######## block 1 ########
Fig. 1: block 1, the clock network
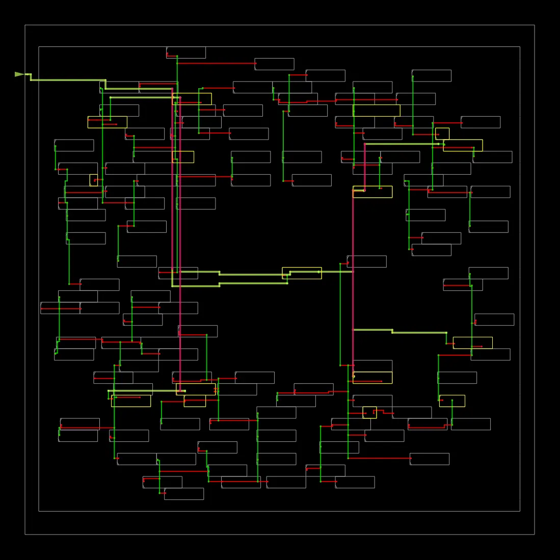

===== src/rtl/i2s_xmit_if.sv =====
// Sample-pair handshake between an audio producer and the I2S transmitter.
// The producer presents a left/right pair with in_valid; the transmitter
// raises in_ready while its holding register is empty.
interface i2s_xmit_if #(
  parameter int WIDTH = 24
);
  logic [WIDTH-1:0] in_left;
  logic [WIDTH-1:0] in_right;
  logic             in_valid;
  logic             in_ready;

  modport master (
    output in_left,
    output in_right,
    output in_valid,
    input  in_ready
  );

  modport slave (
    input  in_left,
    input  in_right,
    input  in_valid,
    output in_ready
  );
endinterface


===== src/rtl/i2s_xmit.sv =====
// I2S transmitter: derives bck/lrck from mck and shifts out left/right
// samples MSB-first, one bck after each lrck edge. A single holding
// register decouples the producer from frame timing; a frame that starts
// with nothing held is sent as silence and flagged with an underrun pulse.
module i2s_xmit #(
  parameter int WIDTH       = 24,
  parameter int MCK_PER_BCK = 4,
  parameter int SLOT_BITS   = 32
) (
  input  logic         mck,
  input  logic         rst,
  i2s_xmit_if.slave    in_bus,
  output logic         bck,
  output logic         lrck,
  output logic         sdata,
  output logic         frame_start,
  output logic         underrun
);

  localparam int DCW = $clog2(MCK_PER_BCK);
  localparam int BCW = $clog2(2 * SLOT_BITS);

  localparam logic [DCW-1:0] DIV_LAST = DCW'(MCK_PER_BCK - 1);
  localparam logic [DCW-1:0] DIV_HALF = DCW'(MCK_PER_BCK / 2 - 1);
  localparam logic [BCW-1:0] BIT_LAST = BCW'(2 * SLOT_BITS - 1);
  localparam logic [BCW-1:0] SLOT_C   = BCW'(SLOT_BITS);
  localparam logic [BCW-1:0] WIDTH_C  = BCW'(WIDTH);
  localparam logic [BCW-1:0] BIT_ONE  = BCW'(1);
  localparam logic [DCW-1:0] DIV_ONE  = DCW'(1);

  logic [DCW-1:0]   div_cnt_r;
  logic [BCW-1:0]   bit_cnt_r;
  logic             hold_full_r;
  logic [WIDTH-1:0] hold_left_r;
  logic [WIDTH-1:0] hold_right_r;
  logic [WIDTH-1:0] frame_left_r;
  logic [WIDTH-1:0] frame_right_r;

  logic             tick_s;
  logic             half_s;
  logic             wrap_s;
  logic             accept_s;
  logic [BCW-1:0]   bit_next_s;
  logic             right_half_s;
  logic [BCW-1:0]   q_s;
  logic [BCW-1:0]   idx_s;
  logic [WIDTH-1:0] chan_s;
  logic [WIDTH-1:0] shifted_s;
  logic             sdata_next_s;

  // in_ready is the inverse of the holding-register flag, never a function of inputs
  assign in_bus.in_ready = !hold_full_r;

  // Next bit position, slot selection and the serial bit that goes with it
  always_comb begin
    tick_s       = (div_cnt_r == DIV_LAST);
    half_s       = (div_cnt_r == DIV_HALF);
    wrap_s       = tick_s && (bit_cnt_r == BIT_LAST);
    accept_s     = in_bus.in_valid && !hold_full_r;
    bit_next_s   = {BCW{1'b0}};
    q_s          = {BCW{1'b0}};
    chan_s       = {WIDTH{1'b0}};
    sdata_next_s = 1'b0;
    if (bit_cnt_r == BIT_LAST) begin
      bit_next_s = {BCW{1'b0}};
    end else begin
      bit_next_s = bit_cnt_r + BIT_ONE;
    end
    right_half_s = (bit_next_s >= SLOT_C);
    if (right_half_s) begin
      q_s    = bit_next_s - SLOT_C;
      chan_s = frame_right_r;
    end else begin
      q_s    = bit_next_s;
      chan_s = frame_left_r;
    end
    // Slot position q carries sample bit WIDTH-q; positions 0 and >WIDTH are padding
    idx_s     = WIDTH_C - q_s;
    shifted_s = chan_s >> idx_s;
    if ((q_s != {BCW{1'b0}}) && (q_s <= WIDTH_C)) begin
      sdata_next_s = shifted_s[0];
    end else begin
      sdata_next_s = 1'b0;
    end
  end

  // Bit-clock divider, bit counter and the registered I2S pins and pulses
  always_ff @(posedge mck or posedge rst) begin
    if (rst) begin
      div_cnt_r   <= {DCW{1'b0}};
      bit_cnt_r   <= {BCW{1'b0}};
      bck         <= 1'b0;
      lrck        <= 1'b0;
      sdata       <= 1'b0;
      frame_start <= 1'b0;
      underrun    <= 1'b0;
    end else begin
      if (tick_s) begin
        div_cnt_r <= {DCW{1'b0}};
        bck       <= 1'b0;
        bit_cnt_r <= bit_next_s;
        lrck      <= right_half_s;
        sdata     <= sdata_next_s;
      end else begin
        div_cnt_r <= div_cnt_r + DIV_ONE;
        if (half_s) begin
          bck <= 1'b1;
        end
      end
      frame_start <= wrap_s;
      underrun    <= wrap_s && !hold_full_r;
    end
  end

  // Holding register fill and hand-over to the frame registers at each frame boundary
  always_ff @(posedge mck or posedge rst) begin
    if (rst) begin
      hold_full_r   <= 1'b0;
      hold_left_r   <= {WIDTH{1'b0}};
      hold_right_r  <= {WIDTH{1'b0}};
      frame_left_r  <= {WIDTH{1'b0}};
      frame_right_r <= {WIDTH{1'b0}};
    end else begin
      if (wrap_s) begin
        if (hold_full_r) begin
          frame_left_r  <= hold_left_r;
          frame_right_r <= hold_right_r;
        end else begin
          frame_left_r  <= {WIDTH{1'b0}};
          frame_right_r <= {WIDTH{1'b0}};
        end
      end
      // accept_s implies an empty register, so it never races the boundary unload;
      // a pair accepted on a boundary with nothing held waits for the next frame
      if (accept_s) begin
        hold_left_r  <= in_bus.in_left;
        hold_right_r <= in_bus.in_right;
        hold_full_r  <= 1'b1;
      end else if (wrap_s) begin
        hold_full_r <= 1'b0;
      end
    end
  end

endmodule

===== src/flat_wrapper.sv =====
// flat-port wrapper written by rule: the top's interface ports become plain ports
module i2s_xmit_flat 
#(
  parameter int WIDTH       = 24,
  parameter int MCK_PER_BCK = 4,
  parameter int SLOT_BITS   = 32
)
  (mck, rst, bck, lrck, sdata, frame_start, underrun, in_bus_in_left, in_bus_in_right, in_bus_in_valid, in_bus_in_ready);
  i2s_xmit_if #(.WIDTH(WIDTH)) in_bus_i ();
  input  logic mck;
  input  logic rst;
  output logic bck;
  output logic lrck;
  output logic sdata;
  output logic frame_start;
  output logic underrun;
  input wire logic [$bits(in_bus_i.in_left)-1:0] in_bus_in_left;
  input wire logic [$bits(in_bus_i.in_right)-1:0] in_bus_in_right;
  input wire logic [$bits(in_bus_i.in_valid)-1:0] in_bus_in_valid;
  output wire logic [$bits(in_bus_i.in_ready)-1:0] in_bus_in_ready;
  assign in_bus_i.in_left = in_bus_in_left;
  assign in_bus_i.in_right = in_bus_in_right;
  assign in_bus_i.in_valid = in_bus_in_valid;
  assign in_bus_in_ready = in_bus_i.in_ready;
  i2s_xmit #(.WIDTH(WIDTH), .MCK_PER_BCK(MCK_PER_BCK), .SLOT_BITS(SLOT_BITS)) u_core (.mck(mck), .rst(rst), .in_bus(in_bus_i), .bck(bck), .lrck(lrck), .sdata(sdata), .frame_start(frame_start), .underrun(underrun));
endmodule

===== config.mk =====
export PLATFORM = sky130hd
export DESIGN_NAME = i2s_xmit_flat
export DESIGN_NICKNAME = d
export VERILOG_FILES = /design/src/rtl/i2s_xmit_if.sv /design/src/rtl/i2s_xmit.sv /design/src/flat_wrapper.sv
export SDC_FILE = /design/constraint.sdc
export NUM_CORES = 1
export LEC_CHECK = 0
export ABC_AREA = 1
export ABC_CLOCK_PERIOD_IN_PS = 3300
export CORE_MARGIN = 3
export CORE_UTILIZATION = 39
export DETAILED_ROUTE_END_ITERATION = 8
export SYNTH_ARGS = -nofsm -noshare
export SYNTH_HDL_FRONTEND = slang
export SYNTH_SLANG_ARGS = --single-unit

===== constraint.sdc =====
create_clock -name mck -period 3.3 [get_ports mck]
set_input_delay 0.66 -clock mck [delete_from_list [all_inputs] [get_ports mck]]
set_output_delay 0.66 -clock mck [all_outputs]
set_load 0.005 [all_outputs]

######## block 2 ########
===== config.mk =====
export PLATFORM = sky130hd
export DESIGN_NAME = karatsuba_ctrl
export DESIGN_NICKNAME = d
export VERILOG_FILES = /design/src/rtl/karatsuba_ctrl.sv
export SDC_FILE = /design/constraint.sdc
export NUM_CORES = 1
export LEC_CHECK = 0
export CAP_MARGIN = 15
export CELL_PAD_IN_SITES_DETAIL_PLACEMENT = 1
export CELL_PAD_IN_SITES_GLOBAL_PLACEMENT = 2
export CORE_MARGIN = 2
export CORE_UTILIZATION = 35
export CTS_BUF_LIST = sky130_fd_sc_hd__clkbuf_4
export DETAILED_ROUTE_END_ITERATION = 10
export PLACE_DENSITY = 0.93
export RECOVER_POWER = 25
export SETUP_SLACK_MARGIN = 0.02
export SLEW_MARGIN = 25
export SYNTH_ARGS = -nofsm -noshare
export SYNTH_HDL_FRONTEND = slang
export SYNTH_SLANG_ARGS = --single-unit

===== constraint.sdc =====
create_clock -name clk -period 5.6 [get_ports clk]
set_clock_uncertainty 0.1 [all_clocks]
set_input_delay 1.12 -clock clk [delete_from_list [all_inputs] [get_ports clk]]
set_output_delay 1.12 -clock clk [all_outputs]
set_load 0.01 [all_outputs]

===== src/rtl/karatsuba_ctrl.sv =====
// Sequential 8x8 unsigned multiplier: one Karatsuba level on 4-bit halves, three lookups into an external 5x5 product ROM.
// Optional build macro ZERO_SKIP_EN: a zero operand bypasses the ROM lookups and reports a product of 0.
//
// state  | meaning
// IDLE   | waiting for an operand pair, in_ready high
// LO     | looking up p0 = a0*b0
// HI     | looking up p2 = a1*b1
// MID    | looking up pm = (a1+a0)*(b1+b0), then combining
// DONE   | product valid, waiting for the sink
module karatsuba_ctrl #(
  parameter int ROM_LATENCY = 0
) (
  input  logic        clk,
  input  logic        rst_n,
  input  logic        in_valid,
  output logic        in_ready,
  input  logic [7:0]  in_a,
  input  logic [7:0]  in_b,
  output logic        out_valid,
  input  logic        out_ready,
  output logic [15:0] out_product,
  output logic        rom_req,
  output logic [9:0]  rom_addr,
  input  logic [9:0]  rom_data
);

  if (ROM_LATENCY != 0 && ROM_LATENCY != 1) begin : g_bad_latency
    $error("karatsuba_ctrl: ROM_LATENCY must be 0 or 1");
  end

  typedef enum logic [2:0] {
    S_IDLE,
    S_LO,
    S_HI,
    S_MID,
    S_DONE
  } state_t;

  localparam logic CNT_LOAD = (ROM_LATENCY == 1) ? 1'b1 : 1'b0;

  state_t      state_q, state_d;
  logic [7:0]  a_q, a_d;
  logic [7:0]  b_q, b_d;
  logic [9:0]  p0_q, p0_d;
  logic [9:0]  p2_q, p2_d;
  logic [15:0] prod_q, prod_d;
  logic        cnt_q, cnt_d;
  logic        skip;

  logic [4:0]  sa;
  logic [4:0]  sb;
  logic [15:0] prod_calc;

`ifdef ZERO_SKIP_EN
  logic        skip_q, skip_d;
  assign skip = skip_q;
`else
  assign skip = 1'b0;
`endif

  assign sa = {1'b0, a_q[7:4]} + {1'b0, a_q[3:0]};
  assign sb = {1'b0, b_q[7:4]} + {1'b0, b_q[3:0]};

  // rom_data holds pm while in MID; the middle term is non-negative by construction
  assign prod_calc = ({6'd0, p2_q} << 8)
                   + (({6'd0, rom_data} - {6'd0, p2_q} - {6'd0, p0_q}) << 4)
                   + {6'd0, p0_q};

  always_comb begin
    state_d   = state_q;
    a_d       = a_q;
    b_d       = b_q;
    p0_d      = p0_q;
    p2_d      = p2_q;
    prod_d    = prod_q;
    cnt_d     = cnt_q;
`ifdef ZERO_SKIP_EN
    skip_d    = skip_q;
`endif
    in_ready  = 1'b0;
    out_valid = 1'b0;
    rom_req   = 1'b0;
    rom_addr  = 10'd0;

    case (state_q)
      S_IDLE: begin
        in_ready = 1'b1;
        if (in_valid) begin
          a_d     = in_a;
          b_d     = in_b;
          cnt_d   = CNT_LOAD;
          state_d = S_LO;
`ifdef ZERO_SKIP_EN
          skip_d  = (in_a == 8'd0) || (in_b == 8'd0);
`endif
        end
      end
      S_LO: begin
        // a skipped operation spends one quiet cycle here so out_valid rises one cycle after accept
        if (skip) begin
          prod_d  = 16'd0;
          state_d = S_DONE;
        end else begin
          rom_req  = 1'b1;
          rom_addr = {1'b0, b_q[3:0], 1'b0, a_q[3:0]};
          if (cnt_q == 1'b0) begin
            p0_d    = rom_data;
            cnt_d   = CNT_LOAD;
            state_d = S_HI;
          end else begin
            cnt_d = cnt_q - 1'b1;
          end
        end
      end
      S_HI: begin
        rom_req  = 1'b1;
        rom_addr = {1'b0, b_q[7:4], 1'b0, a_q[7:4]};
        if (cnt_q == 1'b0) begin
          p2_d    = rom_data;
          cnt_d   = CNT_LOAD;
          state_d = S_MID;
        end else begin
          cnt_d = cnt_q - 1'b1;
        end
      end
      S_MID: begin
        rom_req  = 1'b1;
        rom_addr = {sb, sa};
        if (cnt_q == 1'b0) begin
          prod_d  = prod_calc;
          state_d = S_DONE;
        end else begin
          cnt_d = cnt_q - 1'b1;
        end
      end
      S_DONE: begin
        out_valid = 1'b1;
        if (out_ready) begin
          state_d = S_IDLE;
        end
      end
      default: begin
        state_d = S_IDLE;
      end
    endcase
  end

  always_ff @(posedge clk or negedge rst_n) begin
    if (!rst_n) begin
      state_q <= S_IDLE;
      a_q     <= 8'd0;
      b_q     <= 8'd0;
      p0_q    <= 10'd0;
      p2_q    <= 10'd0;
      prod_q  <= 16'd0;
      cnt_q   <= 1'b0;
`ifdef ZERO_SKIP_EN
      skip_q  <= 1'b0;
`endif
    end else begin
      state_q <= state_d;
      a_q     <= a_d;
      b_q     <= b_d;
      p0_q    <= p0_d;
      p2_q    <= p2_d;
      prod_q  <= prod_d;
      cnt_q   <= cnt_d;
`ifdef ZERO_SKIP_EN
      skip_q  <= skip_d;
`endif
    end
  end

  assign out_product = prod_q;

endmodule


Fig. 2: block 1, metal layers overlaid
Only two layers are drawn.
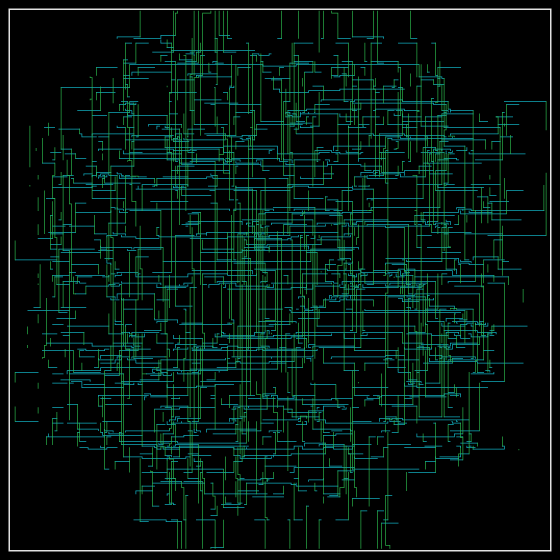
green -> metal 2  # wire length 5170 um
cyan -> metal 1  # wire length 5150 um

About Fig. 1:
flop count: 110
Late-Pin Clk Latency: 360 ps

==> results.sh, block 1 <==
# flow metrics
export IMPL_globalRouteOverflowTotal=0
export IMPL_chipArea_um2=14200
export IMPL_grt_max_degree=63
export IMPL_lay_top_count="nand2_1"
export IMPL_final_core_util_pct=49.1
export IMPL_drive_above_1_share_pct=17.3
export IMPL_cts_tree="built"
export IMPL_rsz0062_at_grt="no"
export IMPL_die_y_um=119
export IMPL_final_seq_area_um2=2750
export IMPL_yosys_warnings=0
export IMPL_ys_sh_simple_pct=24.3
export IMPL_die_w_um=119
export IMPL_nNetsFinal=616
export IMPL_clock_cell_area_share_pct=5.34
export IMPL_routed_wl_met3_um=405
export IMPL_fillers=1200
export IMPL_nClkBuffers=11
export IMPL_fin_skew_ps=11.1
export IMPL_warnings=27
export IMPL_grt_pass1_vias=3592
export IMPL_period_used_pct=68.9
export IMPL_crit_arrival_ps=2570
export IMPL_grt_pass1_wl_mm=18.5
export IMPL_firstDrtPassIters=4
export IMPL_viasPerCell=4.85
export IMPL_cts_hold_buffers=0
export IMPL_numClockSinks=110
export IMPL_synthToLayoutAreaGrowth_pct=20.3
export IMPL_logic_family="simple AND/OR/NAND/NOR gates"
export IMPL_status="completed"
export IMPL_synth_main_ff_cell="dfrtp_1"
export IMPL_ys_sh_xor_pct=0.525
export IMPL_dp_slack_ps=972
[block 1: cells in the mapped netlist, types with 2 or more instances]
| cell | count | area share, % |
|---|---|---|
| nand3_2 | 4 | 0.80 |
| inv_2 | 3 | 0.22 |
| clkbuf_1 | 17 | 1.3 |
| nor2_1 | 21 | 1.6 |
| a21oi_1 | 3 | 0.30 |
| nor2_8 | 2 | 0.80 |
| dfrtp_1 | 110 | 55 |
| ha_1 | 3 | 0.75 |
| nand3_1 | 72 | 7.2 |
| nor2_4 | 2 | 0.45 |
| buf_2 | 4 | 0.40 |
| nand2_1 | 151 | 11 |
| xnor2_1 | 2 | 0.35 |
| mux2_2 | 48 | 11 |
| nor2_2 | 4 | 0.50 |
| nand2_4 | 3 | 0.67 |
| nand2_2 | 3 | 0.37 |
| o21ai_1 | 3 | 0.30 |
| inv_1 | 27 | 2.0 |
| o21ai_0 | 18 | 1.8 |
| o21ai_2 | 2 | 0.35 |
| o211ai_1 | 2 | 0.30 |
| buf_6 | 3 | 0.67 |
| o211ai_2 | 2 | 0.50 |
[block 1: critical path, cell delays in order (launching register included)]
cell     delay [ps]
dfrtp_1         400
ha_1            300
inv_1           340
nor2_4           70
inv_1           820
nand2_1         140
nand2_1         110
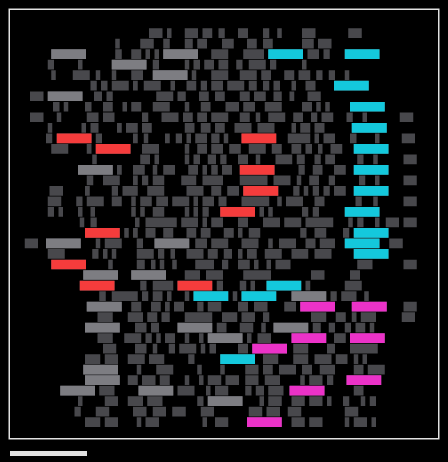
Fig. 3. Sequential cells grouped by signal name (block 2).
The bar under the picture is 20 um long. Other sequential cells in the stronger gray, the rest of the logic in the fainter gray.
magenta -> b_q  # placed flops 8
cyan -> out_product  # placed flops 16
red -> p0_q  # placed flops 10
not colored = 21
Finished Core Util: 46.0%
sequential cell area: 1380 um2
register share of the cell area: 27.3%

==> results.sh, block 2 <==
# flow metrics
export IMPL_status="finished with violations"
export IMPL_violations="max-capacitance violations, max-slew violations"
export IMPL_nNetsFinal=601
export IMPL_grt_pass1_vias=3645
export IMPL_drv_slew=56
export IMPL_cp_startpoint="rom_data[2]"
export IMPL_ys_flops=55
export IMPL_adder_share_pct=18.3
export IMPL_fin_tns_setup_ps=0
export IMPL_syn_num_nets=517
export IMPL_max_cap_viol_count=1
export IMPL_grt_use_total_pct=17.2
export IMPL_num_antenna_cells=0
export IMPL_endpoint="out_product[15]"
export IMPL_yosysChipArea_um2=3990
export IMPL_met2_usage_pct=31.0
export IMPL_clkTransAtPathRegs_ps=150
export IMPL_comb_multi_input_count=319
export IMPL_setup_viol=0
export IMPL_wl_mm=10.3
export IMPL_endpoint_kind="flop"
export IMPL_firstDrtPassIters=4
export IMPL_cp_max_fo=3
export IMPL_top_cells_by_area="dfrtp_1 (35%), ha_1 (15%), mux2_2 (6.5%)"
export IMPL_place_area_um2=4920
export IMPL_post_route_drc_count=0
export IMPL_die_y_um=111
export IMPL_worstRegToRegCells=21
export IMPL_cpMaxStageDelayCell="or4_1"
export IMPL_min_period_ps=5260
export IMPL_tightest_slew_ps=3050
export IMPL_rsz0062_at_grt="no"
export IMPL_fp_util_pct=36.3
export IMPL_timing_rr_end="out_product[15]"
export IMPL_core_area_um2=11000
export IMPL_nWellTaps=140
export IMPL_wl_met1_mm=4.82
export IMPL_synthArstFlopShare_pct=100
export IMPL_clock_cell_area_share_pct=1.14
block 2: flip-flops by register name (all words and copies together) (netlist names):
register and count:
a_q 8, p0_q 10, b_q 8, p2_q 10, out_product 16, state_q 3
block 2: critical path: cells and delay by family:
family,cells,cell delay [ps]
fa+ha+maj,4,1210
buf+inv,1,460
simple gates,5,950
compound gates,8,1400
xor+xnor,2,360
block 2: timing repair:
item                                    CTS  global route
endpoints found under the setup margin    1             1
hold buffers                              0             0
setup buffers                             0             2
resized                                   1            15
pin swaps                                 0            12
block 2: synth_stat cells (2+ instances only):
library cell,n
mux2_2,23
a21oi_1,16
o21ai_1,2
nand3_1,7
o31ai_1,2
nand2b_1,3
nor3b_1,3
xnor2_1,18
nand3b_1,2
inv_1,45
o21a_1,7
nand2_1,46
o211ai_1,2
nor2_1,26
mux2i_1,2
o2111ai_1,2
and2_1,2
a22oi_1,7
a21o_1,7
dfrtp_1,55
o21ai_0,42
buf_2,4
nor3_1,12
and3_1,3
clkbuf_1,10
a211oi_1,2
nor2b_1,7
xor2_1,9
fa_1,7
ha_1,47

==> layout pictures side by side <==
Gate families picked out.
The bar under the picture is 20 um long.
(a)
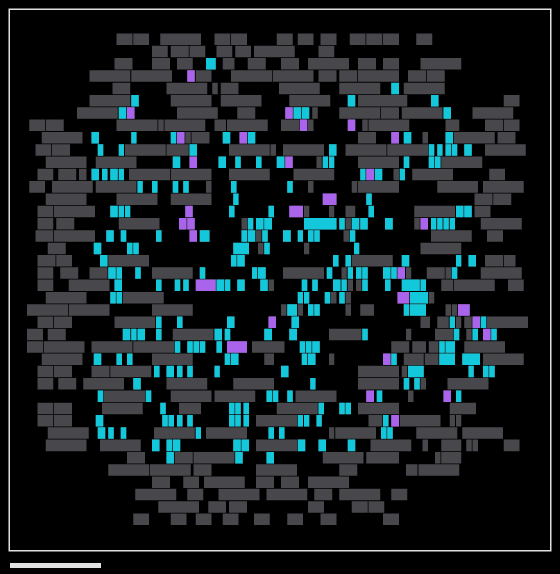
(b)
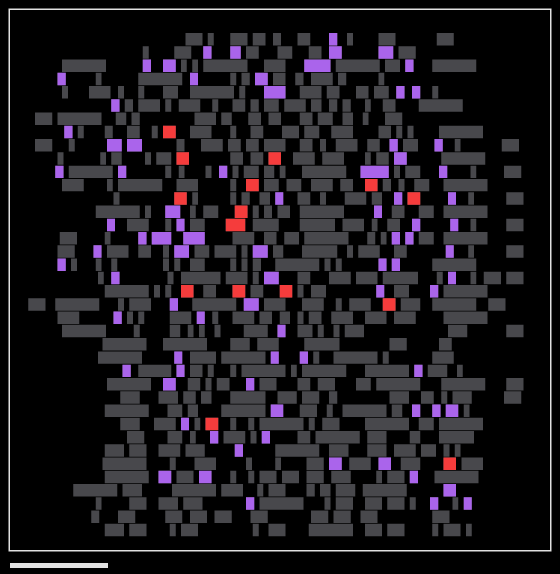
Block 1 is (a).
Block 2 is (b).
Of these, largest die: (a)


######## block 3 ########
===== src/rtl/dmem_arbiter.sv =====
`default_nettype none
// ============================================================================
// Module      : dmem_arbiter
// Description : Shares the single data-memory port between the pipeline MEM
//               stage (core) and an external loader/debug master (ext).
//               Each access goes IDLE -> ACCESS -> RESP -> IDLE. The read
//               data is registered per port, and a one-cycle ack pulse is
//               returned in the IDLE cycle after RESP.
// Ports       : clk, reset            - clock, synchronous active-high reset
//               core_* (req/we/addr/wdata/funct3 in; ack/rdata/stall out)
//               ext_*  (req/we/addr/wdata/funct3/lock in; ack/rdata out)
//               mem_*  (rd/wr/addr/wdata/funct3 out; rdata in)
//               busy, owner           - FSM activity and current owner
// Revision    : 1.0 - initial release
// ============================================================================
module dmem_arbiter #(
  parameter int DM_ADDRESS = 9,
  parameter int DATA_W     = 32
) (
  input  logic                  clk,
  input  logic                  reset,
  input  logic                  core_req,
  input  logic                  core_we,
  input  logic [DM_ADDRESS-1:0] core_addr,
  input  logic [DATA_W-1:0]     core_wdata,
  input  logic [2:0]            core_funct3,
  output logic                  core_ack,
  output logic [DATA_W-1:0]     core_rdata,
  output logic                  core_stall,
  input  logic                  ext_req,
  input  logic                  ext_we,
  input  logic [DM_ADDRESS-1:0] ext_addr,
  input  logic [DATA_W-1:0]     ext_wdata,
  input  logic [2:0]            ext_funct3,
  input  logic                  ext_lock,
  output logic                  ext_ack,
  output logic [DATA_W-1:0]     ext_rdata,
  output logic                  mem_rd,
  output logic                  mem_wr,
  output logic [DM_ADDRESS-1:0] mem_addr,
  output logic [DATA_W-1:0]     mem_wdata,
  output logic [2:0]            mem_funct3,
  input  logic [DATA_W-1:0]     mem_rdata,
  output logic                  busy,
  output logic                  owner
);

  typedef enum logic [1:0] {
    S_IDLE   = 2'd0,
    S_ACCESS = 2'd1,
    S_RESP   = 2'd2
  } state_t;

  state_t                state_q, state_d;
  logic                  we_q;
  logic                  owner_q;
  logic [DM_ADDRESS-1:0] addr_q;
  logic [DATA_W-1:0]     wdata_q;
  logic [2:0]            funct3_q;
  logic                  core_ack_q, ext_ack_q;
  logic [DATA_W-1:0]     core_rdata_q, ext_rdata_q;

  // A request is not eligible in the cycle its own ack is high: a req held
  // through the ack is treated as a fresh request from the next cycle.
  logic core_elig, ext_elig, grant_core, grant_ext, grant;

  assign core_elig  = core_req & ~core_ack_q;
  assign ext_elig   = ext_req  & ~ext_ack_q;
  // Lock reserves the memory for ext even when ext is idle; otherwise the
  // core has fixed priority.
  assign grant_core = core_elig & ~ext_lock;
  assign grant_ext  = ext_elig & (ext_lock | ~core_elig);
  assign grant      = (state_q == S_IDLE) & (grant_core | grant_ext);

  always_comb begin
    state_d = state_q;
    case (state_q)
      S_IDLE:   if (grant_core | grant_ext) state_d = S_ACCESS;
      S_ACCESS: state_d = S_RESP;
      S_RESP:   state_d = S_IDLE;
      default:  state_d = S_IDLE;
    endcase
  end

  always_ff @(posedge clk) begin
    if (reset) begin
      state_q <= S_IDLE;
    end else begin
      state_q <= state_d;
    end
  end

  always_ff @(posedge clk) begin
    if (reset) begin
      we_q         <= 1'b0;
      owner_q      <= 1'b0;
      addr_q       <= '0;
      wdata_q      <= '0;
      funct3_q     <= '0;
      core_ack_q   <= 1'b0;
      ext_ack_q    <= 1'b0;
      core_rdata_q <= '0;
      ext_rdata_q  <= '0;
    end else begin
      core_ack_q <= 1'b0;
      ext_ack_q  <= 1'b0;
      if (grant) begin
        // The command registers double as the memory address/data/size
        // outputs, so those outputs hold their values outside ACCESS.
        owner_q  <= ~grant_core;
        we_q     <= grant_core ? core_we     : ext_we;
        addr_q   <= grant_core ? core_addr   : ext_addr;
        wdata_q  <= grant_core ? core_wdata  : ext_wdata;
        funct3_q <= grant_core ? core_funct3 : ext_funct3;
      end
      if (state_q == S_RESP) begin
        if (owner_q) begin
          ext_ack_q <= 1'b1;
          if (!we_q) ext_rdata_q <= mem_rdata;
        end else begin
          core_ack_q <= 1'b1;
          if (!we_q) core_rdata_q <= mem_rdata;
        end
      end
    end
  end

  // Strobes are gated by reset so an in-flight access never touches memory
  // in a reset cycle.
  assign mem_rd     = (state_q == S_ACCESS) & ~we_q & ~reset;
  assign mem_wr     = (state_q == S_ACCESS) &  we_q & ~reset;
  assign mem_addr   = addr_q;
  assign mem_wdata  = wdata_q;
  assign mem_funct3 = funct3_q;

  assign core_ack   = core_ack_q;
  assign core_rdata = core_rdata_q;
  assign core_stall = core_req & ~core_ack_q;
  assign ext_ack    = ext_ack_q;
  assign ext_rdata  = ext_rdata_q;
  assign busy       = (state_q != S_IDLE);
  assign owner      = owner_q;

endmodule
`default_nettype wire


===== config.mk =====
export PLATFORM = sky130hd
export DESIGN_NAME = dmem_arbiter
export DESIGN_NICKNAME = d
export VERILOG_FILES = /design/src/rtl/dmem_arbiter.sv
export SDC_FILE = /design/constraint.sdc
export NUM_CORES = 1
export LEC_CHECK = 0
export CORE_MARGIN = 5
export CORE_UTILIZATION = 41
export CTS_CLUSTER_SIZE = 28
export DETAILED_ROUTE_END_ITERATION = 6
export PLACE_DENSITY_LB_ADDON = 0.08
export SETUP_SLACK_MARGIN = 0.3
export SYNTH_ARGS = -nofsm -noshare
export SYNTH_HDL_FRONTEND = slang
export SYNTH_SLANG_ARGS = --single-unit

===== constraint.sdc =====
create_clock -name clk -period 1.5 [get_ports clk]
set_input_delay 0.225 -clock clk [delete_from_list [all_inputs] [get_ports clk]]
set_output_delay 0.225 -clock clk [all_outputs]
set_load 0.05 [all_outputs]

######## block 4 ########
`config.mk`:
```
export PLATFORM = sky130hd
export DESIGN_NAME = inst_fetch_unit
export DESIGN_NICKNAME = d
export VERILOG_FILES = /design/src/rtl/inst_fetch_unit_pkg.sv /design/src/rtl/inst_fetch_unit_fetch_fifo.sv /design/src/rtl/inst_fetch_unit.sv
export SDC_FILE = /design/constraint.sdc
export NUM_CORES = 1
export LEC_CHECK = 0
export CORE_MARGIN = 2
export CORE_UTILIZATION = 39
export CTS_BUF_LIST = sky130_fd_sc_hd__clkbuf_2
export DETAILED_ROUTE_END_ITERATION = 8
export MAX_ROUTING_LAYER = met4
export PLACE_DENSITY = 0.63
export SLEW_MARGIN = 25
export SYNTH_ARGS = -nofsm -noshare
export SYNTH_HDL_FRONTEND = slang
export SYNTH_SLANG_ARGS = --single-unit
```
`constraint.sdc`:
```
create_clock -name clk -period 8.5 [get_ports clk]
set_input_delay 2.55 -clock clk [delete_from_list [all_inputs] [get_ports clk]]
set_output_delay 2.55 -clock clk [all_outputs]
set_load 0.02 [all_outputs]
```
`src/rtl/inst_fetch_unit_pkg.sv`:
```
// -----------------------------------------------------------------------------
// inst_fetch_unit_pkg
// Shared definitions for the instruction fetch unit: FSM state codes, word and
// field widths, the FIFO entry layout and small PC helper functions.
// -----------------------------------------------------------------------------
package inst_fetch_unit_pkg;

  // Fetch FSM states: FETCH issues sequential requests, DISCARD waits out a
  // request that was made stale by a redirect.
  typedef enum logic [0:0] {
    ST_FETCH   = 1'b0,
    ST_DISCARD = 1'b1
  } fetch_state_e;

  localparam int          INST_W  = 32;
  localparam int          OPC_W   = 6;
  localparam int          PC_W    = 32;
  localparam int          ENTRY_W = PC_W + INST_W;
  localparam logic [31:0] PC_INC  = 32'd4;

  // One prefetch FIFO entry: the word and the address it was fetched from.
  typedef struct packed {
    logic [PC_W-1:0]   pc;
    logic [INST_W-1:0] word;
  } fetch_entry_t;

  // Sequential successor; wraps naturally modulo 2^32.
  function automatic logic [PC_W-1:0] pc_next(input logic [PC_W-1:0] pc);
    return pc + PC_INC;
  endfunction

  // Force word alignment of an externally supplied target address.
  function automatic logic [PC_W-1:0] pc_align(input logic [PC_W-1:0] pc);
    return pc & 32'hFFFF_FFFC;
  endfunction

endpackage

```
`src/rtl/inst_fetch_unit_fetch_fifo.sv`:
```
// -----------------------------------------------------------------------------
// fetch_fifo
// Synchronous FIFO holding prefetched {pc, word} entries.
// Ports:
//   clk, rst        clock, asynchronous active-low reset
//   push, wdata     write an entry (ignored when full)
//   pop             drop the head entry (ignored when empty)
//   flush           empty the FIFO; overrides push and pop in the same cycle
//   rdata           head entry, all zeros when empty
//   count           number of stored entries (0..DEPTH)
//   empty, full     occupancy flags
// -----------------------------------------------------------------------------
module fetch_fifo #(
  parameter int WIDTH = 64,
  parameter int DEPTH = 4
) (
  input  logic                       clk,
  input  logic                       rst,
  input  logic                       push,
  input  logic                       pop,
  input  logic                       flush,
  input  logic [WIDTH-1:0]           wdata,
  output logic [WIDTH-1:0]           rdata,
  output logic [$clog2(DEPTH):0]     count,
  output logic                       empty,
  output logic                       full
);

  localparam int AW = $clog2(DEPTH);
  localparam int CW = AW + 1;
  localparam logic [CW-1:0] DEPTH_C = CW'(DEPTH);

  logic [WIDTH-1:0] mem_r [DEPTH];
  logic [AW-1:0]    wr_ptr_r;
  logic [AW-1:0]    rd_ptr_r;
  logic [CW-1:0]    count_r;
  logic             push_ok_s;
  logic             pop_ok_s;

  assign empty     = (count_r == {CW{1'b0}});
  assign full      = (count_r == DEPTH_C);
  assign count     = count_r;
  assign push_ok_s = push & ~full;
  assign pop_ok_s  = pop & ~empty;

  // Head presentation; zeroed when empty so consumers never see stale data.
  always_comb begin
    rdata = {WIDTH{1'b0}};
    if (!empty) begin
      rdata = mem_r[rd_ptr_r];
    end else begin
      rdata = {WIDTH{1'b0}};
    end
  end

  // Pointers and occupancy; DEPTH is a power of two so pointers wrap freely.
  always_ff @(posedge clk or negedge rst) begin
    if (!rst) begin
      wr_ptr_r <= {AW{1'b0}};
      rd_ptr_r <= {AW{1'b0}};
      count_r  <= {CW{1'b0}};
    end else if (flush) begin
      wr_ptr_r <= {AW{1'b0}};
      rd_ptr_r <= {AW{1'b0}};
      count_r  <= {CW{1'b0}};
    end else begin
      if (push_ok_s) begin
        wr_ptr_r <= wr_ptr_r + AW'(1);
      end
      if (pop_ok_s) begin
        rd_ptr_r <= rd_ptr_r + AW'(1);
      end
      case ({push_ok_s, pop_ok_s})
        2'b10:   count_r <= count_r + CW'(1);
        2'b01:   count_r <= count_r - CW'(1);
        default: count_r <= count_r;
      endcase
    end
  end

  // Entry storage; only written on an accepted push.
  always_ff @(posedge clk or negedge rst) begin
    if (!rst) begin
      for (int i = 0; i < DEPTH; i++) begin
        mem_r[i] <= {WIDTH{1'b0}};
      end
    end else if (push_ok_s && !flush) begin
      mem_r[wr_ptr_r] <= wdata;
    end
  end

endmodule

```
`src/rtl/inst_fetch_unit.sv`:
```
// -----------------------------------------------------------------------------
// inst_fetch_unit
// Fetch stage: requests 32-bit words from a variable-latency instruction store
// over a req/ack handshake, buffers {pc, word} in a prefetch FIFO and presents
// the head to decode with valid/ready. A redirect flushes prefetched work and
// restarts fetch at the new target.
// Ports:
//   clk, rst                 clock, asynchronous active-low reset
//   redirect, redirect_pc    one-cycle restart request and target (bits [1:0] ignored)
//   mem_req, mem_addr        fetch request and its byte address
//   mem_ack, mem_rdata       request accepted and the returned word
//   inst_valid, inst_ready   head handshake toward decode
//   opc, inst                head word split into opcode [31:26] and remainder
//   inst_pc, pc_plus4        head address and its sequential successor
// -----------------------------------------------------------------------------
module inst_fetch_unit
  import inst_fetch_unit_pkg::*;
#(
  parameter int          DEPTH    = 4,
  parameter logic [31:0] RESET_PC = 32'h0000_0000
) (
  input  logic              clk,
  input  logic              rst,
  input  logic              redirect,
  input  logic [PC_W-1:0]   redirect_pc,
  output logic              mem_req,
  output logic [PC_W-1:0]   mem_addr,
  input  logic              mem_ack,
  input  logic [INST_W-1:0] mem_rdata,
  output logic              inst_valid,
  input  logic              inst_ready,
  output logic [OPC_W-1:0]  opc,
  output logic [25:0]       inst,
  output logic [PC_W-1:0]   inst_pc,
  output logic [PC_W-1:0]   pc_plus4
);

  localparam int CW = $clog2(DEPTH) + 1;
  localparam logic [CW-1:0] DEPTH_C = CW'(DEPTH);

  fetch_state_e    state_r;
  fetch_state_e    state_nxt_s;
  logic [PC_W-1:0] fetch_pc_r;
  logic [PC_W-1:0] fetch_pc_nxt_s;
  logic [PC_W-1:0] hold_addr_r;
  logic [PC_W-1:0] hold_addr_nxt_s;

  logic            req_s;
  logic [PC_W-1:0] addr_s;
  logic            xfer_s;
  logic            push_s;
  logic            pop_s;
  fetch_entry_t    wentry_s;
  fetch_entry_t    head_s;
  logic [CW-1:0]   fifo_count_s;
  logic            fifo_empty_s;
  logic            fifo_full_s;

  // Request side: sequential fetch throttled by free FIFO space, or the
  // stale in-flight address that must stay on the bus until acknowledged.
  always_comb begin
    req_s  = 1'b0;
    addr_s = fetch_pc_r;
    case (state_r)
      ST_FETCH: begin
        req_s  = (fifo_count_s < DEPTH_C);
        addr_s = fetch_pc_r;
      end
      ST_DISCARD: begin
        req_s  = 1'b1;
        addr_s = hold_addr_r;
      end
      default: begin
        req_s  = 1'b0;
        addr_s = fetch_pc_r;
      end
    endcase
  end

  assign xfer_s = req_s & mem_ack;

  // Next-state, next-pc and push decision; redirect takes priority over
  // everything, and a word landing in the redirect cycle is dropped.
  always_comb begin
    state_nxt_s     = state_r;
    fetch_pc_nxt_s  = fetch_pc_r;
    hold_addr_nxt_s = hold_addr_r;
    push_s          = 1'b0;
    case (state_r)
      ST_FETCH: begin
        if (redirect) begin
          fetch_pc_nxt_s = pc_align(redirect_pc);
          if (req_s && !mem_ack) begin
            state_nxt_s     = ST_DISCARD;
            hold_addr_nxt_s = fetch_pc_r;
          end else begin
            state_nxt_s = ST_FETCH;
          end
        end else if (xfer_s) begin
          push_s         = ~fifo_full_s;
          fetch_pc_nxt_s = pc_next(fetch_pc_r);
        end else begin
          state_nxt_s = ST_FETCH;
        end
      end
      ST_DISCARD: begin
        if (redirect) begin
          fetch_pc_nxt_s = pc_align(redirect_pc);
        end else begin
          fetch_pc_nxt_s = fetch_pc_r;
        end
        // The stale word is thrown away; fetch resumes at fetch_pc next cycle.
        if (mem_ack) begin
          state_nxt_s = ST_FETCH;
        end else begin
          state_nxt_s = ST_DISCARD;
        end
      end
      default: begin
        state_nxt_s = ST_FETCH;
      end
    endcase
  end

  // FSM and address registers.
  always_ff @(posedge clk or negedge rst) begin
    if (!rst) begin
      state_r     <= ST_FETCH;
      fetch_pc_r  <= pc_align(RESET_PC);
      hold_addr_r <= 32'h0000_0000;
    end else begin
      state_r     <= state_nxt_s;
      fetch_pc_r  <= fetch_pc_nxt_s;
      hold_addr_r <= hold_addr_nxt_s;
    end
  end

  assign wentry_s.pc   = fetch_pc_r;
  assign wentry_s.word = mem_rdata;
  assign pop_s         = ~fifo_empty_s & inst_ready;

  fetch_fifo #(
    .WIDTH (ENTRY_W),
    .DEPTH (DEPTH)
  ) u_fifo (
    .clk   (clk),
    .rst   (rst),
    .push  (push_s),
    .pop   (pop_s),
    .flush (redirect),
    .wdata (wentry_s),
    .rdata (head_s),
    .count (fifo_count_s),
    .empty (fifo_empty_s),
    .full  (fifo_full_s)
  );

  assign mem_req    = req_s;
  assign mem_addr   = addr_s;
  assign inst_valid = ~fifo_empty_s;
  assign opc        = head_s.word[31:26];
  assign inst       = head_s.word[25:0];
  assign inst_pc    = head_s.pc;

  // Successor of the head address; zero while nothing is presented.
  always_comb begin
    pc_plus4 = 32'h0000_0000;
    if (!fifo_empty_s) begin
      pc_plus4 = pc_next(head_s.pc);
    end else begin
      pc_plus4 = 32'h0000_0000;
    end
  end

endmodule

```
######## block 5 ########
## config.mk

```make
export PLATFORM = sky130hd
export DESIGN_NAME = handshake_rr_arbiter
export DESIGN_NICKNAME = d
export VERILOG_FILES = /design/src/rtl/handshake_rr_arbiter.sv
export SDC_FILE = /design/constraint.sdc
export NUM_CORES = 1
export LEC_CHECK = 0
export CORE_UTILIZATION = 40
export DETAILED_ROUTE_END_ITERATION = 12
export PLACE_DENSITY = 0.88
export SKIP_CTS_REPAIR_TIMING = 1
export SLEW_MARGIN = 40
export SYNTH_ARGS = -nofsm -noshare
export SYNTH_HDL_FRONTEND = slang
export SYNTH_SLANG_ARGS = --single-unit
```

## constraint.sdc

```tcl
create_clock -name clk -period 6 [get_ports clk]
set_input_delay 0.9 -clock clk [delete_from_list [all_inputs] [get_ports clk]]
set_output_delay 0.9 -clock clk [all_outputs]
set_load 0.05 [all_outputs]
```

## src/rtl/handshake_rr_arbiter.sv

```systemverilog
// handshake_rr_arbiter: N-to-1 round-robin valid/ready merge with one registered output slice.
// Define HS_ARB_CNT_EN to add per-requester 16-bit accepted-beat counters on cnt_o.
module handshake_rr_arbiter #(
  parameter int N  = 4,
  parameter int DW = 8,
  parameter int IW = $clog2(N)
) (
  input  logic            clk,
  input  logic            rst,
  input  logic [N-1:0]    valid_i,
  input  logic [N*DW-1:0] data_i,
  output logic [N-1:0]    ready_o,
  output logic            valid_o,
  output logic [DW-1:0]   data_o,
  output logic [IW-1:0]   id_o,
  input  logic            ready_i
`ifdef HS_ARB_CNT_EN
  ,
  output logic [N*16-1:0] cnt_o
`endif
);

  logic [IW-1:0] ptr;
  logic [IW-1:0] gnt;
  logic [IW-1:0] g_hi;
  logic [IW-1:0] g_lo;
  logic          hit_hi;
  logic          load;
  logic          xfer;
  logic [DW-1:0] din;

  // Lowest valid index at or above ptr wins; otherwise lowest below ptr.
  always_comb begin
    hit_hi = 1'b0;
    g_hi   = '0;
    g_lo   = '0;
    for (int k = N - 1; k >= 0; k--) begin
      if (valid_i[k]) begin
        if (IW'(k) >= ptr) begin
          hit_hi = 1'b1;
          g_hi   = IW'(k);
        end else begin
          g_lo = IW'(k);
        end
      end
    end
    gnt = hit_hi ? g_hi : g_lo;
  end

  assign load = !valid_o || ready_i;

  always_comb begin
    ready_o = '0;
    if (load && |valid_i && !rst)
      ready_o[gnt] = 1'b1;
  end

  assign xfer = |ready_o;

  always_comb begin
    din = '0;
    for (int k = 0; k < N; k++) begin
      if (gnt == IW'(k))
        din = data_i[k*DW +: DW];
    end
  end

  always_ff @(posedge clk) begin
    if (rst) begin
      valid_o <= 1'b0;
      data_o  <= '0;
      id_o    <= '0;
      ptr     <= '0;
    end else if (xfer) begin
      valid_o <= 1'b1;
      data_o  <= din;
      id_o    <= gnt;
      ptr     <= (gnt == IW'(N - 1)) ? '0 : gnt + IW'(1);
    end else if (valid_o && ready_i) begin
      valid_o <= 1'b0;
    end
  end

`ifdef HS_ARB_CNT_EN
  always_ff @(posedge clk) begin
    if (rst) begin
      cnt_o <= '0;
    end else begin
      for (int k = 0; k < N; k++) begin
        if (ready_o[k])
          cnt_o[k*16 +: 16] <= cnt_o[k*16 +: 16] + 16'd1;
      end
    end
  end
`else
  // Counters are not built; the merge path is unchanged.
`endif

endmodule

```

######## block 6 ########
$ cat src/rtl/serial_key_pkg.sv
// Shared types and constants for the serial key sequencer: FSM state encoding
// and the fixed engine window decode driven while the engine is selected.
package serial_key_pkg;

    typedef enum logic [2:0] {
        ST_IDLE,
        ST_SETUP,
        ST_STROBE,
        ST_GAPW,
        ST_DONE
    } state_e;

    localparam logic WIN_BA13 = 1'b0;
    localparam logic WIN_BA12 = 1'b1;
    localparam logic WIN_BR_W = 1'b1;

    localparam int unsigned NBITS_DEFAULT = 16;

endpackage

$ cat src/rtl/serial_key_sequencer_arb.sv
// Two-way round-robin arbiter with a registered last-grant index; after reset
// last-grant is 1 so requester 0 wins the first contested round.
module rr_arb2 (
    input  logic       clk,
    input  logic       rst_n,
    input  logic [1:0] req_i,
    input  logic       take_i,
    output logic [1:0] gnt_o
);

    logic last_q;
    logic last_d;

    always_comb begin
        gnt_o = 2'b00;
        case (req_i)
            2'b01:   gnt_o = 2'b01;
            2'b10:   gnt_o = 2'b10;
            2'b11:   gnt_o = last_q ? 2'b01 : 2'b10;
            default: gnt_o = 2'b00;
        endcase
        last_d = last_q;
        if (take_i && (gnt_o != 2'b00)) begin
            last_d = gnt_o[1];
        end
    end

    always_ff @(posedge clk or negedge rst_n) begin
        if (!rst_n) begin
            last_q <= 1'b1;
        end else begin
            last_q <= last_d;
        end
    end

endmodule

$ cat src/rtl/serial_key_sequencer.sv
// Arbitrates two requesters onto a serial key engine and shifts back up to
// NBITS response bits, one strobe per bit separated by GAP idle cycles.
module serial_key_sequencer
    import serial_key_pkg::*;
#(
    parameter int unsigned NBITS = NBITS_DEFAULT,
    parameter int unsigned GAP   = 1
) (
    input  logic                       clk,
    input  logic                       rst_n,
    input  logic [1:0]                 req_i,
    input  logic [3:0]                 cmd0_i,
    input  logic [3:0]                 cmd1_i,
    input  logic [$clog2(NBITS+1)-1:0] len0_i,
    input  logic [$clog2(NBITS+1)-1:0] len1_i,
    output logic [1:0]                 gnt_o,
    output logic [1:0]                 ack_o,
    output logic [NBITS-1:0]           data_o,
    output logic                       busy_o,
    output logic                       sser_n_o,
    output logic                       ba13_o,
    output logic                       ba12_o,
    output logic                       br_w_o,
    output logic [3:0]                 ba_o,
    input  logic                       sdrd_i
);

    localparam int unsigned LW       = $clog2(NBITS + 1);
    localparam logic [2:0]  GAP_LAST = 3'(GAP - 1);

    state_e            state_q, state_d;
    logic [1:0]        owner_q, owner_d;
    logic [3:0]        cmd_q, cmd_d;
    logic [LW-1:0]     len_q, len_d;
    logic [LW-1:0]     bitcnt_q, bitcnt_d;
    logic [2:0]        gapcnt_q, gapcnt_d;
    logic [NBITS-1:0]  data_q, data_d;
    logic [1:0]        arb_gnt;
    logic              arb_take;

    rr_arb2 u_arb (
        .clk    (clk),
        .rst_n  (rst_n),
        .req_i  (req_i),
        .take_i (arb_take),
        .gnt_o  (arb_gnt)
    );

    always_comb begin
        state_d  = state_q;
        owner_d  = owner_q;
        cmd_d    = cmd_q;
        len_d    = len_q;
        bitcnt_d = bitcnt_q;
        gapcnt_d = gapcnt_q;
        data_d   = data_q;
        arb_take = 1'b0;
        case (state_q)
            ST_IDLE: begin
                if (|req_i) begin
                    arb_take = 1'b1;
                    state_d  = ST_SETUP;
                    owner_d  = arb_gnt;
                    cmd_d    = arb_gnt[1] ? cmd1_i : cmd0_i;
                    len_d    = arb_gnt[1] ? len1_i : len0_i;
                    bitcnt_d = '0;
                    data_d   = '0;
                end
            end
            ST_SETUP: begin
                state_d = (len_q == '0) ? ST_DONE : ST_STROBE;
            end
            ST_STROBE: begin
                // Loop select keeps the bit index width-exact against NBITS.
                for (int unsigned i = 0; i < NBITS; i++) begin
                    if (LW'(i) == bitcnt_q) begin
                        data_d[i] = sdrd_i;
                    end
                end
                bitcnt_d = bitcnt_q + LW'(1);
                if (bitcnt_d == len_q) begin
                    state_d = ST_DONE;
                end else begin
                    state_d  = ST_GAPW;
                    gapcnt_d = GAP_LAST;
                end
            end
            ST_GAPW: begin
                if (gapcnt_q == '0) begin
                    state_d = ST_STROBE;
                end else begin
                    gapcnt_d = gapcnt_q - 3'd1;
                end
            end
            ST_DONE: begin
                state_d = ST_IDLE;
            end
            default: begin
                state_d = ST_IDLE;
            end
        endcase
    end

    always_ff @(posedge clk or negedge rst_n) begin
        if (!rst_n) begin
            state_q  <= ST_IDLE;
            owner_q  <= '0;
            cmd_q    <= '0;
            len_q    <= '0;
            bitcnt_q <= '0;
            gapcnt_q <= '0;
            data_q   <= '0;
        end else begin
            state_q  <= state_d;
            owner_q  <= owner_d;
            cmd_q    <= cmd_d;
            len_q    <= len_d;
            bitcnt_q <= bitcnt_d;
            gapcnt_q <= gapcnt_d;
            data_q   <= data_d;
        end
    end

    // Outputs decode straight from state so an async reset releases the engine at once.
    always_comb begin
        gnt_o    = '0;
        ack_o    = '0;
        busy_o   = 1'b0;
        sser_n_o = 1'b1;
        ba13_o   = 1'b0;
        ba12_o   = 1'b0;
        br_w_o   = 1'b0;
        ba_o     = '0;
        if (state_q != ST_IDLE) begin
            gnt_o  = owner_q;
            busy_o = 1'b1;
            ba_o   = cmd_q;
        end
        if (state_q inside {ST_SETUP, ST_STROBE, ST_GAPW}) begin
            ba13_o = WIN_BA13;
            ba12_o = WIN_BA12;
            br_w_o = WIN_BR_W;
        end
        if (state_q == ST_STROBE) begin
            sser_n_o = 1'b0;
        end
        if (state_q == ST_DONE) begin
            ack_o = owner_q;
        end
    end

    assign data_o = data_q;

endmodule

$ cat config.mk
export PLATFORM = sky130hd
export DESIGN_NAME = serial_key_sequencer
export DESIGN_NICKNAME = d
export VERILOG_FILES = /design/src/rtl/serial_key_pkg.sv /design/src/rtl/serial_key_sequencer_arb.sv /design/src/rtl/serial_key_sequencer.sv
export SDC_FILE = /design/constraint.sdc
export NUM_CORES = 1
export LEC_CHECK = 0
export ABC_CLOCK_PERIOD_IN_PS = 5650
export CAP_MARGIN = 20
export CORE_AREA = 2 2 59 89
export DETAILED_ROUTE_END_ITERATION = 6
export DIE_AREA = 0 0 61 91
export GPL_ROUTABILITY_DRIVEN = 1
export MAX_ROUTING_LAYER = met4
export PLACE_DENSITY = 0.77
export SLEW_MARGIN = 20
export SYNTH_ARGS = -nofsm -noshare
export SYNTH_HDL_FRONTEND = slang
export SYNTH_SLANG_ARGS = --single-unit
$ cat constraint.sdc
create_clock -name clk -period 5.65 [get_ports clk]
set_input_delay 1.4125 -clock clk [delete_from_list [all_inputs] [get_ports clk]]
set_output_delay 1.4125 -clock clk [all_outputs]
set_load 0.01 [all_outputs]
Fig. 4: block 6, gate families picked out
The bar under the picture is 20 um long.
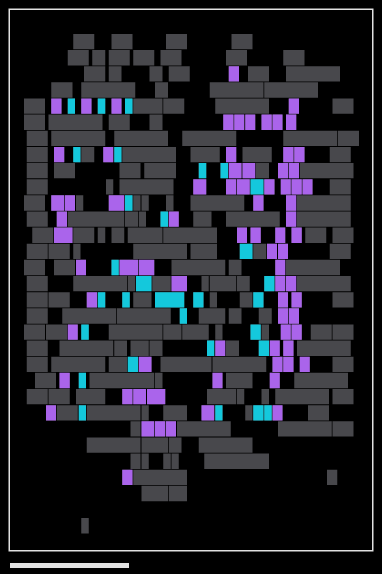
cyan -> NAND gates  # cells 30
purple -> inverting AOI/OAI gates  # cells 77
logic share of the area: 37.3%
most numerous logic cell after layout: clkdlybuf4s50_1

==> results.sh, block 6 <==
# flow metrics
export IMPL_ys_sh_xor_pct=3.61
export IMPL_clock_cell_area_share_pct=4.81
export IMPL_crit_arrival_ps=2020
export IMPL_post_route_drc_count=0
export IMPL_wl_met1_mm=1.82
export IMPL_crit_type="reg -> out"
export IMPL_whs_ps=475
export IMPL_grt_pass1_vias=1743
export IMPL_viasPerCell=5.27
export IMPL_clockRootBuffer="clkbuf_8"
export IMPL_core_area_um2=4770
export IMPL_hold_depth=2
export IMPL_fin_skew_ps=9.92
export IMPL_ys_cells=226
export IMPL_grt_pass1_wl_mm=7.55
export IMPL_grt_busiest_layer="met2"
export IMPL_clock_path_buffers=2
export IMPL_ys_flops=39
export IMPL_ios=52
export IMPL_cp_cell_sequence="nand2b_4, nor2_4, inv_2, clkdlybuf4s50_1"
export IMPL_startpoint_type="flop"
export IMPL_fp_util_pct=44.3
export IMPL_synth_main_ff_cell="dfrtp_1"
export IMPL_cts_tree="built"
export IMPL_globalRouteOverflowTotal=0
export IMPL_cts_hold_buffers=0
export IMPL_compound_area_share_pct=20.2
export IMPL_r2r_start="bitcnt_q[0]"
export IMPL_p_clk_share_pct=19.8
export IMPL_status="completed"
export IMPL_setup_viol=0
export IMPL_switching_share_pct=39.5
export IMPL_final_seq_area_um2=977
[block 6: cells in the mapped netlist (all sizes together), types with 2 or more instances]
| cell type | n | area share (%) |
|---|---|---|
| o21ai | 48 | 11 |
| dfrtp | 38 | 45 |
| nand2 | 19 | 3.4 |
| a21oi | 15 | 3.6 |
| inv | 11 | 2.0 |
| nor2 | 10 | 2.1 |
| mux2i | 9 | 4.3 |
| buf | 7 | 2.6 |
| ha | 7 | 4.1 |
| nand3 | 7 | 1.7 |
| nor2b | 7 | 2.1 |
| and2 | 6 | 1.8 |
| a31oi | 5 | 1.5 |
| clkbuf | 4 | 0.71 |
| o22ai | 4 | 1.2 |
| and3 | 3 | 0.89 |
| nand2b | 3 | 1.2 |
| nor3 | 3 | 1.2 |
| xnor2 | 3 | 1.2 |
| xor2 | 3 | 1.2 |
| nor4 | 2 | 0.59 |
| o31ai | 2 | 0.71 |
[block 6: state kept, by name (all words and copies together), names as in the netlist]
name	flops
bitcnt_q	5
cmd_q	4
data_o	16
gapcnt_q	3
len_q	5
owner_q	2
state_q	3
u_arb.last_q	1
[block 6: critical path: cells and delay by family (launching register included)]
family	cells	cell delay, ps
flops	1	470
simple gates	2	310
buf+inv	2	960
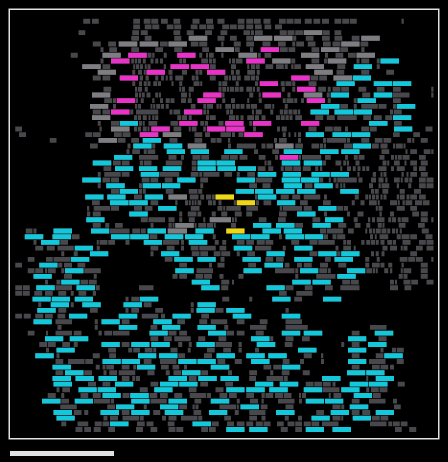
Fig. 5. Sequential cells grouped by signal name (block 4).
The bar under the picture is 50 um long. Other sequential cells in the stronger gray, the rest of the logic in the fainter gray.
yellow -> u_fifo.count  # placed flops 3
magenta -> fetch_pc_r  # placed flops 30, where top middle
cyan -> u_fifo.mem_r  # placed flops 248
register share of the cell area: 41.9%
Seq power: 2.52 mW
Finished Core Util: 47.3%
sequential cell area: 7910 um2

==> results.sh, block 4 <==
# flow metrics
export IMPL_cp_max_fo=29
export IMPL_synthToLayoutAreaGrowth_pct=19.4
export IMPL_max_cap_viol_count=0
export IMPL_die_y_um=205
export IMPL_comb_cell_share_pct=39.4
export IMPL_drv_slew=0
export IMPL_postSynthCellCount=1224
export IMPL_wl_met1_mm=18.3
export IMPL_edf_count=0
export IMPL_nNetsFinal=1496
export IMPL_dr_wl_met2_mm=19.3
export IMPL_synth_distinct_cells=62
export IMPL_whs_ps=488
export IMPL_comb_multi_input_count=798
export IMPL_crit_arrival_ps=5050
export IMPL_endpoint_kind="output pin"
export IMPL_cts_tree="built"
export IMPL_largest_class="sequential cells"
export IMPL_synth_avg_cell_area_um2=12.9
export IMPL_rows=73
export IMPL_grt_pass1_vias=11600
export IMPL_dr_first_iter_drc_count=637
export IMPL_power_density_nw_per_um2=373
export IMPL_finalPower_mw=7.04
export IMPL_drive_above_1_share_pct=35.6
export IMPL_h_tree_depth=3
export IMPL_nWellTaps=525
export IMPL_firstDrtPassIters=5
export IMPL_period_used_pct=89.4
export IMPL_status="completed"
export IMPL_worstHoldPathType="reg -> reg"
export IMPL_viasPerCell=5.42
export IMPL_layout_top_cells="mux2_2 (314), dfrtp_1 (314), clkdlybuf4s50_1 (189), clkbuf_2 (124), and2_1 (59)"
export IMPL_ys_flops=316
export IMPL_grt_use_total_pct=20.5
export IMPL_wl_mm=41.0
export IMPL_ys_cells=1224
export IMPL_fillers=3585
export IMPL_startpoint_type="flop"
export IMPL_port_buffers=190
export IMPL_grt_max_degree=134
export IMPL_numPlacedInstances=1857
## block 4: final timing paths
path	startpoint	depth (start not counted)	endpoint	slack (ps)
max in group asynchronous	rst	2	u_fifo.mem_r[72]	5440
hold reg to reg	u_fifo.mem_r[179]	2	u_fifo.mem_r[179]	490
setup / recovery	u_fifo.rd_ptr_r[1]	10	pc_plus4[24]	900
setup reg to reg	state_r	7	u_fifo.mem_r[201]	5030
min in group asynchronous	rst	1	u_fifo.mem_r[208]	1630
hold / removal	u_fifo.mem_r[179]	2	u_fifo.mem_r[179]	490
## block 4: cells by family after synthesis
logic type                 Yosys count  synth area share, %
DFF                                316                 50.0
AOI/OAI and AO/OA                  124                 4.84
adders and majority gates            7                0.602
muxes                              381                 31.7
and+or+nand+nor                    268                 8.99
buffers and inverters              115                 3.20
xor gates and xnor gates            12                0.665
other                                1               0.0237
## block 4: power breakdown
part           internal [mW]  switching, mW  total (mW)
registers               2.09          0.434        2.52
logic                   1.75           1.70        3.45
clock network          0.445          0.628        1.07
## block 4: sequential cells by signal, indices dropped and copies added (netlist names)
register         flops
state_r              1
u_fifo.rd_ptr_r      2
u_fifo.wr_ptr_r      2
fetch_pc_r          30
u_fifo.mem_r       248
hold_addr_r         30
u_fifo.count         3
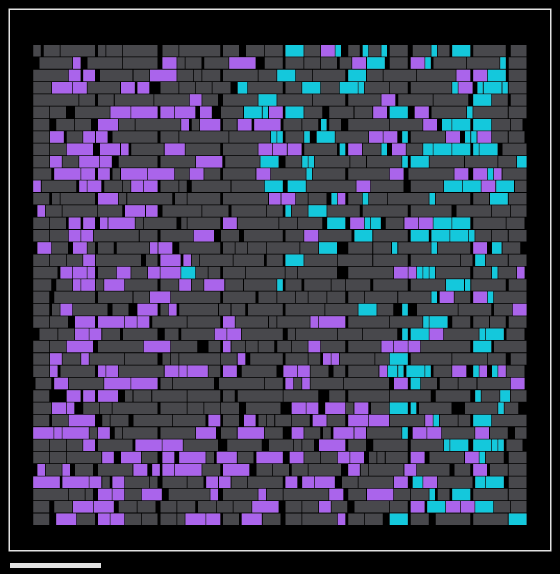
Fig. 6. Gate families picked out (block 3).
The bar under the picture is 20 um long.
purple -> inverting AOI/OAI gates  # cells 247, where spread over the die
cyan -> NAND gates  # cells 130
final cell count without fillers: 1052
most numerous logic cell after layout: clkdlybuf4s50_1
logic share of the area: 33.6%

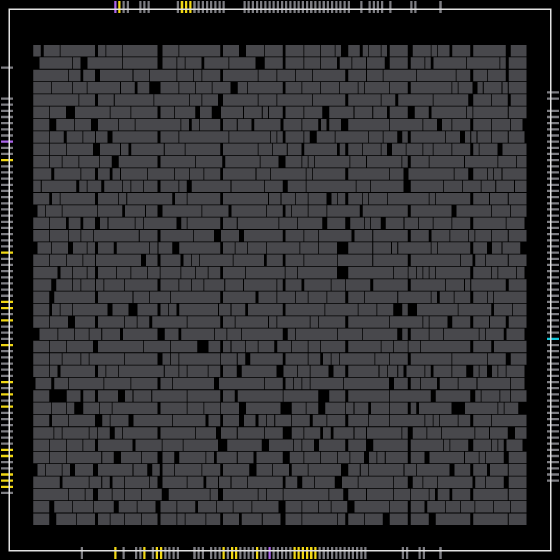
Fig. 7. Pin map (block 3).
Pins as bars across the die edge, other pins in gray.
purple -> ext_funct3  # pins 3, direction input, edge 1 left, 1 top, 1 bottom
yellow -> ext_wdata  # pins 32, direction input, edge 14 bottom, 14 left, 4 top
cyan -> ext_lock  # pins 1, direction input, edge right
all pins by edge = 66 left, 63 right, 59 bottom, 54 top
die width: 119 um
Port Buffer Count: 241

==> results.sh, block 3 <==
# flow metrics
export IMPL_place_area_um2=7480
export IMPL_crit_type="reg -> reg"
export IMPL_p_leak_nw=4.21
export IMPL_dp_hpwl_mm=11.9
export IMPL_status="finished with violations"
export IMPL_wl_mm=29.4
export IMPL_min_period_ps=1660
export IMPL_final_seq_area_um2=2420
export IMPL_postSynthCellCount=612
export IMPL_setup_viol=68
export IMPL_layout_top_cells="clkdlybuf4s50_1 (124), buf_6 (104), dfxtp_2 (77), a21oi_2 (65), nand2_1 (61)"
export IMPL_finalWorstSetupSlack_ps=-164
export IMPL_fin_area_um2=11000
export IMPL_dr_first_iter_drc_count=676
export IMPL_clk_latency_ps=420
export IMPL_violations="negative setup slack"
export IMPL_grt_busiest_layer="met2"
export IMPL_antenna_found_initial=1
export IMPL_sequentialPowerShare_pct=30.4
export IMPL_min_to="state_q[1]"
export IMPL_crit_arrival_ps=1970
export IMPL_warnings=29
export IMPL_hold_path_startpoint="reset"
export IMPL_cp_cell_sequence="nor3b_4, buf_6, buf_6, buf_16, buf_12, buf_12, a21oi_2, a211oi_1"
export IMPL_core_area_um2=11600
-- block 3: worst max-delay path, delay by kind of cell (launching register included) --
family	cells	cell delay, ps
buffers and inverters	5	600
and+or+nand+nor	1	240
AOI/OAI and AO/OA	2	340
DFF	1	360
-- block 3: cell usage after synthesis (3+ instances only) --
cell type  number  area (um2)
a211oi_1       47         353
nor3_1         45         225
a21oi_1       110         551
o21ai_0        45         225
buf_2          25         125
buf_6           4        45.0
o21bai_1       45         338
nor2b_1         3        18.8
clkbuf_1       29         109
nand2_1       128         480
dfxtp_1       114        2280
-- block 3: final cells by class --
type	count	share of cell area, %
diodes	1	0.0227
clock buffers	18	3.98
clock inverters	14	2.05
inverters	1	0.0340
multi-input cells	435	33.6
flip-flops and latches	114	21.9
well taps	143	1.62
repair buffers	326	36.8
-- block 3: stage by stage --
stage	util (%)	worst slack, ps	power, mW
after floorplan	-	106	4.63
after global placement	64.7	-196	5.54
after detailed placement	64.7	-244	5.58
after CTS	81.7	-55.7	10.6
after global routing	95.5	-197	11.6
final	95.5	-164	11.4
-- block 3: cell families after synthesis --
kind of cell | Yosys count | share of synthesized area (%)
compound gates | 247 | 30.0
buf+inv | 63 | 6.22
flops | 114 | 46.7
simple gates | 188 | 17.0
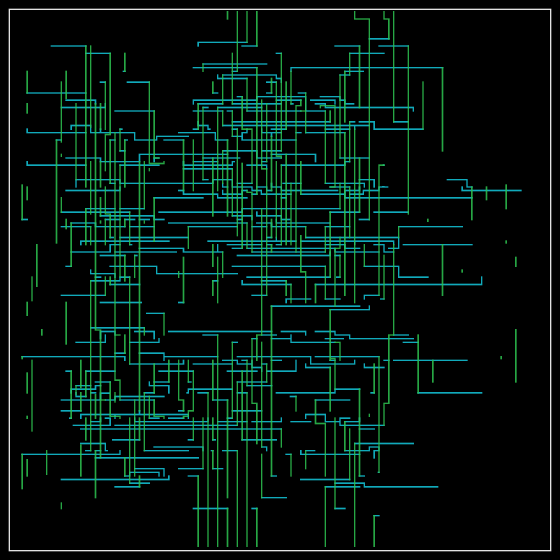
Fig. 8. Metal layers overlaid (block 5).
Only two layers are drawn.
cyan -> metal 1  # wire length 1080 um
green -> metal 2  # wire length 1120 um
Total GRT Usage: 20.8%
routed wire length: 2.43 mm
average wire per standard cell: 12.7 um
vias: 1025

==> results.sh, block 5 <==
# flow metrics
export IMPL_status="completed"
export IMPL_hold_path_startpoint="id_o[1]"
export IMPL_endpoint="ready_o[2]"
export IMPL_pg_clk_mw=0.0529
export IMPL_fp_util_pct=42.7
export IMPL_syn_area_um2=953
export IMPL_hold_violations=0
export IMPL_numPlacedInstances=187
export IMPL_rsz0062_at_grt="no"
export IMPL_crit_arrival_ps=3510
export IMPL_grt_util_met1_pct=26.6
export IMPL_ant_nets=0
export IMPL_crit_type="in -> out"
export IMPL_critPathMaxStageDelay_ps=810
export IMPL_place_gp_congestion=0.742
export IMPL_final_core_util_pct=66.1
export IMPL_cp_cell_sequence="clkdlybuf4s50_1, a21boi_0, o22ai_1, nor2_1, inv_1, ha_1, and2_1, clkdlybuf4s50_1"
export IMPL_logic_area_um2=579
export IMPL_min_to="id_o[1]"
export IMPL_cp_max_fo=18
[block 5: cell families after synthesis]
logic type	synth area share [%]
AOI/OAI and AO/OA	26.0
muxes	1.05
adders and majority gates	5.25
and+or+nand+nor	28.5
buffers and inverters	11.9
DFF	27.3
[block 5: layout make-up]
cell class	instances	area share (%)
timing repair buffer	53	35.9
tap	28	2.37
sequential	13	17.6
clock buffer	4	1.78
inverter	12	3.05
multi-input combinational	81	39.2
[block 5: synth_stat cells]
library cell and instances:
inv_1 12, buf_2 3, mux2i_1 1, o221ai_1 1, a221oi_1 8, and3_1 1, clkbuf_1 3, or4_1 1
ha_1 4, nand2_1 3, o21a_1 1, o22ai_1 2, and4_4 1, a21oi_1 13, a211oi_1 9, or4_4 1
nor3_2 5, nand3b_1 8, nor3b_1 1, nor3_1 4, nand4_4 1, buf_6 2, clkbuf_2 1, nand2b_1 1
a21boi_0 1, buf_8 1, dfxtp_1 13, nor2_1 9, a31o_2 1, and2_1 4
[block 5: routing by layer]
layer | up-vias | part of all wire (%)
met5 | - | 0
met4 | 0 | 1.7
met3 | 4 | 7.9
met2 | 49 | 46
met1 | 454 | 44
li1 | 518 | -

==> gallery <==
The clock network.
Plate I
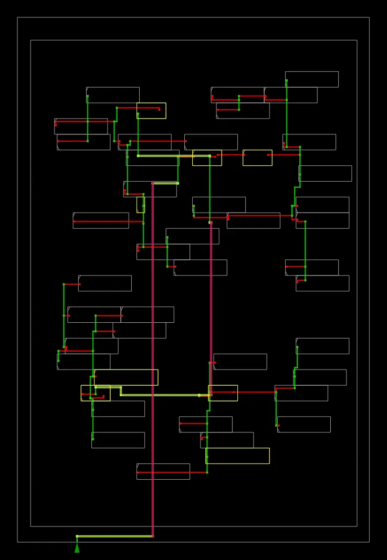
Plate II
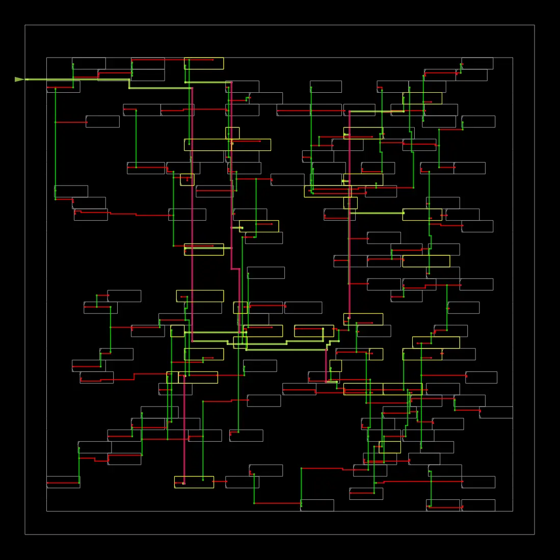
Plate III
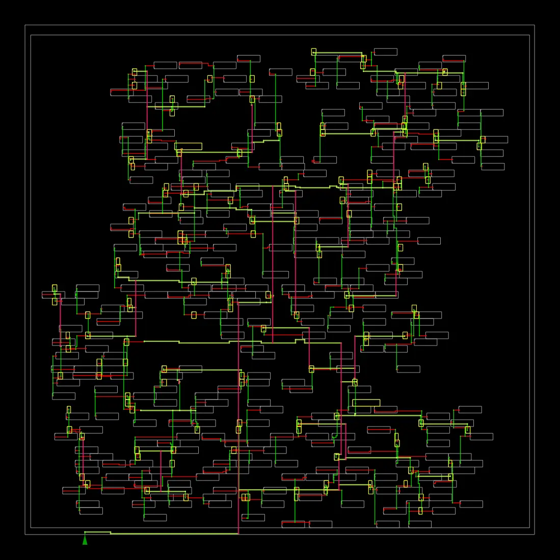
Plate IV
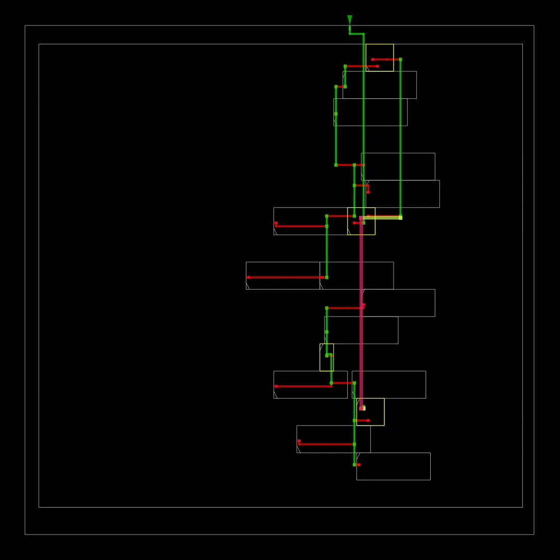
- fewest sequential cells: Plate IV
- most sequential cells: Plate III
- Plate IV = block 5
- Plate I = block 6
- Plate II = block 3
- Plate III = block 4


######## block 7 ########
Fig. 9: block 7, sequential cells grouped by signal name
The bar under the picture is 10 um long. Other sequential cells in the stronger gray, the rest of the logic in the fainter gray.
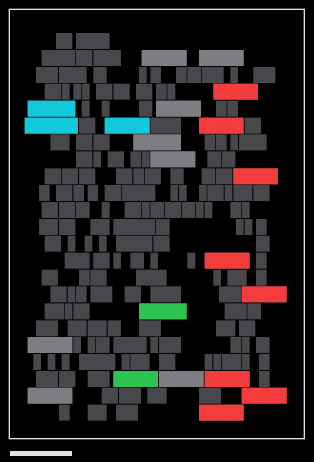

## src/rtl/rgmii_speed_ctrl_if.sv

```systemverilog
// Status/control bundle between the PHY status poller, the RGMII clock divider
// and the MAC reset.
//   status_valid  poller -> ctrl   one-cycle strobe, new PHY sample present
//   link_up       poller -> ctrl   PHY link state
//   phy_speed     poller -> ctrl   00=10M, 01=100M, 10=1G, 11=invalid
//   eth_speed     ctrl -> divider  applied speed select (same encoding)
//   mac_rst       ctrl -> MAC      active-high MAC reset
//   link_ok       ctrl -> system   link running at eth_speed
//   speed_chg     ctrl -> system   one-cycle pulse when eth_speed changes
interface rgmii_speed_ctrl_if;
    logic       status_valid;
    logic       link_up;
    logic [1:0] phy_speed;
    logic [1:0] eth_speed;
    logic       mac_rst;
    logic       link_ok;
    logic       speed_chg;

    // master: status poller side (drives samples, observes results)
    modport master (
        output status_valid, link_up, phy_speed,
        input  eth_speed, mac_rst, link_ok, speed_chg
    );

    // slave: the speed sequencer
    modport slave (
        input  status_valid, link_up, phy_speed,
        output eth_speed, mac_rst, link_ok, speed_chg
    );
endinterface

```

## src/rtl/rgmii_speed_ctrl.sv

```systemverilog
// Link-speed sequencer for the RGMII MAC clock divider. Qualifies PHY
// link/speed samples, holds the MAC in reset while the divider select changes,
// waits for the divided clock to settle and then releases the MAC.
// Ports:
//   clk    125 MHz reference clock
//   reset  synchronous, active-high
//   bus    rgmii_speed_ctrl_if.slave (status in, eth_speed/mac_rst/link_ok/speed_chg out)
//
// state     | meaning
// ----------+---------------------------------------------------------------
// LINK_DOWN | no usable link, MAC held in reset, waiting for a good sample
// QUALIFY   | counting consecutive good samples at the same candidate speed
// APPLY     | one cycle: drive candidate onto eth_speed, restart settle timer
// SETTLE    | divided clock settling, MAC still in reset
// RUN       | MAC released, link_ok asserted
module rgmii_speed_ctrl #(
    parameter int QUAL_COUNT    = 4,
    parameter int SETTLE_CYCLES = 256
) (
    input  logic                 clk,
    input  logic                 reset,
    rgmii_speed_ctrl_if.slave    bus
);

    localparam int QCW = $clog2(QUAL_COUNT + 1);
    localparam int SCW = $clog2(SETTLE_CYCLES);

    localparam logic [QCW-1:0] QUAL_MAX    = QCW'(QUAL_COUNT);
    localparam logic [QCW-1:0] QUAL_ONE    = QCW'(1);
    localparam logic [SCW-1:0] SETTLE_LAST = SCW'(SETTLE_CYCLES - 1);

    localparam logic [2:0] LINK_DOWN = 3'd0;
    localparam logic [2:0] QUALIFY   = 3'd1;
    localparam logic [2:0] APPLY     = 3'd2;
    localparam logic [2:0] SETTLE    = 3'd3;
    localparam logic [2:0] RUN       = 3'd4;

    // With a single-sample qualification the first good sample is already final.
    localparam logic [2:0] FIRST_GOOD_NEXT = (QUAL_COUNT == 1) ? APPLY : QUALIFY;

    localparam logic [1:0] SPEED_1G      = 2'b10;
    localparam logic [1:0] SPEED_INVALID = 2'b11;

    logic [2:0]     state_q,      state_d;
    logic [1:0]     eth_speed_q,  eth_speed_d;
    logic           mac_rst_q,    mac_rst_d;
    logic           link_ok_q,    link_ok_d;
    logic           speed_chg_q,  speed_chg_d;
    logic [1:0]     cand_q,       cand_d;
    logic [QCW-1:0] qual_cnt_q,   qual_cnt_d;
    logic [SCW-1:0] settle_cnt_q, settle_cnt_d;

    logic good_smp;
    logic bad_smp;

    assign good_smp = bus.status_valid &  bus.link_up & (bus.phy_speed != SPEED_INVALID);
    assign bad_smp  = bus.status_valid & (~bus.link_up | (bus.phy_speed == SPEED_INVALID));

    always_comb begin
        state_d      = state_q;
        eth_speed_d  = eth_speed_q;
        mac_rst_d    = mac_rst_q;
        link_ok_d    = link_ok_q;
        speed_chg_d  = 1'b0;
        cand_d       = cand_q;
        qual_cnt_d   = qual_cnt_q;
        settle_cnt_d = settle_cnt_q;

        case (state_q)
            LINK_DOWN: begin
                mac_rst_d = 1'b1;
                link_ok_d = 1'b0;
                if (good_smp) begin
                    cand_d     = bus.phy_speed;
                    qual_cnt_d = QUAL_ONE;
                    state_d    = FIRST_GOOD_NEXT;
                end
            end

            QUALIFY: begin
                mac_rst_d = 1'b1;
                link_ok_d = 1'b0;
                if (bad_smp) begin
                    qual_cnt_d = '0;
                    state_d    = LINK_DOWN;
                end else if (good_smp) begin
                    if (bus.phy_speed == cand_q) begin
                        if (qual_cnt_q != QUAL_MAX) begin
                            qual_cnt_d = qual_cnt_q + QUAL_ONE;
                        end
                        // this sample brings the count to QUAL_COUNT
                        if (qual_cnt_q >= QUAL_MAX - QUAL_ONE) begin
                            state_d = APPLY;
                        end
                    end else begin
                        cand_d     = bus.phy_speed;
                        qual_cnt_d = QUAL_ONE;
                    end
                end
            end

            APPLY: begin
                mac_rst_d    = 1'b1;
                link_ok_d    = 1'b0;
                eth_speed_d  = cand_q;
                speed_chg_d  = (cand_q != eth_speed_q);
                settle_cnt_d = '0;
                state_d      = SETTLE;
            end

            SETTLE: begin
                mac_rst_d = 1'b1;
                link_ok_d = 1'b0;
                if (settle_cnt_q != SETTLE_LAST) begin
                    settle_cnt_d = settle_cnt_q + SCW'(1);
                end
                // a link drop wins over completing the settle period
                if (bad_smp) begin
                    state_d = LINK_DOWN;
                end else if (settle_cnt_q == SETTLE_LAST) begin
                    mac_rst_d = 1'b0;
                    link_ok_d = 1'b1;
                    state_d   = RUN;
                end
            end

            RUN: begin
                if (bad_smp) begin
                    mac_rst_d = 1'b1;
                    link_ok_d = 1'b0;
                    state_d   = LINK_DOWN;
                end else if (good_smp && (bus.phy_speed != eth_speed_q)) begin
                    mac_rst_d  = 1'b1;
                    link_ok_d  = 1'b0;
                    cand_d     = bus.phy_speed;
                    qual_cnt_d = QUAL_ONE;
                    state_d    = FIRST_GOOD_NEXT;
                end
            end

            default: begin
                mac_rst_d = 1'b1;
                link_ok_d = 1'b0;
                state_d   = LINK_DOWN;
            end
        endcase
    end

    always_ff @(posedge clk) begin
        if (reset) begin
            state_q      <= LINK_DOWN;
            eth_speed_q  <= SPEED_1G;
            mac_rst_q    <= 1'b1;
            link_ok_q    <= 1'b0;
            speed_chg_q  <= 1'b0;
            cand_q       <= SPEED_1G;
            qual_cnt_q   <= '0;
            settle_cnt_q <= '0;
        end else begin
            state_q      <= state_d;
            eth_speed_q  <= eth_speed_d;
            mac_rst_q    <= mac_rst_d;
            link_ok_q    <= link_ok_d;
            speed_chg_q  <= speed_chg_d;
            cand_q       <= cand_d;
            qual_cnt_q   <= qual_cnt_d;
            settle_cnt_q <= settle_cnt_d;
        end
    end

    assign bus.eth_speed = eth_speed_q;
    assign bus.mac_rst   = mac_rst_q;
    assign bus.link_ok   = link_ok_q;
    assign bus.speed_chg = speed_chg_q;

endmodule

```

## src/flat_wrapper.sv

```systemverilog
// flat-port wrapper written by rule: the top's interface ports become plain ports
module rgmii_speed_ctrl_flat 
#(
    parameter int QUAL_COUNT    = 4,
    parameter int SETTLE_CYCLES = 256
)
  (clk, reset, bus_status_valid, bus_link_up, bus_phy_speed, bus_eth_speed, bus_mac_rst, bus_link_ok, bus_speed_chg);
  rgmii_speed_ctrl_if bus_i ();
  input  logic clk;
  input  logic reset;
  input wire logic [$bits(bus_i.status_valid)-1:0] bus_status_valid;
  input wire logic [$bits(bus_i.link_up)-1:0] bus_link_up;
  input wire logic [$bits(bus_i.phy_speed)-1:0] bus_phy_speed;
  output wire logic [$bits(bus_i.eth_speed)-1:0] bus_eth_speed;
  output wire logic [$bits(bus_i.mac_rst)-1:0] bus_mac_rst;
  output wire logic [$bits(bus_i.link_ok)-1:0] bus_link_ok;
  output wire logic [$bits(bus_i.speed_chg)-1:0] bus_speed_chg;
  assign bus_i.status_valid = bus_status_valid;
  assign bus_i.link_up = bus_link_up;
  assign bus_i.phy_speed = bus_phy_speed;
  assign bus_eth_speed = bus_i.eth_speed;
  assign bus_mac_rst = bus_i.mac_rst;
  assign bus_link_ok = bus_i.link_ok;
  assign bus_speed_chg = bus_i.speed_chg;
  rgmii_speed_ctrl #(.QUAL_COUNT(QUAL_COUNT), .SETTLE_CYCLES(SETTLE_CYCLES)) u_core (.clk(clk), .reset(reset), .bus(bus_i));
endmodule
```

## config.mk

```make
export PLATFORM = sky130hd
export DESIGN_NAME = rgmii_speed_ctrl_flat
export DESIGN_NICKNAME = d
export VERILOG_FILES = /design/src/rtl/rgmii_speed_ctrl_if.sv /design/src/rtl/rgmii_speed_ctrl.sv /design/src/flat_wrapper.sv
export SDC_FILE = /design/constraint.sdc
export NUM_CORES = 1
export LEC_CHECK = 0
export CELL_PAD_IN_SITES_DETAIL_PLACEMENT = 0
export CELL_PAD_IN_SITES_GLOBAL_PLACEMENT = 1
export CORE_ASPECT_RATIO = 1.5
export CORE_MARGIN = 2
export CORE_UTILIZATION = 41
export DETAILED_ROUTE_END_ITERATION = 8
export PLACE_DENSITY_LB_ADDON = 0.1
export SYNTH_ARGS = -nofsm -noshare
export SYNTH_HDL_FRONTEND = slang
export SYNTH_SLANG_ARGS = --single-unit
```

## constraint.sdc

```tcl
create_clock -name clk -period 1.7 [get_ports clk]
set_input_delay 0.34 -clock clk [delete_from_list [all_inputs] [get_ports clk]]
set_output_delay 0.34 -clock clk [all_outputs]
set_load 0.01 [all_outputs]
```

######## block 8 ########
## src/rtl/mux4_rr_arbiter.sv

```systemverilog
// Round-robin arbiter and select sequencer for a 4:1 mux datapath.
// Grants one of four requesters, drives the registered mux select and
// registers the selected data with a valid qualifier. A hold limit forces
// rotation when another requester waits.
// Optional feature: define MUX4_ARB_LOCK_EN to add a `lock` input that
// suppresses forced rotation while the current owner keeps requesting.
module mux4_rr_arbiter #(
    parameter int unsigned DATA_W   = 1,
    parameter int unsigned MAX_HOLD = 4
) (
    input  logic              clk,
    input  logic              rst_n,
`ifdef MUX4_ARB_LOCK_EN
    input  logic              lock,
`endif
    input  logic [3:0]        req,
    input  logic [DATA_W-1:0] a,
    input  logic [DATA_W-1:0] b,
    input  logic [DATA_W-1:0] c,
    input  logic [DATA_W-1:0] d,
    output logic [3:0]        gnt,
    output logic [1:0]        s,
    output logic [DATA_W-1:0] o,
    output logic              valid
);

    localparam int unsigned      HOLD_W   = $clog2(MAX_HOLD) + 1;
    localparam logic [HOLD_W-1:0] HOLD_MAX = HOLD_W'(MAX_HOLD);
    localparam logic [HOLD_W-1:0] HOLD_ONE = HOLD_W'(1);

    typedef enum logic {IDLE, GRANT} state_t;

    state_t            state_q, state_d;
    logic [1:0]        last_q, last_d;
    logic [HOLD_W-1:0] hold_q, hold_d;
    logic [3:0]        gnt_d;
    logic [1:0]        s_d;
    logic [1:0]        pick_c;
    logic              others_c;
    logic              lock_c;
    logic [DATA_W-1:0] sel_data_c;

`ifdef MUX4_ARB_LOCK_EN
    assign lock_c = lock;
`else
    assign lock_c = 1'b0;
`endif

    // First set request scanning upward from last+1 (mod 4); the current
    // owner (index last) is reached only after all others.
    function automatic logic [1:0] rr_pick(input logic [3:0] r, input logic [1:0] l);
        logic [1:0] win;
        logic [1:0] idx;
        win = l;
        for (int k = 4; k >= 1; k--) begin
            idx = l + 2'(k);
            if (r[idx]) win = idx;
        end
        return win;
    endfunction

    assign pick_c   = rr_pick(req, last_q);
    assign others_c = (req & ~gnt) != 4'b0000;

    // Next-state, grant, select and hold counter logic
    always_comb begin
        state_d = state_q;
        gnt_d   = gnt;
        s_d     = s;
        last_d  = last_q;
        hold_d  = hold_q;
        case (state_q)
            IDLE: begin
                if (req != 4'b0000) begin
                    state_d = GRANT;
                    gnt_d   = 4'b0001 << pick_c;
                    s_d     = pick_c;
                    last_d  = pick_c;
                    hold_d  = HOLD_ONE;
                end
            end
            GRANT: begin
                if (!req[s]) begin
                    if (req != 4'b0000) begin
                        gnt_d  = 4'b0001 << pick_c;
                        s_d    = pick_c;
                        last_d = pick_c;
                        hold_d = HOLD_ONE;
                    end else begin
                        state_d = IDLE;
                        gnt_d   = 4'b0000;
                        hold_d  = '0;
                    end
                end else if (hold_q == HOLD_MAX && others_c && !lock_c) begin
                    gnt_d  = 4'b0001 << pick_c;
                    s_d    = pick_c;
                    last_d = pick_c;
                    hold_d = HOLD_ONE;
                end else if (hold_q != HOLD_MAX) begin
                    hold_d = hold_q + HOLD_ONE;
                end
            end
            default: begin
                state_d = IDLE;
                gnt_d   = 4'b0000;
            end
        endcase
    end

    // FSM state and registered grant/select
    always_ff @(posedge clk or negedge rst_n) begin
        if (!rst_n) begin
            state_q <= IDLE;
            last_q  <= 2'd3;
            hold_q  <= '0;
            gnt     <= 4'b0000;
            s       <= 2'd0;
        end else begin
            state_q <= state_d;
            last_q  <= last_d;
            hold_q  <= hold_d;
            gnt     <= gnt_d;
            s       <= s_d;
        end
    end

    // Mux of the four data inputs by the current select
    always_comb begin
        sel_data_c = a;
        case (s)
            2'd0:    sel_data_c = a;
            2'd1:    sel_data_c = b;
            2'd2:    sel_data_c = c;
            default: sel_data_c = d;
        endcase
    end

    // Registered output data, updated only while the owner still requests
    always_ff @(posedge clk or negedge rst_n) begin
        if (!rst_n) begin
            o     <= '0;
            valid <= 1'b0;
        end else begin
            valid <= (gnt != 4'b0000) && req[s];
            if ((gnt != 4'b0000) && req[s]) begin
                o <= sel_data_c;
            end
        end
    end

endmodule

```

## config.mk

```make
export PLATFORM = sky130hd
export DESIGN_NAME = mux4_rr_arbiter
export DESIGN_NICKNAME = d
export VERILOG_FILES = /design/src/rtl/mux4_rr_arbiter.sv
export SDC_FILE = /design/constraint.sdc
export NUM_CORES = 1
export LEC_CHECK = 0
export ABC_AREA = 1
export CELL_PAD_IN_SITES_DETAIL_PLACEMENT = 2
export CELL_PAD_IN_SITES_GLOBAL_PLACEMENT = 2
export CORE_ASPECT_RATIO = 0.75
export CORE_MARGIN = 5
export CORE_UTILIZATION = 27
export DETAILED_ROUTE_END_ITERATION = 7
export PLACE_DENSITY = 0.79
export SLEW_MARGIN = 0
export SYNTH_ARGS = -nofsm -noshare
export SYNTH_HDL_FRONTEND = slang
export SYNTH_SLANG_ARGS = --single-unit
```

## constraint.sdc

```tcl
create_clock -name clk -period 1.5 [get_ports clk]
set_input_delay 0.15 -clock clk [delete_from_list [all_inputs] [get_ports clk]]
set_output_delay 0.15 -clock clk [all_outputs]
set_load 0.1 [all_outputs]
```

######## block 9 ########
<file path="src/rtl/wb_merge_if.sv">
// Writeback merge bus: ALU and load result streams in, regfile write port and status out.
// The slave modport is the merge stage; the master modport drives it.
interface wb_merge_if #(
  parameter int unsigned DATAPATH_WIDTH     = 64,
  parameter int unsigned REGFILE_ADDR_WIDTH = 5,
  parameter int unsigned LD_FIFO_DEPTH      = 4
);
  localparam int unsigned CntW = $clog2(LD_FIFO_DEPTH) + 1;

  logic                          alu_valid;
  logic                          alu_ready;
  logic [REGFILE_ADDR_WIDTH-1:0] alu_addr;
  logic [DATAPATH_WIDTH-1:0]     alu_data;

  logic                          ld_valid;
  logic                          ld_ready;
  logic [REGFILE_ADDR_WIDTH-1:0] ld_addr;
  logic [DATAPATH_WIDTH-1:0]     ld_data;

  logic [REGFILE_ADDR_WIDTH-1:0] WR_addr_out;
  logic [DATAPATH_WIDTH-1:0]     WR_data_out;
  logic                          wena_out;
  logic [CntW-1:0]               ld_pending;

  modport slave (
    input  alu_valid, alu_addr, alu_data, ld_valid, ld_addr, ld_data,
    output alu_ready, ld_ready, WR_addr_out, WR_data_out, wena_out, ld_pending
  );

  modport master (
    output alu_valid, alu_addr, alu_data, ld_valid, ld_addr, ld_data,
    input  alu_ready, ld_ready, WR_addr_out, WR_data_out, wena_out, ld_pending
  );
endinterface

</file>
<file path="src/rtl/wb_merge.sv">
// Writeback merge stage: arbitrates ALU results and buffered load responses onto a
// single registered regfile write port.
module wb_merge #(
  parameter int unsigned DATAPATH_WIDTH     = 64,
  parameter int unsigned REGFILE_ADDR_WIDTH = 5,
  parameter int unsigned LD_FIFO_DEPTH      = 4
) (
  input logic        clk,
  input logic        reset,
  wb_merge_if.slave  bus
);
  localparam int unsigned PtrW = $clog2(LD_FIFO_DEPTH);
  localparam int unsigned CntW = PtrW + 1;
  localparam logic [CntW-1:0] FullCnt = CntW'(LD_FIFO_DEPTH);

  typedef logic [REGFILE_ADDR_WIDTH-1:0] addr_t;
  typedef logic [DATAPATH_WIDTH-1:0]     data_t;

  // Load FIFO storage; pointers and count carry the reset, storage does not need to.
  addr_t           fifo_addr_q [LD_FIFO_DEPTH];
  data_t           fifo_data_q [LD_FIFO_DEPTH];
  logic [PtrW-1:0] wr_ptr_q, wr_ptr_d;
  logic [PtrW-1:0] rd_ptr_q, rd_ptr_d;
  logic [CntW-1:0] count_q, count_d;

  addr_t wr_addr_q, wr_addr_d;
  data_t wr_data_q, wr_data_d;
  logic  wena_q, wena_d;

  logic  fifo_full, fifo_empty;
  logic  sel_alu, sel_ld, sel_any;
  logic  push, pop;
  addr_t sel_addr;
  data_t sel_data;

  assign fifo_full  = (count_q == FullCnt);
  assign fifo_empty = (count_q == '0);

  // Priority: full FIFO drains first, then ALU, then any buffered load.
  always_comb begin
    sel_alu = 1'b0;
    sel_ld  = 1'b0;
    if (fifo_full) begin
      sel_ld = 1'b1;
    end else if (bus.alu_valid) begin
      sel_alu = 1'b1;
    end else if (!fifo_empty) begin
      sel_ld = 1'b1;
    end
  end

  assign sel_any = sel_alu || sel_ld;
  assign push    = bus.ld_valid && !fifo_full;
  assign pop     = sel_ld;

  always_comb begin
    sel_addr = fifo_addr_q[rd_ptr_q];
    sel_data = fifo_data_q[rd_ptr_q];
    if (sel_alu) begin
      sel_addr = bus.alu_addr;
      sel_data = bus.alu_data;
    end
  end

  always_comb begin
    wr_ptr_d  = wr_ptr_q;
    rd_ptr_d  = rd_ptr_q;
    count_d   = count_q;
    wr_addr_d = wr_addr_q;
    wr_data_d = wr_data_q;
    wena_d    = 1'b0;

    if (push) begin
      wr_ptr_d = wr_ptr_q + PtrW'(1);
    end
    if (pop) begin
      rd_ptr_d = rd_ptr_q + PtrW'(1);
    end
    unique case ({push, pop})
      2'b10:   count_d = count_q + CntW'(1);
      2'b01:   count_d = count_q - CntW'(1);
      default: count_d = count_q;
    endcase

    // Register 0 results are consumed but never written.
    if (sel_any) begin
      wr_addr_d = sel_addr;
      wr_data_d = sel_data;
      wena_d    = (sel_addr != '0);
    end
  end

  always_ff @(posedge clk or posedge reset) begin
    if (reset) begin
      wr_ptr_q  <= '0;
      rd_ptr_q  <= '0;
      count_q   <= '0;
      wr_addr_q <= '0;
      wr_data_q <= '0;
      wena_q    <= 1'b0;
    end else begin
      wr_ptr_q  <= wr_ptr_d;
      rd_ptr_q  <= rd_ptr_d;
      count_q   <= count_d;
      wr_addr_q <= wr_addr_d;
      wr_data_q <= wr_data_d;
      wena_q    <= wena_d;
    end
  end

  always_ff @(posedge clk) begin
    if (push) begin
      fifo_addr_q[wr_ptr_q] <= bus.ld_addr;
      fifo_data_q[wr_ptr_q] <= bus.ld_data;
    end
  end

  assign bus.alu_ready   = !fifo_full;
  assign bus.ld_ready    = !fifo_full;
  assign bus.WR_addr_out = wr_addr_q;
  assign bus.WR_data_out = wr_data_q;
  assign bus.wena_out    = wena_q;
  assign bus.ld_pending  = count_q;

endmodule

</file>
<file path="src/flat_wrapper.sv">
// flat-port wrapper written by rule: the top's interface ports become plain ports
module wb_merge_flat 
#(
  parameter int unsigned DATAPATH_WIDTH     = 64,
  parameter int unsigned REGFILE_ADDR_WIDTH = 5,
  parameter int unsigned LD_FIFO_DEPTH      = 4
)
  (clk, reset, bus_alu_valid, bus_alu_addr, bus_alu_data, bus_ld_valid, bus_ld_addr, bus_ld_data, bus_alu_ready, bus_ld_ready, bus_WR_addr_out, bus_WR_data_out, bus_wena_out, bus_ld_pending);
  wb_merge_if #(.DATAPATH_WIDTH(DATAPATH_WIDTH), .REGFILE_ADDR_WIDTH(REGFILE_ADDR_WIDTH), .LD_FIFO_DEPTH(LD_FIFO_DEPTH)) bus_i ();
  input logic clk;
  input logic reset;
  input wire logic [$bits(bus_i.alu_valid)-1:0] bus_alu_valid;
  input wire logic [$bits(bus_i.alu_addr)-1:0] bus_alu_addr;
  input wire logic [$bits(bus_i.alu_data)-1:0] bus_alu_data;
  input wire logic [$bits(bus_i.ld_valid)-1:0] bus_ld_valid;
  input wire logic [$bits(bus_i.ld_addr)-1:0] bus_ld_addr;
  input wire logic [$bits(bus_i.ld_data)-1:0] bus_ld_data;
  output wire logic [$bits(bus_i.alu_ready)-1:0] bus_alu_ready;
  output wire logic [$bits(bus_i.ld_ready)-1:0] bus_ld_ready;
  output wire logic [$bits(bus_i.WR_addr_out)-1:0] bus_WR_addr_out;
  output wire logic [$bits(bus_i.WR_data_out)-1:0] bus_WR_data_out;
  output wire logic [$bits(bus_i.wena_out)-1:0] bus_wena_out;
  output wire logic [$bits(bus_i.ld_pending)-1:0] bus_ld_pending;
  assign bus_i.alu_valid = bus_alu_valid;
  assign bus_i.alu_addr = bus_alu_addr;
  assign bus_i.alu_data = bus_alu_data;
  assign bus_i.ld_valid = bus_ld_valid;
  assign bus_i.ld_addr = bus_ld_addr;
  assign bus_i.ld_data = bus_ld_data;
  assign bus_alu_ready = bus_i.alu_ready;
  assign bus_ld_ready = bus_i.ld_ready;
  assign bus_WR_addr_out = bus_i.WR_addr_out;
  assign bus_WR_data_out = bus_i.WR_data_out;
  assign bus_wena_out = bus_i.wena_out;
  assign bus_ld_pending = bus_i.ld_pending;
  wb_merge #(.DATAPATH_WIDTH(DATAPATH_WIDTH), .REGFILE_ADDR_WIDTH(REGFILE_ADDR_WIDTH), .LD_FIFO_DEPTH(LD_FIFO_DEPTH)) u_core (.clk(clk), .reset(reset), .bus(bus_i));
endmodule
</file>
<file path="config.mk">
export PLATFORM = sky130hd
export DESIGN_NAME = wb_merge_flat
export DESIGN_NICKNAME = d
export VERILOG_FILES = /design/src/rtl/wb_merge_if.sv /design/src/rtl/wb_merge.sv /design/src/flat_wrapper.sv
export SDC_FILE = /design/constraint.sdc
export NUM_CORES = 1
export LEC_CHECK = 0
export CELL_PAD_IN_SITES_DETAIL_PLACEMENT = 1
export CELL_PAD_IN_SITES_GLOBAL_PLACEMENT = 1
export CORE_UTILIZATION = 46
export DETAILED_ROUTE_END_ITERATION = 8
export GPL_TIMING_DRIVEN = 0
export HOLD_SLACK_MARGIN = 0.1
export PLACE_DENSITY = 0.8
export SYNTH_ARGS = -nofsm -noshare
export SYNTH_HDL_FRONTEND = slang
export SYNTH_SLANG_ARGS = --single-unit
</file>
<file path="constraint.sdc">
create_clock -name clk -period 3.5 [get_ports clk]
set_input_delay 0.35 -clock clk [delete_from_list [all_inputs] [get_ports clk]]
set_output_delay 0.35 -clock clk [all_outputs]
set_load 0.03 [all_outputs]
</file>

## Gallery

The clock network.
shot_01.png
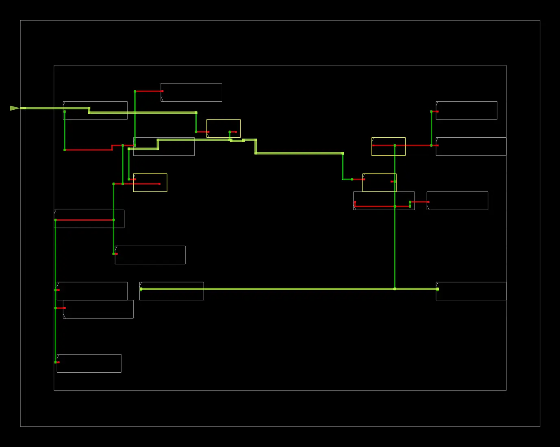
shot_02.png
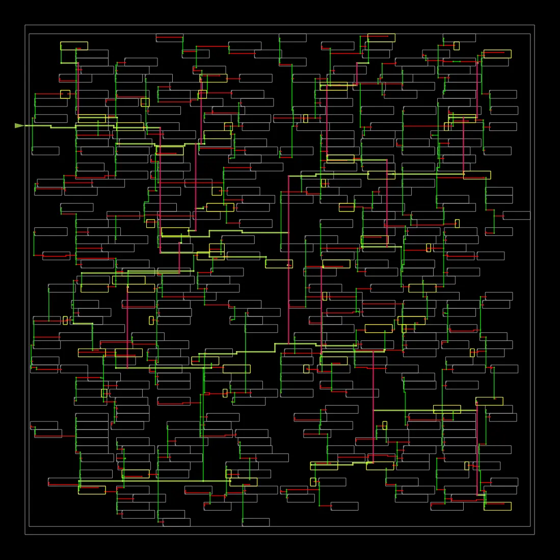
shot_03.png
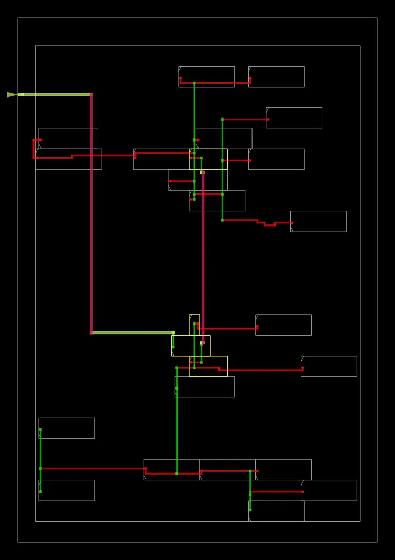
shot_03.png -> block 7
shot_02.png -> block 9
shot_01.png -> block 8

Fig. 10: block 7, metal layers overlaid
Only two layers are drawn.
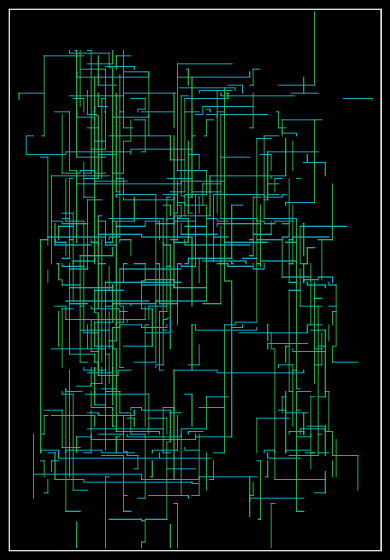
green -> metal 2  # wire length 1540 um
cyan -> metal 1  # wire length 1110 um
vias: 1111
routed wire length: 2.73 mm
average wire per standard cell: 12.5 um
Total GRT Usage: 19.5%

## Picture notes: Fig. 9
cyan -> u_core.qual_cnt_q  # placed flops 3
red -> u_core.settle_cnt_q  # placed flops 8
green -> u_core.bus.eth_speed  # placed flops 2
sequential cell area: 428 um2
register share of the cell area: 26.8%

==> results.sh, block 7 <==
# flow metrics
export IMPL_status="completed"
export IMPL_synth_seq_share_pct=36.5
export IMPL_cp_cell_sequence="clkdlybuf4s15_1, nor2b_1, o2111ai_2, nand2_1, a21oi_4, or4_1, a21oi_1"
export IMPL_lay_top_count="buf_4"
export IMPL_crit_type="in -> reg"
export IMPL_dr_first_iter_drc_count=16
export IMPL_hold_depth=3
export IMPL_reg_top3="u_core.settle_cnt_q: 8 flops, u_core.qual_cnt_q: 3 flops, u_core.state_q: 3 flops"
export IMPL_clk_latency_ps=260
export IMPL_core_area_um2=2680
export IMPL_synthArstFlopShare_pct=0
export IMPL_ys_flops=21
export IMPL_logic_family="simple AND/OR/NAND/NOR gates"
export IMPL_top_register="u_core.settle_cnt_q"
export IMPL_finalWorstSetupSlack_ps=96.4
export IMPL_ant_nets=0
export IMPL_compound_area_share_pct=17.8
export IMPL_synth_avg_cell_area_um2=8.12
export IMPL_synth_main_ff_cell="dfxtp_1"
export IMPL_r2r_setup_slack_ps=100
export IMPL_antenna_found_initial=0
export IMPL_r2r_start="u_core.qual_cnt_q[1]"
export IMPL_num_antenna_cells=0
export IMPL_worstRegToRegCells=7
export IMPL_edf_count=0
export IMPL_final_core_util_pct=59.7
export IMPL_fp_util_pct=43.1
export IMPL_period_used_pct=94.3
export IMPL_drv_slew=0
export IMPL_cts_tree="built"
export IMPL_h_tree_depth=1
export IMPL_fin_skew_ps=3.26
export IMPL_fin_cells=219
export IMPL_die_w_um=47.3
export IMPL_slew_headroom_pct=80.6
export IMPL_timing_rr_end="u_core.qual_cnt_q[0]"
## block 7: area by class of cell
cell class	count	area, um2	share of cell area [%]
Timing Repair Buffer	39	310	19.4
Inverter	8	30.0	1.88
Tap cell	37	46.3	2.90
Sequential cell	21	428	26.8
Clock buffer	4	45.0	2.82
Multi-Input combinational cell	110	737	46.2
## block 7: what timing repair did
action,CTS,global route
hold endpoints to repair,0,0
endpoints found under the setup margin,7,8
hold buffers,0,0
pin swaps,5,5
resized,8,21
gates cloned,0,0
setup buffers,4,2
## block 7: routing by layer
metal	GRT usage, %	wire [um]	vias up
li1	-	-	582
met4	10.8	53	0
met2	35.6	1540	6
met3	1.56	26	4
met1	20.7	1110	519
met5	0	0	-
## block 7: cell usage after synthesis (all sizes together), types with 4 or more instances
cell    instances  area share [%]
inv             8             2.6
dfxtp          21              36
nand3           7             3.0
or3             5             2.7
a21oi           9             4.2
nand2          21             6.8
mux2i           4             3.5
xnor2           7             5.3
nor2           13             4.2
nor3            4             1.7
o21ai           5             2.2
ha              4             4.3
a211oi          5             3.3
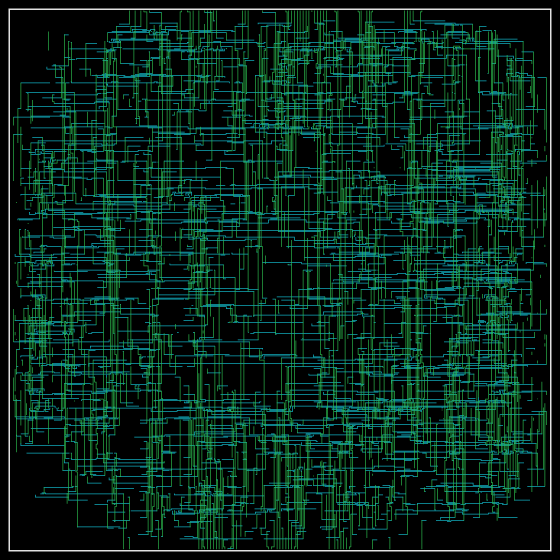
Fig. 11. Metal layers overlaid (block 9).
Only two layers are drawn.
cyan -> metal 1  # wire length 12800 um
green -> metal 2  # wire length 16200 um
routed wire length: 32.8 mm
Total GRT Usage: 22.9%

==> results.sh, block 9 <==
# flow metrics
export IMPL_port_buffers=216
export IMPL_crit_top_cell="xor2_1"
export IMPL_cp_cell_sequence="o21ai_0, o31a_1, clkbuf_2, buf_1, ha_1, inv_1, fa_1, xor2_1, nor2_1, xor2_1"
export IMPL_r2r_setup_slack_ps=390
export IMPL_logic_area_um2=2580
export IMPL_cp_max_fo=10
export IMPL_r2r_start="u_core.bus.ld_pending[0]"
export IMPL_sh_seq_area_pct=59.6
export IMPL_ios=217
export IMPL_syn_area_um2=13200
export IMPL_yosysTopAreaCell="edfxtp_1"
export IMPL_globalRouteOverflowTotal=0
export IMPL_cts_tree="built"
export IMPL_antenna_found_initial=7
export IMPL_layout_top_cells="edfxtp_1 (276), clkdlybuf4s50_1 (216), dfrtp_1 (77), mux4_2 (69), inv_1 (69)"
export IMPL_fp_util_pct=47.2
export IMPL_clock_path_buffers=3
export IMPL_grt_pass1_vias=7882
export IMPL_largest_class="sequential cells"
export IMPL_crit_required_ps=3930
export IMPL_n_all_buffers=262
export IMPL_die_y_um=172
export IMPL_period_used_pct=88.9
export IMPL_status="completed"
export IMPL_endpoint_kind="flop"
export IMPL_fin_cells=1311
export IMPL_inverters=70
export IMPL_post_route_drc_count=0
[block 9: how the worst max path moves through the flow]
stage / depth (start not counted) / from / end
after floorplan: 3 / u_core.bus.ld_pending[0] / u_core.fifo_addr_q[0][0]
after global placement: 2 / bus_ld_valid / u_core.fifo_data_q[3][63]
after detailed placement: 11 / bus_alu_valid / u_core.bus.ld_pending[2]
after CTS: 10 / u_core.bus.ld_pending[0] / u_core.bus.ld_pending[2]
after global routing: 10 / u_core.bus.ld_pending[0] / u_core.bus.ld_pending[2]
final: 10 / u_core.bus.ld_pending[0] / u_core.bus.ld_pending[2]
[block 9: per-layer routing]
metal / vias up / part of all wire (%)
li1: 3178 / -
met1: 3834 / 39
met2: 322 / 49
met3: 46 / 10
met4: 4 / 1.5
met5: - / 0.067
[block 9: stage by stage]
stage / util (%)
floorplan: -
global placement: 56.6
detailed placement: 57.2
CTS: 61.1
global route: 61.1
finish: 61.2
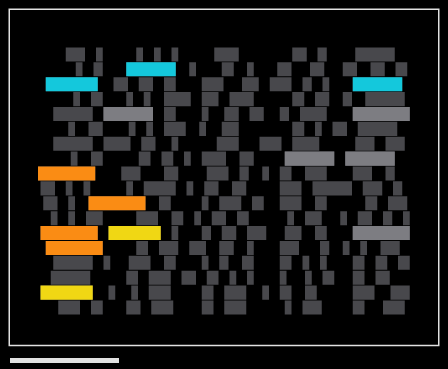
Fig. 12. Sequential cells grouped by signal name (block 8).
The bar under the picture is 20 um long. Other sequential cells in the stronger gray, the rest of the logic in the fainter gray.
orange -> gnt  # placed flops 4
yellow -> last_q  # placed flops 2
cyan -> hold_q  # placed flops 3

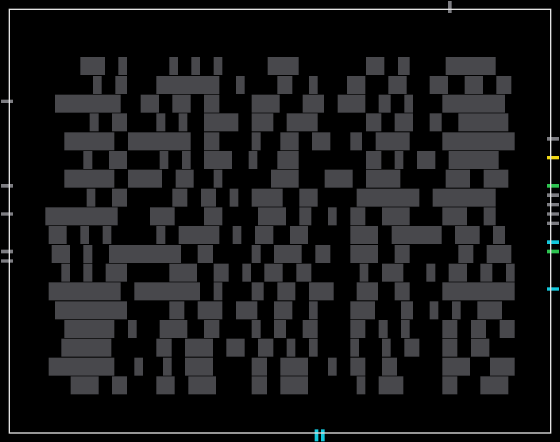
Fig. 13. Pin map (block 8).
Pins as bars across the die edge, other pins in gray.
cyan -> req  # pins 4, direction input, edge 2 right, 2 bottom
yellow -> o  # pins 1, direction output, edge right
green -> s  # pins 2, direction output, edge right
all pins by edge = 10 right, 5 left, 2 bottom, 1 top

==> results.sh, block 8 <==
# flow metrics
export IMPL_status="finished with violations"
export IMPL_violations="negative setup slack"
export IMPL_crit_arrival_ps=1930
export IMPL_grt_pass1_vias=1327
export IMPL_compound_area_share_pct=8.10
export IMPL_dr_wl_met2_mm=2.87
export IMPL_hold_violations=0
export IMPL_r2r_setup_slack_ps=-250
export IMPL_crit_top_cell="nand2_4"
export IMPL_numPlacedInstances=213
export IMPL_final_core_util_pct=53.1
export IMPL_post_route_drc_count=0
export IMPL_met2_usage_pct=42.1
export IMPL_synth_avg_cell_area_um2=6.59
export IMPL_lay_top_count="nand2_1"
export IMPL_fillers=369
export IMPL_grt_pass1_wl_mm=7.59
export IMPL_clk_latency_ps=260
export IMPL_h_tree_depth=1
export IMPL_fin_tns_setup_ps=-2040
export IMPL_yosysChipArea_um2=942
export IMPL_rows=18
export IMPL_mux_share_pct=0
export IMPL_setup_viol=13
export IMPL_r2r_start="last_q[0]"
export IMPL_nNetsFinal=205
export IMPL_syn_area_um2=942
export IMPL_dp_slack_ps=-296
export IMPL_fin_cells=232
export IMPL_ys_sh_simple_pct=41.0
export IMPL_cts_tree="built"
export IMPL_finalWorstSetupSlack_ps=-248
export IMPL_crit_required_ps=1680
export IMPL_wl_mm=5.85
export IMPL_cp_max_fo=6
export IMPL_critPathMaxStageDelay_ps=640
export IMPL_critPathBufInv=1
==> block 8: logic make-up after synthesis <==
logic type | after synthesis
XOR/XNOR | 1
AND/OR/NAND/NOR | 90
buffers and inverters | 22
flip-flops | 14
adder cells (fa/ha/maj) | 2
AND-OR/OR-AND | 14
==> block 8: final cells by class <==
class	instances	area [um2]	share of cell area, %
Sequential cell	14	377	21.3
Multi-Input combinational cell	107	723	40.8
Clock buffer	4	55.1	3.11
Tap cell	40	50.0	2.83
Timing Repair Buffer	46	479	27.1
Inverter	21	86.3	4.88
==> block 8: registers in the layout (all words and copies together) (netlist names) <==
signal / flops
hold_q: 3
last_q: 2
gnt: 4
valid: 1
s: 2
o: 1
state_q: 1
==> block 8: timing repair <==
item                       in CTS  in global routing
resized                        39                 46
pin swaps                      23                 22
setup endpoints to repair      11                 13
setup buffers                   4                 11
==> block 8: synthesized netlist by cell type, drive strengths merged <==
master	number	area (um2)
buf	1	11.3
dfrtp	12	300
o21ai	11	58.8
nand2	70	275
xor2	1	8.76
o22ai	1	6.26
nor2	6	37.5
a21oi	1	5.00
nand4	3	18.8
a31oi	1	6.26
nor3	1	5.00
ha	2	25.0
nand3	10	50.1
dfstp	2	52.6
inv	21	81.3

######## block 10 ########
Fig. 14: block 10, pin map
Pins as bars across the die edge, other pins in gray.
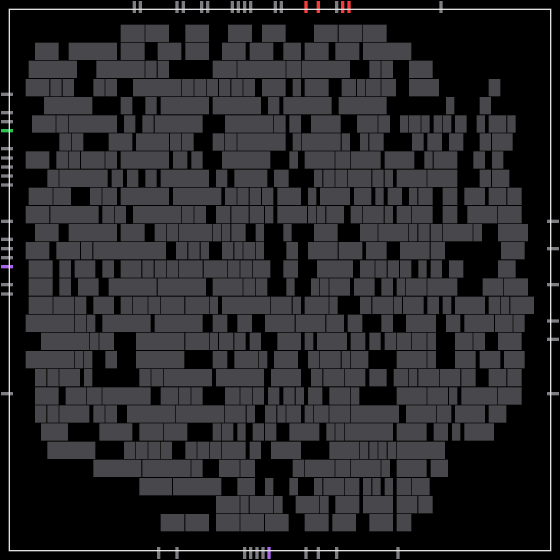

**src/rtl/cpu_data_path_pkg.sv**
```systemverilog
// Shared constants for the CPU datapath: width, ALU op codes,
// bus select codes and condition-code bit positions.
package cpu_pkg;

  localparam int WIDTH = 8;

  localparam logic [2:0] ALU_ADD = 3'b000;
  localparam logic [2:0] ALU_SUB = 3'b001;
  localparam logic [2:0] ALU_AND = 3'b010;
  localparam logic [2:0] ALU_OR  = 3'b011;
  localparam logic [2:0] ALU_XOR = 3'b100;
  localparam logic [2:0] ALU_INC = 3'b101;
  localparam logic [2:0] ALU_DEC = 3'b110;
  localparam logic [2:0] ALU_NOT = 3'b111;

  localparam logic [1:0] BUS1_PC   = 2'b00;
  localparam logic [1:0] BUS1_A    = 2'b01;
  localparam logic [1:0] BUS1_B    = 2'b10;
  localparam logic [1:0] BUS1_ZERO = 2'b11;

  localparam logic [1:0] BUS2_ALU  = 2'b00;
  localparam logic [1:0] BUS2_BUS1 = 2'b01;
  localparam logic [1:0] BUS2_MEM  = 2'b10;
  localparam logic [1:0] BUS2_ZERO = 2'b11;

  localparam int CCR_C = 0;
  localparam int CCR_Z = 1;
  localparam int CCR_N = 2;
  localparam int CCR_V = 3;

endpackage

```
**src/rtl/cpu_data_path_if.sv**
```systemverilog
// Control-unit / memory side of the datapath: load strobes, selects,
// memory read/write data and the feedback values to the control unit.
interface cpu_data_path_if #(parameter int WIDTH = 8);

  logic             IR_Load;
  logic             MAR_Load;
  logic             PC_Load;
  logic             PC_Inc;
  logic             A_Load;
  logic             B_Load;
  logic             CCR_Load;
  logic [2:0]       ALU_Sel;
  logic [1:0]       Bus1_Sel;
  logic [1:0]       Bus2_Sel;
  logic [WIDTH-1:0] from_memory;
  logic [WIDTH-1:0] address;
  logic [WIDTH-1:0] to_memory;
  logic [WIDTH-1:0] IR;
  logic [3:0]       CCR_Result;

  modport master (
    output IR_Load, MAR_Load, PC_Load, PC_Inc, A_Load, B_Load, CCR_Load,
    output ALU_Sel, Bus1_Sel, Bus2_Sel, from_memory,
    input  address, to_memory, IR, CCR_Result
  );

  modport slave (
    input  IR_Load, MAR_Load, PC_Load, PC_Inc, A_Load, B_Load, CCR_Load,
    input  ALU_Sel, Bus1_Sel, Bus2_Sel, from_memory,
    output address, to_memory, IR, CCR_Result
  );

endinterface

```
**src/rtl/cpu_alu.sv**
```systemverilog
// Combinational ALU. X comes from Bus1, Y from the B register.
// Flags are returned in CCR bit order ({V,N,Z,C}).
module cpu_alu
  import cpu_pkg::*;
#(
  parameter int W = cpu_pkg::WIDTH
) (
  input  logic [W-1:0] X,
  input  logic [W-1:0] Y,
  input  logic [2:0]   ALU_Sel,
  output logic [W-1:0] R,
  output logic [3:0]   NZVC
);

  logic [W:0]   sum;
  logic [W-1:0] opnd;
  logic         c_flag;
  logic         v_flag;

  // Result and carry/overflow; INC/DEC reuse the add/sub path with operand 1.
  always_comb begin
    sum    = '0;
    opnd   = Y;
    R      = '0;
    c_flag = 1'b0;
    v_flag = 1'b0;
    case (ALU_Sel)
      ALU_ADD, ALU_INC: begin
        if (ALU_Sel == ALU_INC) opnd = {{(W-1){1'b0}}, 1'b1};
        sum    = {1'b0, X} + {1'b0, opnd};
        R      = sum[W-1:0];
        c_flag = sum[W];
        v_flag = (X[W-1] == opnd[W-1]) && (R[W-1] != X[W-1]);
      end
      ALU_SUB, ALU_DEC: begin
        if (ALU_Sel == ALU_DEC) opnd = {{(W-1){1'b0}}, 1'b1};
        sum    = {1'b0, X} - {1'b0, opnd};
        R      = sum[W-1:0];
        c_flag = sum[W];  // borrow: set exactly when X < opnd
        v_flag = (X[W-1] != opnd[W-1]) && (R[W-1] != X[W-1]);
      end
      ALU_AND: R = X & Y;
      ALU_OR:  R = X | Y;
      ALU_XOR: R = X ^ Y;
      default: R = ~X;
    endcase
  end

  // Pack flags into CCR bit positions.
  always_comb begin
    NZVC        = '0;
    NZVC[CCR_C] = c_flag;
    NZVC[CCR_Z] = (R == '0);
    NZVC[CCR_N] = R[W-1];
    NZVC[CCR_V] = v_flag;
  end

endmodule

```
**src/rtl/cpu_data_path.sv**
```systemverilog
// CPU datapath: IR, MAR, PC, A, B, CCR, the two bus muxes and the ALU.
// Optional debug mirrors of A/B/PC/MAR are enabled with DATA_PATH_DEBUG_EN.
module cpu_data_path
  import cpu_pkg::*;
#(
  parameter int         WIDTH    = cpu_pkg::WIDTH,
  parameter logic [7:0] PC_RESET = 8'h00
) (
  input  logic             Clk,
  input  logic             Reset,
  cpu_data_path_if.slave   bus
`ifdef DATA_PATH_DEBUG_EN
  ,
  output logic [WIDTH-1:0] dbg_A,
  output logic [WIDTH-1:0] dbg_B,
  output logic [WIDTH-1:0] dbg_PC,
  output logic [WIDTH-1:0] dbg_MAR
`endif
);

  logic [WIDTH-1:0] ir_q, ir_d;
  logic [WIDTH-1:0] mar_q, mar_d;
  logic [WIDTH-1:0] pc_q, pc_d;
  logic [WIDTH-1:0] a_q, a_d;
  logic [WIDTH-1:0] b_q, b_d;
  logic [3:0]       ccr_q, ccr_d;
  logic [WIDTH-1:0] bus1;
  logic [WIDTH-1:0] bus2;
  logic [WIDTH-1:0] alu_r;
  logic [3:0]       alu_nzvc;

  cpu_alu #(.W(WIDTH)) u_alu (
    .X       (bus1),
    .Y       (b_q),
    .ALU_Sel (bus.ALU_Sel),
    .R       (alu_r),
    .NZVC    (alu_nzvc)
  );

  // Bus1 feeds the ALU X operand and the memory write data.
  always_comb begin
    case (bus.Bus1_Sel)
      BUS1_PC: bus1 = pc_q;
      BUS1_A:  bus1 = a_q;
      BUS1_B:  bus1 = b_q;
      default: bus1 = '0;
    endcase
  end

  // Bus2 is the common source for every register load.
  always_comb begin
    case (bus.Bus2_Sel)
      BUS2_ALU:  bus2 = alu_r;
      BUS2_BUS1: bus2 = bus1;
      BUS2_MEM:  bus2 = bus.from_memory;
      default:   bus2 = '0;
    endcase
  end

  // Next-state for each register; PC load takes priority over increment.
  always_comb begin
    ir_d  = bus.IR_Load  ? bus2 : ir_q;
    mar_d = bus.MAR_Load ? bus2 : mar_q;
    a_d   = bus.A_Load   ? bus2 : a_q;
    b_d   = bus.B_Load   ? bus2 : b_q;
    ccr_d = bus.CCR_Load ? alu_nzvc : ccr_q;
    if (bus.PC_Load)     pc_d = bus2;
    else if (bus.PC_Inc) pc_d = pc_q + 1'b1;
    else                 pc_d = pc_q;
  end

  // Register bank with synchronous active-low reset.
  always_ff @(posedge Clk) begin
    if (!Reset) begin
      ir_q  <= '0;
      mar_q <= '0;
      pc_q  <= PC_RESET;
      a_q   <= '0;
      b_q   <= '0;
      ccr_q <= '0;
    end else begin
      ir_q  <= ir_d;
      mar_q <= mar_d;
      pc_q  <= pc_d;
      a_q   <= a_d;
      b_q   <= b_d;
      ccr_q <= ccr_d;
    end
  end

  assign bus.address    = mar_q;
  assign bus.to_memory  = bus1;
  assign bus.IR         = ir_q;
  assign bus.CCR_Result = ccr_q;

`ifdef DATA_PATH_DEBUG_EN
  assign dbg_A   = a_q;
  assign dbg_B   = b_q;
  assign dbg_PC  = pc_q;
  assign dbg_MAR = mar_q;
`endif

endmodule

```
**src/flat_wrapper.sv**
```systemverilog
// flat-port wrapper written by rule: the top's interface ports become plain ports
module cpu_data_path_flat import cpu_pkg::*;
#(
  parameter int         WIDTH    = cpu_pkg::WIDTH,
  parameter logic [7:0] PC_RESET = 8'h00
)
  (Clk, Reset, bus_IR_Load, bus_MAR_Load, bus_PC_Load, bus_PC_Inc, bus_A_Load, bus_B_Load, bus_CCR_Load, bus_ALU_Sel, bus_Bus1_Sel, bus_Bus2_Sel, bus_from_memory, bus_address, bus_to_memory, bus_IR, bus_CCR_Result);
  cpu_data_path_if #(.WIDTH(WIDTH)) bus_i ();
  input  logic Clk;
  input  logic Reset;
  input wire logic [$bits(bus_i.IR_Load)-1:0] bus_IR_Load;
  input wire logic [$bits(bus_i.MAR_Load)-1:0] bus_MAR_Load;
  input wire logic [$bits(bus_i.PC_Load)-1:0] bus_PC_Load;
  input wire logic [$bits(bus_i.PC_Inc)-1:0] bus_PC_Inc;
  input wire logic [$bits(bus_i.A_Load)-1:0] bus_A_Load;
  input wire logic [$bits(bus_i.B_Load)-1:0] bus_B_Load;
  input wire logic [$bits(bus_i.CCR_Load)-1:0] bus_CCR_Load;
  input wire logic [$bits(bus_i.ALU_Sel)-1:0] bus_ALU_Sel;
  input wire logic [$bits(bus_i.Bus1_Sel)-1:0] bus_Bus1_Sel;
  input wire logic [$bits(bus_i.Bus2_Sel)-1:0] bus_Bus2_Sel;
  input wire logic [$bits(bus_i.from_memory)-1:0] bus_from_memory;
  output wire logic [$bits(bus_i.address)-1:0] bus_address;
  output wire logic [$bits(bus_i.to_memory)-1:0] bus_to_memory;
  output wire logic [$bits(bus_i.IR)-1:0] bus_IR;
  output wire logic [$bits(bus_i.CCR_Result)-1:0] bus_CCR_Result;
  assign bus_i.IR_Load = bus_IR_Load;
  assign bus_i.MAR_Load = bus_MAR_Load;
  assign bus_i.PC_Load = bus_PC_Load;
  assign bus_i.PC_Inc = bus_PC_Inc;
  assign bus_i.A_Load = bus_A_Load;
  assign bus_i.B_Load = bus_B_Load;
  assign bus_i.CCR_Load = bus_CCR_Load;
  assign bus_i.ALU_Sel = bus_ALU_Sel;
  assign bus_i.Bus1_Sel = bus_Bus1_Sel;
  assign bus_i.Bus2_Sel = bus_Bus2_Sel;
  assign bus_i.from_memory = bus_from_memory;
  assign bus_address = bus_i.address;
  assign bus_to_memory = bus_i.to_memory;
  assign bus_IR = bus_i.IR;
  assign bus_CCR_Result = bus_i.CCR_Result;
  cpu_data_path #(.WIDTH(WIDTH), .PC_RESET(PC_RESET)) u_core (.Clk(Clk), .Reset(Reset), .bus(bus_i));
endmodule
```
**config.mk**
```make
export PLATFORM = sky130hd
export DESIGN_NAME = cpu_data_path_flat
export DESIGN_NICKNAME = d
export VERILOG_FILES = /design/src/rtl/cpu_data_path_pkg.sv /design/src/rtl/cpu_data_path_if.sv /design/src/rtl/cpu_alu.sv /design/src/rtl/cpu_data_path.sv /design/src/flat_wrapper.sv
export SDC_FILE = /design/constraint.sdc
export NUM_CORES = 1
export LEC_CHECK = 0
export CORE_MARGIN = 2
export CORE_UTILIZATION = 59
export DETAILED_ROUTE_END_ITERATION = 10
export PLACE_DENSITY = 0.87
export SLEW_MARGIN = 30
export SYNTH_ARGS = -nofsm -noshare
export SYNTH_HDL_FRONTEND = slang
export SYNTH_SLANG_ARGS = --single-unit
export TNS_END_PERCENT = 100
```
**constraint.sdc**
```tcl
create_clock -name Clk -period 11.52 [get_ports Clk]
set_input_delay 2.88 -clock Clk [delete_from_list [all_inputs] [get_ports Clk]]
set_output_delay 2.88 -clock Clk [all_outputs]
set_load 0.02 [all_outputs]
```
######## block 11 ########
File: src/rtl/mips_pkg.sv
// Shared MIPS32 decode constants: opcode/funct fields, EX aluop and alusel
// codes, and the ID/EX occupancy state type.
package mips_pkg;

    // Primary opcodes
    localparam logic [5:0] OP_SPECIAL = 6'b000000;
    localparam logic [5:0] OP_ADDIU   = 6'b001001;
    localparam logic [5:0] OP_ANDI    = 6'b001100;
    localparam logic [5:0] OP_ORI     = 6'b001101;
    localparam logic [5:0] OP_XORI    = 6'b001110;
    localparam logic [5:0] OP_LUI     = 6'b001111;

    // SPECIAL funct codes
    localparam logic [5:0] FN_SLL  = 6'b000000;
    localparam logic [5:0] FN_SRL  = 6'b000010;
    localparam logic [5:0] FN_SRA  = 6'b000011;
    localparam logic [5:0] FN_ADDU = 6'b100001;
    localparam logic [5:0] FN_SUBU = 6'b100011;
    localparam logic [5:0] FN_AND  = 6'b100100;
    localparam logic [5:0] FN_OR   = 6'b100101;
    localparam logic [5:0] FN_XOR  = 6'b100110;
    localparam logic [5:0] FN_NOR  = 6'b100111;

    // EX operation codes
    localparam logic [7:0] EXE_NOP_OP   = 8'h00;
    localparam logic [7:0] EXE_SRL_OP   = 8'h02;
    localparam logic [7:0] EXE_SRA_OP   = 8'h03;
    localparam logic [7:0] EXE_ADDU_OP  = 8'h21;
    localparam logic [7:0] EXE_SUBU_OP  = 8'h23;
    localparam logic [7:0] EXE_AND_OP   = 8'h24;
    localparam logic [7:0] EXE_OR_OP    = 8'h25;
    localparam logic [7:0] EXE_XOR_OP   = 8'h26;
    localparam logic [7:0] EXE_NOR_OP   = 8'h27;
    localparam logic [7:0] EXE_ADDIU_OP = 8'h56;
    localparam logic [7:0] EXE_SLL_OP   = 8'h7C;

    // EX result selectors
    localparam logic [2:0] EXE_RES_NOP   = 3'b000;
    localparam logic [2:0] EXE_RES_LOGIC = 3'b001;
    localparam logic [2:0] EXE_RES_SHIFT = 3'b010;
    localparam logic [2:0] EXE_RES_ARITH = 3'b100;

    localparam logic [4:0]  NOPRegAddr = 5'b00000;
    localparam logic [31:0] ZeroWord   = 32'h0000_0000;

    typedef logic [7:0] aluop_t;
    typedef logic [2:0] alusel_t;

    typedef enum logic {
        ST_EMPTY = 1'b0,
        ST_FULL  = 1'b1
    } id_state_e;

endpackage

File: src/rtl/id_decoder.sv
// Combinational MIPS32 instruction decoder. Unrecognised opcodes/functs come
// out as a NOP with invalid=1, no register reads and no write-back.
// Shift instructions carry shamt on operand 1 (imm1); immediates use imm2.
module id_decoder
    import mips_pkg::*;
#(
    parameter int DATA_W = 32,
    parameter int REG_AW = 5
) (
    input  logic [31:0]       inst,
    output aluop_t            aluop,
    output alusel_t           alusel,
    output logic [REG_AW-1:0] waddr,
    output logic              wr_en,
    output logic [DATA_W-1:0] imm1,
    output logic [DATA_W-1:0] imm2,
    output logic              rd_en1,
    output logic              rd_en2,
    output logic              invalid
);

    logic [5:0]        op;
    logic [5:0]        funct;
    logic [REG_AW-1:0] rt;
    logic [REG_AW-1:0] rd;
    logic [DATA_W-1:0] zimm;
    logic [DATA_W-1:0] simm;
    logic [DATA_W-1:0] uimm;
    logic [DATA_W-1:0] shamt;

    assign op    = inst[31:26];
    assign funct = inst[5:0];
    assign rt    = inst[20:16];
    assign rd    = inst[15:11];
    assign zimm  = {{(DATA_W-16){1'b0}}, inst[15:0]};
    assign simm  = {{(DATA_W-16){inst[15]}}, inst[15:0]};
    assign uimm  = {inst[15:0], {(DATA_W-16){1'b0}}};
    assign shamt = {{(DATA_W-5){1'b0}}, inst[10:6]};

    // Decode opcode/funct into EX controls and operand sources
    always_comb begin
        aluop   = EXE_NOP_OP;
        alusel  = EXE_RES_NOP;
        waddr   = NOPRegAddr;
        wr_en   = 1'b0;
        imm1    = '0;
        imm2    = '0;
        rd_en1  = 1'b0;
        rd_en2  = 1'b0;
        invalid = 1'b0;
        case (op)
            OP_SPECIAL: begin
                waddr  = rd;
                wr_en  = 1'b1;
                rd_en1 = 1'b1;
                rd_en2 = 1'b1;
                case (funct)
                    FN_AND:  begin aluop = EXE_AND_OP;  alusel = EXE_RES_LOGIC; end
                    FN_OR:   begin aluop = EXE_OR_OP;   alusel = EXE_RES_LOGIC; end
                    FN_XOR:  begin aluop = EXE_XOR_OP;  alusel = EXE_RES_LOGIC; end
                    FN_NOR:  begin aluop = EXE_NOR_OP;  alusel = EXE_RES_LOGIC; end
                    FN_ADDU: begin aluop = EXE_ADDU_OP; alusel = EXE_RES_ARITH; end
                    FN_SUBU: begin aluop = EXE_SUBU_OP; alusel = EXE_RES_ARITH; end
                    FN_SLL:  begin aluop = EXE_SLL_OP; alusel = EXE_RES_SHIFT; rd_en1 = 1'b0; imm1 = shamt; end
                    FN_SRL:  begin aluop = EXE_SRL_OP; alusel = EXE_RES_SHIFT; rd_en1 = 1'b0; imm1 = shamt; end
                    FN_SRA:  begin aluop = EXE_SRA_OP; alusel = EXE_RES_SHIFT; rd_en1 = 1'b0; imm1 = shamt; end
                    default: begin
                        waddr   = NOPRegAddr;
                        wr_en   = 1'b0;
                        rd_en1  = 1'b0;
                        rd_en2  = 1'b0;
                        invalid = 1'b1;
                    end
                endcase
            end
            OP_ORI:   begin aluop = EXE_OR_OP;    alusel = EXE_RES_LOGIC; waddr = rt; wr_en = 1'b1; rd_en1 = 1'b1; imm2 = zimm; end
            OP_ANDI:  begin aluop = EXE_AND_OP;   alusel = EXE_RES_LOGIC; waddr = rt; wr_en = 1'b1; rd_en1 = 1'b1; imm2 = zimm; end
            OP_XORI:  begin aluop = EXE_XOR_OP;   alusel = EXE_RES_LOGIC; waddr = rt; wr_en = 1'b1; rd_en1 = 1'b1; imm2 = zimm; end
            OP_ADDIU: begin aluop = EXE_ADDIU_OP; alusel = EXE_RES_ARITH; waddr = rt; wr_en = 1'b1; rd_en1 = 1'b1; imm2 = simm; end
            // LUI ignores rs so the result is exactly imm<<16 whatever rs holds
            OP_LUI:   begin aluop = EXE_OR_OP;    alusel = EXE_RES_LOGIC; waddr = rt; wr_en = 1'b1; imm2 = uimm; end
            default:  invalid = 1'b1;
        endcase
    end

endmodule

File: src/rtl/id_stage_pipe.sv
// MIPS32 decode stage with a valid/ready ID/EX register.
// Build option: ID_FWD_EN -- when defined, operands are forwarded from EX/MEM
// and only load-use stalls; when undefined, operands come from the regfile
// only and any pending EX/MEM write to a source register stalls.
//
// state    | meaning
// ---------+-----------------------------------------------
// ST_EMPTY | ID/EX register holds nothing (ex_valid=0)
// ST_FULL  | ID/EX register holds an instruction for EX
module id_stage_pipe
    import mips_pkg::*;
#(
    parameter int DATA_W   = 32,
    parameter int REG_AW   = 5,
    parameter int ALUOP_W  = 8,
    parameter int ALUSEL_W = 3,
    parameter int CNT_W    = 16
) (
    input  logic                clk,
    input  logic                rst,
    input  logic                flush,
    input  logic                if_valid,
    output logic                if_ready,
    input  logic [DATA_W-1:0]   id_pc,
    input  logic [31:0]         id_inst,
    output logic                reg1_rd_en,
    output logic                reg2_rd_en,
    output logic [REG_AW-1:0]   reg1_addr,
    output logic [REG_AW-1:0]   reg2_addr,
    input  logic [DATA_W-1:0]   reg1_data,
    input  logic [DATA_W-1:0]   reg2_data,
    input  logic                ex_fw_wr_en,
    input  logic [REG_AW-1:0]   ex_fw_waddr,
    input  logic [DATA_W-1:0]   ex_fw_wdata,
    input  logic                ex_fw_is_load,
    input  logic                mem_fw_wr_en,
    input  logic [REG_AW-1:0]   mem_fw_waddr,
    input  logic [DATA_W-1:0]   mem_fw_wdata,
    output logic                ex_valid,
    input  logic                ex_ready,
    output logic [DATA_W-1:0]   ex_pc,
    output logic [ALUOP_W-1:0]  ex_aluop,
    output logic [ALUSEL_W-1:0] ex_alusel,
    output logic [DATA_W-1:0]   ex_reg1,
    output logic [DATA_W-1:0]   ex_reg2,
    output logic [REG_AW-1:0]   ex_waddr,
    output logic                ex_wr_en,
    output logic                ex_inst_invalid,
    output logic [CNT_W-1:0]    stall_cnt
);

    aluop_t            dec_aluop;
    alusel_t           dec_alusel;
    logic [REG_AW-1:0] dec_waddr;
    logic              dec_wr_en;
    logic [DATA_W-1:0] dec_imm1;
    logic [DATA_W-1:0] dec_imm2;
    logic              dec_rd_en1;
    logic              dec_rd_en2;
    logic              dec_invalid;

    id_decoder #(
        .DATA_W (DATA_W),
        .REG_AW (REG_AW)
    ) u_dec (
        .inst    (id_inst),
        .aluop   (dec_aluop),
        .alusel  (dec_alusel),
        .waddr   (dec_waddr),
        .wr_en   (dec_wr_en),
        .imm1    (dec_imm1),
        .imm2    (dec_imm2),
        .rd_en1  (dec_rd_en1),
        .rd_en2  (dec_rd_en2),
        .invalid (dec_invalid)
    );

    assign reg1_addr  = id_inst[25:21];
    assign reg2_addr  = id_inst[20:16];
    assign reg1_rd_en = dec_rd_en1;
    assign reg2_rd_en = dec_rd_en2;

    // A pending write only matters for an enabled, non-$0 source register
    logic ex_hit1, ex_hit2, mem_hit1, mem_hit2, load_use, hazard;
    assign ex_hit1  = dec_rd_en1 && ex_fw_wr_en  && (ex_fw_waddr  != '0) && (ex_fw_waddr  == reg1_addr);
    assign ex_hit2  = dec_rd_en2 && ex_fw_wr_en  && (ex_fw_waddr  != '0) && (ex_fw_waddr  == reg2_addr);
    assign mem_hit1 = dec_rd_en1 && mem_fw_wr_en && (mem_fw_waddr != '0) && (mem_fw_waddr == reg1_addr);
    assign mem_hit2 = dec_rd_en2 && mem_fw_wr_en && (mem_fw_waddr != '0) && (mem_fw_waddr == reg2_addr);
    assign load_use = ex_fw_is_load && (ex_hit1 || ex_hit2);

    logic [DATA_W-1:0] op1, op2;

`ifdef ID_FWD_EN
    assign hazard = load_use;

    // Operand select: immediate, $0, then EX forward over MEM forward over regfile
    always_comb begin
        op1 = reg1_data;
        op2 = reg2_data;
        if (!dec_rd_en1)         op1 = dec_imm1;
        else if (reg1_addr == '0) op1 = ZeroWord;
        else if (ex_hit1)         op1 = ex_fw_wdata;
        else if (mem_hit1)        op1 = mem_fw_wdata;
        if (!dec_rd_en2)         op2 = dec_imm2;
        else if (reg2_addr == '0) op2 = ZeroWord;
        else if (ex_hit2)         op2 = ex_fw_wdata;
        else if (mem_hit2)        op2 = mem_fw_wdata;
    end
`else
    // No forwarding paths: wait until neither EX nor MEM will write a source
    assign hazard = load_use || ex_hit1 || ex_hit2 || mem_hit1 || mem_hit2;

    logic unused_fwd_data;
    assign unused_fwd_data = ^{ex_fw_wdata, mem_fw_wdata};

    // Operand select: immediate, $0, then regfile
    always_comb begin
        op1 = reg1_data;
        op2 = reg2_data;
        if (!dec_rd_en1)         op1 = dec_imm1;
        else if (reg1_addr == '0) op1 = ZeroWord;
        if (!dec_rd_en2)         op2 = dec_imm2;
        else if (reg2_addr == '0) op2 = ZeroWord;
    end
`endif

    id_state_e state;
    logic      accept;

    assign ex_valid = (state == ST_FULL);
    assign if_ready = (!ex_valid || ex_ready) && !hazard && !flush;
    assign accept   = if_valid && if_ready;

    // ID/EX register: load on accept, drain on ex_ready/flush/bubble, else hold
    always_ff @(posedge clk or negedge rst) begin
        if (!rst) begin
            state           <= ST_EMPTY;
            ex_pc           <= '0;
            ex_aluop        <= EXE_NOP_OP;
            ex_alusel       <= EXE_RES_NOP;
            ex_reg1         <= ZeroWord;
            ex_reg2         <= ZeroWord;
            ex_waddr        <= '0;
            ex_wr_en        <= 1'b0;
            ex_inst_invalid <= 1'b0;
        end else if (accept) begin
            state           <= ST_FULL;
            ex_pc           <= id_pc;
            ex_aluop        <= dec_aluop;
            ex_alusel       <= dec_alusel;
            ex_reg1         <= op1;
            ex_reg2         <= op2;
            ex_waddr        <= dec_waddr;
            ex_wr_en        <= dec_wr_en;
            ex_inst_invalid <= dec_invalid;
        end else if (flush || !ex_valid || ex_ready) begin
            state <= ST_EMPTY;
        end
    end

    // Saturating count of stalled fetch cycles; flush cycles are excluded
    always_ff @(posedge clk or negedge rst) begin
        if (!rst) begin
            stall_cnt <= '0;
        end else if (if_valid && hazard && !flush && (stall_cnt != '1)) begin
            stall_cnt <= stall_cnt + 1'b1;
        end
    end

endmodule

File: config.mk
export PLATFORM = sky130hd
export DESIGN_NAME = id_stage_pipe
export DESIGN_NICKNAME = d
export VERILOG_FILES = /design/src/rtl/mips_pkg.sv /design/src/rtl/id_decoder.sv /design/src/rtl/id_stage_pipe.sv
export SDC_FILE = /design/constraint.sdc
export NUM_CORES = 1
export LEC_CHECK = 0
export ABC_AREA = 1
export ABC_CLOCK_PERIOD_IN_PS = 3800
export CAP_MARGIN = 20
export CORE_AREA = 3 3 142 144
export CTS_CLUSTER_DIAMETER = 120
export DETAILED_ROUTE_END_ITERATION = 8
export DIE_AREA = 0 0 145 147
export GPL_TIMING_DRIVEN = 0
export PLACE_DENSITY = 0.8
export SYNTH_ARGS = -nofsm -noshare
export SYNTH_HDL_FRONTEND = slang
export SYNTH_HIERARCHICAL = 1
export SYNTH_SLANG_ARGS = --single-unit
File: constraint.sdc
create_clock -name clk -period 3.8 [get_ports clk]
set_input_delay 0.76 -clock clk [delete_from_list [all_inputs] [get_ports clk]]
set_output_delay 0.76 -clock clk [all_outputs]
set_load 0.02 [all_outputs]
######## block 12 ########
File: src/rtl/riscv_pkg.sv
// Shared RV32 decode constants for the decode, ALU and writeback stages.
package riscv_pkg;

  localparam int unsigned DATA_W = 8;
  localparam int unsigned INST_W = 32;
  localparam int unsigned NREGS  = 32;
  localparam int unsigned ADDR_W = $clog2(NREGS);

  localparam int unsigned RS1_MSB = 19;
  localparam int unsigned RS1_LSB = 15;
  localparam int unsigned RS2_MSB = 24;
  localparam int unsigned RS2_LSB = 20;
  localparam int unsigned RD_MSB  = 11;
  localparam int unsigned RD_LSB  = 7;

  localparam logic [6:0] OPC_RTYPE = 7'b0110011;

endpackage

File: src/rtl/reg_file.sv
// NREGS x DATA_W register file: two async read ports, one sync write port,
// async clear, x0 hardwired to zero.
module reg_file
  import riscv_pkg::*;
(
  input  logic              in_clk,
  input  logic              in_rst,
  input  logic              in_we,
  input  logic [ADDR_W-1:0] in_waddr,
  input  logic [DATA_W-1:0] in_wdata,
  input  logic [ADDR_W-1:0] in_raddr1,
  input  logic [ADDR_W-1:0] in_raddr2,
  output logic [DATA_W-1:0] out_rdata1,
  output logic [DATA_W-1:0] out_rdata2
);

  logic [DATA_W-1:0] regs_q [NREGS];

  // Storage: cleared on reset, writes to x0 are dropped.
  always_ff @(posedge in_clk or posedge in_rst) begin
    if (in_rst) begin
      for (int unsigned i = 0; i < NREGS; i++) regs_q[i] <= '0;
    end else if (in_we && (in_waddr != '0)) begin
      regs_q[in_waddr] <= in_wdata;
    end
  end

  // Async reads; x0 forced to zero regardless of storage contents.
  always_comb begin
    out_rdata1 = (in_raddr1 == '0) ? '0 : regs_q[in_raddr1];
    out_rdata2 = (in_raddr2 == '0) ? '0 : regs_q[in_raddr2];
  end

endmodule

File: src/rtl/decode_regfile.sv
// Decode/operand-fetch stage: one-entry pipeline register toward the ALU,
// writeback bypass at accept and operand refresh while stalled.
module decode_regfile
  import riscv_pkg::*;
(
  input  logic              in_clk,
  input  logic              in_rst,
  input  logic              in_inst_valid,
  output logic              out_inst_ready,
  input  logic [INST_W-1:0] in_inst,
  output logic              out_valid,
  input  logic              in_ready,
  output logic [INST_W-1:0] out_inst,
  output logic [DATA_W-1:0] out_r1,
  output logic [DATA_W-1:0] out_r2,
  input  logic              in_wb_en,
  input  logic [ADDR_W-1:0] in_wb_addr,
  input  logic [DATA_W-1:0] in_wb_data
);

  logic              valid_q, valid_d;
  logic [INST_W-1:0] inst_q, inst_d;
  logic [DATA_W-1:0] r1_q, r1_d, r2_q, r2_d;
  logic [DATA_W-1:0] rd1, rd2;
  logic [ADDR_W-1:0] rs1, rs2, held_rs1, held_rs2;
  logic              accept, stall, wb_hit;

  assign rs1      = in_inst[RS1_MSB:RS1_LSB];
  assign rs2      = in_inst[RS2_MSB:RS2_LSB];
  assign held_rs1 = inst_q[RS1_MSB:RS1_LSB];
  assign held_rs2 = inst_q[RS2_MSB:RS2_LSB];

  assign out_inst_ready = ~valid_q | in_ready;
  assign accept         = in_inst_valid & out_inst_ready;
  assign stall          = valid_q & ~in_ready;
  assign wb_hit         = in_wb_en & (in_wb_addr != '0);

  reg_file u_rf (
    .in_clk     (in_clk),
    .in_rst     (in_rst),
    .in_we      (in_wb_en),
    .in_waddr   (in_wb_addr),
    .in_wdata   (in_wb_data),
    .in_raddr1  (rs1),
    .in_raddr2  (rs2),
    .out_rdata1 (rd1),
    .out_rdata2 (rd2)
  );

  // Next bundle: load with bypass on accept, clear valid on drain, refresh
  // held operands from a matching writeback while stalled.
  always_comb begin
    valid_d = valid_q;
    inst_d  = inst_q;
    r1_d    = r1_q;
    r2_d    = r2_q;
    if (accept) begin
      valid_d = 1'b1;
      inst_d  = in_inst;
      r1_d    = (wb_hit && (in_wb_addr == rs1)) ? in_wb_data : rd1;
      r2_d    = (wb_hit && (in_wb_addr == rs2)) ? in_wb_data : rd2;
    end else begin
      if (in_ready) valid_d = 1'b0;
      if (stall && wb_hit && (in_wb_addr == held_rs1)) r1_d = in_wb_data;
      if (stall && wb_hit && (in_wb_addr == held_rs2)) r2_d = in_wb_data;
    end
  end

  // Pipeline register toward the ALU.
  always_ff @(posedge in_clk or posedge in_rst) begin
    if (in_rst) begin
      valid_q <= 1'b0;
      inst_q  <= '0;
      r1_q    <= '0;
      r2_q    <= '0;
    end else begin
      valid_q <= valid_d;
      inst_q  <= inst_d;
      r1_q    <= r1_d;
      r2_q    <= r2_d;
    end
  end

  assign out_valid = valid_q;
  assign out_inst  = inst_q;
  assign out_r1    = r1_q;
  assign out_r2    = r2_q;

endmodule

File: config.mk
export PLATFORM = sky130hd
export DESIGN_NAME = decode_regfile
export DESIGN_NICKNAME = d
export VERILOG_FILES = /design/src/rtl/riscv_pkg.sv /design/src/rtl/reg_file.sv /design/src/rtl/decode_regfile.sv
export SDC_FILE = /design/constraint.sdc
export NUM_CORES = 1
export LEC_CHECK = 0
export ABC_AREA = 1
export CAP_MARGIN = 40
export CELL_PAD_IN_SITES_DETAIL_PLACEMENT = 1
export CELL_PAD_IN_SITES_GLOBAL_PLACEMENT = 2
export CORE_UTILIZATION = 31
export CTS_CLUSTER_DIAMETER = 50
export DETAILED_ROUTE_END_ITERATION = 10
export GPL_TIMING_DRIVEN = 1
export PLACE_DENSITY = 0.75
export RECOVER_POWER = 100
export SETUP_SLACK_MARGIN = 0.05
export SLEW_MARGIN = 40
export SYNTH_ARGS = -nofsm -noshare
export SYNTH_HDL_FRONTEND = slang
export SYNTH_HIERARCHICAL = 1
export SYNTH_SLANG_ARGS = --single-unit
File: constraint.sdc
create_clock -name in_clk -period 10.7 [get_ports in_clk]
set_input_delay 3.21 -clock in_clk [delete_from_list [all_inputs] [get_ports in_clk]]
set_output_delay 3.21 -clock in_clk [all_outputs]
set_load 0.02 [all_outputs]
Fig. 15: block 12, gate families picked out
The bar under the picture is 50 um long.
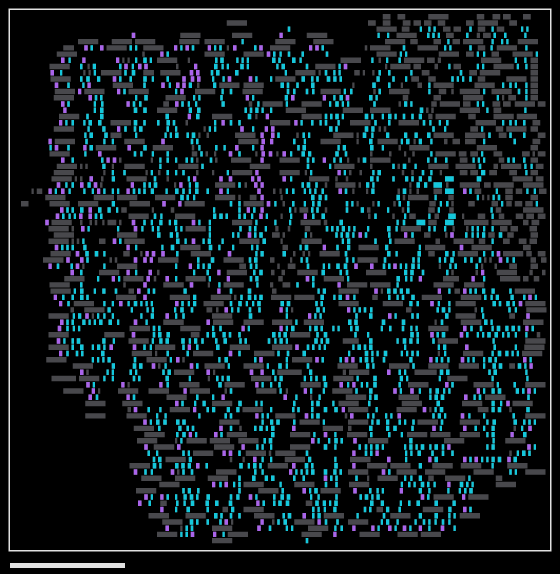
cyan -> NAND gates  # cells 1435, where spread over the die
purple -> inverting AOI/OAI gates  # cells 314, where spread over the die
logic share of the area: 41.1%
most numerous logic cell after layout: nand2_1
final cell count without fillers: 3170

==> results.sh, block 12 <==
# flow metrics
export IMPL_drv_slew=273
export IMPL_core_area_um2=53800
export IMPL_numPlacedInstances=3084
export IMPL_switching_share_pct=32.4
export IMPL_violations="max-capacitance violations, max-slew violations"
export IMPL_synth_distinct_cells=30
export IMPL_status="finished with violations"
export IMPL_crit_arrival_ps=4670
export IMPL_adder_share_pct=0
export IMPL_dr_first_iter_drc_count=1351
export IMPL_synthArstFlopShare_pct=100
export IMPL_clock_path_buffers=3
export IMPL_cp_max_fo=4
export IMPL_vias=16600
export IMPL_max_cap_viol_count=6
export IMPL_crit_required_ps=7490
-- block 12: worst paths after layout --
kind / startpoint / to / cells after the start
min in group asynchronous: in_rst / out_r2[6] / 2
min: u_rf/regs_q[254] / u_rf/regs_q[254] / 0
min reg2reg: u_rf/regs_q[254] / u_rf/regs_q[254] / 0
max reg2reg: out_valid / out_r2[1] / 7
max: in_ready / out_inst_ready / 4
max in group asynchronous: in_rst / u_rf/regs_q[135] / 2
-- block 12: worst max-delay path, stage by stage --
cell and delay (ps):
dlygate4sd3_1 530, clkinv_1 60, nand2_1 170, dlygate4sd3_1 700
-- block 12: metal layers --
layer	share of wire, %	vias to the layer above	track usage (%)
li1	-	7864	-
met1	48	8352	35.1
met2	46	343	39.9
met3	4.0	89	3.66
met4	2.1	0	6.42
met5	0	-	0
-- block 12: state kept, by name, summed over array words and instances (netlist names) --
register,flops
u_rf/regs_q,256
out_valid,1
out_r1,8
out_r2,8
out_inst,32
-- block 12: final cells by class --
class | instances | area [um2]
Clock inverter | 22 | 226
Timing Repair Buffer | 131 | 1260
Sequential cell | 305 | 7630
Inverter | 74 | 299
Tap cell | 696 | 871
Fill cell | 6675 | 34100
Multi-Input combinational cell | 1879 | 8100
Clock buffer | 63 | 1330
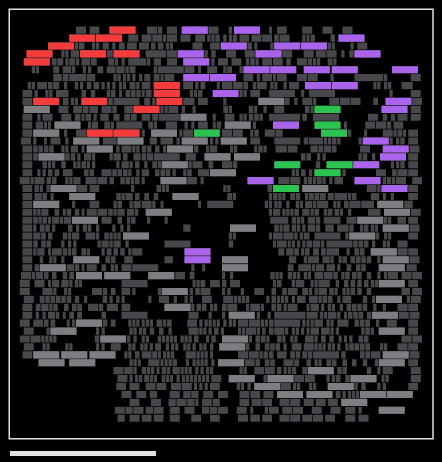
Fig. 16. Sequential cells grouped by signal name (block 11).
The bar under the picture is 50 um long. Other sequential cells in the stronger gray, the rest of the logic in the fainter gray.
red -> stall_cnt  # placed flops 16, where top left
green -> ex_aluop  # placed flops 8
purple -> ex_pc  # placed flops 32
Finished Core Util: 64.7%
sequential cell area: 3280 um2
register share of the cell area: 26.9%
Seq power: 1.59 mW

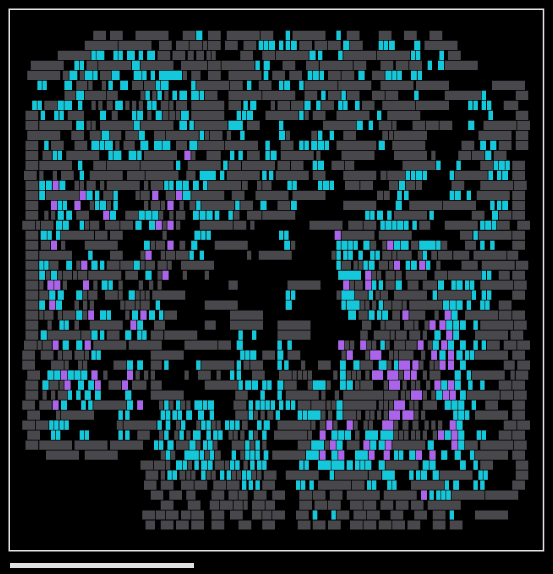
Fig. 17. Gate families picked out (block 11).
The bar under the picture is 50 um long.
purple -> inverting AOI/OAI gates  # cells 88
cyan -> NAND gates  # cells 595, where spread over the die

==> results.sh, block 11 <==
# flow metrics
export IMPL_dp_hpwl_mm=21.0
export IMPL_sequentialPowerShare_pct=37.2
export IMPL_cts_hold_buffers=0
export IMPL_worstRegToRegCells=9
export IMPL_postSynthCellCount=1146
export IMPL_startpoint_type="input pin"
export IMPL_wl_per_cell_um=15.8
export IMPL_dp_slack_ps=-1130
export IMPL_yosysChipArea_um2=8070
export IMPL_cp_depth=19
export IMPL_adder_share_pct=0.155
export IMPL_synthArstFlopShare_pct=100
export IMPL_top_cell_area_share_pct=40.6
export IMPL_drv_slew=0
export IMPL_met2_usage_pct=42.9
export IMPL_place_gp_congestion=0.939
export IMPL_nNetsFinal=1702
export IMPL_status="completed"
export IMPL_period_used_pct=95.4
export IMPL_setup_viol=0
export IMPL_power_frac_comb_pct=24.0
export IMPL_power_density_nw_per_um2=350
export IMPL_yosys_warnings=6
==> block 11: final cells by class <==
cell class | count | area share [%]
buffer | 105 | 5.54
timing repair buffer | 300 | 24.6
tap | 260 | 2.67
sequential | 131 | 26.9
antenna | 3 | 0.0616
inverter | 126 | 3.89
clock buffer | 22 | 3.81
clock inverter | 10 | 1.03
multi-input combinational | 810 | 31.5
==> block 11: placed cells by master, fill, tap and decap left out, types with 7 or more instances in the layout <==
cell	netlist	routed
conb_1	1	28
nand2_2	15	18
inv_1	120	115
nor3_1	12	12
buf_2	17	15
o21ai_0	76	76
clkbuf_1	32	35
nand4_1	16	16
o21ai_2	10	10
buf_6	10	11
dfrtp_1	131	131
nand3_2	10	12
nor2_1	61	54
nor2_2	2	7
buf_4	41	53
nand2_1	354	349
inv_2	5	10
nand3_1	197	194
clkbuf_16	0	17
clkdlybuf4s50_1	0	275
dlygate4sd2_1	0	7
xor2_1	10	10
==> block 11: registers in the layout, indices dropped and copies added, names as in the netlist <==
name	cells
stall_cnt	16
ex_inst_invalid	1
ex_waddr	5
ex_aluop	8
ex_wr_en	1
ex_reg1	32
ex_pc	32
ex_alusel	3
ex_valid	1
ex_reg2	32
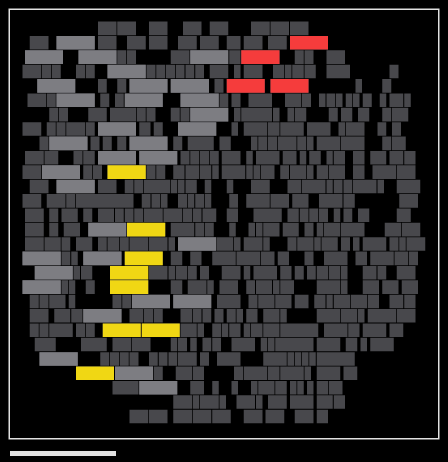
Fig. 18. Sequential cells grouped by signal name (block 10).
The bar under the picture is 20 um long. Other sequential cells in the stronger gray, the rest of the logic in the fainter gray.
red -> u_core.bus.CCR_Result  # placed flops 4
yellow -> u_core.a_q  # placed flops 8
not colored = 32

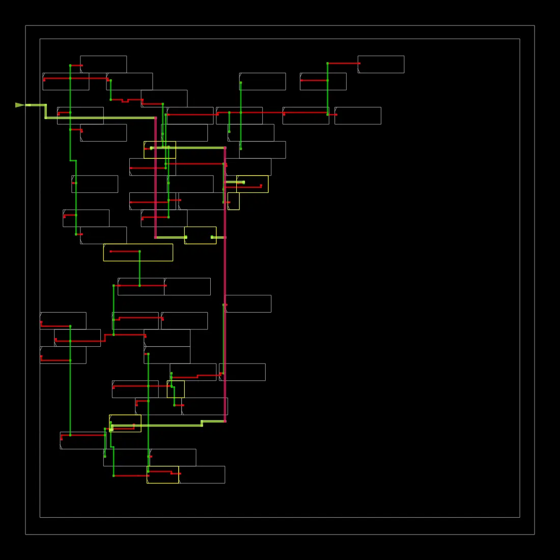
Fig. 19. The clock network (block 10).
clk pwr: 0.119 mW
flop count: 44
Num CTS Buffers: 5
clk_skew: 8.14 ps
clk sinks: 44

## Picture notes: Fig. 14
green -> bus_IR_Load  # pins 1, direction input, edge left
purple -> bus_Bus2_Sel  # pins 2, direction input, edge 1 left, 1 bottom
red -> bus_CCR_Result  # pins 4, direction output, edge top
all pins by edge = 18 top, 17 left, 11 bottom, 6 right

==> results.sh, block 10 <==
# flow metrics
export IMPL_synth_most_common_cell="o21ai_0"
export IMPL_clock_path_buffers=2
export IMPL_wl_met1_mm=3.96
export IMPL_grt_pass1_vias=3172
export IMPL_ant_nets=0
export IMPL_clkTransAtPathRegs_ps=80
export IMPL_grt_util_met1_pct=37.2
export IMPL_synth_seq_share_pct=25.2
export IMPL_tightest_slew_ps=901
export IMPL_edf_count=0
export IMPL_cts_tree="built"
export IMPL_rsz0062_at_grt="no"
export IMPL_p_clk_share_pct=26.4
export IMPL_num_antenna_cells=0
export IMPL_n_all_buffers=52
export IMPL_worstHoldPathType="reg -> reg"
export IMPL_min_to="u_core.bus.CCR_Result[1]"
export IMPL_status="completed"
export IMPL_whs_ps=493
export IMPL_synth_main_ff_cell="dfxtp_1"
export IMPL_port_buffers=51
export IMPL_synth_avg_cell_area_um2=7.88
export IMPL_ios=52
export IMPL_setup_viol=0
export IMPL_dr_wl_met2_mm=4.16
export IMPL_intPower_mw=0.296
export IMPL_fillers=468
export IMPL_fp_util_pct=60.2
export IMPL_sh_seq_area_pct=21.4
export IMPL_logic_area_um2=2410
export IMPL_yosysChipArea_um2=3500
export IMPL_inverters=25
export IMPL_finalWorstSetupSlack_ps=3390
export IMPL_hold_path_startpoint="u_core.bus.CCR_Result[1]"
export IMPL_top_cell_area_share_pct=25.2
[block 10: cell families (layout without fill, tap and decap cells)]
| kind of cell | count (synthesis) | in the layout | share of synthesized area (%) |
|---|---|---|---|
| compound gates | 174 | 174 | 30.6 |
| xor+xnor | 11 | 11 | 2.75 |
| fa+ha+maj | 36 | 36 | 13.3 |
| buf+inv | 46 | 85 | 5.90 |
| flops | 44 | 44 | 25.2 |
| mux | 13 | 13 | 3.76 |
| simple gates | 120 | 120 | 18.5 |
[block 10: power groups by stage]
stage                     clock [mW]  combinational [mW]  sequential, mW
after floorplan                    0               0.103           0.180
after global placement             0               0.150           0.176
after detailed placement           0               0.155           0.176
after CTS                      0.119               0.156           0.173
after global routing           0.125               0.175           0.175
final                          0.119               0.158           0.173
[block 10: registers in the layout (all words and copies together), names as in the netlist]
register               cells
u_core.bus.CCR_Result      4
u_core.b_q                 8
u_core.pc_q                8
u_core.a_q                 8
u_core.bus.address         8
u_core.bus.IR              8
[block 10: critical path: stages]
cell	delay [ps]
clkdlybuf4s50_1	660
nor2b_1	560
nand2_1	110
o21a_1	180
inv_1	210
clkdlybuf4s50_1	650


==> gallery <==
Metal layers overlaid.
Only two layers are drawn.
image #1
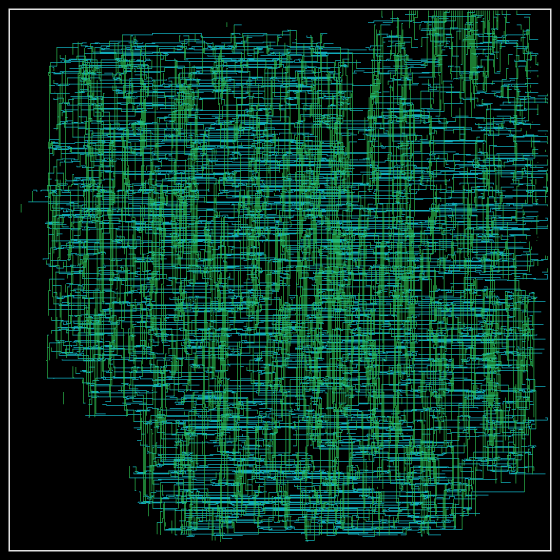
image #2
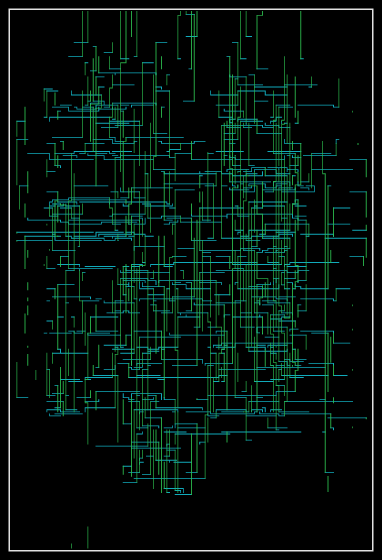
image #3
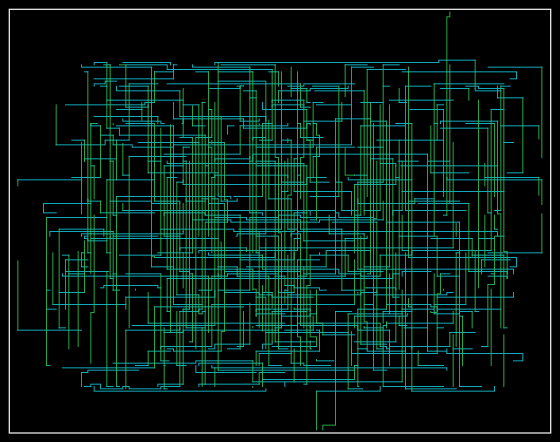
image #4
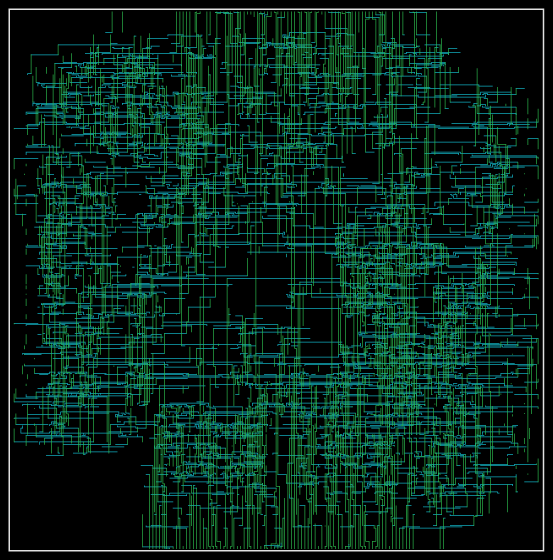
image #5
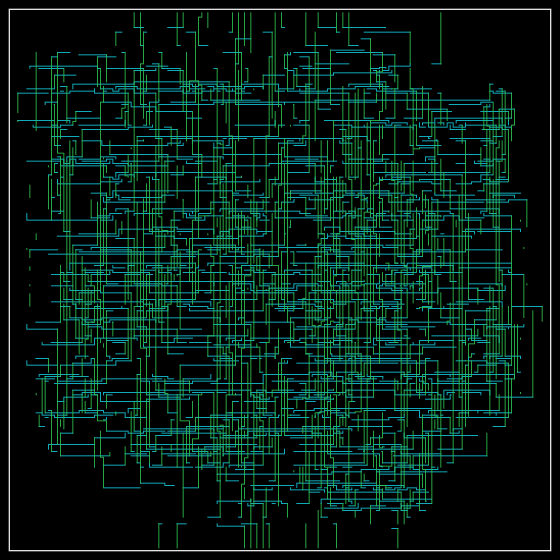
image #6
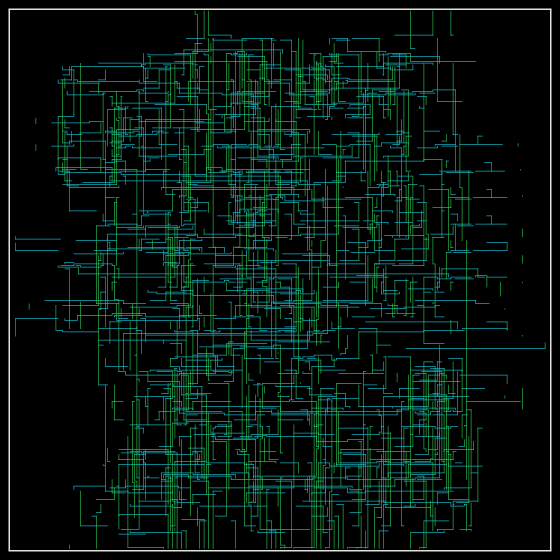
For block 8, see image #3.
For block 11, see image #4.
For block 6, see image #2.
For block 10, see image #5.
For block 2, see image #6.
For block 12, see image #1.
Of these, most wire: image #1
Of these, least wire: image #2


==> notes/layouts.md <==
Pictures saved along the way, in no particular order.

Gate families picked out.
panel A
The bar under the picture is 50 um long.
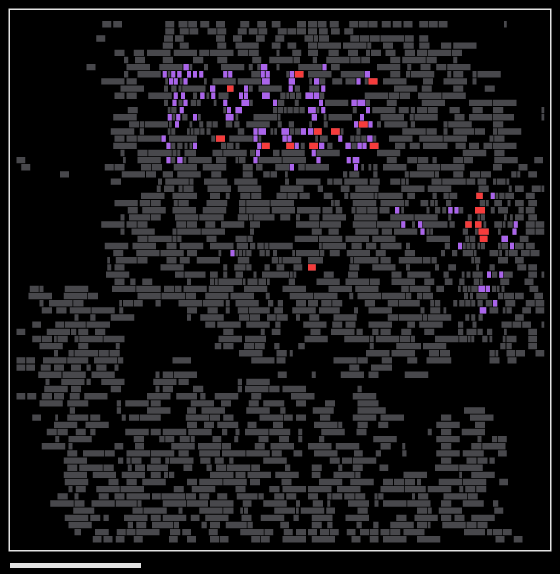
panel B
The bar under the picture is 20 um long.
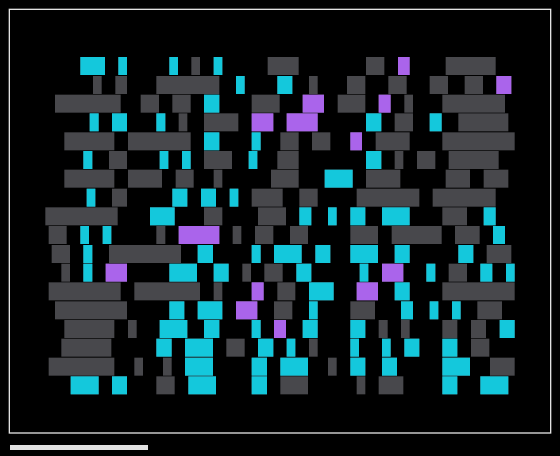
panel C
The bar under the picture is 10 um long.
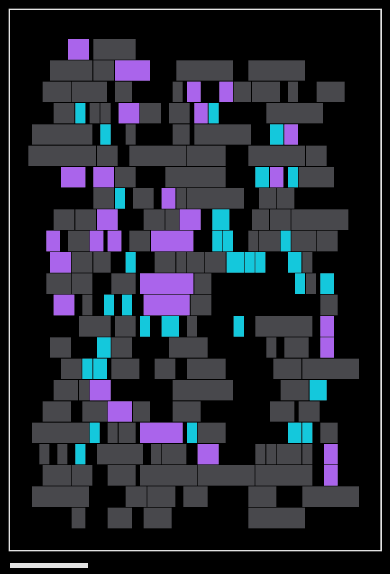
panel D
The bar under the picture is 20 um long.
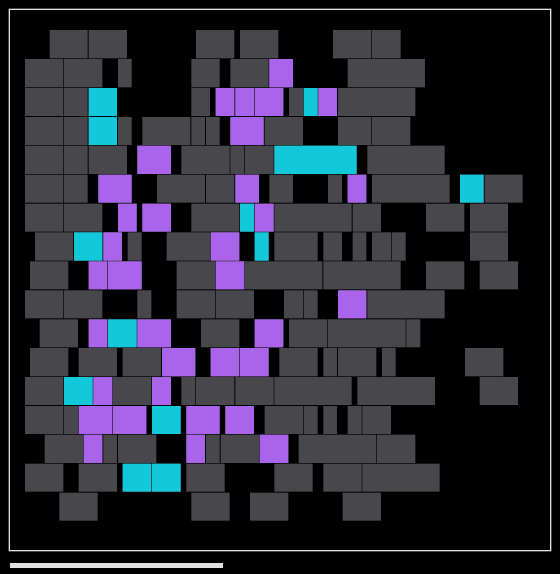
panel E
The bar under the picture is 50 um long.
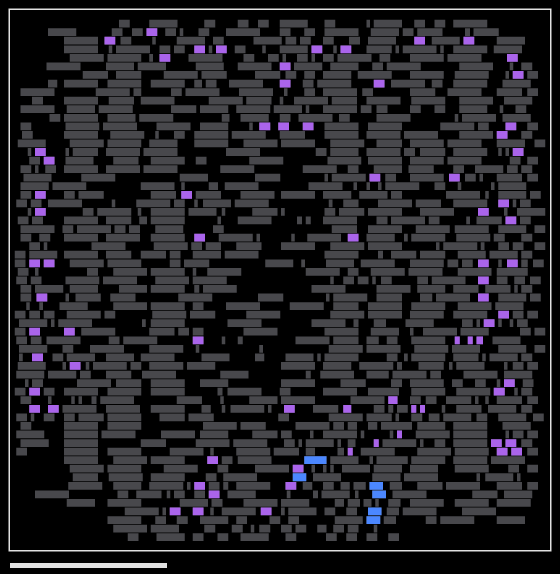
panel F
The bar under the picture is 20 um long.
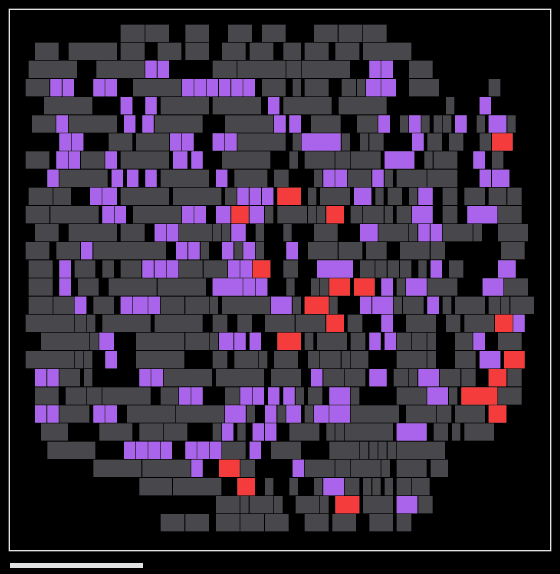
For block 4, see panel A.
For block 7, see panel C.
For block 9, see panel E.
For block 8, see panel B.
For block 10, see panel F.
For block 5, see panel D.

Power and IR drop assume default switching activity.
